==================== serial_command_rx
serial_command_rx/m3.png
Scale: 4 px per µm.
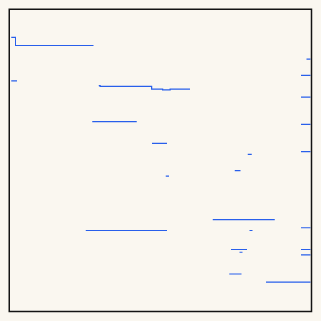

File: config.mk
export PLATFORM = sky130hd
export DESIGN_NAME = serial_command_rx
export DESIGN_NICKNAME = d
export VERILOG_FILES = /design/src/rtl/serial_command_rx.sv
export SDC_FILE = /design/constraint.sdc
export NUM_CORES = 1
export LEC_CHECK = 0
export ABC_AREA = 1
export CAP_MARGIN = 40
export CORE_UTILIZATION = 45
export CTS_CLUSTER_SIZE = 24
export DETAILED_ROUTE_END_ITERATION = 7
export GPL_TIMING_DRIVEN = 1
export HOLD_SLACK_MARGIN = 0.06
export PLACE_DENSITY_LB_ADDON = 0.1
export SLEW_MARGIN = 5
export SYNTH_ARGS = -nofsm -noshare
export SYNTH_HDL_FRONTEND = slang
export SYNTH_SLANG_ARGS = --single-unit
File: constraint.sdc
create_clock -name CLK -period 5.3 [get_ports CLK]
set_input_delay 1.06 -clock CLK [delete_from_list [all_inputs] [get_ports CLK]]
set_output_delay 1.06 -clock CLK [all_outputs]
set_load 0.1 [all_outputs]
File: src/rtl/serial_command_rx.sv
// serial_command_rx: 16x-oversampled UART receiver feeding an ASCII command parser that
// drives the error-injection controls. Define SERIAL_CMD_PARITY_EN for 8E1 framing (default 8N1).
module serial_command_rx #(
    parameter int BAUD_DIV   = 27,
    parameter int OVERSAMPLE = 16
) (
    input  logic       CLK,
    input  logic       RESET_N,
    input  logic       SERIAL_IN,
    output logic [7:0] RX_DATA,
    output logic       RX_VALID,
    output logic       FRAME_ERR,
    output logic [1:0] ERROR_TARGET_SELECT,
    output logic [3:0] ERROR_TYPE_SELECT,
    output logic       START,
    output logic       INHIBIT,
    output logic       CMD_ERROR
);
    localparam int TW = (BAUD_DIV > 2) ? $clog2(BAUD_DIV) : 1;
    localparam int SW = $clog2(OVERSAMPLE);

    localparam logic [1:0] CMD_T = 2'd0;
    localparam logic [1:0] CMD_E = 2'd1;
    localparam logic [1:0] CMD_I = 2'd2;

    typedef enum logic [2:0] {
        S_WAIT_HIGH,
        S_IDLE,
        S_START,
        S_DATA,
`ifdef SERIAL_CMD_PARITY_EN
        S_PARITY,
`endif
        S_STOP
    } rx_state_e;

    typedef enum logic {P_CMD, P_ARG} p_state_e;

    function automatic logic [4:0] hex_decode(input logic [7:0] b);
        if (b >= 8'h30 && b <= 8'h39) return {1'b1, b[3:0]};
        if (b >= 8'h41 && b <= 8'h46) return {1'b1, b[3:0] + 4'd9};
        return 5'd0;
    endfunction

    logic            rx_meta_q, rx_s_q;
    logic [1:0]      flush_q;
    logic            sync_primed;
    logic [TW-1:0]   tick_cnt_q;
    logic            tick;
    logic [SW-1:0]   samp_cnt_q;
    logic [2:0]      bit_cnt_q;
    logic [7:0]      shift_q;
    logic            par_ok;
    rx_state_e       rx_state_q, rx_state_d;
    logic            mid_start, bit_end;
    logic            clr_tick, samp_clr, bit_clr, shift_en, stop_ok, stop_bad;
    logic [7:0]      rx_data_q;
    logic            rx_valid_q, frame_err_q;

    // The sync flops' reset value is not line data, so WAIT_HIGH ignores rx_s until they flush.
    always_ff @(posedge CLK or negedge RESET_N) begin
        if (!RESET_N) begin
            rx_meta_q <= 1'b1;
            rx_s_q    <= 1'b1;
            flush_q   <= 2'b00;
        end else begin
            rx_meta_q <= SERIAL_IN;
            rx_s_q    <= rx_meta_q;
            flush_q   <= {flush_q[0], 1'b1};
        end
    end
    assign sync_primed = flush_q[1];

    assign tick      = (tick_cnt_q == TW'(BAUD_DIV - 1));
    assign mid_start = tick && (samp_cnt_q == SW'(OVERSAMPLE / 2 - 1));
    assign bit_end   = tick && (samp_cnt_q == SW'(OVERSAMPLE - 1));

    always_ff @(posedge CLK or negedge RESET_N) begin
        if (!RESET_N) begin
            tick_cnt_q <= '0;
            samp_cnt_q <= '0;
            bit_cnt_q  <= '0;
        end else begin
            if (clr_tick || tick) tick_cnt_q <= '0;
            else                  tick_cnt_q <= tick_cnt_q + 1'b1;
            if (samp_clr)  samp_cnt_q <= '0;
            else if (tick) samp_cnt_q <= samp_cnt_q + 1'b1;
            if (bit_clr)       bit_cnt_q <= '0;
            else if (shift_en) bit_cnt_q <= bit_cnt_q + 1'b1;
        end
    end

    always_ff @(posedge CLK) begin
        if (shift_en) shift_q <= {rx_s_q, shift_q[7:1]};
    end

`ifdef SERIAL_CMD_PARITY_EN
    logic par_en, par_bit_q;
    always_ff @(posedge CLK) begin
        if (par_en) par_bit_q <= rx_s_q;
    end
    assign par_ok = ~(^shift_q ^ par_bit_q);
`else
    assign par_ok = 1'b1;
`endif

    always_ff @(posedge CLK or negedge RESET_N) begin
        if (!RESET_N) rx_state_q <= S_WAIT_HIGH;
        else          rx_state_q <= rx_state_d;
    end

    always_comb begin
        rx_state_d = rx_state_q;
        case (rx_state_q)
            S_WAIT_HIGH: if (sync_primed && rx_s_q) rx_state_d = S_IDLE;
            S_IDLE:      if (!rx_s_q) rx_state_d = S_START;
            S_START:     if (mid_start) rx_state_d = rx_s_q ? S_IDLE : S_DATA;
            S_DATA: begin
                if (bit_end && bit_cnt_q == 3'd7) begin
`ifdef SERIAL_CMD_PARITY_EN
                    rx_state_d = S_PARITY;
`else
                    rx_state_d = S_STOP;
`endif
                end
            end
`ifdef SERIAL_CMD_PARITY_EN
            S_PARITY:    if (bit_end) rx_state_d = S_STOP;
`endif
            S_STOP:      if (bit_end) rx_state_d = rx_s_q ? S_IDLE : S_WAIT_HIGH;
            default:     rx_state_d = S_WAIT_HIGH;
        endcase
    end

    always_comb begin
        clr_tick = 1'b0;
        samp_clr = 1'b0;
        bit_clr  = 1'b0;
        shift_en = 1'b0;
        stop_ok  = 1'b0;
        stop_bad = 1'b0;
`ifdef SERIAL_CMD_PARITY_EN
        par_en   = 1'b0;
`endif
        case (rx_state_q)
            S_IDLE: begin
                clr_tick = !rx_s_q;
                samp_clr = 1'b1;
            end
            S_START: begin
                samp_clr = mid_start;
                bit_clr  = 1'b1;
            end
            S_DATA: begin
                samp_clr = bit_end;
                shift_en = bit_end;
            end
`ifdef SERIAL_CMD_PARITY_EN
            S_PARITY: begin
                samp_clr = bit_end;
                par_en   = bit_end;
            end
`endif
            S_STOP: begin
                samp_clr = bit_end;
                stop_ok  = bit_end && rx_s_q && par_ok;
                stop_bad = bit_end && !(rx_s_q && par_ok);
            end
            default: ;
        endcase
    end

    always_ff @(posedge CLK or negedge RESET_N) begin
        if (!RESET_N) begin
            rx_data_q   <= 8'h00;
            rx_valid_q  <= 1'b0;
            frame_err_q <= 1'b0;
        end else begin
            rx_valid_q  <= stop_ok;
            frame_err_q <= stop_bad;
            if (stop_ok) rx_data_q <= shift_q;
        end
    end

    p_state_e    p_state_q, p_state_d;
    logic [1:0]  cmd_q, cmd_d;
    logic [1:0]  targ_q, targ_d;
    logic [3:0]  type_q, type_d;
    logic        inh_q, inh_d;
    logic        start_q, start_d;
    logic        cmd_err_q, cmd_err_d;
    logic [4:0]  hex;

    always_ff @(posedge CLK or negedge RESET_N) begin
        if (!RESET_N) begin
            p_state_q <= P_CMD;
            cmd_q     <= CMD_T;
            targ_q    <= 2'd0;
            type_q    <= 4'd0;
            inh_q     <= 1'b0;
            start_q   <= 1'b0;
            cmd_err_q <= 1'b0;
        end else begin
            p_state_q <= p_state_d;
            cmd_q     <= cmd_d;
            targ_q    <= targ_d;
            type_q    <= type_d;
            inh_q     <= inh_d;
            start_q   <= start_d;
            cmd_err_q <= cmd_err_d;
        end
    end

    always_comb begin
        p_state_d = p_state_q;
        if (p_state_q == P_ARG && frame_err_q) begin
            p_state_d = P_CMD;
        end else if (rx_valid_q) begin
            if (p_state_q == P_ARG) p_state_d = P_CMD;
            else if (rx_data_q == 8'h54 || rx_data_q == 8'h45 || rx_data_q == 8'h49) p_state_d = P_ARG;
        end
    end

    always_comb begin
        cmd_d     = cmd_q;
        targ_d    = targ_q;
        type_d    = type_q;
        inh_d     = inh_q;
        start_d   = 1'b0;
        cmd_err_d = 1'b0;
        hex       = hex_decode(rx_data_q);
        if (rx_valid_q) begin
            if (p_state_q == P_CMD) begin
                case (rx_data_q)
                    8'h54:               cmd_d = CMD_T;
                    8'h45:               cmd_d = CMD_E;
                    8'h49:               cmd_d = CMD_I;
                    8'h47:               start_d = 1'b1;
                    8'h0D, 8'h0A, 8'h20: ;
                    default:             cmd_err_d = 1'b1;
                endcase
            end else begin
                case (cmd_q)
                    CMD_T: begin
                        if (hex[4] && hex[3:0] <= 4'd3) targ_d = hex[1:0];
                        else cmd_err_d = 1'b1;
                    end
                    CMD_E: begin
                        if (hex[4]) type_d = hex[3:0];
                        else cmd_err_d = 1'b1;
                    end
                    default: begin
                        if (hex[4] && hex[3:0] <= 4'd1) inh_d = hex[0];
                        else cmd_err_d = 1'b1;
                    end
                endcase
            end
        end
    end

    assign RX_DATA             = rx_data_q;
    assign RX_VALID            = rx_valid_q;
    assign FRAME_ERR           = frame_err_q;
    assign ERROR_TARGET_SELECT = targ_q;
    assign ERROR_TYPE_SELECT   = type_q;
    assign START               = start_q;
    assign INHIBIT             = inh_q;
    assign CMD_ERROR           = cmd_err_q;
endmodule

==================== memory_bus_arbiter
===== config.mk =====
export PLATFORM = sky130hd
export DESIGN_NAME = memory_bus_arbiter
export DESIGN_NICKNAME = d
export VERILOG_FILES = /design/src/rtl/memory_bus_arbiter_pkg.sv /design/src/rtl/memory_bus_arbiter_rr_picker.sv /design/src/rtl/memory_bus_arbiter.sv
export SDC_FILE = /design/constraint.sdc
export NUM_CORES = 1
export LEC_CHECK = 0
export ABC_AREA = 1
export CAP_MARGIN = 40
export CORE_AREA = 10 10 303 305
export DETAILED_ROUTE_END_ITERATION = 6
export DIE_AREA = 0 0 313 315
export HOLD_SLACK_MARGIN = 0.06
export PLACE_DENSITY_LB_ADDON = 0.1
export SYNTH_ARGS = -nofsm -noshare
export SYNTH_HDL_FRONTEND = slang
export SYNTH_SLANG_ARGS = --single-unit

===== constraint.sdc =====
create_clock -name clk -period 3.1 [get_ports clk]
set_input_delay 0.465 -clock clk [delete_from_list [all_inputs] [get_ports clk]]
set_output_delay 0.465 -clock clk [all_outputs]
set_load 0.02 [all_outputs]

===== src/rtl/memory_bus_arbiter_pkg.sv =====
// Shared DRAM-bus packet definitions and arbiter state encoding.
package memory_bus_arbiter_pkg;

   localparam logic [63:0] END_MEMORY_ADDRESS = 64'd4096;
   localparam int          SRC_W              = 4;

   typedef enum logic {
      bus_read_data  = 1'b0,
      bus_write_data = 1'b1
   } bus_packet_type_t;

   typedef logic [63:0] bus_packet_payload_t;

   typedef enum logic [1:0] {
      IDLE,
      ISSUE,
      WAIT_RSP,
      RESP_NOW
   } arb_state_t;

   // An 8-byte access must fit entirely below the end of DRAM.
   function automatic logic addr_out_of_range(input logic [63:0] addr, input logic [63:0] mem_bytes);
      return addr > (mem_bytes - 64'd8);
   endfunction

endpackage


===== src/rtl/memory_bus_arbiter_rr_picker.sv =====
// Combinational round-robin priority encoder: first set request at or after rr_ptr, wrapping.
module rr_picker
   import memory_bus_arbiter_pkg::*;
#(
   parameter int NUM_REQ = 4,
   parameter int IDX_W   = 2
) (
   input  logic [NUM_REQ-1:0] req_valid,
   input  logic [IDX_W-1:0]   rr_ptr,
   output logic [IDX_W-1:0]   win,
   output logic               any
);

   int unsigned slot;

   always_comb begin
      win  = '0;
      any  = 1'b0;
      slot = 0;
      for (int i = 0; i < NUM_REQ; i++) begin
         slot = 32'(rr_ptr) + 32'(i);
         if (slot >= 32'(NUM_REQ)) begin
            slot = slot - 32'(NUM_REQ);
         end
         if (!any && req_valid[IDX_W'(slot)]) begin
            win = IDX_W'(slot);
            any = 1'b1;
         end
      end
   end

endmodule


===== src/rtl/memory_bus_arbiter.sv =====
// Round-robin arbiter serialising NUM_REQ requesters onto the single DRAM bus,
// with one transaction in flight, address range checking and a response timeout.
module memory_bus_arbiter
   import memory_bus_arbiter_pkg::*;
#(
   parameter int          NUM_REQ     = 4,
   parameter logic [63:0] MEM_BYTES   = END_MEMORY_ADDRESS,
   parameter int          RSP_TIMEOUT = 1024
) (
   input  logic                                 clk,
   input  logic                                 reset_n,
   input  logic [NUM_REQ-1:0]                   req_valid,
   output logic [NUM_REQ-1:0]                   req_ready,
   input  bus_packet_type_t    [NUM_REQ-1:0]    req_type,
   input  logic [NUM_REQ-1:0][63:0]             req_addr,
   input  bus_packet_payload_t [NUM_REQ-1:0]    req_payload,
   output logic                                 mem_req_valid,
   input  logic                                 mem_req_ready,
   output bus_packet_type_t                     mem_req_type,
   output logic [63:0]                          mem_req_addr,
   output bus_packet_payload_t                  mem_req_payload,
   output logic [SRC_W-1:0]                     mem_req_source,
   input  logic                                 mem_rsp_valid,
   input  bus_packet_payload_t                  mem_rsp_payload,
   input  logic [SRC_W-1:0]                     mem_rsp_dest,
   output logic [NUM_REQ-1:0]                   rsp_valid,
   output bus_packet_payload_t                  rsp_payload,
   output logic                                 err_sticky
);

   localparam int IDX_W = (NUM_REQ > 1) ? $clog2(NUM_REQ) : 1;
   localparam int CNT_W = $clog2(RSP_TIMEOUT) + 1;

   arb_state_t          state, state_next;
   logic [IDX_W-1:0]    rr_ptr, rr_ptr_next;
   logic [IDX_W-1:0]    src, src_next;
   bus_packet_type_t    cur_type, cur_type_next;
   logic [63:0]         cur_addr, cur_addr_next;
   bus_packet_payload_t cur_payload, cur_payload_next;
   logic [CNT_W-1:0]    wait_cnt, wait_cnt_next;
   logic                err_next;
   logic [NUM_REQ-1:0]  rsp_valid_next;
   bus_packet_payload_t rsp_payload_next;
   logic [IDX_W-1:0]    win;
   logic                any_req;

   rr_picker #(
      .NUM_REQ (NUM_REQ),
      .IDX_W   (IDX_W)
   ) u_picker (
      .req_valid (req_valid),
      .rr_ptr    (rr_ptr),
      .win       (win),
      .any       (any_req)
   );

   assign mem_req_valid   = (state == ISSUE);
   assign mem_req_type    = cur_type;
   assign mem_req_addr    = cur_addr;
   assign mem_req_payload = cur_payload;
   assign mem_req_source  = SRC_W'(src);

   always_ff @(posedge clk or negedge reset_n) begin
      if (!reset_n) begin
         state       <= IDLE;
         rr_ptr      <= '0;
         src         <= '0;
         cur_type    <= bus_read_data;
         cur_addr    <= '0;
         cur_payload <= '0;
         wait_cnt    <= '0;
         err_sticky  <= 1'b0;
         rsp_valid   <= '0;
         rsp_payload <= '0;
      end else begin
         state       <= state_next;
         rr_ptr      <= rr_ptr_next;
         src         <= src_next;
         cur_type    <= cur_type_next;
         cur_addr    <= cur_addr_next;
         cur_payload <= cur_payload_next;
         wait_cnt    <= wait_cnt_next;
         err_sticky  <= err_next;
         rsp_valid   <= rsp_valid_next;
         rsp_payload <= rsp_payload_next;
      end
   end

   always_comb begin
      state_next       = state;
      rr_ptr_next      = rr_ptr;
      src_next         = src;
      cur_type_next    = cur_type;
      cur_addr_next    = cur_addr;
      cur_payload_next = cur_payload;
      wait_cnt_next    = wait_cnt;
      err_next         = err_sticky;
      rsp_valid_next   = '0;
      rsp_payload_next = rsp_payload;
      req_ready        = '0;

      case (state)
         IDLE: begin
            if (mem_rsp_valid) begin
               err_next = 1'b1;
            end
            if (any_req) begin
               req_ready        = NUM_REQ'(1) << win;
               src_next         = win;
               cur_type_next    = req_type[win];
               cur_addr_next    = req_addr[win];
               cur_payload_next = req_payload[win];
               rr_ptr_next      = (win == IDX_W'(NUM_REQ - 1)) ? '0 : win + 1'b1;
               // Out-of-range reads complete locally with zero data; writes are dropped.
               if (addr_out_of_range(req_addr[win], MEM_BYTES)) begin
                  err_next = 1'b1;
                  if (req_type[win] == bus_read_data) begin
                     state_next       = RESP_NOW;
                     rsp_valid_next   = NUM_REQ'(1) << win;
                     rsp_payload_next = '0;
                  end
               end else begin
                  state_next = ISSUE;
               end
            end
         end

         ISSUE: begin
            if (mem_rsp_valid) begin
               err_next = 1'b1;
            end
            if (mem_req_ready) begin
               wait_cnt_next = '0;
               state_next    = (cur_type == bus_write_data) ? IDLE : WAIT_RSP;
            end
         end

         WAIT_RSP: begin
            wait_cnt_next = wait_cnt + 1'b1;
            // A matching response beats a timeout firing in the same cycle.
            if (mem_rsp_valid && (mem_rsp_dest == SRC_W'(src))) begin
               rsp_valid_next   = NUM_REQ'(1) << src;
               rsp_payload_next = mem_rsp_payload;
               state_next       = IDLE;
            end else begin
               if (mem_rsp_valid) begin
                  err_next = 1'b1;
               end
               if (wait_cnt == CNT_W'(RSP_TIMEOUT - 1)) begin
                  rsp_valid_next   = NUM_REQ'(1) << src;
                  rsp_payload_next = '0;
                  err_next         = 1'b1;
                  state_next       = IDLE;
               end
            end
         end

         RESP_NOW: begin
            if (mem_rsp_valid) begin
               err_next = 1'b1;
            end
            state_next = IDLE;
         end

         default: begin
            state_next = IDLE;
         end
      endcase
   end

endmodule


==================== serial_adder_ctrl
==> src/rtl/serial_adder_ctrl.sv <==
`default_nettype none
// ============================================================================
// Module      : serial_adder_ctrl
// Description : Bit-serial WIDTH-bit adder, one shared full-adder cell, LSB first
// Revision    : 1.0 - initial release
// ============================================================================
module serial_adder_ctrl #(
    parameter int WIDTH = 8
) (
    input  logic             clk,
    input  logic             rst_n,
    input  logic             start_i,
    input  logic [WIDTH-1:0] a_i,
    input  logic [WIDTH-1:0] b_i,
    output logic             busy_o,
    output logic             done_o,
    output logic [WIDTH-1:0] sum_o,
    output logic             cout_o
);

    localparam int               CNT_W    = $clog2(WIDTH) + 1;
    localparam logic [CNT_W-1:0] LAST_BIT = CNT_W'(WIDTH - 1);

    typedef enum logic [1:0] {
        ST_IDLE  = 2'd0,
        ST_SHIFT = 2'd1,
        ST_DONE  = 2'd2
    } state_t;

    state_t           state_q, state_d;
    logic [WIDTH-1:0] a_sh_q, a_sh_d;
    logic [WIDTH-1:0] b_sh_q, b_sh_d;
    logic             carry_q, carry_d;
    logic [CNT_W-1:0] bitcnt_q, bitcnt_d;
    logic [WIDTH-1:0] sum_q, sum_d;
    logic             cout_q, cout_d;

    logic             w_ha0_s, w_ha0_c, w_ha1_c;
    logic             w_s_bit, w_carry_nxt;
    logic [WIDTH-1:0] w_result;

    // Full-adder cell: two half adders, carries merged by an OR
    assign w_ha0_s     = a_sh_q[0] ^ b_sh_q[0];
    assign w_ha0_c     = a_sh_q[0] & b_sh_q[0];
    assign w_s_bit     = w_ha0_s ^ carry_q;
    assign w_ha1_c     = w_ha0_s & carry_q;
    assign w_carry_nxt = w_ha0_c | w_ha1_c;

    // Partial-sum register keeps WIDTH-1 bits; the bit just computed completes the word
    generate
        if (WIDTH == 1) begin : g_single
            assign w_result = w_s_bit;
        end else begin : g_multi
            logic [WIDTH-2:0] s_sh_q, s_sh_d;

            assign w_result = {w_s_bit, s_sh_q};

            always_comb begin
                s_sh_d = s_sh_q;
                if (state_q == ST_IDLE && start_i) begin
                    s_sh_d = '0;
                end else if (state_q == ST_SHIFT) begin
                    s_sh_d = w_result[WIDTH-1:1];
                end
            end

            always_ff @(posedge clk or negedge rst_n) begin
                if (!rst_n) begin
                    s_sh_q <= '0;
                end else begin
                    s_sh_q <= s_sh_d;
                end
            end
        end
    endgenerate

    always_comb begin
        state_d  = state_q;
        a_sh_d   = a_sh_q;
        b_sh_d   = b_sh_q;
        carry_d  = carry_q;
        bitcnt_d = bitcnt_q;
        sum_d    = sum_q;
        cout_d   = cout_q;
        case (state_q)
            ST_IDLE: begin
                if (start_i) begin
                    a_sh_d   = a_i;
                    b_sh_d   = b_i;
                    carry_d  = 1'b0;
                    bitcnt_d = '0;
                    state_d  = ST_SHIFT;
                end
            end
            ST_SHIFT: begin
                a_sh_d   = a_sh_q >> 1;
                b_sh_d   = b_sh_q >> 1;
                carry_d  = w_carry_nxt;
                bitcnt_d = bitcnt_q + CNT_W'(1);
                if (bitcnt_q == LAST_BIT) begin
                    sum_d   = w_result;
                    cout_d  = w_carry_nxt;
                    state_d = ST_DONE;
                end
            end
            ST_DONE: begin
                state_d = ST_IDLE;
            end
            default: begin
                state_d = ST_IDLE;
            end
        endcase
    end

    always_ff @(posedge clk or negedge rst_n) begin
        if (!rst_n) begin
            state_q  <= ST_IDLE;
            a_sh_q   <= '0;
            b_sh_q   <= '0;
            carry_q  <= 1'b0;
            bitcnt_q <= '0;
            sum_q    <= '0;
            cout_q   <= 1'b0;
        end else begin
            state_q  <= state_d;
            a_sh_q   <= a_sh_d;
            b_sh_q   <= b_sh_d;
            carry_q  <= carry_d;
            bitcnt_q <= bitcnt_d;
            sum_q    <= sum_d;
            cout_q   <= cout_d;
        end
    end

    assign busy_o = (state_q != ST_IDLE);
    assign done_o = (state_q == ST_DONE);
    assign sum_o  = sum_q;
    assign cout_o = cout_q;

endmodule
`default_nettype wire

==> config.mk <==
export PLATFORM = sky130hd
export DESIGN_NAME = serial_adder_ctrl
export DESIGN_NICKNAME = d
export VERILOG_FILES = /design/src/rtl/serial_adder_ctrl.sv
export SDC_FILE = /design/constraint.sdc
export NUM_CORES = 1
export LEC_CHECK = 0
export CAP_MARGIN = 10
export CELL_PAD_IN_SITES_DETAIL_PLACEMENT = 0
export CELL_PAD_IN_SITES_GLOBAL_PLACEMENT = 2
export CORE_ASPECT_RATIO = 1.75
export CORE_MARGIN = 5
export CORE_UTILIZATION = 35
export DETAILED_ROUTE_END_ITERATION = 8
export GPL_TIMING_DRIVEN = 0
export HOLD_SLACK_MARGIN = 0.08
export PLACE_DENSITY = 0.91
export SETUP_SLACK_MARGIN = 0.05
export SYNTH_ARGS = -nofsm -noshare
export SYNTH_HDL_FRONTEND = slang
export SYNTH_SLANG_ARGS = --single-unit
==> constraint.sdc <==
create_clock -name clk -period 2.5 [get_ports clk]
set_input_delay 0.375 -clock clk [delete_from_list [all_inputs] [get_ports clk]]
set_output_delay 0.375 -clock clk [all_outputs]
set_load 0.02 [all_outputs]
==================== tt_scanner
==> src/rtl/tt_scanner.sv <==
// tt_scanner: sweeps a 4-input stimulus vector over all 16 indices, captures the
// truth tables of two function implementations, and compares them against each
// other and against expected tables.
module tt_scanner #(
    parameter logic [15:0] EXP_A  = 16'hF272,
    parameter logic [15:0] EXP_B  = 16'hF266,
    parameter int unsigned SETTLE = 1
) (
    input  logic        clk,
    input  logic        rst_n,
    input  logic        start,
    input  logic        resp_a,
    input  logic        resp_b,
    output logic [3:0]  x,
    output logic        busy,
    output logic        done,
    output logic [15:0] table_a,
    output logic [15:0] table_b,
    output logic        res_valid,
    output logic        pass_a,
    output logic        pass_b,
    output logic [4:0]  mis_cnt,
    output logic        mis_found,
    output logic [3:0]  first_mis
);

    localparam int unsigned CW = 4;
    localparam int unsigned XW = 4;
    localparam int unsigned TW = 16;
    localparam int unsigned MW = 5;

    localparam logic [CW-1:0] SETTLE_C = CW'(SETTLE);
    localparam logic [XW-1:0] X_LAST   = XW'(15);

    typedef enum logic [1:0] {
        S_IDLE  = 2'd0,
        S_SWEEP = 2'd1,
        S_DONE  = 2'd2
    } state_t;

    state_t          state, state_n;
    logic [CW-1:0]   cnt, cnt_n;
    logic [XW-1:0]   x_n;
    logic            busy_n, done_n, res_valid_n, pass_a_n, pass_b_n, mis_found_n;
    logic [TW-1:0]   table_a_n, table_b_n;
    logic [MW-1:0]   mis_cnt_n;
    logic [XW-1:0]   first_mis_n;

    // Register state and every output; synchronous active-low reset.
    always_ff @(posedge clk) begin
        if (!rst_n) begin
            state     <= S_IDLE;
            cnt       <= '0;
            x         <= '0;
            busy      <= 1'b0;
            done      <= 1'b0;
            table_a   <= '0;
            table_b   <= '0;
            res_valid <= 1'b0;
            pass_a    <= 1'b0;
            pass_b    <= 1'b0;
            mis_cnt   <= '0;
            mis_found <= 1'b0;
            first_mis <= '0;
        end else begin
            state     <= state_n;
            cnt       <= cnt_n;
            x         <= x_n;
            busy      <= busy_n;
            done      <= done_n;
            table_a   <= table_a_n;
            table_b   <= table_b_n;
            res_valid <= res_valid_n;
            pass_a    <= pass_a_n;
            pass_b    <= pass_b_n;
            mis_cnt   <= mis_cnt_n;
            mis_found <= mis_found_n;
            first_mis <= first_mis_n;
        end
    end

    // Next-state and next-output logic; everything holds unless a state acts.
    always_comb begin
        state_n     = state;
        cnt_n       = cnt;
        x_n         = x;
        busy_n      = busy;
        done_n      = 1'b0;
        table_a_n   = table_a;
        table_b_n   = table_b;
        res_valid_n = res_valid;
        pass_a_n    = pass_a;
        pass_b_n    = pass_b;
        mis_cnt_n   = mis_cnt;
        mis_found_n = mis_found;
        first_mis_n = first_mis;

        case (state)
            S_IDLE: begin
                if (start) begin
                    state_n     = S_SWEEP;
                    cnt_n       = '0;
                    x_n         = '0;
                    busy_n      = 1'b1;
                    table_a_n   = '0;
                    table_b_n   = '0;
                    res_valid_n = 1'b0;
                    pass_a_n    = 1'b0;
                    pass_b_n    = 1'b0;
                    mis_cnt_n   = '0;
                    mis_found_n = 1'b0;
                    first_mis_n = '0;
                end
            end

            S_SWEEP: begin
                if (cnt == SETTLE_C) begin
                    // Vector has settled: capture both responses at index x.
                    table_a_n[x] = resp_a;
                    table_b_n[x] = resp_b;
                    if (resp_a != resp_b) begin
                        mis_cnt_n = mis_cnt + MW'(1);
                        if (!mis_found) begin
                            mis_found_n = 1'b1;
                            first_mis_n = x;
                        end
                    end
                    if (x != X_LAST) begin
                        x_n   = x + XW'(1);
                        cnt_n = '0;
                    end else begin
                        state_n     = S_DONE;
                        busy_n      = 1'b0;
                        done_n      = 1'b1;
                        res_valid_n = 1'b1;
                        pass_a_n    = (table_a_n == EXP_A);
                        pass_b_n    = (table_b_n == EXP_B);
                    end
                end else begin
                    cnt_n = cnt + CW'(1);
                end
            end

            S_DONE: begin
                state_n = S_IDLE;
                x_n     = '0;
            end

            default: begin
                state_n = S_IDLE;
                x_n     = '0;
                busy_n  = 1'b0;
            end
        endcase
    end

endmodule

==> config.mk <==
export PLATFORM = sky130hd
export DESIGN_NAME = tt_scanner
export DESIGN_NICKNAME = d
export VERILOG_FILES = /design/src/rtl/tt_scanner.sv
export SDC_FILE = /design/constraint.sdc
export NUM_CORES = 1
export LEC_CHECK = 0
export ABC_AREA = 1
export CORE_MARGIN = 2
export CORE_UTILIZATION = 52
export DETAILED_ROUTE_END_ITERATION = 10
export PLACE_DENSITY = 0.76
export SYNTH_ARGS = -nofsm -noshare
export SYNTH_HDL_FRONTEND = slang
export SYNTH_SLANG_ARGS = --single-unit
==> constraint.sdc <==
create_clock -name clk -period 2.2 [get_ports clk]
set_input_delay 0.44 -clock clk [delete_from_list [all_inputs] [get_ports clk]]
set_output_delay 0.44 -clock clk [all_outputs]
set_load 0.02 [all_outputs]

## Gallery

Wiring by layer.
panel A
Scale: 4 px per µm. Two of the layers only.
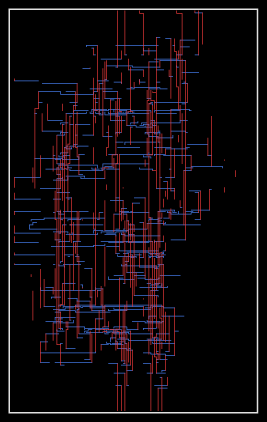
panel B
Scale: 4 px per µm. Two of the layers only.
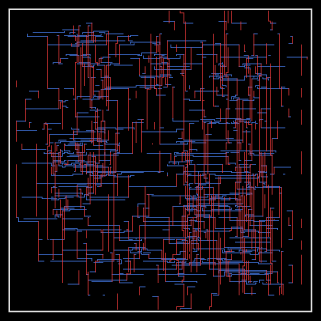
panel C
Scale: 1 px per µm. Two of the layers only.
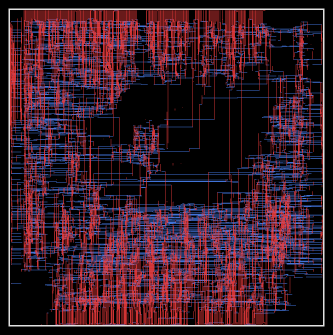
panel D
Scale: 4 px per µm. Two of the layers only.
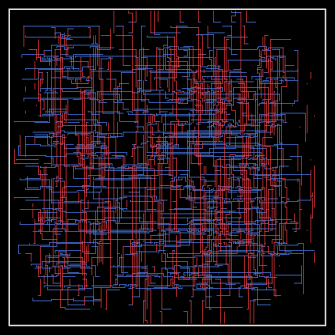
- most wire: panel C
- largest die: panel C
panel A: serial_adder_ctrl
panel B: serial_command_rx
panel C: memory_bus_arbiter
panel D: tt_scanner

Key to panel A:
M1 -> blue  # wire length 1,280 µm
M2 -> red  # wire length 1,830 µm

serial_command_rx/class_map.png
Scale: 4 px per µm.
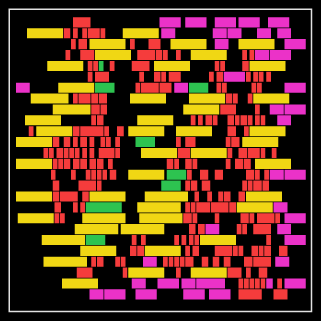
sequential cells -> yellow  # cells 49
remaining logic cells -> red  # cells 216
remaining buffers and delay cells -> magenta  # cells 41
clock drivers and dummy loads -> green  # cells 8
core footprint: 5140 µm²
sequential cell area share: 40.8%

Notes on serial_command_rx/m3.png above:
share of all routed wire = 2.9%
nets with wire on the layer = 16
main direction = horizontal
longest straight run = 20.0 µm
wire length on this layer = 132 µm
via count: 1,894
met3 capacity usage during global routing: 4.28%
Total Wirelength: 4510 µm

==> summary.txt, serial_command_rx <==
yosys + openroad results -> Fin. Hold Viols=0, clk latency of the worst-skew pair=300 ps, FP Util=46.9%, Top pwr grp=sequential cells, reg2reg start=tick_cnt_q[0], clock network area share=3.58%, Synth Cell Area=2410 µm², Hold Crit Start=flush_q[0], Critical Path End Type=primary output, vias per cell=4.93, cell count of the worst reg-to-reg path=8, worst-path cell chain=clkdlybuf4s50_1 -> buf_8, Reg clk slew, reported paths=90 ps, worst r2r dst=shift_q[3], Flop pwr share=51.7%, Sw Pwr=0.000251 W, clock skew=8.99 ps, Hold Crit Depth=0, status=complete, no violations, clock tree root buffer cell=clkbuf_8, Non-CTS buffers=41, largest net degree at the start of global routing=26
[serial_command_rx: logic make-up (layout without fill, tap and decap cells)]
family	after synthesis	after routing	share of synthesized area, %
mux	1	1	0.467
flops	49	49	52.6
xor+xnor	5	5	1.82
simple gates	134	134	26.6
other cells	1	1	0.156
compound gates	28	28	6.70
fa+ha+maj	10	10	5.19
buf+inv	39	86	6.39
[serial_command_rx: layer usage]
metal / track usage, % / share of wire, % / up-vias
met2: 32.4 / 50 / 26
met5: 0 / 0 / -
met1: 22.5 / 45 / 904
met3: 4.28 / 2.9 / 10
li1: - / - / 954
met4: 7.20 / 2.1 / 0
[serial_command_rx: metrics by stage]
step,worst slack (ps),hold slack [ps],std cells,util (%)
6_report,2610,359,384,60.4
5_1_grt,2560,366,384,60.4
4_1_cts,2610,361,384,60.4
3_5_place_dp,2950,344,376,58.3
3_3_place_gp,2570,335,356,52.3
2_1_floorplan,2880,331,267,-
[serial_command_rx: registers in the layout (all words and copies together) (netlist names), 2 cells and up]
register	flops
ERROR_TARGET_SELECT	2
ERROR_TYPE_SELECT	4
RX_DATA	8
bit_cnt_q	3
cmd_q	2
flush_q	2
rx_state_q	3
samp_cnt_q	4
shift_q	8
tick_cnt_q	5
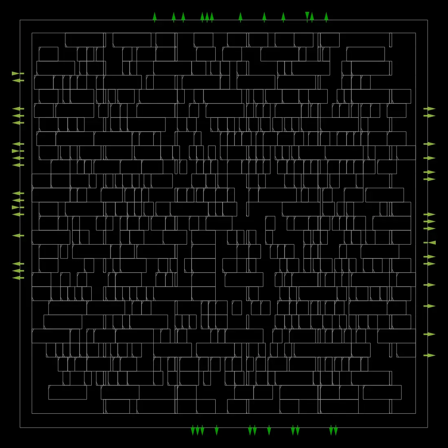
tt_scanner/placed.png
flip-flops: 57
sequential cell area share: 30.4%
post-layout util: 69.1%
fin cells: 559
core footprint: 5440 µm²

==> summary.txt, tt_scanner <==
yosys + openroad results -> status=complete, no violations, met3 capacity usage during global routing=4.37%, Die Y=78.7 µm, CP top delay family=buffers and inverters, Max stage delay cell, worst path=clkdlybuf4s50_1, ys cells=421, Slew @ Worst Pin=449 ps, post-cts resize count=0, share of layout cells above drive strength 1=8.21%, tally of unique sky130hd cells used after synthesis=28, Seq. pwr=0.00106 W, biggest regs=table_a x16, table_b x16, mis_cnt x5, Die W=78.7 µm, Synth Instances=421, Synth Cell Area=2900 µm², Flop pwr share=46.1%, Worst EP required=1760 ps
-- tt_scanner: layout make-up --
type | instances | area share (%)
Clock inverter | 2 | 0.932
Clock buffer | 14 | 4.60
Sequential cell | 57 | 30.4
Multi-Input combinational cell | 292 | 39.1
Timing Repair Buffer | 68 | 17.2
Inverter | 54 | 5.39
Tap cell | 72 | 2.40
-- tt_scanner: cells in the mapped netlist (all sizes together), types with 3 or more instances --
cell      n  share of area, %
nor3      4              0.69
xor2      3              0.91
nand2   103                14
nand3    53               9.3
o32ai     3              0.91
buf       8               1.7
a21oi    20               3.5
nand4     9               1.9
clkbuf   10               1.3
o21ai    39               6.7
ha        9               3.9
dfxtp    57                39
inv      53               6.9
o22ai    11               2.4
nor2     35               5.4
-- tt_scanner: how the worst max path moves through the flow --
stage          slack, ps  cells past startpoint  endpoint
2_1_floorplan        410                      7    cnt[1]
3_3_place_gp          90                      9    pass_a
3_5_place_dp         100                      9    pass_a
4_1_cts              200                      1      x[2]
5_1_grt               60                     10    pass_a
6_report             200                      1      x[2]
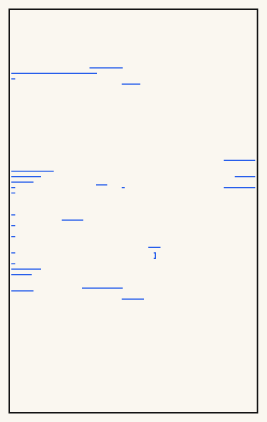
serial_adder_ctrl/m3.png
Scale: 4 px per µm.
wire length on this layer = 127 µm
nets with wire on the layer = 22
Total Wirelength: 3320 µm
via count: 1,226

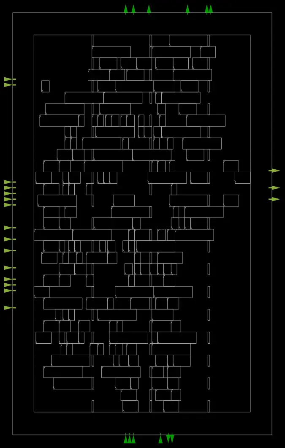
serial_adder_ctrl/placed.png
Well Taps: 52
core footprint: 4620 µm²
flip-flops: 39

==> summary.txt, serial_adder_ctrl <==
yosys + openroad results -> Dominant Register Cell=dfrtp_1, most numerous logic cell after layout=nand2_1, met2 wire length=1830 µm, syn nets=174, CTS Sinks=39, switch share=36.6%, I/O Pins=30, fillers=460, CP startpoint=state_q[1], mux share=6.80%, chip area=6200 µm², max-slew violations=0, Iteration-0 DRC Markers=26, Synth logic family=simple AND/OR/NAND/NOR gates, Post-CTS Setup Inserts=0, Sw Pwr=0.000904 W, cell count of the worst reg-to-reg path=4, Log Warnings=26, Worst EP required=2120 ps, post-route cell area=2080 µm², Die Y=100 µm, Slew HR=43.7%, Wirelength per Cell=13.8 µm, status=complete, no violations, Die W=61.7 µm, CTS H-tree lvls=2, top-count cell post-synth=nand2_1, simple share=20.9%, PD cells=1190 nW/µm²
-- serial_adder_ctrl: final cells by class --
class | count | area share, %
repair buffers | 29 | 13.7
multi-input cells | 105 | 29.8
flip-flops and latches | 39 | 47.0
plain buffers | 9 | 2.11
clock buffers | 6 | 3.98
clock inverters | 1 | 0.241
well taps | 52 | 3.13
-- serial_adder_ctrl: per-layer routing --
metal	up-vias	GRT usage (%)
li1	592	-
met1	598	14.0
met2	29	22.0
met3	7	3.08
met4	0	5.88
met5	-	0
-- serial_adder_ctrl: sequential cells by signal, summed over array words and instances, names as in the netlist --
register        flops
g_multi.s_sh_q      7
a_sh_q              8
carry_q             1
b_sh_q              8
cout_o              1
sum_o               8
state_q             2
bitcnt_q            4
-- serial_adder_ctrl: stage by stage --
step | total power, W | setup WS [ps] | hold slack, ps | util (%)
global route | 0.00267 | 499 | 269 | 44.9
floorplan | 0.00171 | 974 | 79.4 | -
detailed placement | 0.00208 | 456 | 468 | 43.0
finish | 0.00247 | 548 | 191 | 44.9
CTS | 0.00251 | 537 | 219 | 44.9
global placement | 0.00204 | 156 | 462 | 43.1
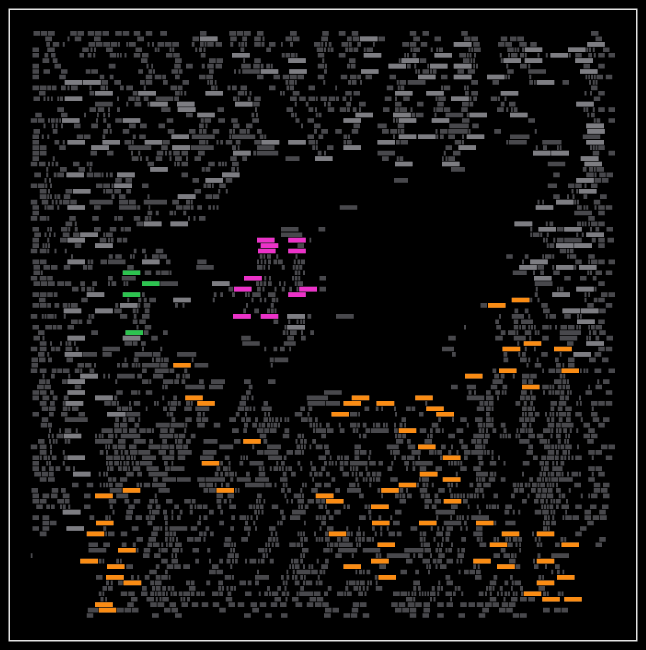
memory_bus_arbiter/ff_map.png
Scale: 2 px per µm. Other sequential cells in the stronger gray, the rest of the logic in the fainter gray.
`rsp_valid` -> green  # flops 4, where left middle
`mem_req_addr` -> orange  # flops 64
`wait_cnt` -> magenta  # flops 11, where middle
post-layout util: 33.1%
FF/Latch Area: 5380 µm²
sequential cell area share: 18.9%

==> summary.txt, memory_bus_arbiter <==
yosys + openroad results -> Crit Path Category=reg -> reg, I/O Pins=799, global route overflow=0, Non-CTS buffers=1,104, Crit path largest cell delay=420 ps, Comb/total area=29.9%, worst r2r dst=rsp_payload[14], status=finished with violations, final worst path period need=3440 ps, Area Growth Syn to Fin=107%, Synth logic family=simple AND/OR/NAND/NOR gates, Final WS setup=-338 ps, Internal=0.0232 W, clock buf count=50, Post-synth EDFFs=0, clock skew=18.8 ps, proportion of netlist area held by the largest area contributor=39.1%, Top Layer Used=met5, drt drc=0, Synth Cell Area=13,800 µm², Die Y=315 µm, Critical Path Sink=rsp_payload[14], clock tree root buffer cell=clkbuf_16, max-cap viol count=0, failing checks=setup timing, final setup fails=77, Die W=313 µm, FP Util=16.0%, wire length on met3=7330 µm, Top cells excl fill/tap=791 x clkdlybuf4s50_1, 692 x nand2_1, 219 x buf_4
-- memory_bus_arbiter: metal layers --
| layer | track usage [%] | vias up |
|---|---|---|
| met5 | 0 | - |
| met4 | 5.36 | 16 |
| met3 | 5.11 | 126 |
| met2 | 33.5 | 725 |
| met1 | 22.6 | 8850 |
| li1 | - | 8771 |
-- memory_bus_arbiter: per-stage QoR --
step	cells	util, %	cell area [µm²]	power, W
floorplan	2072	-	13800	0.0187
global placement	4080	28.4	24400	0.0323
detailed placement	4081	28.4	24400	0.0324
CTS	4216	31.6	27200	0.0430
global route	4262	33.1	28500	0.0492
finish	4264	33.1	28500	0.0460
-- memory_bus_arbiter: worst max-delay path, delay by kind of cell, from the launching register on --
kind / cells / cell delay (ps)
and+or+nand+nor: 20 / 1840
buffers and inverters: 8 / 1090
DFF: 1 / 420
-- memory_bus_arbiter: repair_timing --
| item | 4_1_cts | 5_1_grt |
|---|---|---|
| gates cloned | 23 | 5 |
| buffers inserted | 55 | 37 |
| hold buffers | 1 | 0 |
| hold endpoints to repair | 76 | 0 |
| setup endpoints to repair | 75 | 114 |
| resized | 145 | 272 |
| pin swaps | 24 | 106 |

==================== branch_unit
branch_unit/placed.png
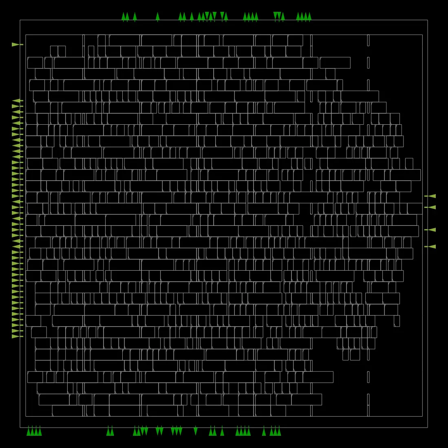

===== src/rtl/branch_unit.sv =====
// branch_unit: resolves 6502-style conditional relative branches and JMP.
//
// Ports
//   clk, rst         rising-edge clock, synchronous active-high reset
//   start            one-cycle request strobe, accepted only in IDLE
//   op, jmp_ind      opcode and JMP addressing mode (1 = indirect)
//   operand          relative offset in [7:0], or JMP target / pointer
//   pc, flags        address after the branch; status register N V - - - - Z C
//   mem_addr, mem_rd byte read request, held until mem_valid
//   mem_data         read data, qualified by mem_valid
//   busy, done       non-IDLE indicator; one-cycle completion pulse
//   taken, new_pc    redirect flag and resolved next PC
//   penalty          extra cycles for a taken branch (1, or 2 on page cross)
//   illegal          op was not a supported opcode
module branch_unit (
    input  logic        clk,
    input  logic        rst,
    input  logic        start,
    input  logic [7:0]  op,
    input  logic        jmp_ind,
    input  logic [15:0] operand,
    input  logic [15:0] pc,
    input  logic [7:0]  flags,
    output logic [15:0] mem_addr,
    output logic        mem_rd,
    input  logic [7:0]  mem_data,
    input  logic        mem_valid,
    output logic        busy,
    output logic        done,
    output logic        taken,
    output logic [15:0] new_pc,
    output logic [1:0]  penalty,
    output logic        illegal
);

    typedef enum logic [2:0] {
        IDLE, EVAL, PEN1, PEN2, RD_LO, RD_HI, FIN
    } state_t;

    state_t      state_q, state_d;
    logic [7:0]  op_q, op_d;
    logic        jmp_ind_q, jmp_ind_d;
    logic [15:0] operand_q, operand_d;
    logic [15:0] pc_q, pc_d;
    logic [7:0]  flags_q, flags_d;
    logic [7:0]  lo_q, lo_d;
    logic        taken_q, taken_d;
    logic [15:0] new_pc_q, new_pc_d;
    logic [1:0]  penalty_q, penalty_d;
    logic        illegal_q, illegal_d;

    logic [15:0] target;
    logic        page_cross;
    logic        is_branch;
    logic        is_jmp;
    logic        cond;

    always_comb begin
        target     = pc_q + {{8{operand_q[7]}}, operand_q[7:0]};
        page_cross = (target[15:8] != pc_q[15:8]);

        is_branch = 1'b1;
        is_jmp    = 1'b0;
        cond      = 1'b0;
        case (op_q)
            8'h04:   cond = ~flags_q[0];
            8'h05:   cond =  flags_q[0];
            8'h06:   cond =  flags_q[1];
            8'h07:   cond =  flags_q[7];
            8'h08:   cond = ~flags_q[1];
            8'h09:   cond = ~flags_q[7];
            8'h0A:   cond = ~flags_q[6];
            8'h0B:   cond =  flags_q[6];
            8'h1C: begin
                is_branch = 1'b0;
                is_jmp    = 1'b1;
            end
            default: is_branch = 1'b0;
        endcase
    end

    always_comb begin
        state_d   = state_q;
        op_d      = op_q;
        jmp_ind_d = jmp_ind_q;
        operand_d = operand_q;
        pc_d      = pc_q;
        flags_d   = flags_q;
        lo_d      = lo_q;
        taken_d   = taken_q;
        new_pc_d  = new_pc_q;
        penalty_d = penalty_q;
        illegal_d = illegal_q;
        mem_addr  = '0;
        mem_rd    = 1'b0;

        case (state_q)
            IDLE: begin
                if (start) begin
                    op_d      = op;
                    jmp_ind_d = jmp_ind;
                    operand_d = operand;
                    pc_d      = pc;
                    flags_d   = flags;
                    state_d   = EVAL;
                end
            end
            EVAL: begin
                // Result registers are loaded on every transition into FIN,
                // so each path writes all four fields.
                if (is_jmp && jmp_ind_q) begin
                    state_d = RD_LO;
                end else if (is_jmp) begin
                    taken_d   = 1'b1;
                    new_pc_d  = operand_q;
                    penalty_d = 2'd0;
                    illegal_d = 1'b0;
                    state_d   = FIN;
                end else if (is_branch && cond) begin
                    state_d = PEN1;
                end else begin
                    taken_d   = 1'b0;
                    new_pc_d  = pc_q;
                    penalty_d = 2'd0;
                    illegal_d = ~is_branch;
                    state_d   = FIN;
                end
            end
            PEN1: begin
                if (page_cross) begin
                    state_d = PEN2;
                end else begin
                    taken_d   = 1'b1;
                    new_pc_d  = target;
                    penalty_d = 2'd1;
                    illegal_d = 1'b0;
                    state_d   = FIN;
                end
            end
            PEN2: begin
                taken_d   = 1'b1;
                new_pc_d  = target;
                penalty_d = 2'd2;
                illegal_d = 1'b0;
                state_d   = FIN;
            end
            RD_LO: begin
                mem_addr = operand_q;
                mem_rd   = 1'b1;
                if (mem_valid) begin
                    lo_d    = mem_data;
                    state_d = RD_HI;
                end
            end
            RD_HI: begin
                // Pointer high byte is fetched from the same page (6502 wrap).
                mem_addr = {operand_q[15:8], operand_q[7:0] + 8'd1};
                mem_rd   = 1'b1;
                if (mem_valid) begin
                    taken_d   = 1'b1;
                    new_pc_d  = {mem_data, lo_q};
                    penalty_d = 2'd0;
                    illegal_d = 1'b0;
                    state_d   = FIN;
                end
            end
            FIN:     state_d = IDLE;
            default: state_d = IDLE;
        endcase
    end

    always_ff @(posedge clk) begin
        if (rst) begin
            state_q   <= IDLE;
            op_q      <= '0;
            jmp_ind_q <= 1'b0;
            operand_q <= '0;
            pc_q      <= '0;
            flags_q   <= '0;
            lo_q      <= '0;
            taken_q   <= 1'b0;
            new_pc_q  <= '0;
            penalty_q <= '0;
            illegal_q <= 1'b0;
        end else begin
            state_q   <= state_d;
            op_q      <= op_d;
            jmp_ind_q <= jmp_ind_d;
            operand_q <= operand_d;
            pc_q      <= pc_d;
            flags_q   <= flags_d;
            lo_q      <= lo_d;
            taken_q   <= taken_d;
            new_pc_q  <= new_pc_d;
            penalty_q <= penalty_d;
            illegal_q <= illegal_d;
        end
    end

    assign busy    = (state_q != IDLE);
    assign done    = (state_q == FIN);
    assign taken   = taken_q;
    assign new_pc  = new_pc_q;
    assign penalty = penalty_q;
    assign illegal = illegal_q;

endmodule

===== config.mk =====
export PLATFORM = sky130hd
export DESIGN_NAME = branch_unit
export DESIGN_NICKNAME = d
export VERILOG_FILES = /design/src/rtl/branch_unit.sv
export SDC_FILE = /design/constraint.sdc
export NUM_CORES = 1
export LEC_CHECK = 0
export ABC_AREA = 1
export CORE_MARGIN = 1
export CORE_UTILIZATION = 52
export CTS_CLUSTER_DIAMETER = 100
export DETAILED_ROUTE_END_ITERATION = 10
export PLACE_DENSITY = 0.91
export SYNTH_ARGS = -nofsm -noshare
export SYNTH_HDL_FRONTEND = slang
export SYNTH_SLANG_ARGS = --single-unit

===== constraint.sdc =====
create_clock -name clk -period 2.7 [get_ports clk]
set_clock_uncertainty 0.05 [all_clocks]
set_input_delay 0.675 -clock clk [delete_from_list [all_inputs] [get_ports clk]]
set_output_delay 0.675 -clock clk [all_outputs]
set_load 0.05 [all_outputs]

==================== uart_tx_mmio
--- src/rtl/uart_tx_mmio.sv ---
// Memory-mapped 8N1 UART transmitter: DATA/STATUS/DIV registers, TX FIFO, serializer.
// Define UART_TX_PARITY_EN to add an even-parity bit (8E1 frames).
package uart_tx_pkg;
  typedef logic [31:0] word_t;
endpackage

module uart_tx_mmio
  import uart_tx_pkg::*;
#(
  parameter word_t       BASE_ADDR  = 32'h0000_1000,
  parameter int          FIFO_DEPTH = 8,
  parameter logic [15:0] DIV_RESET  = 16'd868
) (
  input  logic  clk,
  input  logic  rst,
  input  word_t addr,
  input  word_t din,
  input  logic  write_en,
  output word_t dout,
  output logic  tx
);
  localparam int AW = $clog2(FIFO_DEPTH);
  localparam int PW = AW + 1;

  typedef enum logic [2:0] {
    S_IDLE,
    S_START,
    S_DATA,
`ifdef UART_TX_PARITY_EN
    S_PARITY,
`endif
    S_STOP
  } state_t;

  // Register decode
  word_t off;
  logic  in_rng, sel_data, sel_stat, sel_div;
  assign off      = addr - BASE_ADDR;
  assign in_rng   = (off[31:4] == '0) && (off[3:2] != 2'd3);
  assign sel_data = in_rng && (off[3:2] == 2'd0);
  assign sel_stat = in_rng && (off[3:2] == 2'd1);
  assign sel_div  = in_rng && (off[3:2] == 2'd2);

  logic [7:0]    mem_q [FIFO_DEPTH];
  logic [PW-1:0] wptr_q, rptr_q, count;
  logic          full, empty, ovf_q, pop, push, accept;
  logic [15:0]   div_q;
  logic [7:0]    head;

  state_t        state_q, state_d;
  logic [15:0]   cnt_q, cnt_d;
  logic [2:0]    idx_q, idx_d;
  logic [7:0]    shift_q, shift_d;
  logic          par_q, par_d, tx_q, tx_d, busy;

  assign count  = wptr_q - rptr_q;
  assign empty  = (wptr_q == rptr_q);
  assign full   = ((wptr_q ^ rptr_q) == {1'b1, {AW{1'b0}}});
  assign head   = mem_q[rptr_q[AW-1:0]];
  assign push   = write_en && sel_data;
  // A pop in the same cycle frees a slot, so a push into a full FIFO still lands.
  assign accept = push && (!full || pop);
  assign busy   = (state_q != S_IDLE);
  assign tx     = tx_q;

  logic unused_bits;
  assign unused_bits = ^{off[1:0], din[31:16]};

  logic [7:0] cnt8;
  assign cnt8 = 8'(count);

  always_comb begin
    dout = '0;
    if (sel_stat) dout = {16'h0, cnt8, 4'h0, ovf_q, busy, empty, full};
    else if (sel_div) dout = {16'h0, div_q};
  end

  always_ff @(posedge clk) begin
    if (accept) mem_q[wptr_q[AW-1:0]] <= din[7:0];
  end

  always_ff @(posedge clk or posedge rst) begin
    if (rst) begin
      wptr_q <= '0;
      rptr_q <= '0;
      ovf_q  <= 1'b0;
      div_q  <= DIV_RESET;
    end else begin
      if (accept) wptr_q <= wptr_q + 1'b1;
      if (pop)    rptr_q <= rptr_q + 1'b1;
      if (write_en && sel_stat)        ovf_q <= 1'b0;
      else if (push && full && !pop)   ovf_q <= 1'b1;
      if (write_en && sel_div) div_q <= (din[15:0] == 16'd0) ? 16'd1 : din[15:0];
    end
  end

  // Serializer: cnt_q counts down the current bit; reload picks up DIV only at bit boundaries.
  always_comb begin
    state_d = state_q;
    cnt_d   = cnt_q;
    idx_d   = idx_q;
    shift_d = shift_q;
    par_d   = par_q;
    pop     = 1'b0;
    case (state_q)
      S_IDLE: begin
        if (!empty) begin
          pop     = 1'b1;
          shift_d = head;
          par_d   = ^head;
          cnt_d   = div_q - 16'd1;
          state_d = S_START;
        end
      end
      S_START: begin
        if (cnt_q == 16'd0) begin
          cnt_d   = div_q - 16'd1;
          idx_d   = 3'd0;
          state_d = S_DATA;
        end else cnt_d = cnt_q - 16'd1;
      end
      S_DATA: begin
        if (cnt_q == 16'd0) begin
          cnt_d   = div_q - 16'd1;
          shift_d = shift_q >> 1;
          idx_d   = idx_q + 3'd1;
`ifdef UART_TX_PARITY_EN
          if (idx_q == 3'd7) state_d = S_PARITY;
`else
          if (idx_q == 3'd7) state_d = S_STOP;
`endif
        end else cnt_d = cnt_q - 16'd1;
      end
`ifdef UART_TX_PARITY_EN
      S_PARITY: begin
        if (cnt_q == 16'd0) begin
          cnt_d   = div_q - 16'd1;
          state_d = S_STOP;
        end else cnt_d = cnt_q - 16'd1;
      end
`endif
      S_STOP: begin
        if (cnt_q == 16'd0) begin
          if (!empty) begin
            pop     = 1'b1;
            shift_d = head;
            par_d   = ^head;
            cnt_d   = div_q - 16'd1;
            state_d = S_START;
          end else state_d = S_IDLE;
        end else cnt_d = cnt_q - 16'd1;
      end
      default: state_d = S_IDLE;
    endcase
  end

  always_comb begin
    tx_d = 1'b1;
    case (state_d)
      S_START:  tx_d = 1'b0;
      S_DATA:   tx_d = shift_d[0];
`ifdef UART_TX_PARITY_EN
      S_PARITY: tx_d = par_d;
`endif
      default:  tx_d = 1'b1;
    endcase
  end

  always_ff @(posedge clk or posedge rst) begin
    if (rst) begin
      state_q <= S_IDLE;
      cnt_q   <= '0;
      idx_q   <= '0;
      shift_q <= '0;
      par_q   <= 1'b0;
      tx_q    <= 1'b1;
    end else begin
      state_q <= state_d;
      cnt_q   <= cnt_d;
      idx_q   <= idx_d;
      shift_q <= shift_d;
      par_q   <= par_d;
      tx_q    <= tx_d;
    end
  end
endmodule
--- config.mk ---
export PLATFORM = sky130hd
export DESIGN_NAME = uart_tx_mmio
export DESIGN_NICKNAME = d
export VERILOG_FILES = /design/src/rtl/uart_tx_mmio.sv
export SDC_FILE = /design/constraint.sdc
export NUM_CORES = 1
export LEC_CHECK = 0
export CAP_MARGIN = 10
export CORE_AREA = 2 2 78 155
export CTS_CLUSTER_DIAMETER = 50
export DETAILED_ROUTE_END_ITERATION = 10
export DIE_AREA = 0 0 80 157
export HOLD_SLACK_MARGIN = 0.05
export PLACE_DENSITY = 0.82
export SETUP_SLACK_MARGIN = 0.3
export SKIP_LAST_GASP = 1
export SLEW_MARGIN = 30
export SYNTH_ARGS = -nofsm -noshare
export SYNTH_HDL_FRONTEND = slang
export SYNTH_SLANG_ARGS = --single-unit
export TNS_END_PERCENT = 20
--- constraint.sdc ---
create_clock -name clk -period 7.2 [get_ports clk]
set_clock_uncertainty 0.15 [all_clocks]
set_input_delay 0.72 -clock clk [delete_from_list [all_inputs] [get_ports clk]]
set_output_delay 0.72 -clock clk [all_outputs]
set_load 0.03 [all_outputs]
==================== rf_wb_arbiter_flat
--- src/rtl/rf_wb_arbiter_if.sv ---
// Bundles the writeback, MDU, decode and register-file write-port signals around rf_wb_arbiter.
// master = surrounding pipeline/MDU/register file, slave = the arbiter.
interface rf_wb_arbiter_if;
  logic        pipe_valid;
  logic [4:0]  pipe_addr;
  logic [31:0] pipe_data;
  logic        pipe_stall_o;

  logic        mdu_valid;
  logic        mdu_ready;
  logic [4:0]  mdu_addr;
  logic [31:0] mdu_data;
  logic        mdu_issue;
  logic [4:0]  mdu_issue_rd;

  logic [4:0]  dec_rs1;
  logic [4:0]  dec_rs2;
  logic [4:0]  dec_rd;
  logic        hazard_o;

  logic        wr_en;
  logic [4:0]  wr_addr;
  logic [31:0] wr_data;

  logic        fwd1_valid;
  logic        fwd2_valid;
  logic [31:0] fwd_data;

  modport master (
    output pipe_valid, pipe_addr, pipe_data,
    output mdu_valid, mdu_addr, mdu_data, mdu_issue, mdu_issue_rd,
    output dec_rs1, dec_rs2, dec_rd,
    input  pipe_stall_o, mdu_ready, hazard_o,
    input  wr_en, wr_addr, wr_data,
    input  fwd1_valid, fwd2_valid, fwd_data
  );

  modport slave (
    input  pipe_valid, pipe_addr, pipe_data,
    input  mdu_valid, mdu_addr, mdu_data, mdu_issue, mdu_issue_rd,
    input  dec_rs1, dec_rs2, dec_rd,
    output pipe_stall_o, mdu_ready, hazard_o,
    output wr_en, wr_addr, wr_data,
    output fwd1_valid, fwd2_valid, fwd_data
  );
endinterface

--- src/rtl/rf_wb_arbiter.sv ---
// Arbitrates the register-file write port between pipeline writeback and the MDU, and tracks busy registers.
// Optional macro WB_FWD_EN: forward the registered write to decode instead of stalling on it.
module rf_wb_arbiter #(
  parameter int unsigned STARVE_LIMIT = 4
) (
  input logic           clk,
  input logic           rst_n,
  rf_wb_arbiter_if.slave bus
);

  localparam logic [3:0] LIMIT = 4'(STARVE_LIMIT);

  logic [3:0]  wait_cnt_q, wait_cnt_d;
  logic [31:0] busy_q, busy_d;
  logic        wr_en_q, wr_en_d;
  logic [4:0]  wr_addr_q, wr_addr_d;
  logic [31:0] wr_data_q, wr_data_d;

  logic starve;
  logic mdu_hs;
  logic pipe_go;
  logic hazard;

  always_comb begin
    starve  = bus.mdu_valid && (wait_cnt_q == LIMIT);
    mdu_hs  = bus.mdu_valid && (!bus.pipe_valid || starve);
    pipe_go = bus.pipe_valid && !starve;

    wait_cnt_d = wait_cnt_q;
    if (!bus.mdu_valid || mdu_hs) begin
      wait_cnt_d = 4'd0;
    end else if (wait_cnt_q != LIMIT) begin
      wait_cnt_d = wait_cnt_q + 4'd1;
    end

    // x0 writes still complete the handshake but never reach the register file
    wr_en_d   = 1'b0;
    wr_addr_d = wr_addr_q;
    wr_data_d = wr_data_q;
    if (mdu_hs) begin
      if (bus.mdu_addr != 5'd0) begin
        wr_en_d   = 1'b1;
        wr_addr_d = bus.mdu_addr;
        wr_data_d = bus.mdu_data;
      end
    end else if (pipe_go) begin
      if (bus.pipe_addr != 5'd0) begin
        wr_en_d   = 1'b1;
        wr_addr_d = bus.pipe_addr;
        wr_data_d = bus.pipe_data;
      end
    end

    // set is applied after clear so a same-cycle reissue keeps the register busy
    busy_d = busy_q;
    if (mdu_hs) begin
      busy_d[bus.mdu_addr] = 1'b0;
    end
    if (bus.mdu_issue && (bus.mdu_issue_rd != 5'd0)) begin
      busy_d[bus.mdu_issue_rd] = 1'b1;
    end
    busy_d[0] = 1'b0;
  end

  always_ff @(posedge clk or negedge rst_n) begin
    if (!rst_n) begin
      wait_cnt_q <= 4'd0;
      busy_q     <= 32'd0;
      wr_en_q    <= 1'b0;
      wr_addr_q  <= 5'd0;
      wr_data_q  <= 32'd0;
    end else begin
      wait_cnt_q <= wait_cnt_d;
      busy_q     <= busy_d;
      wr_en_q    <= wr_en_d;
      wr_addr_q  <= wr_addr_d;
      wr_data_q  <= wr_data_d;
    end
  end

  // busy_q[0] is held at 0, so x0 operands never raise a hazard
  always_comb begin
    hazard = busy_q[bus.dec_rs1] | busy_q[bus.dec_rs2] | busy_q[bus.dec_rd];
`ifndef WB_FWD_EN
    hazard = hazard
           | (wr_en_q && (wr_addr_q == bus.dec_rs1) && (bus.dec_rs1 != 5'd0))
           | (wr_en_q && (wr_addr_q == bus.dec_rs2) && (bus.dec_rs2 != 5'd0));
`endif
  end

  assign bus.mdu_ready    = mdu_hs;
  assign bus.pipe_stall_o = starve && bus.pipe_valid;
  assign bus.hazard_o     = hazard;
  assign bus.wr_en        = wr_en_q;
  assign bus.wr_addr      = wr_addr_q;
  assign bus.wr_data      = wr_data_q;
  assign bus.fwd_data     = wr_data_q;

`ifdef WB_FWD_EN
  assign bus.fwd1_valid = wr_en_q && (wr_addr_q == bus.dec_rs1) && (bus.dec_rs1 != 5'd0);
  assign bus.fwd2_valid = wr_en_q && (wr_addr_q == bus.dec_rs2) && (bus.dec_rs2 != 5'd0);
`else
  assign bus.fwd1_valid = 1'b0;
  assign bus.fwd2_valid = 1'b0;
`endif

endmodule

--- src/flat_wrapper.sv ---
// flat-port wrapper written by rule: the top's interface ports become plain ports
module rf_wb_arbiter_flat 
#(
  parameter int unsigned STARVE_LIMIT = 4
)
  (clk, rst_n, bus_pipe_valid, bus_pipe_addr, bus_pipe_data, bus_mdu_valid, bus_mdu_addr, bus_mdu_data, bus_mdu_issue, bus_mdu_issue_rd, bus_dec_rs1, bus_dec_rs2, bus_dec_rd, bus_pipe_stall_o, bus_mdu_ready, bus_hazard_o, bus_wr_en, bus_wr_addr, bus_wr_data, bus_fwd1_valid, bus_fwd2_valid, bus_fwd_data);
  rf_wb_arbiter_if bus_i ();
  input logic clk;
  input logic rst_n;
  input wire logic [$bits(bus_i.pipe_valid)-1:0] bus_pipe_valid;
  input wire logic [$bits(bus_i.pipe_addr)-1:0] bus_pipe_addr;
  input wire logic [$bits(bus_i.pipe_data)-1:0] bus_pipe_data;
  input wire logic [$bits(bus_i.mdu_valid)-1:0] bus_mdu_valid;
  input wire logic [$bits(bus_i.mdu_addr)-1:0] bus_mdu_addr;
  input wire logic [$bits(bus_i.mdu_data)-1:0] bus_mdu_data;
  input wire logic [$bits(bus_i.mdu_issue)-1:0] bus_mdu_issue;
  input wire logic [$bits(bus_i.mdu_issue_rd)-1:0] bus_mdu_issue_rd;
  input wire logic [$bits(bus_i.dec_rs1)-1:0] bus_dec_rs1;
  input wire logic [$bits(bus_i.dec_rs2)-1:0] bus_dec_rs2;
  input wire logic [$bits(bus_i.dec_rd)-1:0] bus_dec_rd;
  output wire logic [$bits(bus_i.pipe_stall_o)-1:0] bus_pipe_stall_o;
  output wire logic [$bits(bus_i.mdu_ready)-1:0] bus_mdu_ready;
  output wire logic [$bits(bus_i.hazard_o)-1:0] bus_hazard_o;
  output wire logic [$bits(bus_i.wr_en)-1:0] bus_wr_en;
  output wire logic [$bits(bus_i.wr_addr)-1:0] bus_wr_addr;
  output wire logic [$bits(bus_i.wr_data)-1:0] bus_wr_data;
  output wire logic [$bits(bus_i.fwd1_valid)-1:0] bus_fwd1_valid;
  output wire logic [$bits(bus_i.fwd2_valid)-1:0] bus_fwd2_valid;
  output wire logic [$bits(bus_i.fwd_data)-1:0] bus_fwd_data;
  assign bus_i.pipe_valid = bus_pipe_valid;
  assign bus_i.pipe_addr = bus_pipe_addr;
  assign bus_i.pipe_data = bus_pipe_data;
  assign bus_i.mdu_valid = bus_mdu_valid;
  assign bus_i.mdu_addr = bus_mdu_addr;
  assign bus_i.mdu_data = bus_mdu_data;
  assign bus_i.mdu_issue = bus_mdu_issue;
  assign bus_i.mdu_issue_rd = bus_mdu_issue_rd;
  assign bus_i.dec_rs1 = bus_dec_rs1;
  assign bus_i.dec_rs2 = bus_dec_rs2;
  assign bus_i.dec_rd = bus_dec_rd;
  assign bus_pipe_stall_o = bus_i.pipe_stall_o;
  assign bus_mdu_ready = bus_i.mdu_ready;
  assign bus_hazard_o = bus_i.hazard_o;
  assign bus_wr_en = bus_i.wr_en;
  assign bus_wr_addr = bus_i.wr_addr;
  assign bus_wr_data = bus_i.wr_data;
  assign bus_fwd1_valid = bus_i.fwd1_valid;
  assign bus_fwd2_valid = bus_i.fwd2_valid;
  assign bus_fwd_data = bus_i.fwd_data;
  rf_wb_arbiter #(.STARVE_LIMIT(STARVE_LIMIT)) u_core (.clk(clk), .rst_n(rst_n), .bus(bus_i));
endmodule
--- config.mk ---
export PLATFORM = sky130hd
export DESIGN_NAME = rf_wb_arbiter_flat
export DESIGN_NICKNAME = d
export VERILOG_FILES = /design/src/rtl/rf_wb_arbiter_if.sv /design/src/rtl/rf_wb_arbiter.sv /design/src/flat_wrapper.sv
export SDC_FILE = /design/constraint.sdc
export NUM_CORES = 1
export LEC_CHECK = 0
export ABC_CLOCK_PERIOD_IN_PS = 2500
export CORE_ASPECT_RATIO = 1.75
export CORE_UTILIZATION = 40
export CTS_CLUSTER_DIAMETER = 100
export DETAILED_ROUTE_END_ITERATION = 7
export PLACE_DENSITY = 0.74
export SLEW_MARGIN = 20
export SYNTH_ARGS = -nofsm -noshare
export SYNTH_HDL_FRONTEND = slang
export SYNTH_SLANG_ARGS = --single-unit
--- constraint.sdc ---
create_clock -name clk -period 2.5 [get_ports clk]
set_clock_uncertainty 0.15 [all_clocks]
set_input_delay 0.5 -clock clk [delete_from_list [all_inputs] [get_ports clk]]
set_output_delay 0.5 -clock clk [all_outputs]
set_load 0.02 [all_outputs]
==================== binary_acc_14_flat
## src/rtl/binary_acc_14_pkg.sv

```systemverilog
// Shared types and defaults for the binary adder/accumulator family.
// Holds the accumulator FSM state encoding and the width-derivation helper.
package binary_add_pkg;

    typedef enum logic [1:0] {
        IDLE  = 2'd0,
        ACCUM = 2'd1,
        HOLD  = 2'd2
    } acc_state_t;

    localparam int DEF_DATA_W  = 14;
    localparam int DEF_N_TERMS = 8;
    localparam int DEF_CNT_W   = 8;

    // Ceiling log2; clog2(1) is 0 so a single-term build adds no guard bits.
    function automatic int clog2(input int value);
        int r;
        r = 0;
        while ((1 << r) < value) begin
            r = r + 1;
        end
        return r;
    endfunction

endpackage

```

## src/rtl/binary_acc_14_if.sv

```systemverilog
// Stream bus between the adder stage, the accumulator and its consumer.
// Carries the input term stream, the held result stream and a debug view of the FSM state.
interface binary_acc_14_if
    import binary_add_pkg::*;
#(
    parameter int DATA_W = DEF_DATA_W,
    parameter int ACC_W  = DEF_DATA_W + clog2(DEF_N_TERMS)
);

    // Both streams are valid/ready: a transfer happens on a rising clock edge where
    // valid and ready are both 1; once valid is raised the sender keeps it and its
    // data unchanged until that edge, and ready never depends on valid.
    logic              in_valid;
    logic [DATA_W-1:0] in_data;
    logic              in_ready;
    logic              out_valid;
    logic [ACC_W-1:0]  out_data;
    logic              out_ready;
    logic              ovf;
    acc_state_t        dbg_state;

    modport master (
        output in_valid, in_data, out_ready,
        input  in_ready, out_valid, out_data, ovf, dbg_state
    );

    modport slave (
        input  in_valid, in_data, out_ready,
        output in_ready, out_valid, out_data, ovf, dbg_state
    );

endinterface

```

## src/rtl/binary_acc_14_acc_rca.sv

```systemverilog
// Ripple-carry adder of W bits built as a chain of full-adder cells, carry-in tied low.
// The final carry is exposed so the accumulator can flag overflow.
module acc_rca #(
    parameter int W = 17
) (
    input  logic [W-1:0] a,
    input  logic [W-1:0] b,
    output logic [W-1:0] sum,
    output logic         cout
);

    // Carry walks the cell chain as a procedural variable to keep it a plain ripple.
    always_comb begin : fa_chain
        logic carry;
        carry = 1'b0;
        sum   = '0;
        for (int i = 0; i < W; i++) begin
            sum[i] = a[i] ^ b[i] ^ carry;
            carry  = (a[i] & b[i]) | (carry & (a[i] ^ b[i]));
        end
        cout = carry;
    end

endmodule

```

## src/rtl/binary_acc_14.sv

```systemverilog
// Accumulates N_TERMS unsigned sums into a wider total and holds it until consumed.
// Build option BINARY_ACC_SAT_EN: clamp to all-ones on overflow instead of wrapping.
module binary_acc_14
    import binary_add_pkg::*;
#(
    parameter int DATA_W  = DEF_DATA_W,
    parameter int N_TERMS = DEF_N_TERMS,
    parameter int ACC_W   = DATA_W + clog2(N_TERMS),
    parameter int CNT_W   = DEF_CNT_W
) (
    input  logic           clk,
    input  logic           rst_n,
    input  logic           clr,
    binary_acc_14_if.slave bus
);

    acc_state_t       state_q, state_d;
    logic [ACC_W-1:0] acc_q, acc_d;
    logic [ACC_W-1:0] out_data_q, out_data_d;
    logic [CNT_W-1:0] cnt_q, cnt_d;
    logic             out_valid_q, out_valid_d;
    logic             ovf_q, ovf_d;

    logic             in_ready;
    logic             accept;
    logic             last_term;
    logic [ACC_W-1:0] in_ext;
    logic [ACC_W-1:0] sum_raw;
    logic [ACC_W-1:0] next_acc;
    logic             sum_cout;

    assign in_ready  = (state_q != HOLD);
    assign accept    = bus.in_valid && in_ready;
    assign in_ext    = ACC_W'(bus.in_data);
    assign last_term = (cnt_q == CNT_W'(N_TERMS - 1));

    acc_rca #(
        .W (ACC_W)
    ) u_rca (
        .a    (acc_q),
        .b    (in_ext),
        .sum  (sum_raw),
        .cout (sum_cout)
    );

`ifdef BINARY_ACC_SAT_EN
    // Once overflowed, the accumulation stays pinned at full scale until it completes.
    assign next_acc = (sum_cout || ovf_q) ? {ACC_W{1'b1}} : sum_raw;
`else
    assign next_acc = sum_raw;
`endif

    always_comb begin
        state_d     = state_q;
        acc_d       = acc_q;
        cnt_d       = cnt_q;
        out_valid_d = out_valid_q;
        out_data_d  = out_data_q;
        ovf_d       = ovf_q;

        if (clr) begin
            // Abort discards partial and pending results but leaves out_data as last shown.
            state_d     = IDLE;
            acc_d       = '0;
            cnt_d       = '0;
            out_valid_d = 1'b0;
            ovf_d       = 1'b0;
        end else begin
            unique case (state_q)
                IDLE: begin
                    if (accept) begin
                        acc_d = in_ext;
                        ovf_d = 1'b0;
                        cnt_d = CNT_W'(1);
                        if (N_TERMS == 1) begin
                            out_data_d  = in_ext;
                            out_valid_d = 1'b1;
                            state_d     = HOLD;
                        end else begin
                            state_d = ACCUM;
                        end
                    end
                end
                ACCUM: begin
                    if (accept) begin
                        ovf_d = ovf_q | sum_cout;
                        acc_d = next_acc;
                        cnt_d = cnt_q + CNT_W'(1);
                        if (last_term) begin
                            out_data_d  = next_acc;
                            out_valid_d = 1'b1;
                            state_d     = HOLD;
                        end
                    end
                end
                HOLD: begin
                    if (bus.out_ready) begin
                        out_valid_d = 1'b0;
                        cnt_d       = '0;
                        state_d     = IDLE;
                    end
                end
                default: begin
                    state_d = IDLE;
                end
            endcase
        end
    end

    always_ff @(posedge clk or negedge rst_n) begin
        if (!rst_n) begin
            state_q     <= IDLE;
            acc_q       <= '0;
            cnt_q       <= '0;
            out_valid_q <= 1'b0;
            out_data_q  <= '0;
            ovf_q       <= 1'b0;
        end else begin
            state_q     <= state_d;
            acc_q       <= acc_d;
            cnt_q       <= cnt_d;
            out_valid_q <= out_valid_d;
            out_data_q  <= out_data_d;
            ovf_q       <= ovf_d;
        end
    end

    assign bus.in_ready  = in_ready;
    assign bus.out_valid = out_valid_q;
    assign bus.out_data  = out_data_q;
    assign bus.ovf       = ovf_q;
    assign bus.dbg_state = state_q;

endmodule

```

## src/flat_wrapper.sv

```systemverilog
// flat-port wrapper written by rule: the top's interface ports become plain ports
module binary_acc_14_flat import binary_add_pkg::*;
#(
    parameter int DATA_W  = DEF_DATA_W,
    parameter int N_TERMS = DEF_N_TERMS,
    parameter int ACC_W   = DATA_W + clog2(N_TERMS),
    parameter int CNT_W   = DEF_CNT_W
)
  (clk, rst_n, clr, bus_in_valid, bus_in_data, bus_out_ready, bus_in_ready, bus_out_valid, bus_out_data, bus_ovf, bus_dbg_state);
  binary_acc_14_if #(.DATA_W(DATA_W), .ACC_W(ACC_W)) bus_i ();
  input  logic clk;
  input  logic rst_n;
  input  logic clr;
  input wire logic [$bits(bus_i.in_valid)-1:0] bus_in_valid;
  input wire logic [$bits(bus_i.in_data)-1:0] bus_in_data;
  input wire logic [$bits(bus_i.out_ready)-1:0] bus_out_ready;
  output wire logic [$bits(bus_i.in_ready)-1:0] bus_in_ready;
  output wire logic [$bits(bus_i.out_valid)-1:0] bus_out_valid;
  output wire logic [$bits(bus_i.out_data)-1:0] bus_out_data;
  output wire logic [$bits(bus_i.ovf)-1:0] bus_ovf;
  output wire logic [$bits(bus_i.dbg_state)-1:0] bus_dbg_state;
  assign bus_i.in_valid = bus_in_valid;
  assign bus_i.in_data = bus_in_data;
  assign bus_i.out_ready = bus_out_ready;
  assign bus_in_ready = bus_i.in_ready;
  assign bus_out_valid = bus_i.out_valid;
  assign bus_out_data = bus_i.out_data;
  assign bus_ovf = bus_i.ovf;
  assign bus_dbg_state = bus_i.dbg_state;
  binary_acc_14 #(.DATA_W(DATA_W), .N_TERMS(N_TERMS), .ACC_W(ACC_W), .CNT_W(CNT_W)) u_core (.clk(clk), .rst_n(rst_n), .clr(clr), .bus(bus_i));
endmodule
```

## config.mk

```make
export PLATFORM = sky130hd
export DESIGN_NAME = binary_acc_14_flat
export DESIGN_NICKNAME = d
export VERILOG_FILES = /design/src/rtl/binary_acc_14_pkg.sv /design/src/rtl/binary_acc_14_if.sv /design/src/rtl/binary_acc_14_acc_rca.sv /design/src/rtl/binary_acc_14.sv /design/src/flat_wrapper.sv
export SDC_FILE = /design/constraint.sdc
export NUM_CORES = 1
export LEC_CHECK = 0
export CAP_MARGIN = 20
export CORE_ASPECT_RATIO = 1.2
export CORE_MARGIN = 2
export CORE_UTILIZATION = 54
export DETAILED_ROUTE_END_ITERATION = 6
export PLACE_DENSITY = 0.8
export SYNTH_ARGS = -nofsm -noshare
export SYNTH_HDL_FRONTEND = slang
export SYNTH_SLANG_ARGS = --single-unit
```

## constraint.sdc

```tcl
create_clock -name clk -period 9.17 [get_ports clk]
set_clock_uncertainty 0.1 [all_clocks]
set_input_delay 0.917 -clock clk [delete_from_list [all_inputs] [get_ports clk]]
set_output_delay 0.917 -clock clk [all_outputs]
set_load 0.05 [all_outputs]
```


==> layout pictures side by side <==
Placement view.
picture 1
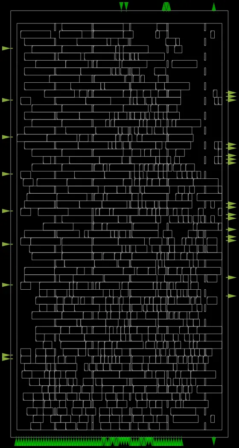
picture 2
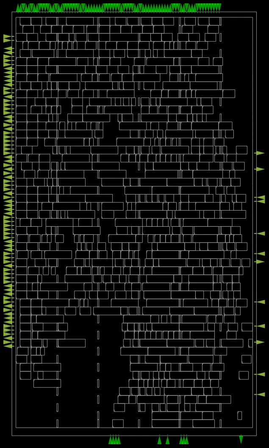
picture 3
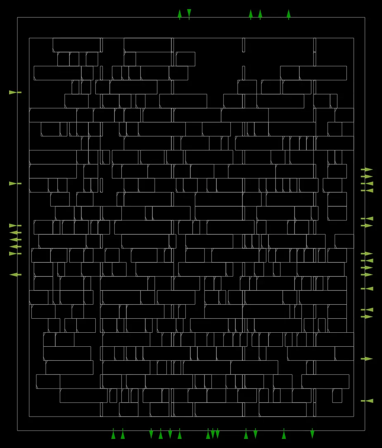
| picture | from |
|---|---|
| picture 3 | binary_acc_14_flat |
| picture 2 | rf_wb_arbiter_flat |
| picture 1 | uart_tx_mmio |

binary_acc_14_flat/class_map.png
Scale: 3 px per µm.
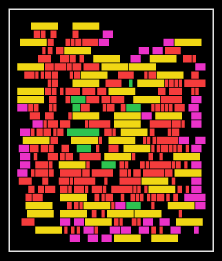
sequential cells -> yellow  # cells 46
clock drivers and dummy loads -> green  # cells 8
remaining buffers and delay cells -> magenta  # cells 41
remaining logic cells -> red  # cells 199
sequential cell area share: 36.6%
row cnt: 27
post-route cell area: 3150 µm²
post-layout util: 68.0%

==> summary.txt, binary_acc_14_flat <==
yosys + openroad results -> Crit path largest cell delay=480 ps, Critical Path End Type=flip-flop, Total Wirelength=5110 µm, status=complete, no violations, Post-synth EDFFs=0, switch share=37.0%, initial antenna violation count=0, CTS Sinks=46, Dominant Register Cell=dfrtp_1, routability cong.=0.804, syn avg cell area=10.2 µm², Crit path top cell by count=fa_1, CTS tree=built, Synthesis Warnings=0, max-slew violations=0, Area Growth Syn to Fin=20.5%, Leak Pwr=1.40 nW
[binary_acc_14_flat: cell usage after synthesis (2+ instances only)]
master,number,area (µm²)
nor2b_1,2,12.5
o211ai_1,9,67.6
a21oi_1,16,80.1
o21ai_1,9,45.0
nor2_1,9,33.8
mux2_4,5,75.1
nand2b_1,7,43.8
nand2_1,38,143
fa_1,13,260
mux2i_1,8,80.1
nand3_1,4,20.0
o21ai_2,2,17.5
a31oi_1,5,31.3
a211oi_1,6,45.0
a41oi_1,3,26.3
clkbuf_1,8,30.0
inv_1,31,116
ha_1,9,113
a22o_1,3,26.3
and3_1,2,12.5
buf_1,2,7.51
o21ai_0,2,10.0
dfrtp_1,46,1150
[binary_acc_14_flat: layer usage]
metal	up-vias	routed length, µm	track usage [%]
li1	947	-	-
met1	931	2190	27.9
met2	39	2660	36.6
met3	6	191	4.34
met4	0	65	7.14
met5	-	0	0
[binary_acc_14_flat: cell families after synthesis]
group	after synthesis	share of synthesized area, %
AOI/OAI and AO/OA	63	16.0
adders and majority gates	22	14.3
buffers and inverters	43	6.85
DFF	46	44.1
muxes	13	5.94
and+or+nand+nor	70	12.9
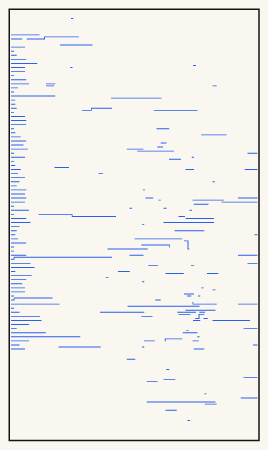
rf_wb_arbiter_flat/m3.png
Scale: 3 px per µm.
main direction = horizontal
longest straight run = 32.4 µm
met3 capacity usage during global routing: 6.20%
via count: 4,407
Total Wirelength: 15,500 µm

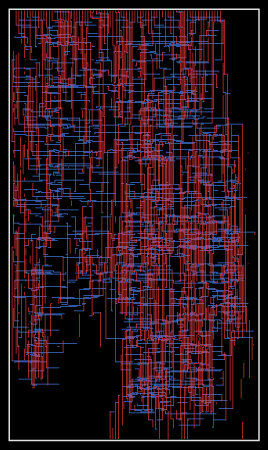
rf_wb_arbiter_flat/layers.png
Scale: 3 px per µm. Two of the layers only.
M1 -> blue  # wire length 4,860 µm
M2 -> red  # wire length 8,970 µm
Wirelength per Cell: 19.4 µm
All-Layer GR Usage: 27.8%

==> summary.txt, rf_wb_arbiter_flat <==
yosys + openroad results -> status=finished with violations, failing checks=setup timing, Dominant Register Cell=dfrtp_1, routed metal-1 wirelength=4860 µm, final setup fails=1, Max stage delay cell, worst path=mux4_2, HPWL Detailed=12,200 µm, Final WS setup=-298 ps, maximum VDD drop=0.429 mV, RSZ-0062 raised after global routing=yes, Iteration-0 DRC Markers=315, total chip power=0.00459 W, syn avg cell area=10.2 µm², CP startpoint kind=flip-flop, Die Y=143 µm, met1 Use GR=27.5%
-- rf_wb_arbiter_flat: power breakdown --
| part | internal [W] | switching [W] |
|---|---|---|
| Clock | 0.000924 | 0.000477 |
| Combinational | 0.000917 | 0.000715 |
| Sequential | 0.00138 | 0.000185 |
| Total | 0.00322 | 0.00138 |
-- rf_wb_arbiter_flat: layout make-up --
class                           instances  area (µm²)
Clock buffer                           11         253
Sequential cell                        73        1830
Clock inverter                          4        76.3
Fill cell                             894        3890
Tap cell                              132         165
Inverter                                7        26.3
Multi-Input combinational cell        309        2370
Timing Repair Buffer                  261        2490
-- rf_wb_arbiter_flat: path summary, 6_finish.rpt --
kind | from | end | slack [ps] | depth (start not counted)
max in group asynchronous | rst_n | u_core.busy_q[23] | 1850 | 2
min in group clk | u_core.wait_cnt_q[0] | u_core.wait_cnt_q[0] | 350 | 1
worst min register to register | u_core.wait_cnt_q[0] | u_core.wait_cnt_q[0] | 350 | 1
worst max register to register | u_core.wait_cnt_q[0] | u_core.busy_q[13] | 210 | 10
worst max-delay path | u_core.busy_q[30] | bus_hazard_o | -300 | 5
worst min-delay path | rst_n | u_core.bus.fwd_data[24] | 30 | 2
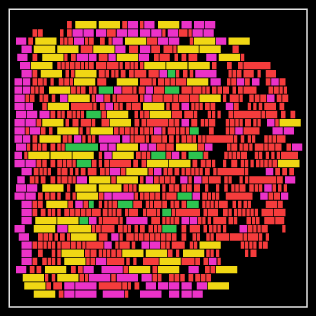
branch_unit/class_map.png
Scale: 3 px per µm.
remaining buffers and delay cells -> magenta  # cells 146
remaining logic cells -> red  # cells 639
clock drivers and dummy loads -> green  # cells 16
sequential cells -> yellow  # cells 76
row cnt: 34
post-route cell area: 6780 µm²
post-layout util: 76.3%

Notes on branch_unit/placed.png above:
flip-flops: 76
fillers: 591
Well Taps: 108
sequential cell area share: 22.6%
fin cells: 985

==> summary.txt, branch_unit <==
yosys + openroad results -> most numerous logic cell after layout=nand2_1, failing checks=setup timing, status=finished with violations, CP top delay family=AND-OR/OR-AND gates, register area share after synthesis=31.2%, Leak Pwr=2.90 nW, simple share=30.0%, comb. cell area=3090 µm², final setup fails=1, P_clk=0.000955 W, Top cells excl fill/tap=153 x nand2_1, 92 x inv_1, 91 x a21oi_1, CTS H-tree lvls=3, CP startpoint=operand_q[0], syn avg cell area=6.55 µm², Final WS setup=-281 ps, R2R Setup Slk=40 ps, Synthesis Warnings=0
==> branch_unit: routing by layer <==
layer	wire length (µm)	up-vias	share of wire, %
met4	939	0	5.3
met1	6280	2672	36
met5	0	-	0
li1	-	2708	-
met3	1910	106	11
met2	8460	381	48
==> branch_unit: Yosys cell counts, types with 2 or more instances <==
cell type  count  area (µm²)
nor2_2         3        18.8
and2_1         2        12.5
dfxtp_1       76        1520
o21ai_0       74         370
buf_6          2        22.5
ha_1          16         200
nand2_1      164         616
nand3_1       58         290
buf_4          3        22.5
a21oi_1       97         485
inv_2          9        33.8
clkbuf_1      23        86.3
nand4_1        6        37.5
o221ai_1       2        17.5
a21oi_2       11        96.3
nor2_4         3        33.8
nor3_1         5        25.0
nand2_2        7        43.8
nand3_2       15         150
nor2_1        46         173
nor4_1         2        12.5
inv_1         96         360
nand2_4        2        22.5
a221oi_1       5        43.8
o211ai_1       5        37.5
==> branch_unit: worst reg2reg max path, delay by kind of cell, from the launching register on <==
family                     cells  cell delay (ps)
DFF                            1              450
adders and majority gates      1              320
buffers and inverters          3              300
AOI/OAI and AO/OA              1              140
and+or+nand+nor               13             1330
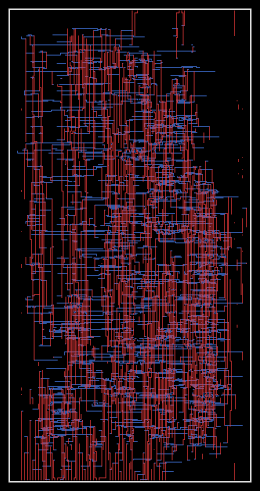
uart_tx_mmio/layers.png
Scale: 3 px per µm. Two of the layers only.
M1 -> blue  # wire length 5,030 µm
M2 -> red  # wire length 8,880 µm
Wirelength per Cell: 19.8 µm
All-Layer GR Usage: 26.2%
via count: 4,760

==> summary.txt, uart_tx_mmio <==
yosys + openroad results -> status=complete, no violations, global route overflow=0, Flop pwr share=38.7%, largest net degree at the start of global routing=57, Reg clk slew, reported paths=60 ps, Num CTS Buffers=17, CP top delay family=buffers and inverters, Top pwr grp=sequential cells, met1 Use GR=25.6%, proportion of netlist area held by the largest area contributor=30.3%, hold buffer count at cts=0, max-cap viol count=0, Max stage delay cell, worst path=clkdlybuf4s50_1, area post-placement=7080 µm², HPWL Detailed=11,400 µm, initial antenna violation count=0, routability cong.=0.932, Post-CTS Setup Inserts=0, global-route wire length before repair=24,600 µm, Top Layer Used=met4, P_clk=0.000813 W, drt drc=0, worst-path cell chain=clkdlybuf4s50_1 -> a211oi_1 -> and4_1 -> o2111a_2 -> nand4_4 -> nor2b_1 -> and2_1 -> clkdlybuf4s50_1, Crit path top cell by count=clkdlybuf4s50_1, Synth Cell Area=6340 µm², combinational power=0.000532 W
[uart_tx_mmio: cell type report]
class	instances	area, µm²
fill	845	3630
sequential	120	3330
multi-input combinational	387	2790
timing repair buffer	71	696
clock buffer	17	425
tap	142	178
clock inverter	15	149
inverter	22	82.6
[uart_tx_mmio: kinds of logic after synthesis]
group	synth area share (%)
adders and majority gates	2.29
AOI/OAI and AO/OA	10.8
muxes	9.01
xor gates and xnor gates	3.59
and+or+nand+nor	17.2
DFF	52.5
other	0.0591
buffers and inverters	4.61
[uart_tx_mmio: stage by stage]
| step | total power (W) | setup WS (ps) | instances | util, % | hold WS [ps] |
|---|---|---|---|---|---|
| global route | 0.00229 | 2300 | 774 | 67.8 | 392 |
| detailed placement | 0.00138 | 2530 | 742 | 62.7 | 348 |
| CTS | 0.00220 | 2500 | 774 | 67.8 | 361 |
| global placement | 0.00136 | 2570 | 742 | 62.6 | 327 |
| floorplan | 0.00123 | 3650 | 566 | - | 315 |
| finish | 0.00219 | 2500 | 774 | 67.8 | 361 |

==================== chart_sequencer
chart_sequencer/placed.png
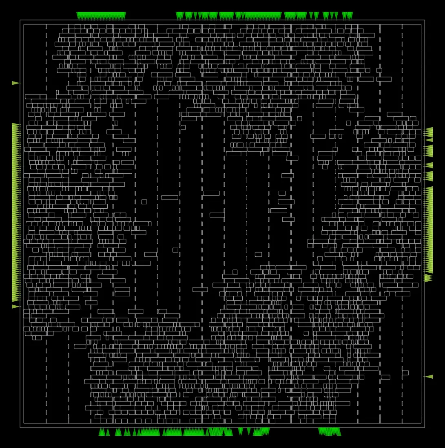

$ cat config.mk
export PLATFORM = sky130hd
export DESIGN_NAME = chart_sequencer
export DESIGN_NICKNAME = d
export VERILOG_FILES = /design/src/rtl/chart_sequencer.sv
export SDC_FILE = /design/constraint.sdc
export NUM_CORES = 1
export LEC_CHECK = 0
export CORE_AREA = 2 2 249 251
export DETAILED_ROUTE_END_ITERATION = 8
export DIE_AREA = 0 0 251 253
export SKIP_LAST_GASP = 1
export SYNTH_ARGS = -nofsm -noshare
export SYNTH_HDL_FRONTEND = slang
export SYNTH_SLANG_ARGS = --single-unit
$ cat constraint.sdc
create_clock -name clk -period 2.2 [get_ports clk]
set_input_delay 0.22 -clock clk [delete_from_list [all_inputs] [get_ports clk]]
set_output_delay 0.22 -clock clk [all_outputs]
set_load 0.01 [all_outputs]
$ cat src/rtl/chart_sequencer.sv
// Beat-synchronous song-chart player: latches three lane vectors from the song loader and emits one column per beat.
// Optional CHART_SEQUENCER_LOOP_EN: replay the current chart forever instead of stopping in DONE.
module chart_sequencer #(
  parameter int CHART_LEN      = 100,
  parameter int TICKS_PER_BEAT = 12500000
) (
  input  logic                 clk,
  input  logic                 resetn,
  input  logic                 start,
  input  logic                 abort,
  input  logic                 pause,
  input  logic [4:0]           song_req,
  output logic [4:0]           song_select,
  input  logic [CHART_LEN-1:0] chart_red,
  input  logic [CHART_LEN-1:0] chart_blue,
  input  logic [CHART_LEN-1:0] chart_yellow,
  input  logic [7:0]           chart_total,
  output logic                 note_red,
  output logic                 note_blue,
  output logic                 note_yellow,
  output logic                 beat_strobe,
  output logic [6:0]           beat_index,
  output logic [7:0]           notes_emitted,
  output logic                 busy,
  output logic                 done,
  output logic                 chart_error
);

  localparam int                DIV_W    = (TICKS_PER_BEAT > 1) ? $clog2(TICKS_PER_BEAT) : 1;
  localparam logic [DIV_W-1:0]  DIV_LAST = DIV_W'(TICKS_PER_BEAT - 1);
  localparam int                CNT_W    = $clog2(CHART_LEN + 1);
  localparam logic [CNT_W-1:0]  COLS_ALL = CNT_W'(CHART_LEN);

  typedef enum logic [2:0] {
    S_IDLE,
    S_LOAD,
    S_PLAY,
    S_PAUSED,
    S_DONE
  } state_t;

  state_t               state, state_next;
  logic [DIV_W-1:0]     div;
  logic [CNT_W-1:0]     cols_out;
  logic [CHART_LEN-1:0] red_sr, blue_sr, yellow_sr;
  logic [7:0]           total_q;
  logic                 tick, terminal, chart_end;
  logic [1:0]           col_pop;
  logic [8:0]           notes_sum;

  // A terminal count in PLAY still fires while pause is high; the resume cycle itself counts.
  assign tick      = ((state == S_PLAY) && (!pause || (div == DIV_LAST))) ||
                     ((state == S_PAUSED) && !pause);
  assign terminal  = tick && (div == DIV_LAST);
  assign chart_end = terminal && (cols_out == COLS_ALL);
  assign col_pop   = {1'b0, red_sr[CHART_LEN-1]} + {1'b0, blue_sr[CHART_LEN-1]} +
                     {1'b0, yellow_sr[CHART_LEN-1]};
  assign notes_sum = {1'b0, notes_emitted} + {7'd0, col_pop};

  always_ff @(posedge clk or negedge resetn) begin
    if (!resetn) begin
      state <= S_IDLE;
    end else begin
      state <= state_next;
    end
  end

  always_comb begin
    state_next = state;
    if (abort) begin
      state_next = S_IDLE;
    end else begin
      case (state)
        S_IDLE:   if (start) state_next = S_LOAD;
        S_LOAD:   state_next = S_PLAY;
        S_PLAY, S_PAUSED: begin
          if (chart_end) begin
`ifdef CHART_SEQUENCER_LOOP_EN
            state_next = S_LOAD;
`else
            state_next = S_DONE;
`endif
          end else if (pause) begin
            state_next = S_PAUSED;
          end else begin
            state_next = S_PLAY;
          end
        end
        S_DONE:   if (start) state_next = S_LOAD;
        default:  state_next = S_IDLE;
      endcase
    end
  end

  always_ff @(posedge clk or negedge resetn) begin
    if (!resetn) begin
      song_select   <= '0;
      red_sr        <= '0;
      blue_sr       <= '0;
      yellow_sr     <= '0;
      total_q       <= '0;
      div           <= '0;
      cols_out      <= '0;
      note_red      <= 1'b0;
      note_blue     <= 1'b0;
      note_yellow   <= 1'b0;
      beat_strobe   <= 1'b0;
      beat_index    <= '0;
      notes_emitted <= '0;
      busy          <= 1'b0;
      done          <= 1'b0;
      chart_error   <= 1'b0;
    end else begin
      beat_strobe <= 1'b0;
      busy        <= (state_next == S_LOAD) || (state_next == S_PLAY) || (state_next == S_PAUSED);
      done        <= (state_next == S_DONE);
      if (abort) begin
        note_red      <= 1'b0;
        note_blue     <= 1'b0;
        note_yellow   <= 1'b0;
        beat_index    <= '0;
        notes_emitted <= '0;
        chart_error   <= 1'b0;
      end else begin
        case (state)
          S_IDLE, S_DONE: begin
            if (start) begin
              song_select <= song_req;
              chart_error <= 1'b0;
            end
          end
          S_LOAD: begin
            red_sr        <= chart_red;
            blue_sr       <= chart_blue;
            yellow_sr     <= chart_yellow;
            total_q       <= chart_total;
            div           <= '0;
            cols_out      <= '0;
            beat_index    <= '0;
            notes_emitted <= '0;
          end
          S_PLAY, S_PAUSED: begin
            if (terminal) begin
              div <= '0;
              if (chart_end) begin
                note_red    <= 1'b0;
                note_blue   <= 1'b0;
                note_yellow <= 1'b0;
`ifdef CHART_SEQUENCER_LOOP_EN
                chart_error <= chart_error | (notes_emitted != total_q);
`else
                chart_error <= (notes_emitted != total_q);
`endif
              end else begin
                note_red    <= red_sr[CHART_LEN-1];
                note_blue   <= blue_sr[CHART_LEN-1];
                note_yellow <= yellow_sr[CHART_LEN-1];
                red_sr      <= {red_sr[CHART_LEN-2:0], 1'b0};
                blue_sr     <= {blue_sr[CHART_LEN-2:0], 1'b0};
                yellow_sr   <= {yellow_sr[CHART_LEN-2:0], 1'b0};
                beat_strobe <= 1'b1;
                cols_out    <= cols_out + 1'b1;
                // Column 0 keeps index 0; later strobes advance it.
                if (cols_out != '0) beat_index <= beat_index + 7'd1;
                notes_emitted <= notes_sum[8] ? 8'hFF : notes_sum[7:0];
              end
            end else if (tick) begin
              div <= div + 1'b1;
            end
          end
          default: ;
        endcase
      end
    end
  end

endmodule

==================== execute_stage
`config.mk`:
```
export PLATFORM = sky130hd
export DESIGN_NAME = execute_stage
export DESIGN_NICKNAME = d
export VERILOG_FILES = /design/src/rtl/execute_stage.sv
export SDC_FILE = /design/constraint.sdc
export NUM_CORES = 1
export LEC_CHECK = 0
export CORE_MARGIN = 2
export CORE_UTILIZATION = 31
export CTS_CLUSTER_DIAMETER = 80
export CTS_CLUSTER_SIZE = 25
export DETAILED_ROUTE_END_ITERATION = 10
export GPL_ROUTABILITY_DRIVEN = 0
export GPL_TIMING_DRIVEN = 0
export MAX_ROUTING_LAYER = met4
export SYNTH_ARGS = -nofsm -noshare
export SYNTH_HDL_FRONTEND = slang
export SYNTH_SLANG_ARGS = --single-unit
```
`constraint.sdc`:
```
create_clock -name clk -period 0.8 [get_ports clk]
set_input_delay 0.2 -clock clk [delete_from_list [all_inputs] [get_ports clk]]
set_output_delay 0.2 -clock clk [all_outputs]
set_load 0.02 [all_outputs]
```
`src/rtl/execute_stage.sv`:
```
// Purpose: EX stage of the 5-stage MIPS pipeline; ALU, branch target, destination select, EX/MEM latch.
// Latency: combinational EX logic, one cycle into the EX/MEM latch, one instruction per cycle.
// Backpressure: stall holds the whole latch; flush (wins over stall) turns the latch into a bubble.
//
// Ports:
//   clk, rst (async active-low)   - pipeline clock and reset
//   stall, flush                  - EX/MEM latch hold / bubble insert
//   id_ex_*                       - ID/EX latch contents from decode
//   ex_mem_*                      - registered EX/MEM latch contents
// Optional build macro EX_FORWARD_EN adds forward_a, forward_b and mem_wb_write_data
// for operand forwarding from the EX/MEM and MEM/WB stages.
module execute_stage #(
    parameter int DW = 32,
    parameter int RW = 5
) (
    input  logic          clk,
    input  logic          rst,
    input  logic          stall,
    input  logic          flush,
    input  logic [1:0]    id_ex_wb,
    input  logic [2:0]    id_ex_mem,
    input  logic [3:0]    id_ex_execute,
    input  logic [DW-1:0] id_ex_npc,
    input  logic [DW-1:0] id_ex_readdat1,
    input  logic [DW-1:0] id_ex_readdat2,
    input  logic [DW-1:0] id_ex_sign_ext,
    input  logic [RW-1:0] id_ex_instr_bits_20_16,
    input  logic [RW-1:0] id_ex_instr_bits_15_11,
    output logic [1:0]    ex_mem_wb,
    output logic [2:0]    ex_mem_mem,
    output logic [DW-1:0] ex_mem_add_result,
    output logic          ex_mem_zero,
    output logic [DW-1:0] ex_mem_alu_result,
    output logic [DW-1:0] ex_mem_rdata2,
    output logic [RW-1:0] ex_mem_muxout,
    output logic          ex_mem_valid
`ifdef EX_FORWARD_EN
    ,
    input  logic [1:0]    forward_a,
    input  logic [1:0]    forward_b,
    input  logic [DW-1:0] mem_wb_write_data
`endif
);

    typedef enum logic [2:0] {
        ALU_ADD,
        ALU_SUB,
        ALU_AND,
        ALU_OR,
        ALU_SLT,
        ALU_NONE
    } alu_fn_t;

    logic          regdst;
    logic [1:0]    aluop;
    logic          alusrc;
    logic [5:0]    funct;
    alu_fn_t       alu_fn;
    logic [DW-1:0] op_a;
    logic [DW-1:0] op_rt;      // rt operand after forwarding; also the store data
    logic [DW-1:0] op_b;
    logic [DW-1:0] alu_res;
    logic [DW-1:0] add_res;
    logic [RW-1:0] dst_reg;

    assign regdst = id_ex_execute[3];
    assign aluop  = id_ex_execute[2:1];
    assign alusrc = id_ex_execute[0];
    assign funct  = id_ex_sign_ext[5:0];

`ifdef EX_FORWARD_EN
    // 10 = previous instruction (EX/MEM), 01 = two back (MEM/WB); 11 falls to the ID/EX value.
    always_comb begin
        case (forward_a)
            2'b10:   op_a = ex_mem_alu_result;
            2'b01:   op_a = mem_wb_write_data;
            default: op_a = id_ex_readdat1;
        endcase
    end

    always_comb begin
        case (forward_b)
            2'b10:   op_rt = ex_mem_alu_result;
            2'b01:   op_rt = mem_wb_write_data;
            default: op_rt = id_ex_readdat2;
        endcase
    end
`else
    assign op_a  = id_ex_readdat1;
    assign op_rt = id_ex_readdat2;
`endif

    assign op_b = alusrc ? id_ex_sign_ext : op_rt;

    // ALU control: 10 defers to the funct field, 11 is the immediate-logical OR.
    always_comb begin
        alu_fn = ALU_NONE;
        case (aluop)
            2'b00: alu_fn = ALU_ADD;
            2'b01: alu_fn = ALU_SUB;
            2'b11: alu_fn = ALU_OR;
            default: begin
                case (funct)
                    6'b100000: alu_fn = ALU_ADD;
                    6'b100010: alu_fn = ALU_SUB;
                    6'b100100: alu_fn = ALU_AND;
                    6'b100101: alu_fn = ALU_OR;
                    6'b101010: alu_fn = ALU_SLT;
                    default:   alu_fn = ALU_NONE;
                endcase
            end
        endcase
    end

    // Add/sub wrap silently; slt compares as signed and zero-extends the flag.
    always_comb begin
        alu_res = '0;
        case (alu_fn)
            ALU_ADD: alu_res = op_a + op_b;
            ALU_SUB: alu_res = op_a - op_b;
            ALU_AND: alu_res = op_a & op_b;
            ALU_OR:  alu_res = op_a | op_b;
            ALU_SLT: alu_res = {{(DW-1){1'b0}}, ($signed(op_a) < $signed(op_b))};
            default: alu_res = '0;
        endcase
    end

    assign add_res = id_ex_npc + (id_ex_sign_ext << 2);
    assign dst_reg = regdst ? id_ex_instr_bits_15_11 : id_ex_instr_bits_20_16;

    // A flush only kills the control fields and valid; data fields keep their old values.
    always_ff @(posedge clk or negedge rst) begin
        if (!rst) begin
            ex_mem_wb         <= '0;
            ex_mem_mem        <= '0;
            ex_mem_add_result <= '0;
            ex_mem_zero       <= 1'b0;
            ex_mem_alu_result <= '0;
            ex_mem_rdata2     <= '0;
            ex_mem_muxout     <= '0;
            ex_mem_valid      <= 1'b0;
        end else if (flush) begin
            ex_mem_wb    <= '0;
            ex_mem_mem   <= '0;
            ex_mem_valid <= 1'b0;
        end else if (!stall) begin
            ex_mem_wb         <= id_ex_wb;
            ex_mem_mem        <= id_ex_mem;
            ex_mem_add_result <= add_res;
            ex_mem_zero       <= (alu_res == '0);
            ex_mem_alu_result <= alu_res;
            ex_mem_rdata2     <= op_rt;
            ex_mem_muxout     <= dst_reg;
            ex_mem_valid      <= 1'b1;
        end
    end

endmodule

```
==================== pcs_tx_scramble_gearbox
$ cat src/rtl/pcs_pkg.sv
// Shared constants and types for the 10GBASE-R TX PCS slice.
//   DATA_WIDTH / HDR_WIDTH : encoder word and sync-header widths
//   SYNC_DATA / SYNC_CTRL  : 64b/66b sync header codes
//   SCR_*                  : self-synchronous scrambler G(x) = 1 + x^39 + x^58
//   FRAME_LEN / PAUSE_*    : upstream throttle schedule (2 idle cycles per 66)
//   BUF_WIDTH              : gearbox bit buffer depth
//   blk_phase_t            : which half of a 66-bit block the next word is
package pcs_pkg;

    localparam int unsigned DATA_WIDTH   = 32;
    localparam int unsigned HDR_WIDTH    = 2;

    localparam logic [1:0]  SYNC_DATA    = 2'b01;
    localparam logic [1:0]  SYNC_CTRL    = 2'b10;

    localparam int unsigned SCR_LEN      = 58;
    localparam int unsigned SCR_TAP_A    = 39;
    localparam int unsigned SCR_TAP_B    = 58;
    localparam logic [SCR_LEN-1:0] SCR_SEED = '1;

    localparam int unsigned FRAME_LEN    = 66;
    localparam int unsigned PAUSE_CYCLES = 2;

    localparam int unsigned BUF_WIDTH    = 128;

    typedef enum logic {
        FIRST  = 1'b0,
        SECOND = 1'b1
    } blk_phase_t;

endpackage

$ cat src/rtl/pcs_scrambler.sv
// 32-bit self-synchronous scrambler, G(x) = 1 + x^39 + x^58.
// Bits are processed LSB first; each scrambled bit is fed back into the
// 58-bit state. The state only advances when i_en is high.
// With SCRAMBLE_EN = 0 the data passes through unchanged.
// Ports:
//   i_clk, i_reset_n : clock, asynchronous active-low reset (state <= SEED)
//   i_en             : advance the state by one 32-bit word this cycle
//   i_data           : payload word to scramble
//   o_data           : combinational scrambled (or bypassed) word
module pcs_scrambler
    import pcs_pkg::*;
#(
    parameter bit                 SCRAMBLE_EN = 1'b1,
    parameter logic [SCR_LEN-1:0] SEED        = SCR_SEED
) (
    input  logic                  i_clk,
    input  logic                  i_reset_n,
    input  logic                  i_en,
    input  logic [DATA_WIDTH-1:0] i_data,
    output logic [DATA_WIDTH-1:0] o_data
);

    logic [SCR_LEN-1:0]    state;
    logic [SCR_LEN-1:0]    lfsr;
    logic [DATA_WIDTH-1:0] scr_data;

    always_comb begin
        lfsr     = state;
        scr_data = '0;
        for (int unsigned i = 0; i < DATA_WIDTH; i++) begin
            scr_data[i] = i_data[i] ^ lfsr[SCR_TAP_A-1] ^ lfsr[SCR_TAP_B-1];
            lfsr        = {lfsr[SCR_LEN-2:0], scr_data[i]};
        end
    end

    assign o_data = SCRAMBLE_EN ? scr_data : i_data;

    always_ff @(posedge i_clk or negedge i_reset_n) begin
        if (!i_reset_n) begin
            state <= SEED;
        end else if (i_en) begin
            state <= lfsr;
        end
    end

endmodule

$ cat src/rtl/pcs_tx_scramble_gearbox.sv
// TX PCS stage after the 64b/66b encoder: scrambles the payload and packs
// 66-bit blocks (header + 64 payload bits) into a continuous 32-bit stream.
// A free-running 66-cycle frame counter raises o_pause for 2 cycles so the
// upstream supplies exactly 64 words per 66 output words.
// Ports:
//   i_clk, i_reset_n     : clock, asynchronous active-low reset
//   i_encoded_data_valid : encoded word present
//   i_encoded_data       : payload half-block (low half first)
//   i_sync_hdr           : sync header, used with the first word of a block
//   i_encoding_err       : encoder error, delayed to match the data path
//   o_pause              : upstream must hold off while high
//   o_tx_data/o_tx_valid : gearboxed stream, bit 0 transmitted first
//   o_encoding_err       : delayed i_encoding_err
//   o_gearbox_err        : pulse on input during pause or buffer overflow
module pcs_tx_scramble_gearbox #(
    parameter int unsigned DATA_WIDTH  = 32,
    parameter int unsigned HDR_WIDTH   = 2,
    parameter bit          SCRAMBLE_EN = 1'b1,
    parameter logic [57:0] SCR_SEED    = {58{1'b1}}
) (
    input  logic                  i_clk,
    input  logic                  i_reset_n,
    input  logic                  i_encoded_data_valid,
    input  logic [DATA_WIDTH-1:0] i_encoded_data,
    input  logic [HDR_WIDTH-1:0]  i_sync_hdr,
    input  logic                  i_encoding_err,
    output logic                  o_pause,
    output logic [DATA_WIDTH-1:0] o_tx_data,
    output logic                  o_tx_valid,
    output logic                  o_encoding_err,
    output logic                  o_gearbox_err
);
    import pcs_pkg::*;

    localparam int unsigned FIRST_BITS = DATA_WIDTH + HDR_WIDTH;
    // No overflow implies count + in_bits <= BUF_WIDTH + DATA_WIDTH.
    localparam int unsigned CAT_WIDTH  = BUF_WIDTH + DATA_WIDTH;

    // ---------------- pause schedule ----------------
    logic [6:0] frame_cnt;
    logic [6:0] frame_cnt_next;
    logic       pause_next;

    always_comb begin
        frame_cnt_next = (frame_cnt == 7'(FRAME_LEN - 1)) ? '0 : frame_cnt + 7'd1;
        // Registered so o_pause is high exactly while frame_cnt is 64 or 65.
        pause_next     = (frame_cnt_next >= 7'(FRAME_LEN - PAUSE_CYCLES));
    end

    always_ff @(posedge i_clk or negedge i_reset_n) begin
        if (!i_reset_n) begin
            frame_cnt <= '0;
            o_pause   <= 1'b0;
        end else begin
            frame_cnt <= frame_cnt_next;
            o_pause   <= pause_next;
        end
    end

    // ---------------- stage 1: accept + scramble ----------------
    logic                  accept;
    logic                  pause_viol;
    blk_phase_t            phase;
    logic [DATA_WIDTH-1:0] scr_data;
    logic                  s1_valid;
    logic                  s1_first;
    logic                  s1_enc_err;
    logic [DATA_WIDTH-1:0] s1_data;
    logic [HDR_WIDTH-1:0]  s1_hdr;

    assign accept     = i_encoded_data_valid & ~o_pause;
    assign pause_viol = i_encoded_data_valid &  o_pause;

    pcs_scrambler #(
        .SCRAMBLE_EN (SCRAMBLE_EN),
        .SEED        (SCR_SEED)
    ) u_scrambler (
        .i_clk     (i_clk),
        .i_reset_n (i_reset_n),
        .i_en      (accept),
        .i_data    (i_encoded_data),
        .o_data    (scr_data)
    );

    always_ff @(posedge i_clk or negedge i_reset_n) begin
        if (!i_reset_n) begin
            phase      <= FIRST;
            s1_valid   <= 1'b0;
            s1_first   <= 1'b0;
            s1_enc_err <= 1'b0;
            s1_data    <= '0;
            s1_hdr     <= '0;
        end else begin
            s1_valid   <= accept;
            s1_enc_err <= i_encoding_err;
            if (accept) begin
                s1_data  <= scr_data;
                s1_first <= (phase == FIRST);
                if (phase == FIRST) begin
                    s1_hdr <= i_sync_hdr;
                end
                phase <= (phase == FIRST) ? SECOND : FIRST;
            end
        end
    end

    // ---------------- stage 2: gearbox ----------------
    logic [BUF_WIDTH-1:0] gb_buf;
    logic [BUF_WIDTH-1:0] gb_buf_next;
    logic [7:0]           count;
    logic [7:0]           count_next;
    logic [CAT_WIDTH-1:0] in_vec;
    logic [CAT_WIDTH-1:0] cat;
    logic [8:0]           in_bits;
    logic [8:0]           with_in;
    logic [8:0]           after_drain;
    logic [8:0]           total;
    logic                 ovf;
    logic                 drain;

    always_comb begin
        in_vec  = '0;
        in_bits = '0;
        if (s1_valid) begin
            if (s1_first) begin
                in_vec  = CAT_WIDTH'({s1_data, s1_hdr});
                in_bits = 9'(FIRST_BITS);
            end else begin
                in_vec  = CAT_WIDTH'(s1_data);
                in_bits = 9'(DATA_WIDTH);
            end
        end

        // Overflow is judged on the net fill after this cycle's drain; an
        // overflowing word is discarded and the buffer just drains.
        with_in     = {1'b0, count} + in_bits;
        after_drain = (with_in >= 9'(DATA_WIDTH)) ? with_in - 9'(DATA_WIDTH) : with_in;
        ovf         = s1_valid && (after_drain > 9'(BUF_WIDTH));
        if (ovf) begin
            in_vec  = '0;
            in_bits = '0;
        end

        total = {1'b0, count} + in_bits;
        drain = (total >= 9'(DATA_WIDTH));
        cat   = CAT_WIDTH'(gb_buf) | (in_vec << count);

        if (drain) begin
            gb_buf_next = cat[DATA_WIDTH +: BUF_WIDTH];
            count_next  = 8'(total - 9'(DATA_WIDTH));
        end else begin
            gb_buf_next = cat[BUF_WIDTH-1:0];
            count_next  = total[7:0];
        end
    end

    always_ff @(posedge i_clk or negedge i_reset_n) begin
        if (!i_reset_n) begin
            gb_buf         <= '0;
            count          <= '0;
            o_tx_data      <= '0;
            o_tx_valid     <= 1'b0;
            o_encoding_err <= 1'b0;
            o_gearbox_err  <= 1'b0;
        end else begin
            gb_buf         <= gb_buf_next;
            count          <= count_next;
            o_tx_valid     <= drain;
            if (drain) begin
                o_tx_data <= cat[DATA_WIDTH-1:0];
            end
            o_encoding_err <= s1_enc_err;
            o_gearbox_err  <= pause_viol | ovf;
        end
    end

endmodule

$ cat config.mk
export PLATFORM = sky130hd
export DESIGN_NAME = pcs_tx_scramble_gearbox
export DESIGN_NICKNAME = d
export VERILOG_FILES = /design/src/rtl/pcs_pkg.sv /design/src/rtl/pcs_scrambler.sv /design/src/rtl/pcs_tx_scramble_gearbox.sv
export SDC_FILE = /design/constraint.sdc
export NUM_CORES = 1
export LEC_CHECK = 0
export ABC_AREA = 1
export CORE_MARGIN = 4
export CORE_UTILIZATION = 58
export DETAILED_ROUTE_END_ITERATION = 8
export HOLD_SLACK_MARGIN = 0.15
export PLACE_DENSITY = 0.82
export SYNTH_ARGS = -nofsm -noshare
export SYNTH_HDL_FRONTEND = slang
export SYNTH_HIERARCHICAL = 1
export SYNTH_SLANG_ARGS = --single-unit
$ cat constraint.sdc
create_clock -name i_clk -period 9.35 [get_ports i_clk]
set_input_delay 1.87 -clock i_clk [delete_from_list [all_inputs] [get_ports i_clk]]
set_output_delay 1.87 -clock i_clk [all_outputs]
set_load 0.005 [all_outputs]
==================== dac_start_sequencer_flat
<file path="config.mk">
export PLATFORM = sky130hd
export DESIGN_NAME = dac_start_sequencer_flat
export DESIGN_NICKNAME = d
export VERILOG_FILES = /design/src/rtl/dac_start_sequencer_if.sv /design/src/rtl/dac_start_sequencer.sv /design/src/flat_wrapper.sv
export SDC_FILE = /design/constraint.sdc
export NUM_CORES = 1
export LEC_CHECK = 0
export CORE_MARGIN = 2
export CORE_UTILIZATION = 35
export CTS_BUF_LIST = sky130_fd_sc_hd__clkbuf_2
export CTS_CLUSTER_SIZE = 14
export DETAILED_ROUTE_END_ITERATION = 8
export GPL_ROUTABILITY_DRIVEN = 0
export PLACE_DENSITY = 0.66
export SYNTH_ARGS = -nofsm -noshare
export SYNTH_HDL_FRONTEND = slang
export SYNTH_SLANG_ARGS = --single-unit
</file>
<file path="constraint.sdc">
create_clock -name user_clk -period 4.85 [get_ports user_clk]
set_input_delay 0.97 -clock user_clk [delete_from_list [all_inputs] [get_ports user_clk]]
set_output_delay 0.97 -clock user_clk [all_outputs]
set_load 0.005 [all_outputs]
</file>
<file path="src/rtl/dac_start_sequencer_if.sv">
// Register-side and LUT-side signals of the DAC start sequencer.
// The master drives startDAC/sync and the sequencer (slave) returns playback control.
interface dac_start_sequencer_if #(
  parameter int ADDR_W = 10
);
  logic [31:0]       start_reg;
  logic              sync_in;
  logic              dac_en;
  logic [ADDR_W-1:0] lut_addr;
  logic              lut_addr_rst;
  logic [31:0]       status;

  modport master (
    output start_reg, sync_in,
    input  dac_en, lut_addr, lut_addr_rst, status
  );

  modport slave (
    input  start_reg, sync_in,
    output dac_en, lut_addr, lut_addr_rst, status
  );
endinterface

</file>
<file path="src/rtl/dac_start_sequencer.sv">
// Arms on a startDAC run edge, optionally waits for sync, delays D+1 cycles,
// then plays the LUT address range with wrap counting until run drops.
module dac_start_sequencer #(
  parameter int ADDR_W  = 10,
  parameter int LUT_LEN = 1024
) (
  input logic                  user_clk,
  input logic                  user_rst_n,
  dac_start_sequencer_if.slave bus
);

  typedef enum logic [1:0] {
    IDLE  = 2'd0,
    ARMED = 2'd1,
    DELAY = 2'd2,
    RUN   = 2'd3
  } state_e;

  localparam logic [ADDR_W-1:0] LAST_ADDR = ADDR_W'(LUT_LEN - 1);

  state_e            state_q;
  logic              run_q;
  logic              sync_q;
  logic              primed_q;
  logic [15:0]       cnt_q;
  logic [15:0]       wrap_cnt_q;
  logic [ADDR_W-1:0] lut_addr_q;
  logic              dac_en_q;
  logic              lut_addr_rst_q;
  logic [31:0]       status_q;

  logic        run_bit;
  logic        use_sync;
  logic [15:0] delay_val;
  logic        run_rise;
  logic        run_fall;
  logic        sync_rise;
  logic        unused_start_bits;

  assign run_bit           = bus.start_reg[0];
  assign use_sync          = bus.start_reg[1];
  assign delay_val         = bus.start_reg[31:16];
  assign unused_start_bits = ^bus.start_reg[15:2];

  // primed_q blocks a run bit that is already high out of reset from looking like a fresh edge
  assign run_rise  = run_bit & ~run_q & primed_q;
  assign run_fall  = ~run_bit & run_q;
  assign sync_rise = bus.sync_in & ~sync_q;

  always_ff @(posedge user_clk or negedge user_rst_n) begin
    if (!user_rst_n) begin
      state_q        <= IDLE;
      run_q          <= 1'b0;
      sync_q         <= 1'b0;
      primed_q       <= 1'b0;
      cnt_q          <= '0;
      wrap_cnt_q     <= '0;
      lut_addr_q     <= '0;
      dac_en_q       <= 1'b0;
      lut_addr_rst_q <= 1'b0;
      status_q       <= '0;
    end else begin
      run_q          <= run_bit;
      sync_q         <= bus.sync_in;
      status_q       <= {state_q, 14'd0, wrap_cnt_q};
      lut_addr_rst_q <= 1'b0;
      if (!run_bit) begin
        primed_q <= 1'b1;
      end

      if (run_fall && (state_q != IDLE)) begin
        state_q    <= IDLE;
        dac_en_q   <= 1'b0;
        lut_addr_q <= '0;
        cnt_q      <= '0;
      end else begin
        case (state_q)
          IDLE: begin
            if (run_rise) begin
              state_q    <= ARMED;
              wrap_cnt_q <= '0;
            end
          end
          ARMED: begin
            if (!use_sync || sync_rise) begin
              state_q <= DELAY;
              cnt_q   <= delay_val;
            end
          end
          DELAY: begin
            if (cnt_q == 16'd0) begin
              state_q        <= RUN;
              lut_addr_q     <= '0;
              lut_addr_rst_q <= 1'b1;
              dac_en_q       <= 1'b1;
            end else begin
              cnt_q <= cnt_q - 16'd1;
            end
          end
          RUN: begin
            if (lut_addr_q == LAST_ADDR) begin
              lut_addr_q <= '0;
              if (wrap_cnt_q != 16'hFFFF) begin
                wrap_cnt_q <= wrap_cnt_q + 16'd1;
              end
            end else begin
              lut_addr_q <= lut_addr_q + ADDR_W'(1);
            end
          end
          default: state_q <= IDLE;
        endcase
      end
    end
  end

  assign bus.dac_en       = dac_en_q;
  assign bus.lut_addr     = lut_addr_q;
  assign bus.lut_addr_rst = lut_addr_rst_q;
  assign bus.status       = status_q;

endmodule

</file>
<file path="src/flat_wrapper.sv">
// flat-port wrapper written by rule: the top's interface ports become plain ports
module dac_start_sequencer_flat 
#(
  parameter int ADDR_W  = 10,
  parameter int LUT_LEN = 1024
)
  (user_clk, user_rst_n, bus_start_reg, bus_sync_in, bus_dac_en, bus_lut_addr, bus_lut_addr_rst, bus_status);
  dac_start_sequencer_if #(.ADDR_W(ADDR_W)) bus_i ();
  input logic user_clk;
  input logic user_rst_n;
  input wire logic [$bits(bus_i.start_reg)-1:0] bus_start_reg;
  input wire logic [$bits(bus_i.sync_in)-1:0] bus_sync_in;
  output wire logic [$bits(bus_i.dac_en)-1:0] bus_dac_en;
  output wire logic [$bits(bus_i.lut_addr)-1:0] bus_lut_addr;
  output wire logic [$bits(bus_i.lut_addr_rst)-1:0] bus_lut_addr_rst;
  output wire logic [$bits(bus_i.status)-1:0] bus_status;
  assign bus_i.start_reg = bus_start_reg;
  assign bus_i.sync_in = bus_sync_in;
  assign bus_dac_en = bus_i.dac_en;
  assign bus_lut_addr = bus_i.lut_addr;
  assign bus_lut_addr_rst = bus_i.lut_addr_rst;
  assign bus_status = bus_i.status;
  dac_start_sequencer #(.ADDR_W(ADDR_W), .LUT_LEN(LUT_LEN)) u_core (.user_clk(user_clk), .user_rst_n(user_rst_n), .bus(bus_i));
endmodule
</file>

## Gallery

Placed cells, one color a class.
Plate I
Scale: 1 px per µm.
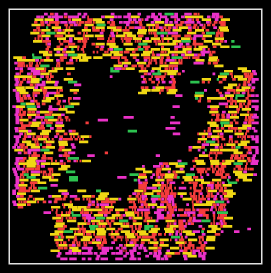
Plate II
Scale: 3 px per µm.
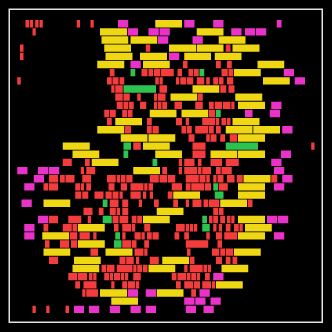
Plate III
Scale: 1.5 px per µm.
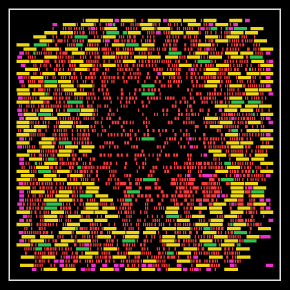
Plate IV
Scale: 1.5 px per µm.
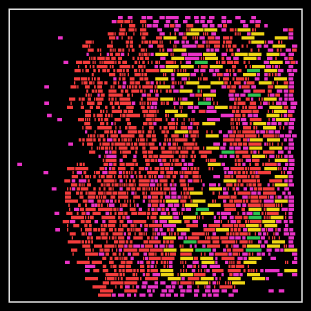
chart_sequencer: Plate I
execute_stage: Plate IV
pcs_tx_scramble_gearbox: Plate III
dac_start_sequencer_flat: Plate II
Of these, highest utilization: Plate III
Of these, fewest cells: Plate II

execute_stage/m3.png
Scale: 2 px per µm.
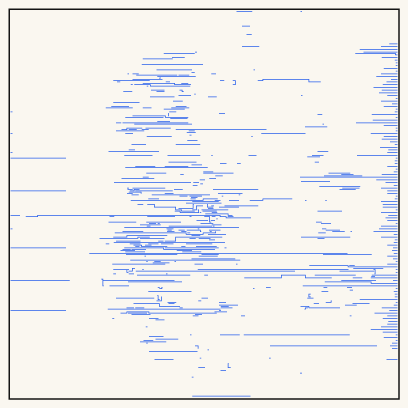
nets with wire on the layer = 336
share of all routed wire = 8.6%
main direction = horizontal
wire length on this layer = 4,440 µm
via count: 13,500
met3 capacity usage during global routing: 4.05%

==> summary.txt, execute_stage <==
yosys + openroad results -> Iteration-0 DRC Markers=1,040, cycle use final=476%, failing checks=hold timing, setup timing, final setup fails=213, All-Layer GR Usage=26.8%, Min Hold Slack=-248 ps, Post-CTS Setup Inserts=128, status=finished with violations, Worst EP required=1060 ps, Crit Path Category=in -> reg, largest class=multi-input combinational cells, Final WS setup=-3010 ps, CTS max path bufs=2, CP startpoint kind=input port, Fin. Hold Viols=43, yosys stat chip area=11,200 µm², Critical Path Sink=ex_mem_zero, register bit count reported by yosys=108, worst-path cell chain=buf_8 -> buf_8 -> clkbuf_16 -> mux2i_4 -> inv_2 -> ha_4 -> fa_2 -> nor2_4 -> o311ai_4 -> a221o_2 -> buf_6 -> o221a_4 -> o41ai_4 -> a41oi_2 -> a221oi_2 -> o221ai_4 -> nor4_4 -> nand4_1 -> o41ai_2, met2 usage=44.5%
[execute_stage: per-stage QoR]
| step | TNS, ps | area [µm²] | std cells |
|---|---|---|---|
| 6_report | -147660 | 19000 | 2374 |
| 5_1_grt | -155470 | 19000 | 2372 |
| 4_1_cts | -135840 | 17600 | 2308 |
| 3_5_place_dp | -249080 | 14800 | 2173 |
| 3_3_place_gp | -765700 | 14800 | 2172 |
| 2_1_floorplan | -113400 | 11700 | 1458 |
[execute_stage: power breakdown]
group | internal [W] | switching (W)
clock network | 0.00280 | 0.00203
registers | 0.00638 | 0.000750
logic | 0.00802 | 0.00897
total | 0.0172 | 0.0117
[execute_stage: sequential cells by signal, indices dropped and copies added, names as in the netlist]
name,count
ex_mem_add_result,32
ex_mem_alu_result,32
ex_mem_rdata2,32
ex_mem_muxout,5
ex_mem_mem,3
ex_mem_wb,2
ex_mem_valid,1
ex_mem_zero,1
[execute_stage: logic make-up after synthesis]
family,after synthesis
adder cells (fa/ha/maj),129
flip-flops,108
multiplexers,48
buffers and inverters,198
AND/OR/NAND/NOR,507
XOR/XNOR,28
AND-OR/OR-AND,440
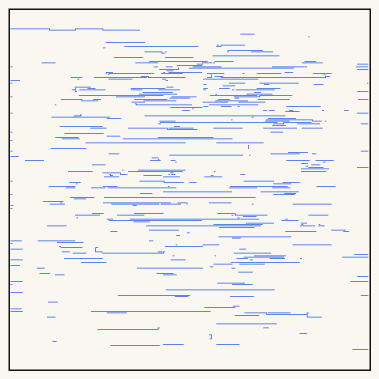
pcs_tx_scramble_gearbox/m3.png
Scale: 2 px per µm.
wire length on this layer = 4,010 µm
nets with wire on the layer = 206
longest straight run = 75.4 µm
main direction = horizontal
share of all routed wire = 8.1%
Total Wirelength: 49,800 µm
met3 capacity usage during global routing: 4.87%
via count: 16,800

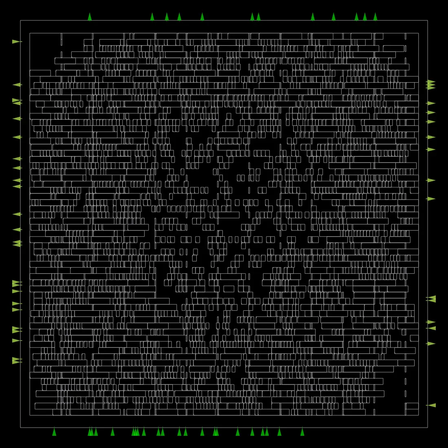
pcs_tx_scramble_gearbox/placed.png
core footprint: 28,900 µm²
fin cells: 2,984

==> summary.txt, pcs_tx_scramble_gearbox <==
yosys + openroad results -> final worst path period need=5870 ps, Hold Crit Start=s1_enc_err, post-cts resize count=0, maximum VDD drop=0.437 mV, routability cong.=0.976, RSZ-0062 raised after global routing=no, CTS H-tree lvls=1, met1 Use GR=44.7%, Num CTS Buffers=30, Critical Path Sink=gb_buf[104], Seq. pwr=0.00191 W, simple share=45.5%, clock tree root buffer cell=clkbuf_16, Dominant Register Cell=dfrtp_1, setup total negative slack=0 ps, comb. cell area=8680 µm², Final nets=2,624, Die W=180 µm, FF/Latch Area=6880 µm², Synth area leaders=dfrtp_1 31%, nand2_1 27%, nand3_1 12%, All-Layer GR Usage=30.2%, status=complete, no violations, Antenna diodes=0
[pcs_tx_scramble_gearbox: cells by family (layout without fill, tap and decap cells)]
group | Yosys count | after routing
compound gates | 111 | 111
xor+xnor | 7 | 7
fa+ha+maj | 10 | 10
buf+inv | 370 | 362
simple gates | 1836 | 1836
mux | 2 | 2
flops | 272 | 272
[pcs_tx_scramble_gearbox: per-stage QoR]
stage / power (W) / std cells / worst slack [ps] / hold slack, ps / utilization, %
3_5_place_dp: 0.00610 / 2928 / 3680 / 350 / 61.3
5_1_grt: 0.00804 / 2984 / 2940 / 377 / 64.9
2_1_floorplan: 0.00497 / 2608 / 5510 / 331 / -
4_1_cts: 0.00736 / 2984 / 3650 / 363 / 64.9
3_3_place_gp: 0.00599 / 2928 / 3950 / 344 / 61.3
6_report: 0.00741 / 2984 / 3480 / 361 / 64.9
[pcs_tx_scramble_gearbox: layout make-up]
cell class                 instances  share of cell area [%]
multi-input combinational       1966                    46.2
sequential                       272                    36.6
clock buffer                      45                    4.89
timing repair buffer              90                    4.73
inverter                         216                    4.35
tap                              384                    2.56
clock inverter                    11                   0.600
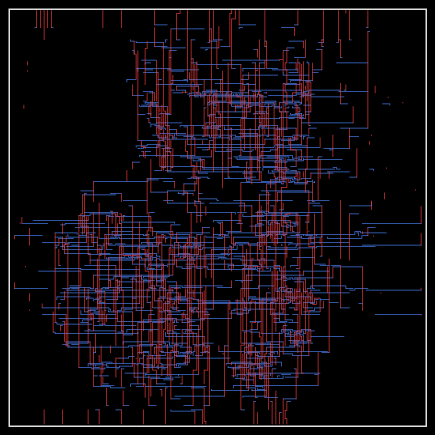
dac_start_sequencer_flat/layers.png
Scale: 4 px per µm. Two of the layers only.
M2 -> red  # wire length 3,770 µm
M1 -> blue  # wire length 3,750 µm
via count: 2,942
All-Layer GR Usage: 15.2%

==> summary.txt, dac_start_sequencer_flat <==
yosys + openroad results -> clock buf count=9, Wirelength per Cell=14.9 µm, maximum VDD drop=0.165 mV, hold buffer count at cts=0, first-pass detailed-route iteration total=4, worst r2r dst=u_core.cnt_q[7], Comb gates=269, Fin. Hold Viols=0, Flop pwr share=37.6%, Iteration-0 DRC Markers=179, status=complete, no violations, vias in the first global route=2,662, most numerous logic cell after layout=dfrtp_1, Num CTS Buffers=9, Adder Share, Synth=2.87%, Non-CTS buffers=51
==> dac_start_sequencer_flat: metrics by stage <==
step | area, µm² | cells | hold WS, ps
final | 4180 | 545 | 390
after global routing | 4170 | 544 | 366
after CTS | 4170 | 544 | 384
after detailed placement | 4030 | 528 | 412
after global placement | 4030 | 528 | 402
after floorplan | 3540 | 372 | 382
==> dac_start_sequencer_flat: worst max-delay path, delay by kind of cell <==
family / cells / cell delay, ps
AND/OR/NAND/NOR: 3 / 1380
buffers and inverters: 1 / 580
AND-OR/OR-AND: 2 / 550
==> dac_start_sequencer_flat: synthesized netlist by cell type (6+ instances only) <==
master	instances	area (µm²)
a21oi_1	23	115
a32oi_1	6	52.6
and3_1	7	43.8
buf_4	15	113
clkbuf_1	7	26.3
dfrtp_1	67	1680
ha_1	8	100
inv_1	8	30.0
nand2_1	27	101
nand2b_1	6	37.5
nand3_1	15	75.1
nand4_1	9	56.3
nor2_1	28	105
nor3_1	8	40.0
o21ai_0	34	170
or3_1	11	68.8
or4_1	6	45.0
xor2_1	6	52.6
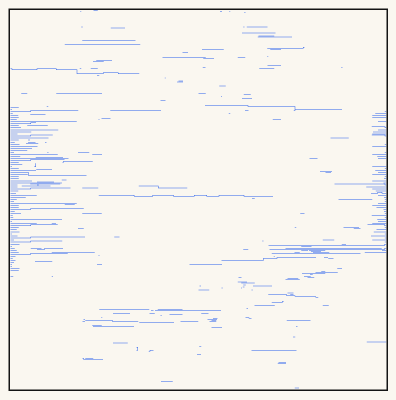
chart_sequencer/m3.png
Scale: 1.5 px per µm.
longest straight run = 77.3 µm
main direction = horizontal
wire length on this layer = 3,450 µm
via count: 15,600
Total Wirelength: 59,300 µm
met3 capacity usage during global routing: 4.02%

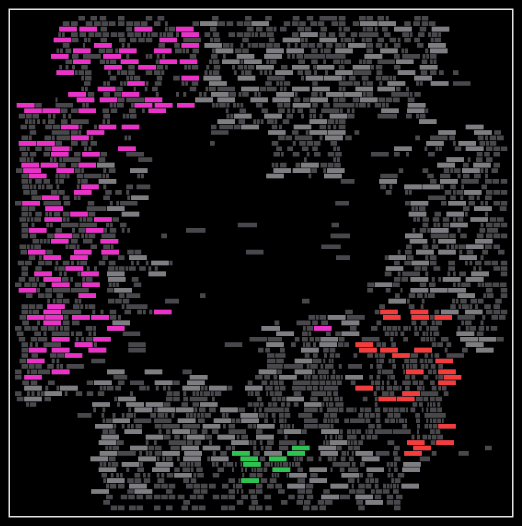
chart_sequencer/ff_map.png
Scale: 2 px per µm. Other sequential cells in the stronger gray, the rest of the logic in the fainter gray.
`blue_sr` -> magenta  # flops 100
`total_q` -> green  # flops 8, where bottom middle
`div` -> red  # flops 24
not colored = 237
FF/Latch Area: 9240 µm²
post-layout util: 42.4%

## Picture notes: chart_sequencer/placed.png
row cnt: 91
sequential cell area share: 35.7%
core footprint: 61,000 µm²

==> summary.txt, chart_sequencer <==
yosys + openroad results -> status=finished with violations, failing checks=setup timing, Antenna diodes=7, Wirelength per Cell=19.9 µm, Post-synth ARST share=100%, Detail Route Antenna Nets=0, top-count cell post-synth=dfrtp_1, CP startpoint=yellow_sr[99], Crit path largest cell delay=480 ps, worst-path cell chain=fa_1 -> ha_2 -> fa_2 -> and4_4 -> nand2_4 -> a21oi_1 -> or3_1, All-Layer GR Usage=17.0%, clock network area share=5.68%, CP startpoint kind=flip-flop, vias in the first global route=15,300, cell count of the worst reg-to-reg path=7, PD cells=872 nW/µm², final setup fails=146, cycle use final=104%, Critical Path Sink=notes_emitted[2], Internal=0.0159 W, setup total negative slack=-2590 ps, flip-flops=369, Final WS setup=-79.5 ps, Dominant Register Cell=dfrtp_1, ys cells=1,751
## chart_sequencer: layer usage
layer / part of all wire (%) / up-vias
met5: 0.12 / -
met2: 49 / 434
met1: 42 / 7778
met3: 5.8 / 98
li1: - / 7235
met4: 2.5 / 10
## chart_sequencer: flip-flops by register name, summed over array words and instances, names as in the netlist, 3 cells and up
| name | cells |
|---|---|
| notes_emitted | 8 |
| yellow_sr | 100 |
| div | 24 |
| cols_out | 7 |
| state | 3 |
| blue_sr | 100 |
| red_sr | 100 |
| song_select | 5 |
| total_q | 8 |
| beat_index | 7 |
## chart_sequencer: cell families (layout without fill, tap and decap cells)
| group | Yosys count | count (layout) | share of synthesized area [%] |
|---|---|---|---|
| AOI/OAI and AO/OA | 409 | 409 | 12.6 |
| DFF | 369 | 369 | 51.0 |
| and+or+nand+nor | 483 | 485 | 13.8 |
| xor gates and xnor gates | 8 | 8 | 0.387 |
| other | 0 | 7 | 0 |
| adders and majority gates | 8 | 8 | 0.636 |
| buffers and inverters | 167 | 588 | 4.58 |
| muxes | 307 | 307 | 17.0 |


==> gallery <==
Placed cells, one color a class.
(a)
Scale: 4 px per µm.
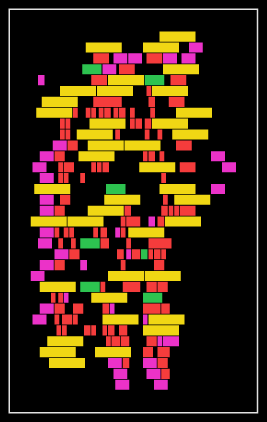
(b)
Scale: 1 px per µm.
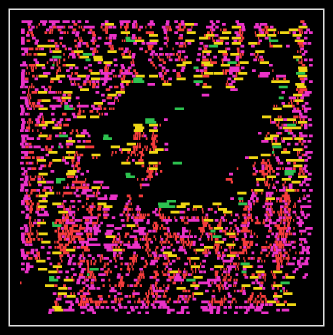
(c)
Scale: 2 px per µm.
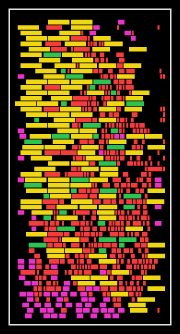
(d)
Scale: 2 px per µm.
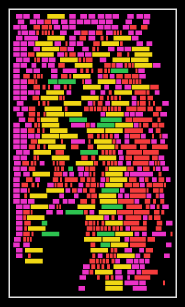
(e)
Scale: 4 px per µm.
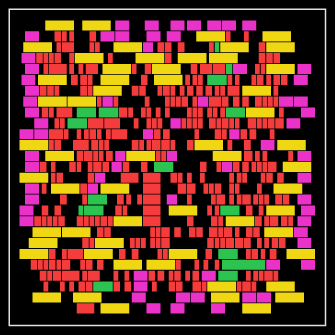
rf_wb_arbiter_flat is (d).
memory_bus_arbiter is (b).
tt_scanner is (e).
serial_adder_ctrl is (a).
uart_tx_mmio is (c).

Key to (a):
remaining buffers and delay cells -> magenta  # cells 38
remaining logic cells -> red  # cells 105
clock drivers and dummy loads -> green  # cells 7
sequential cells -> yellow  # cells 39


## Gallery

Sequential cells grouped by signal name.
image #1
Scale: 8 px per µm. Other sequential cells in the stronger gray, the rest of the logic in the fainter gray.
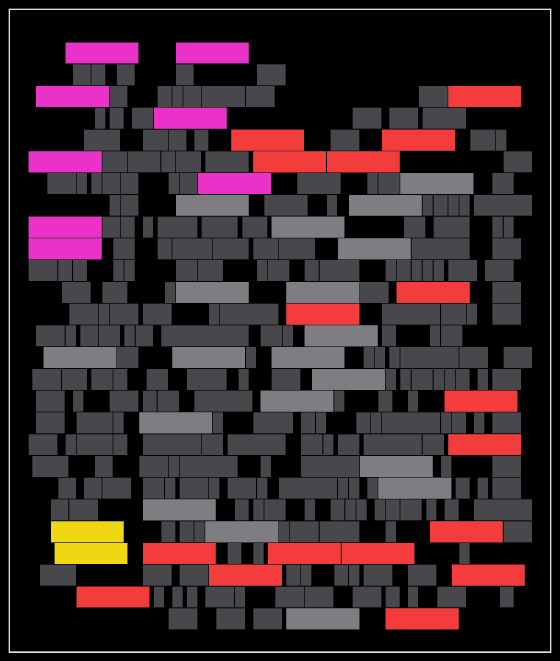
image #2
Scale: 8 px per µm. Other sequential cells in the stronger gray, the rest of the logic in the fainter gray.
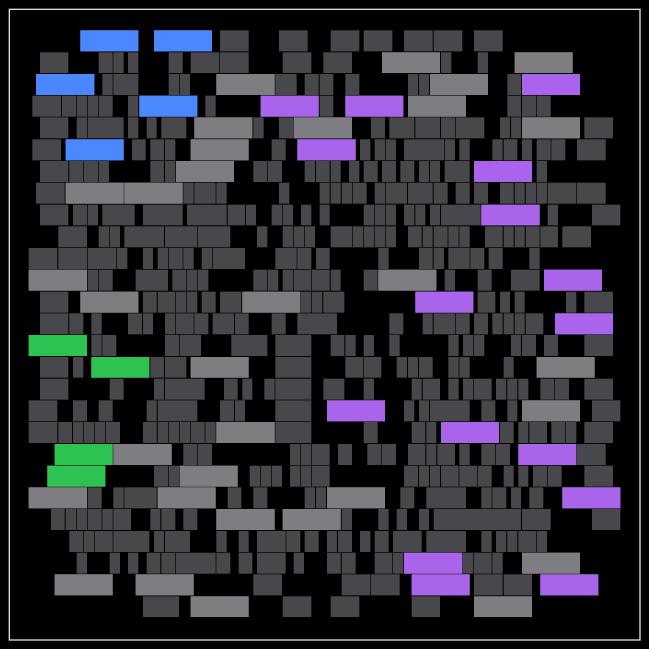
image #3
Scale: 3 px per µm. Other sequential cells in the stronger gray, the rest of the logic in the fainter gray.
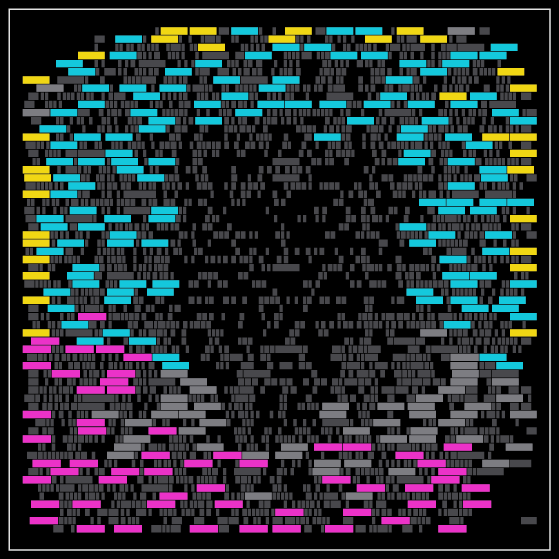
image #4
Scale: 8 px per µm. Other sequential cells in the stronger gray, the rest of the logic in the fainter gray.
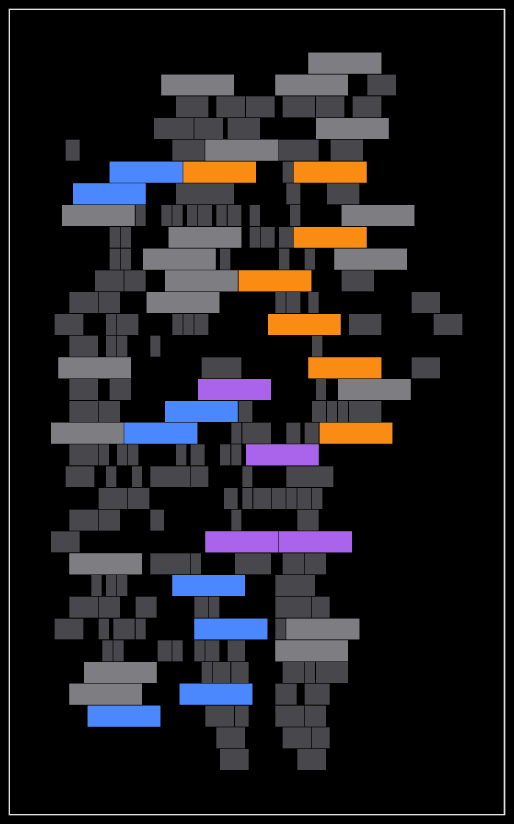
image #5
Scale: 8 px per µm. Other sequential cells in the stronger gray, the rest of the logic in the fainter gray.
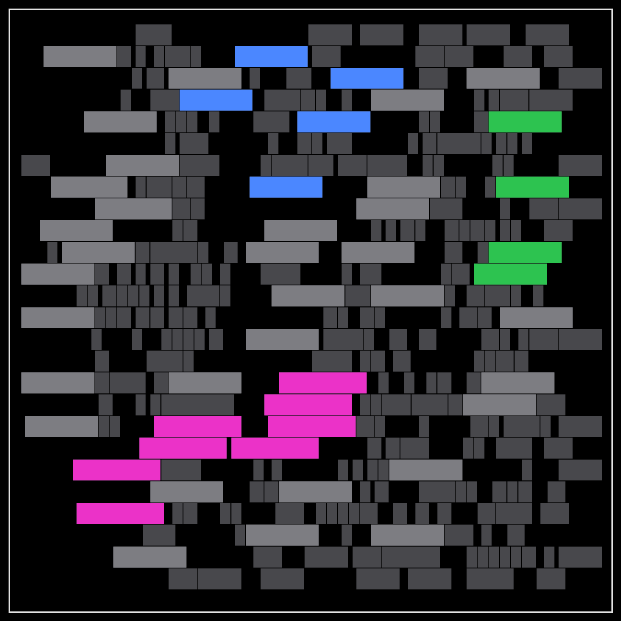
image #6
Scale: 4 px per µm. Other sequential cells in the stronger gray, the rest of the logic in the fainter gray.
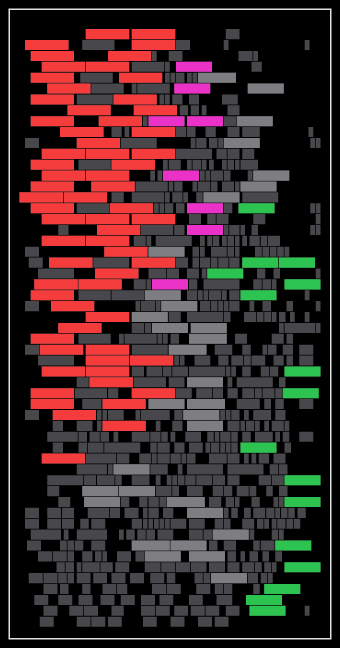
The one with the most cells is image #3.
image #5: serial_command_rx
image #4: serial_adder_ctrl
image #1: binary_acc_14_flat
image #2: tt_scanner
image #6: uart_tx_mmio
image #3: pcs_tx_scramble_gearbox

No activity file was given, so power comes from the tool's default toggle rates.
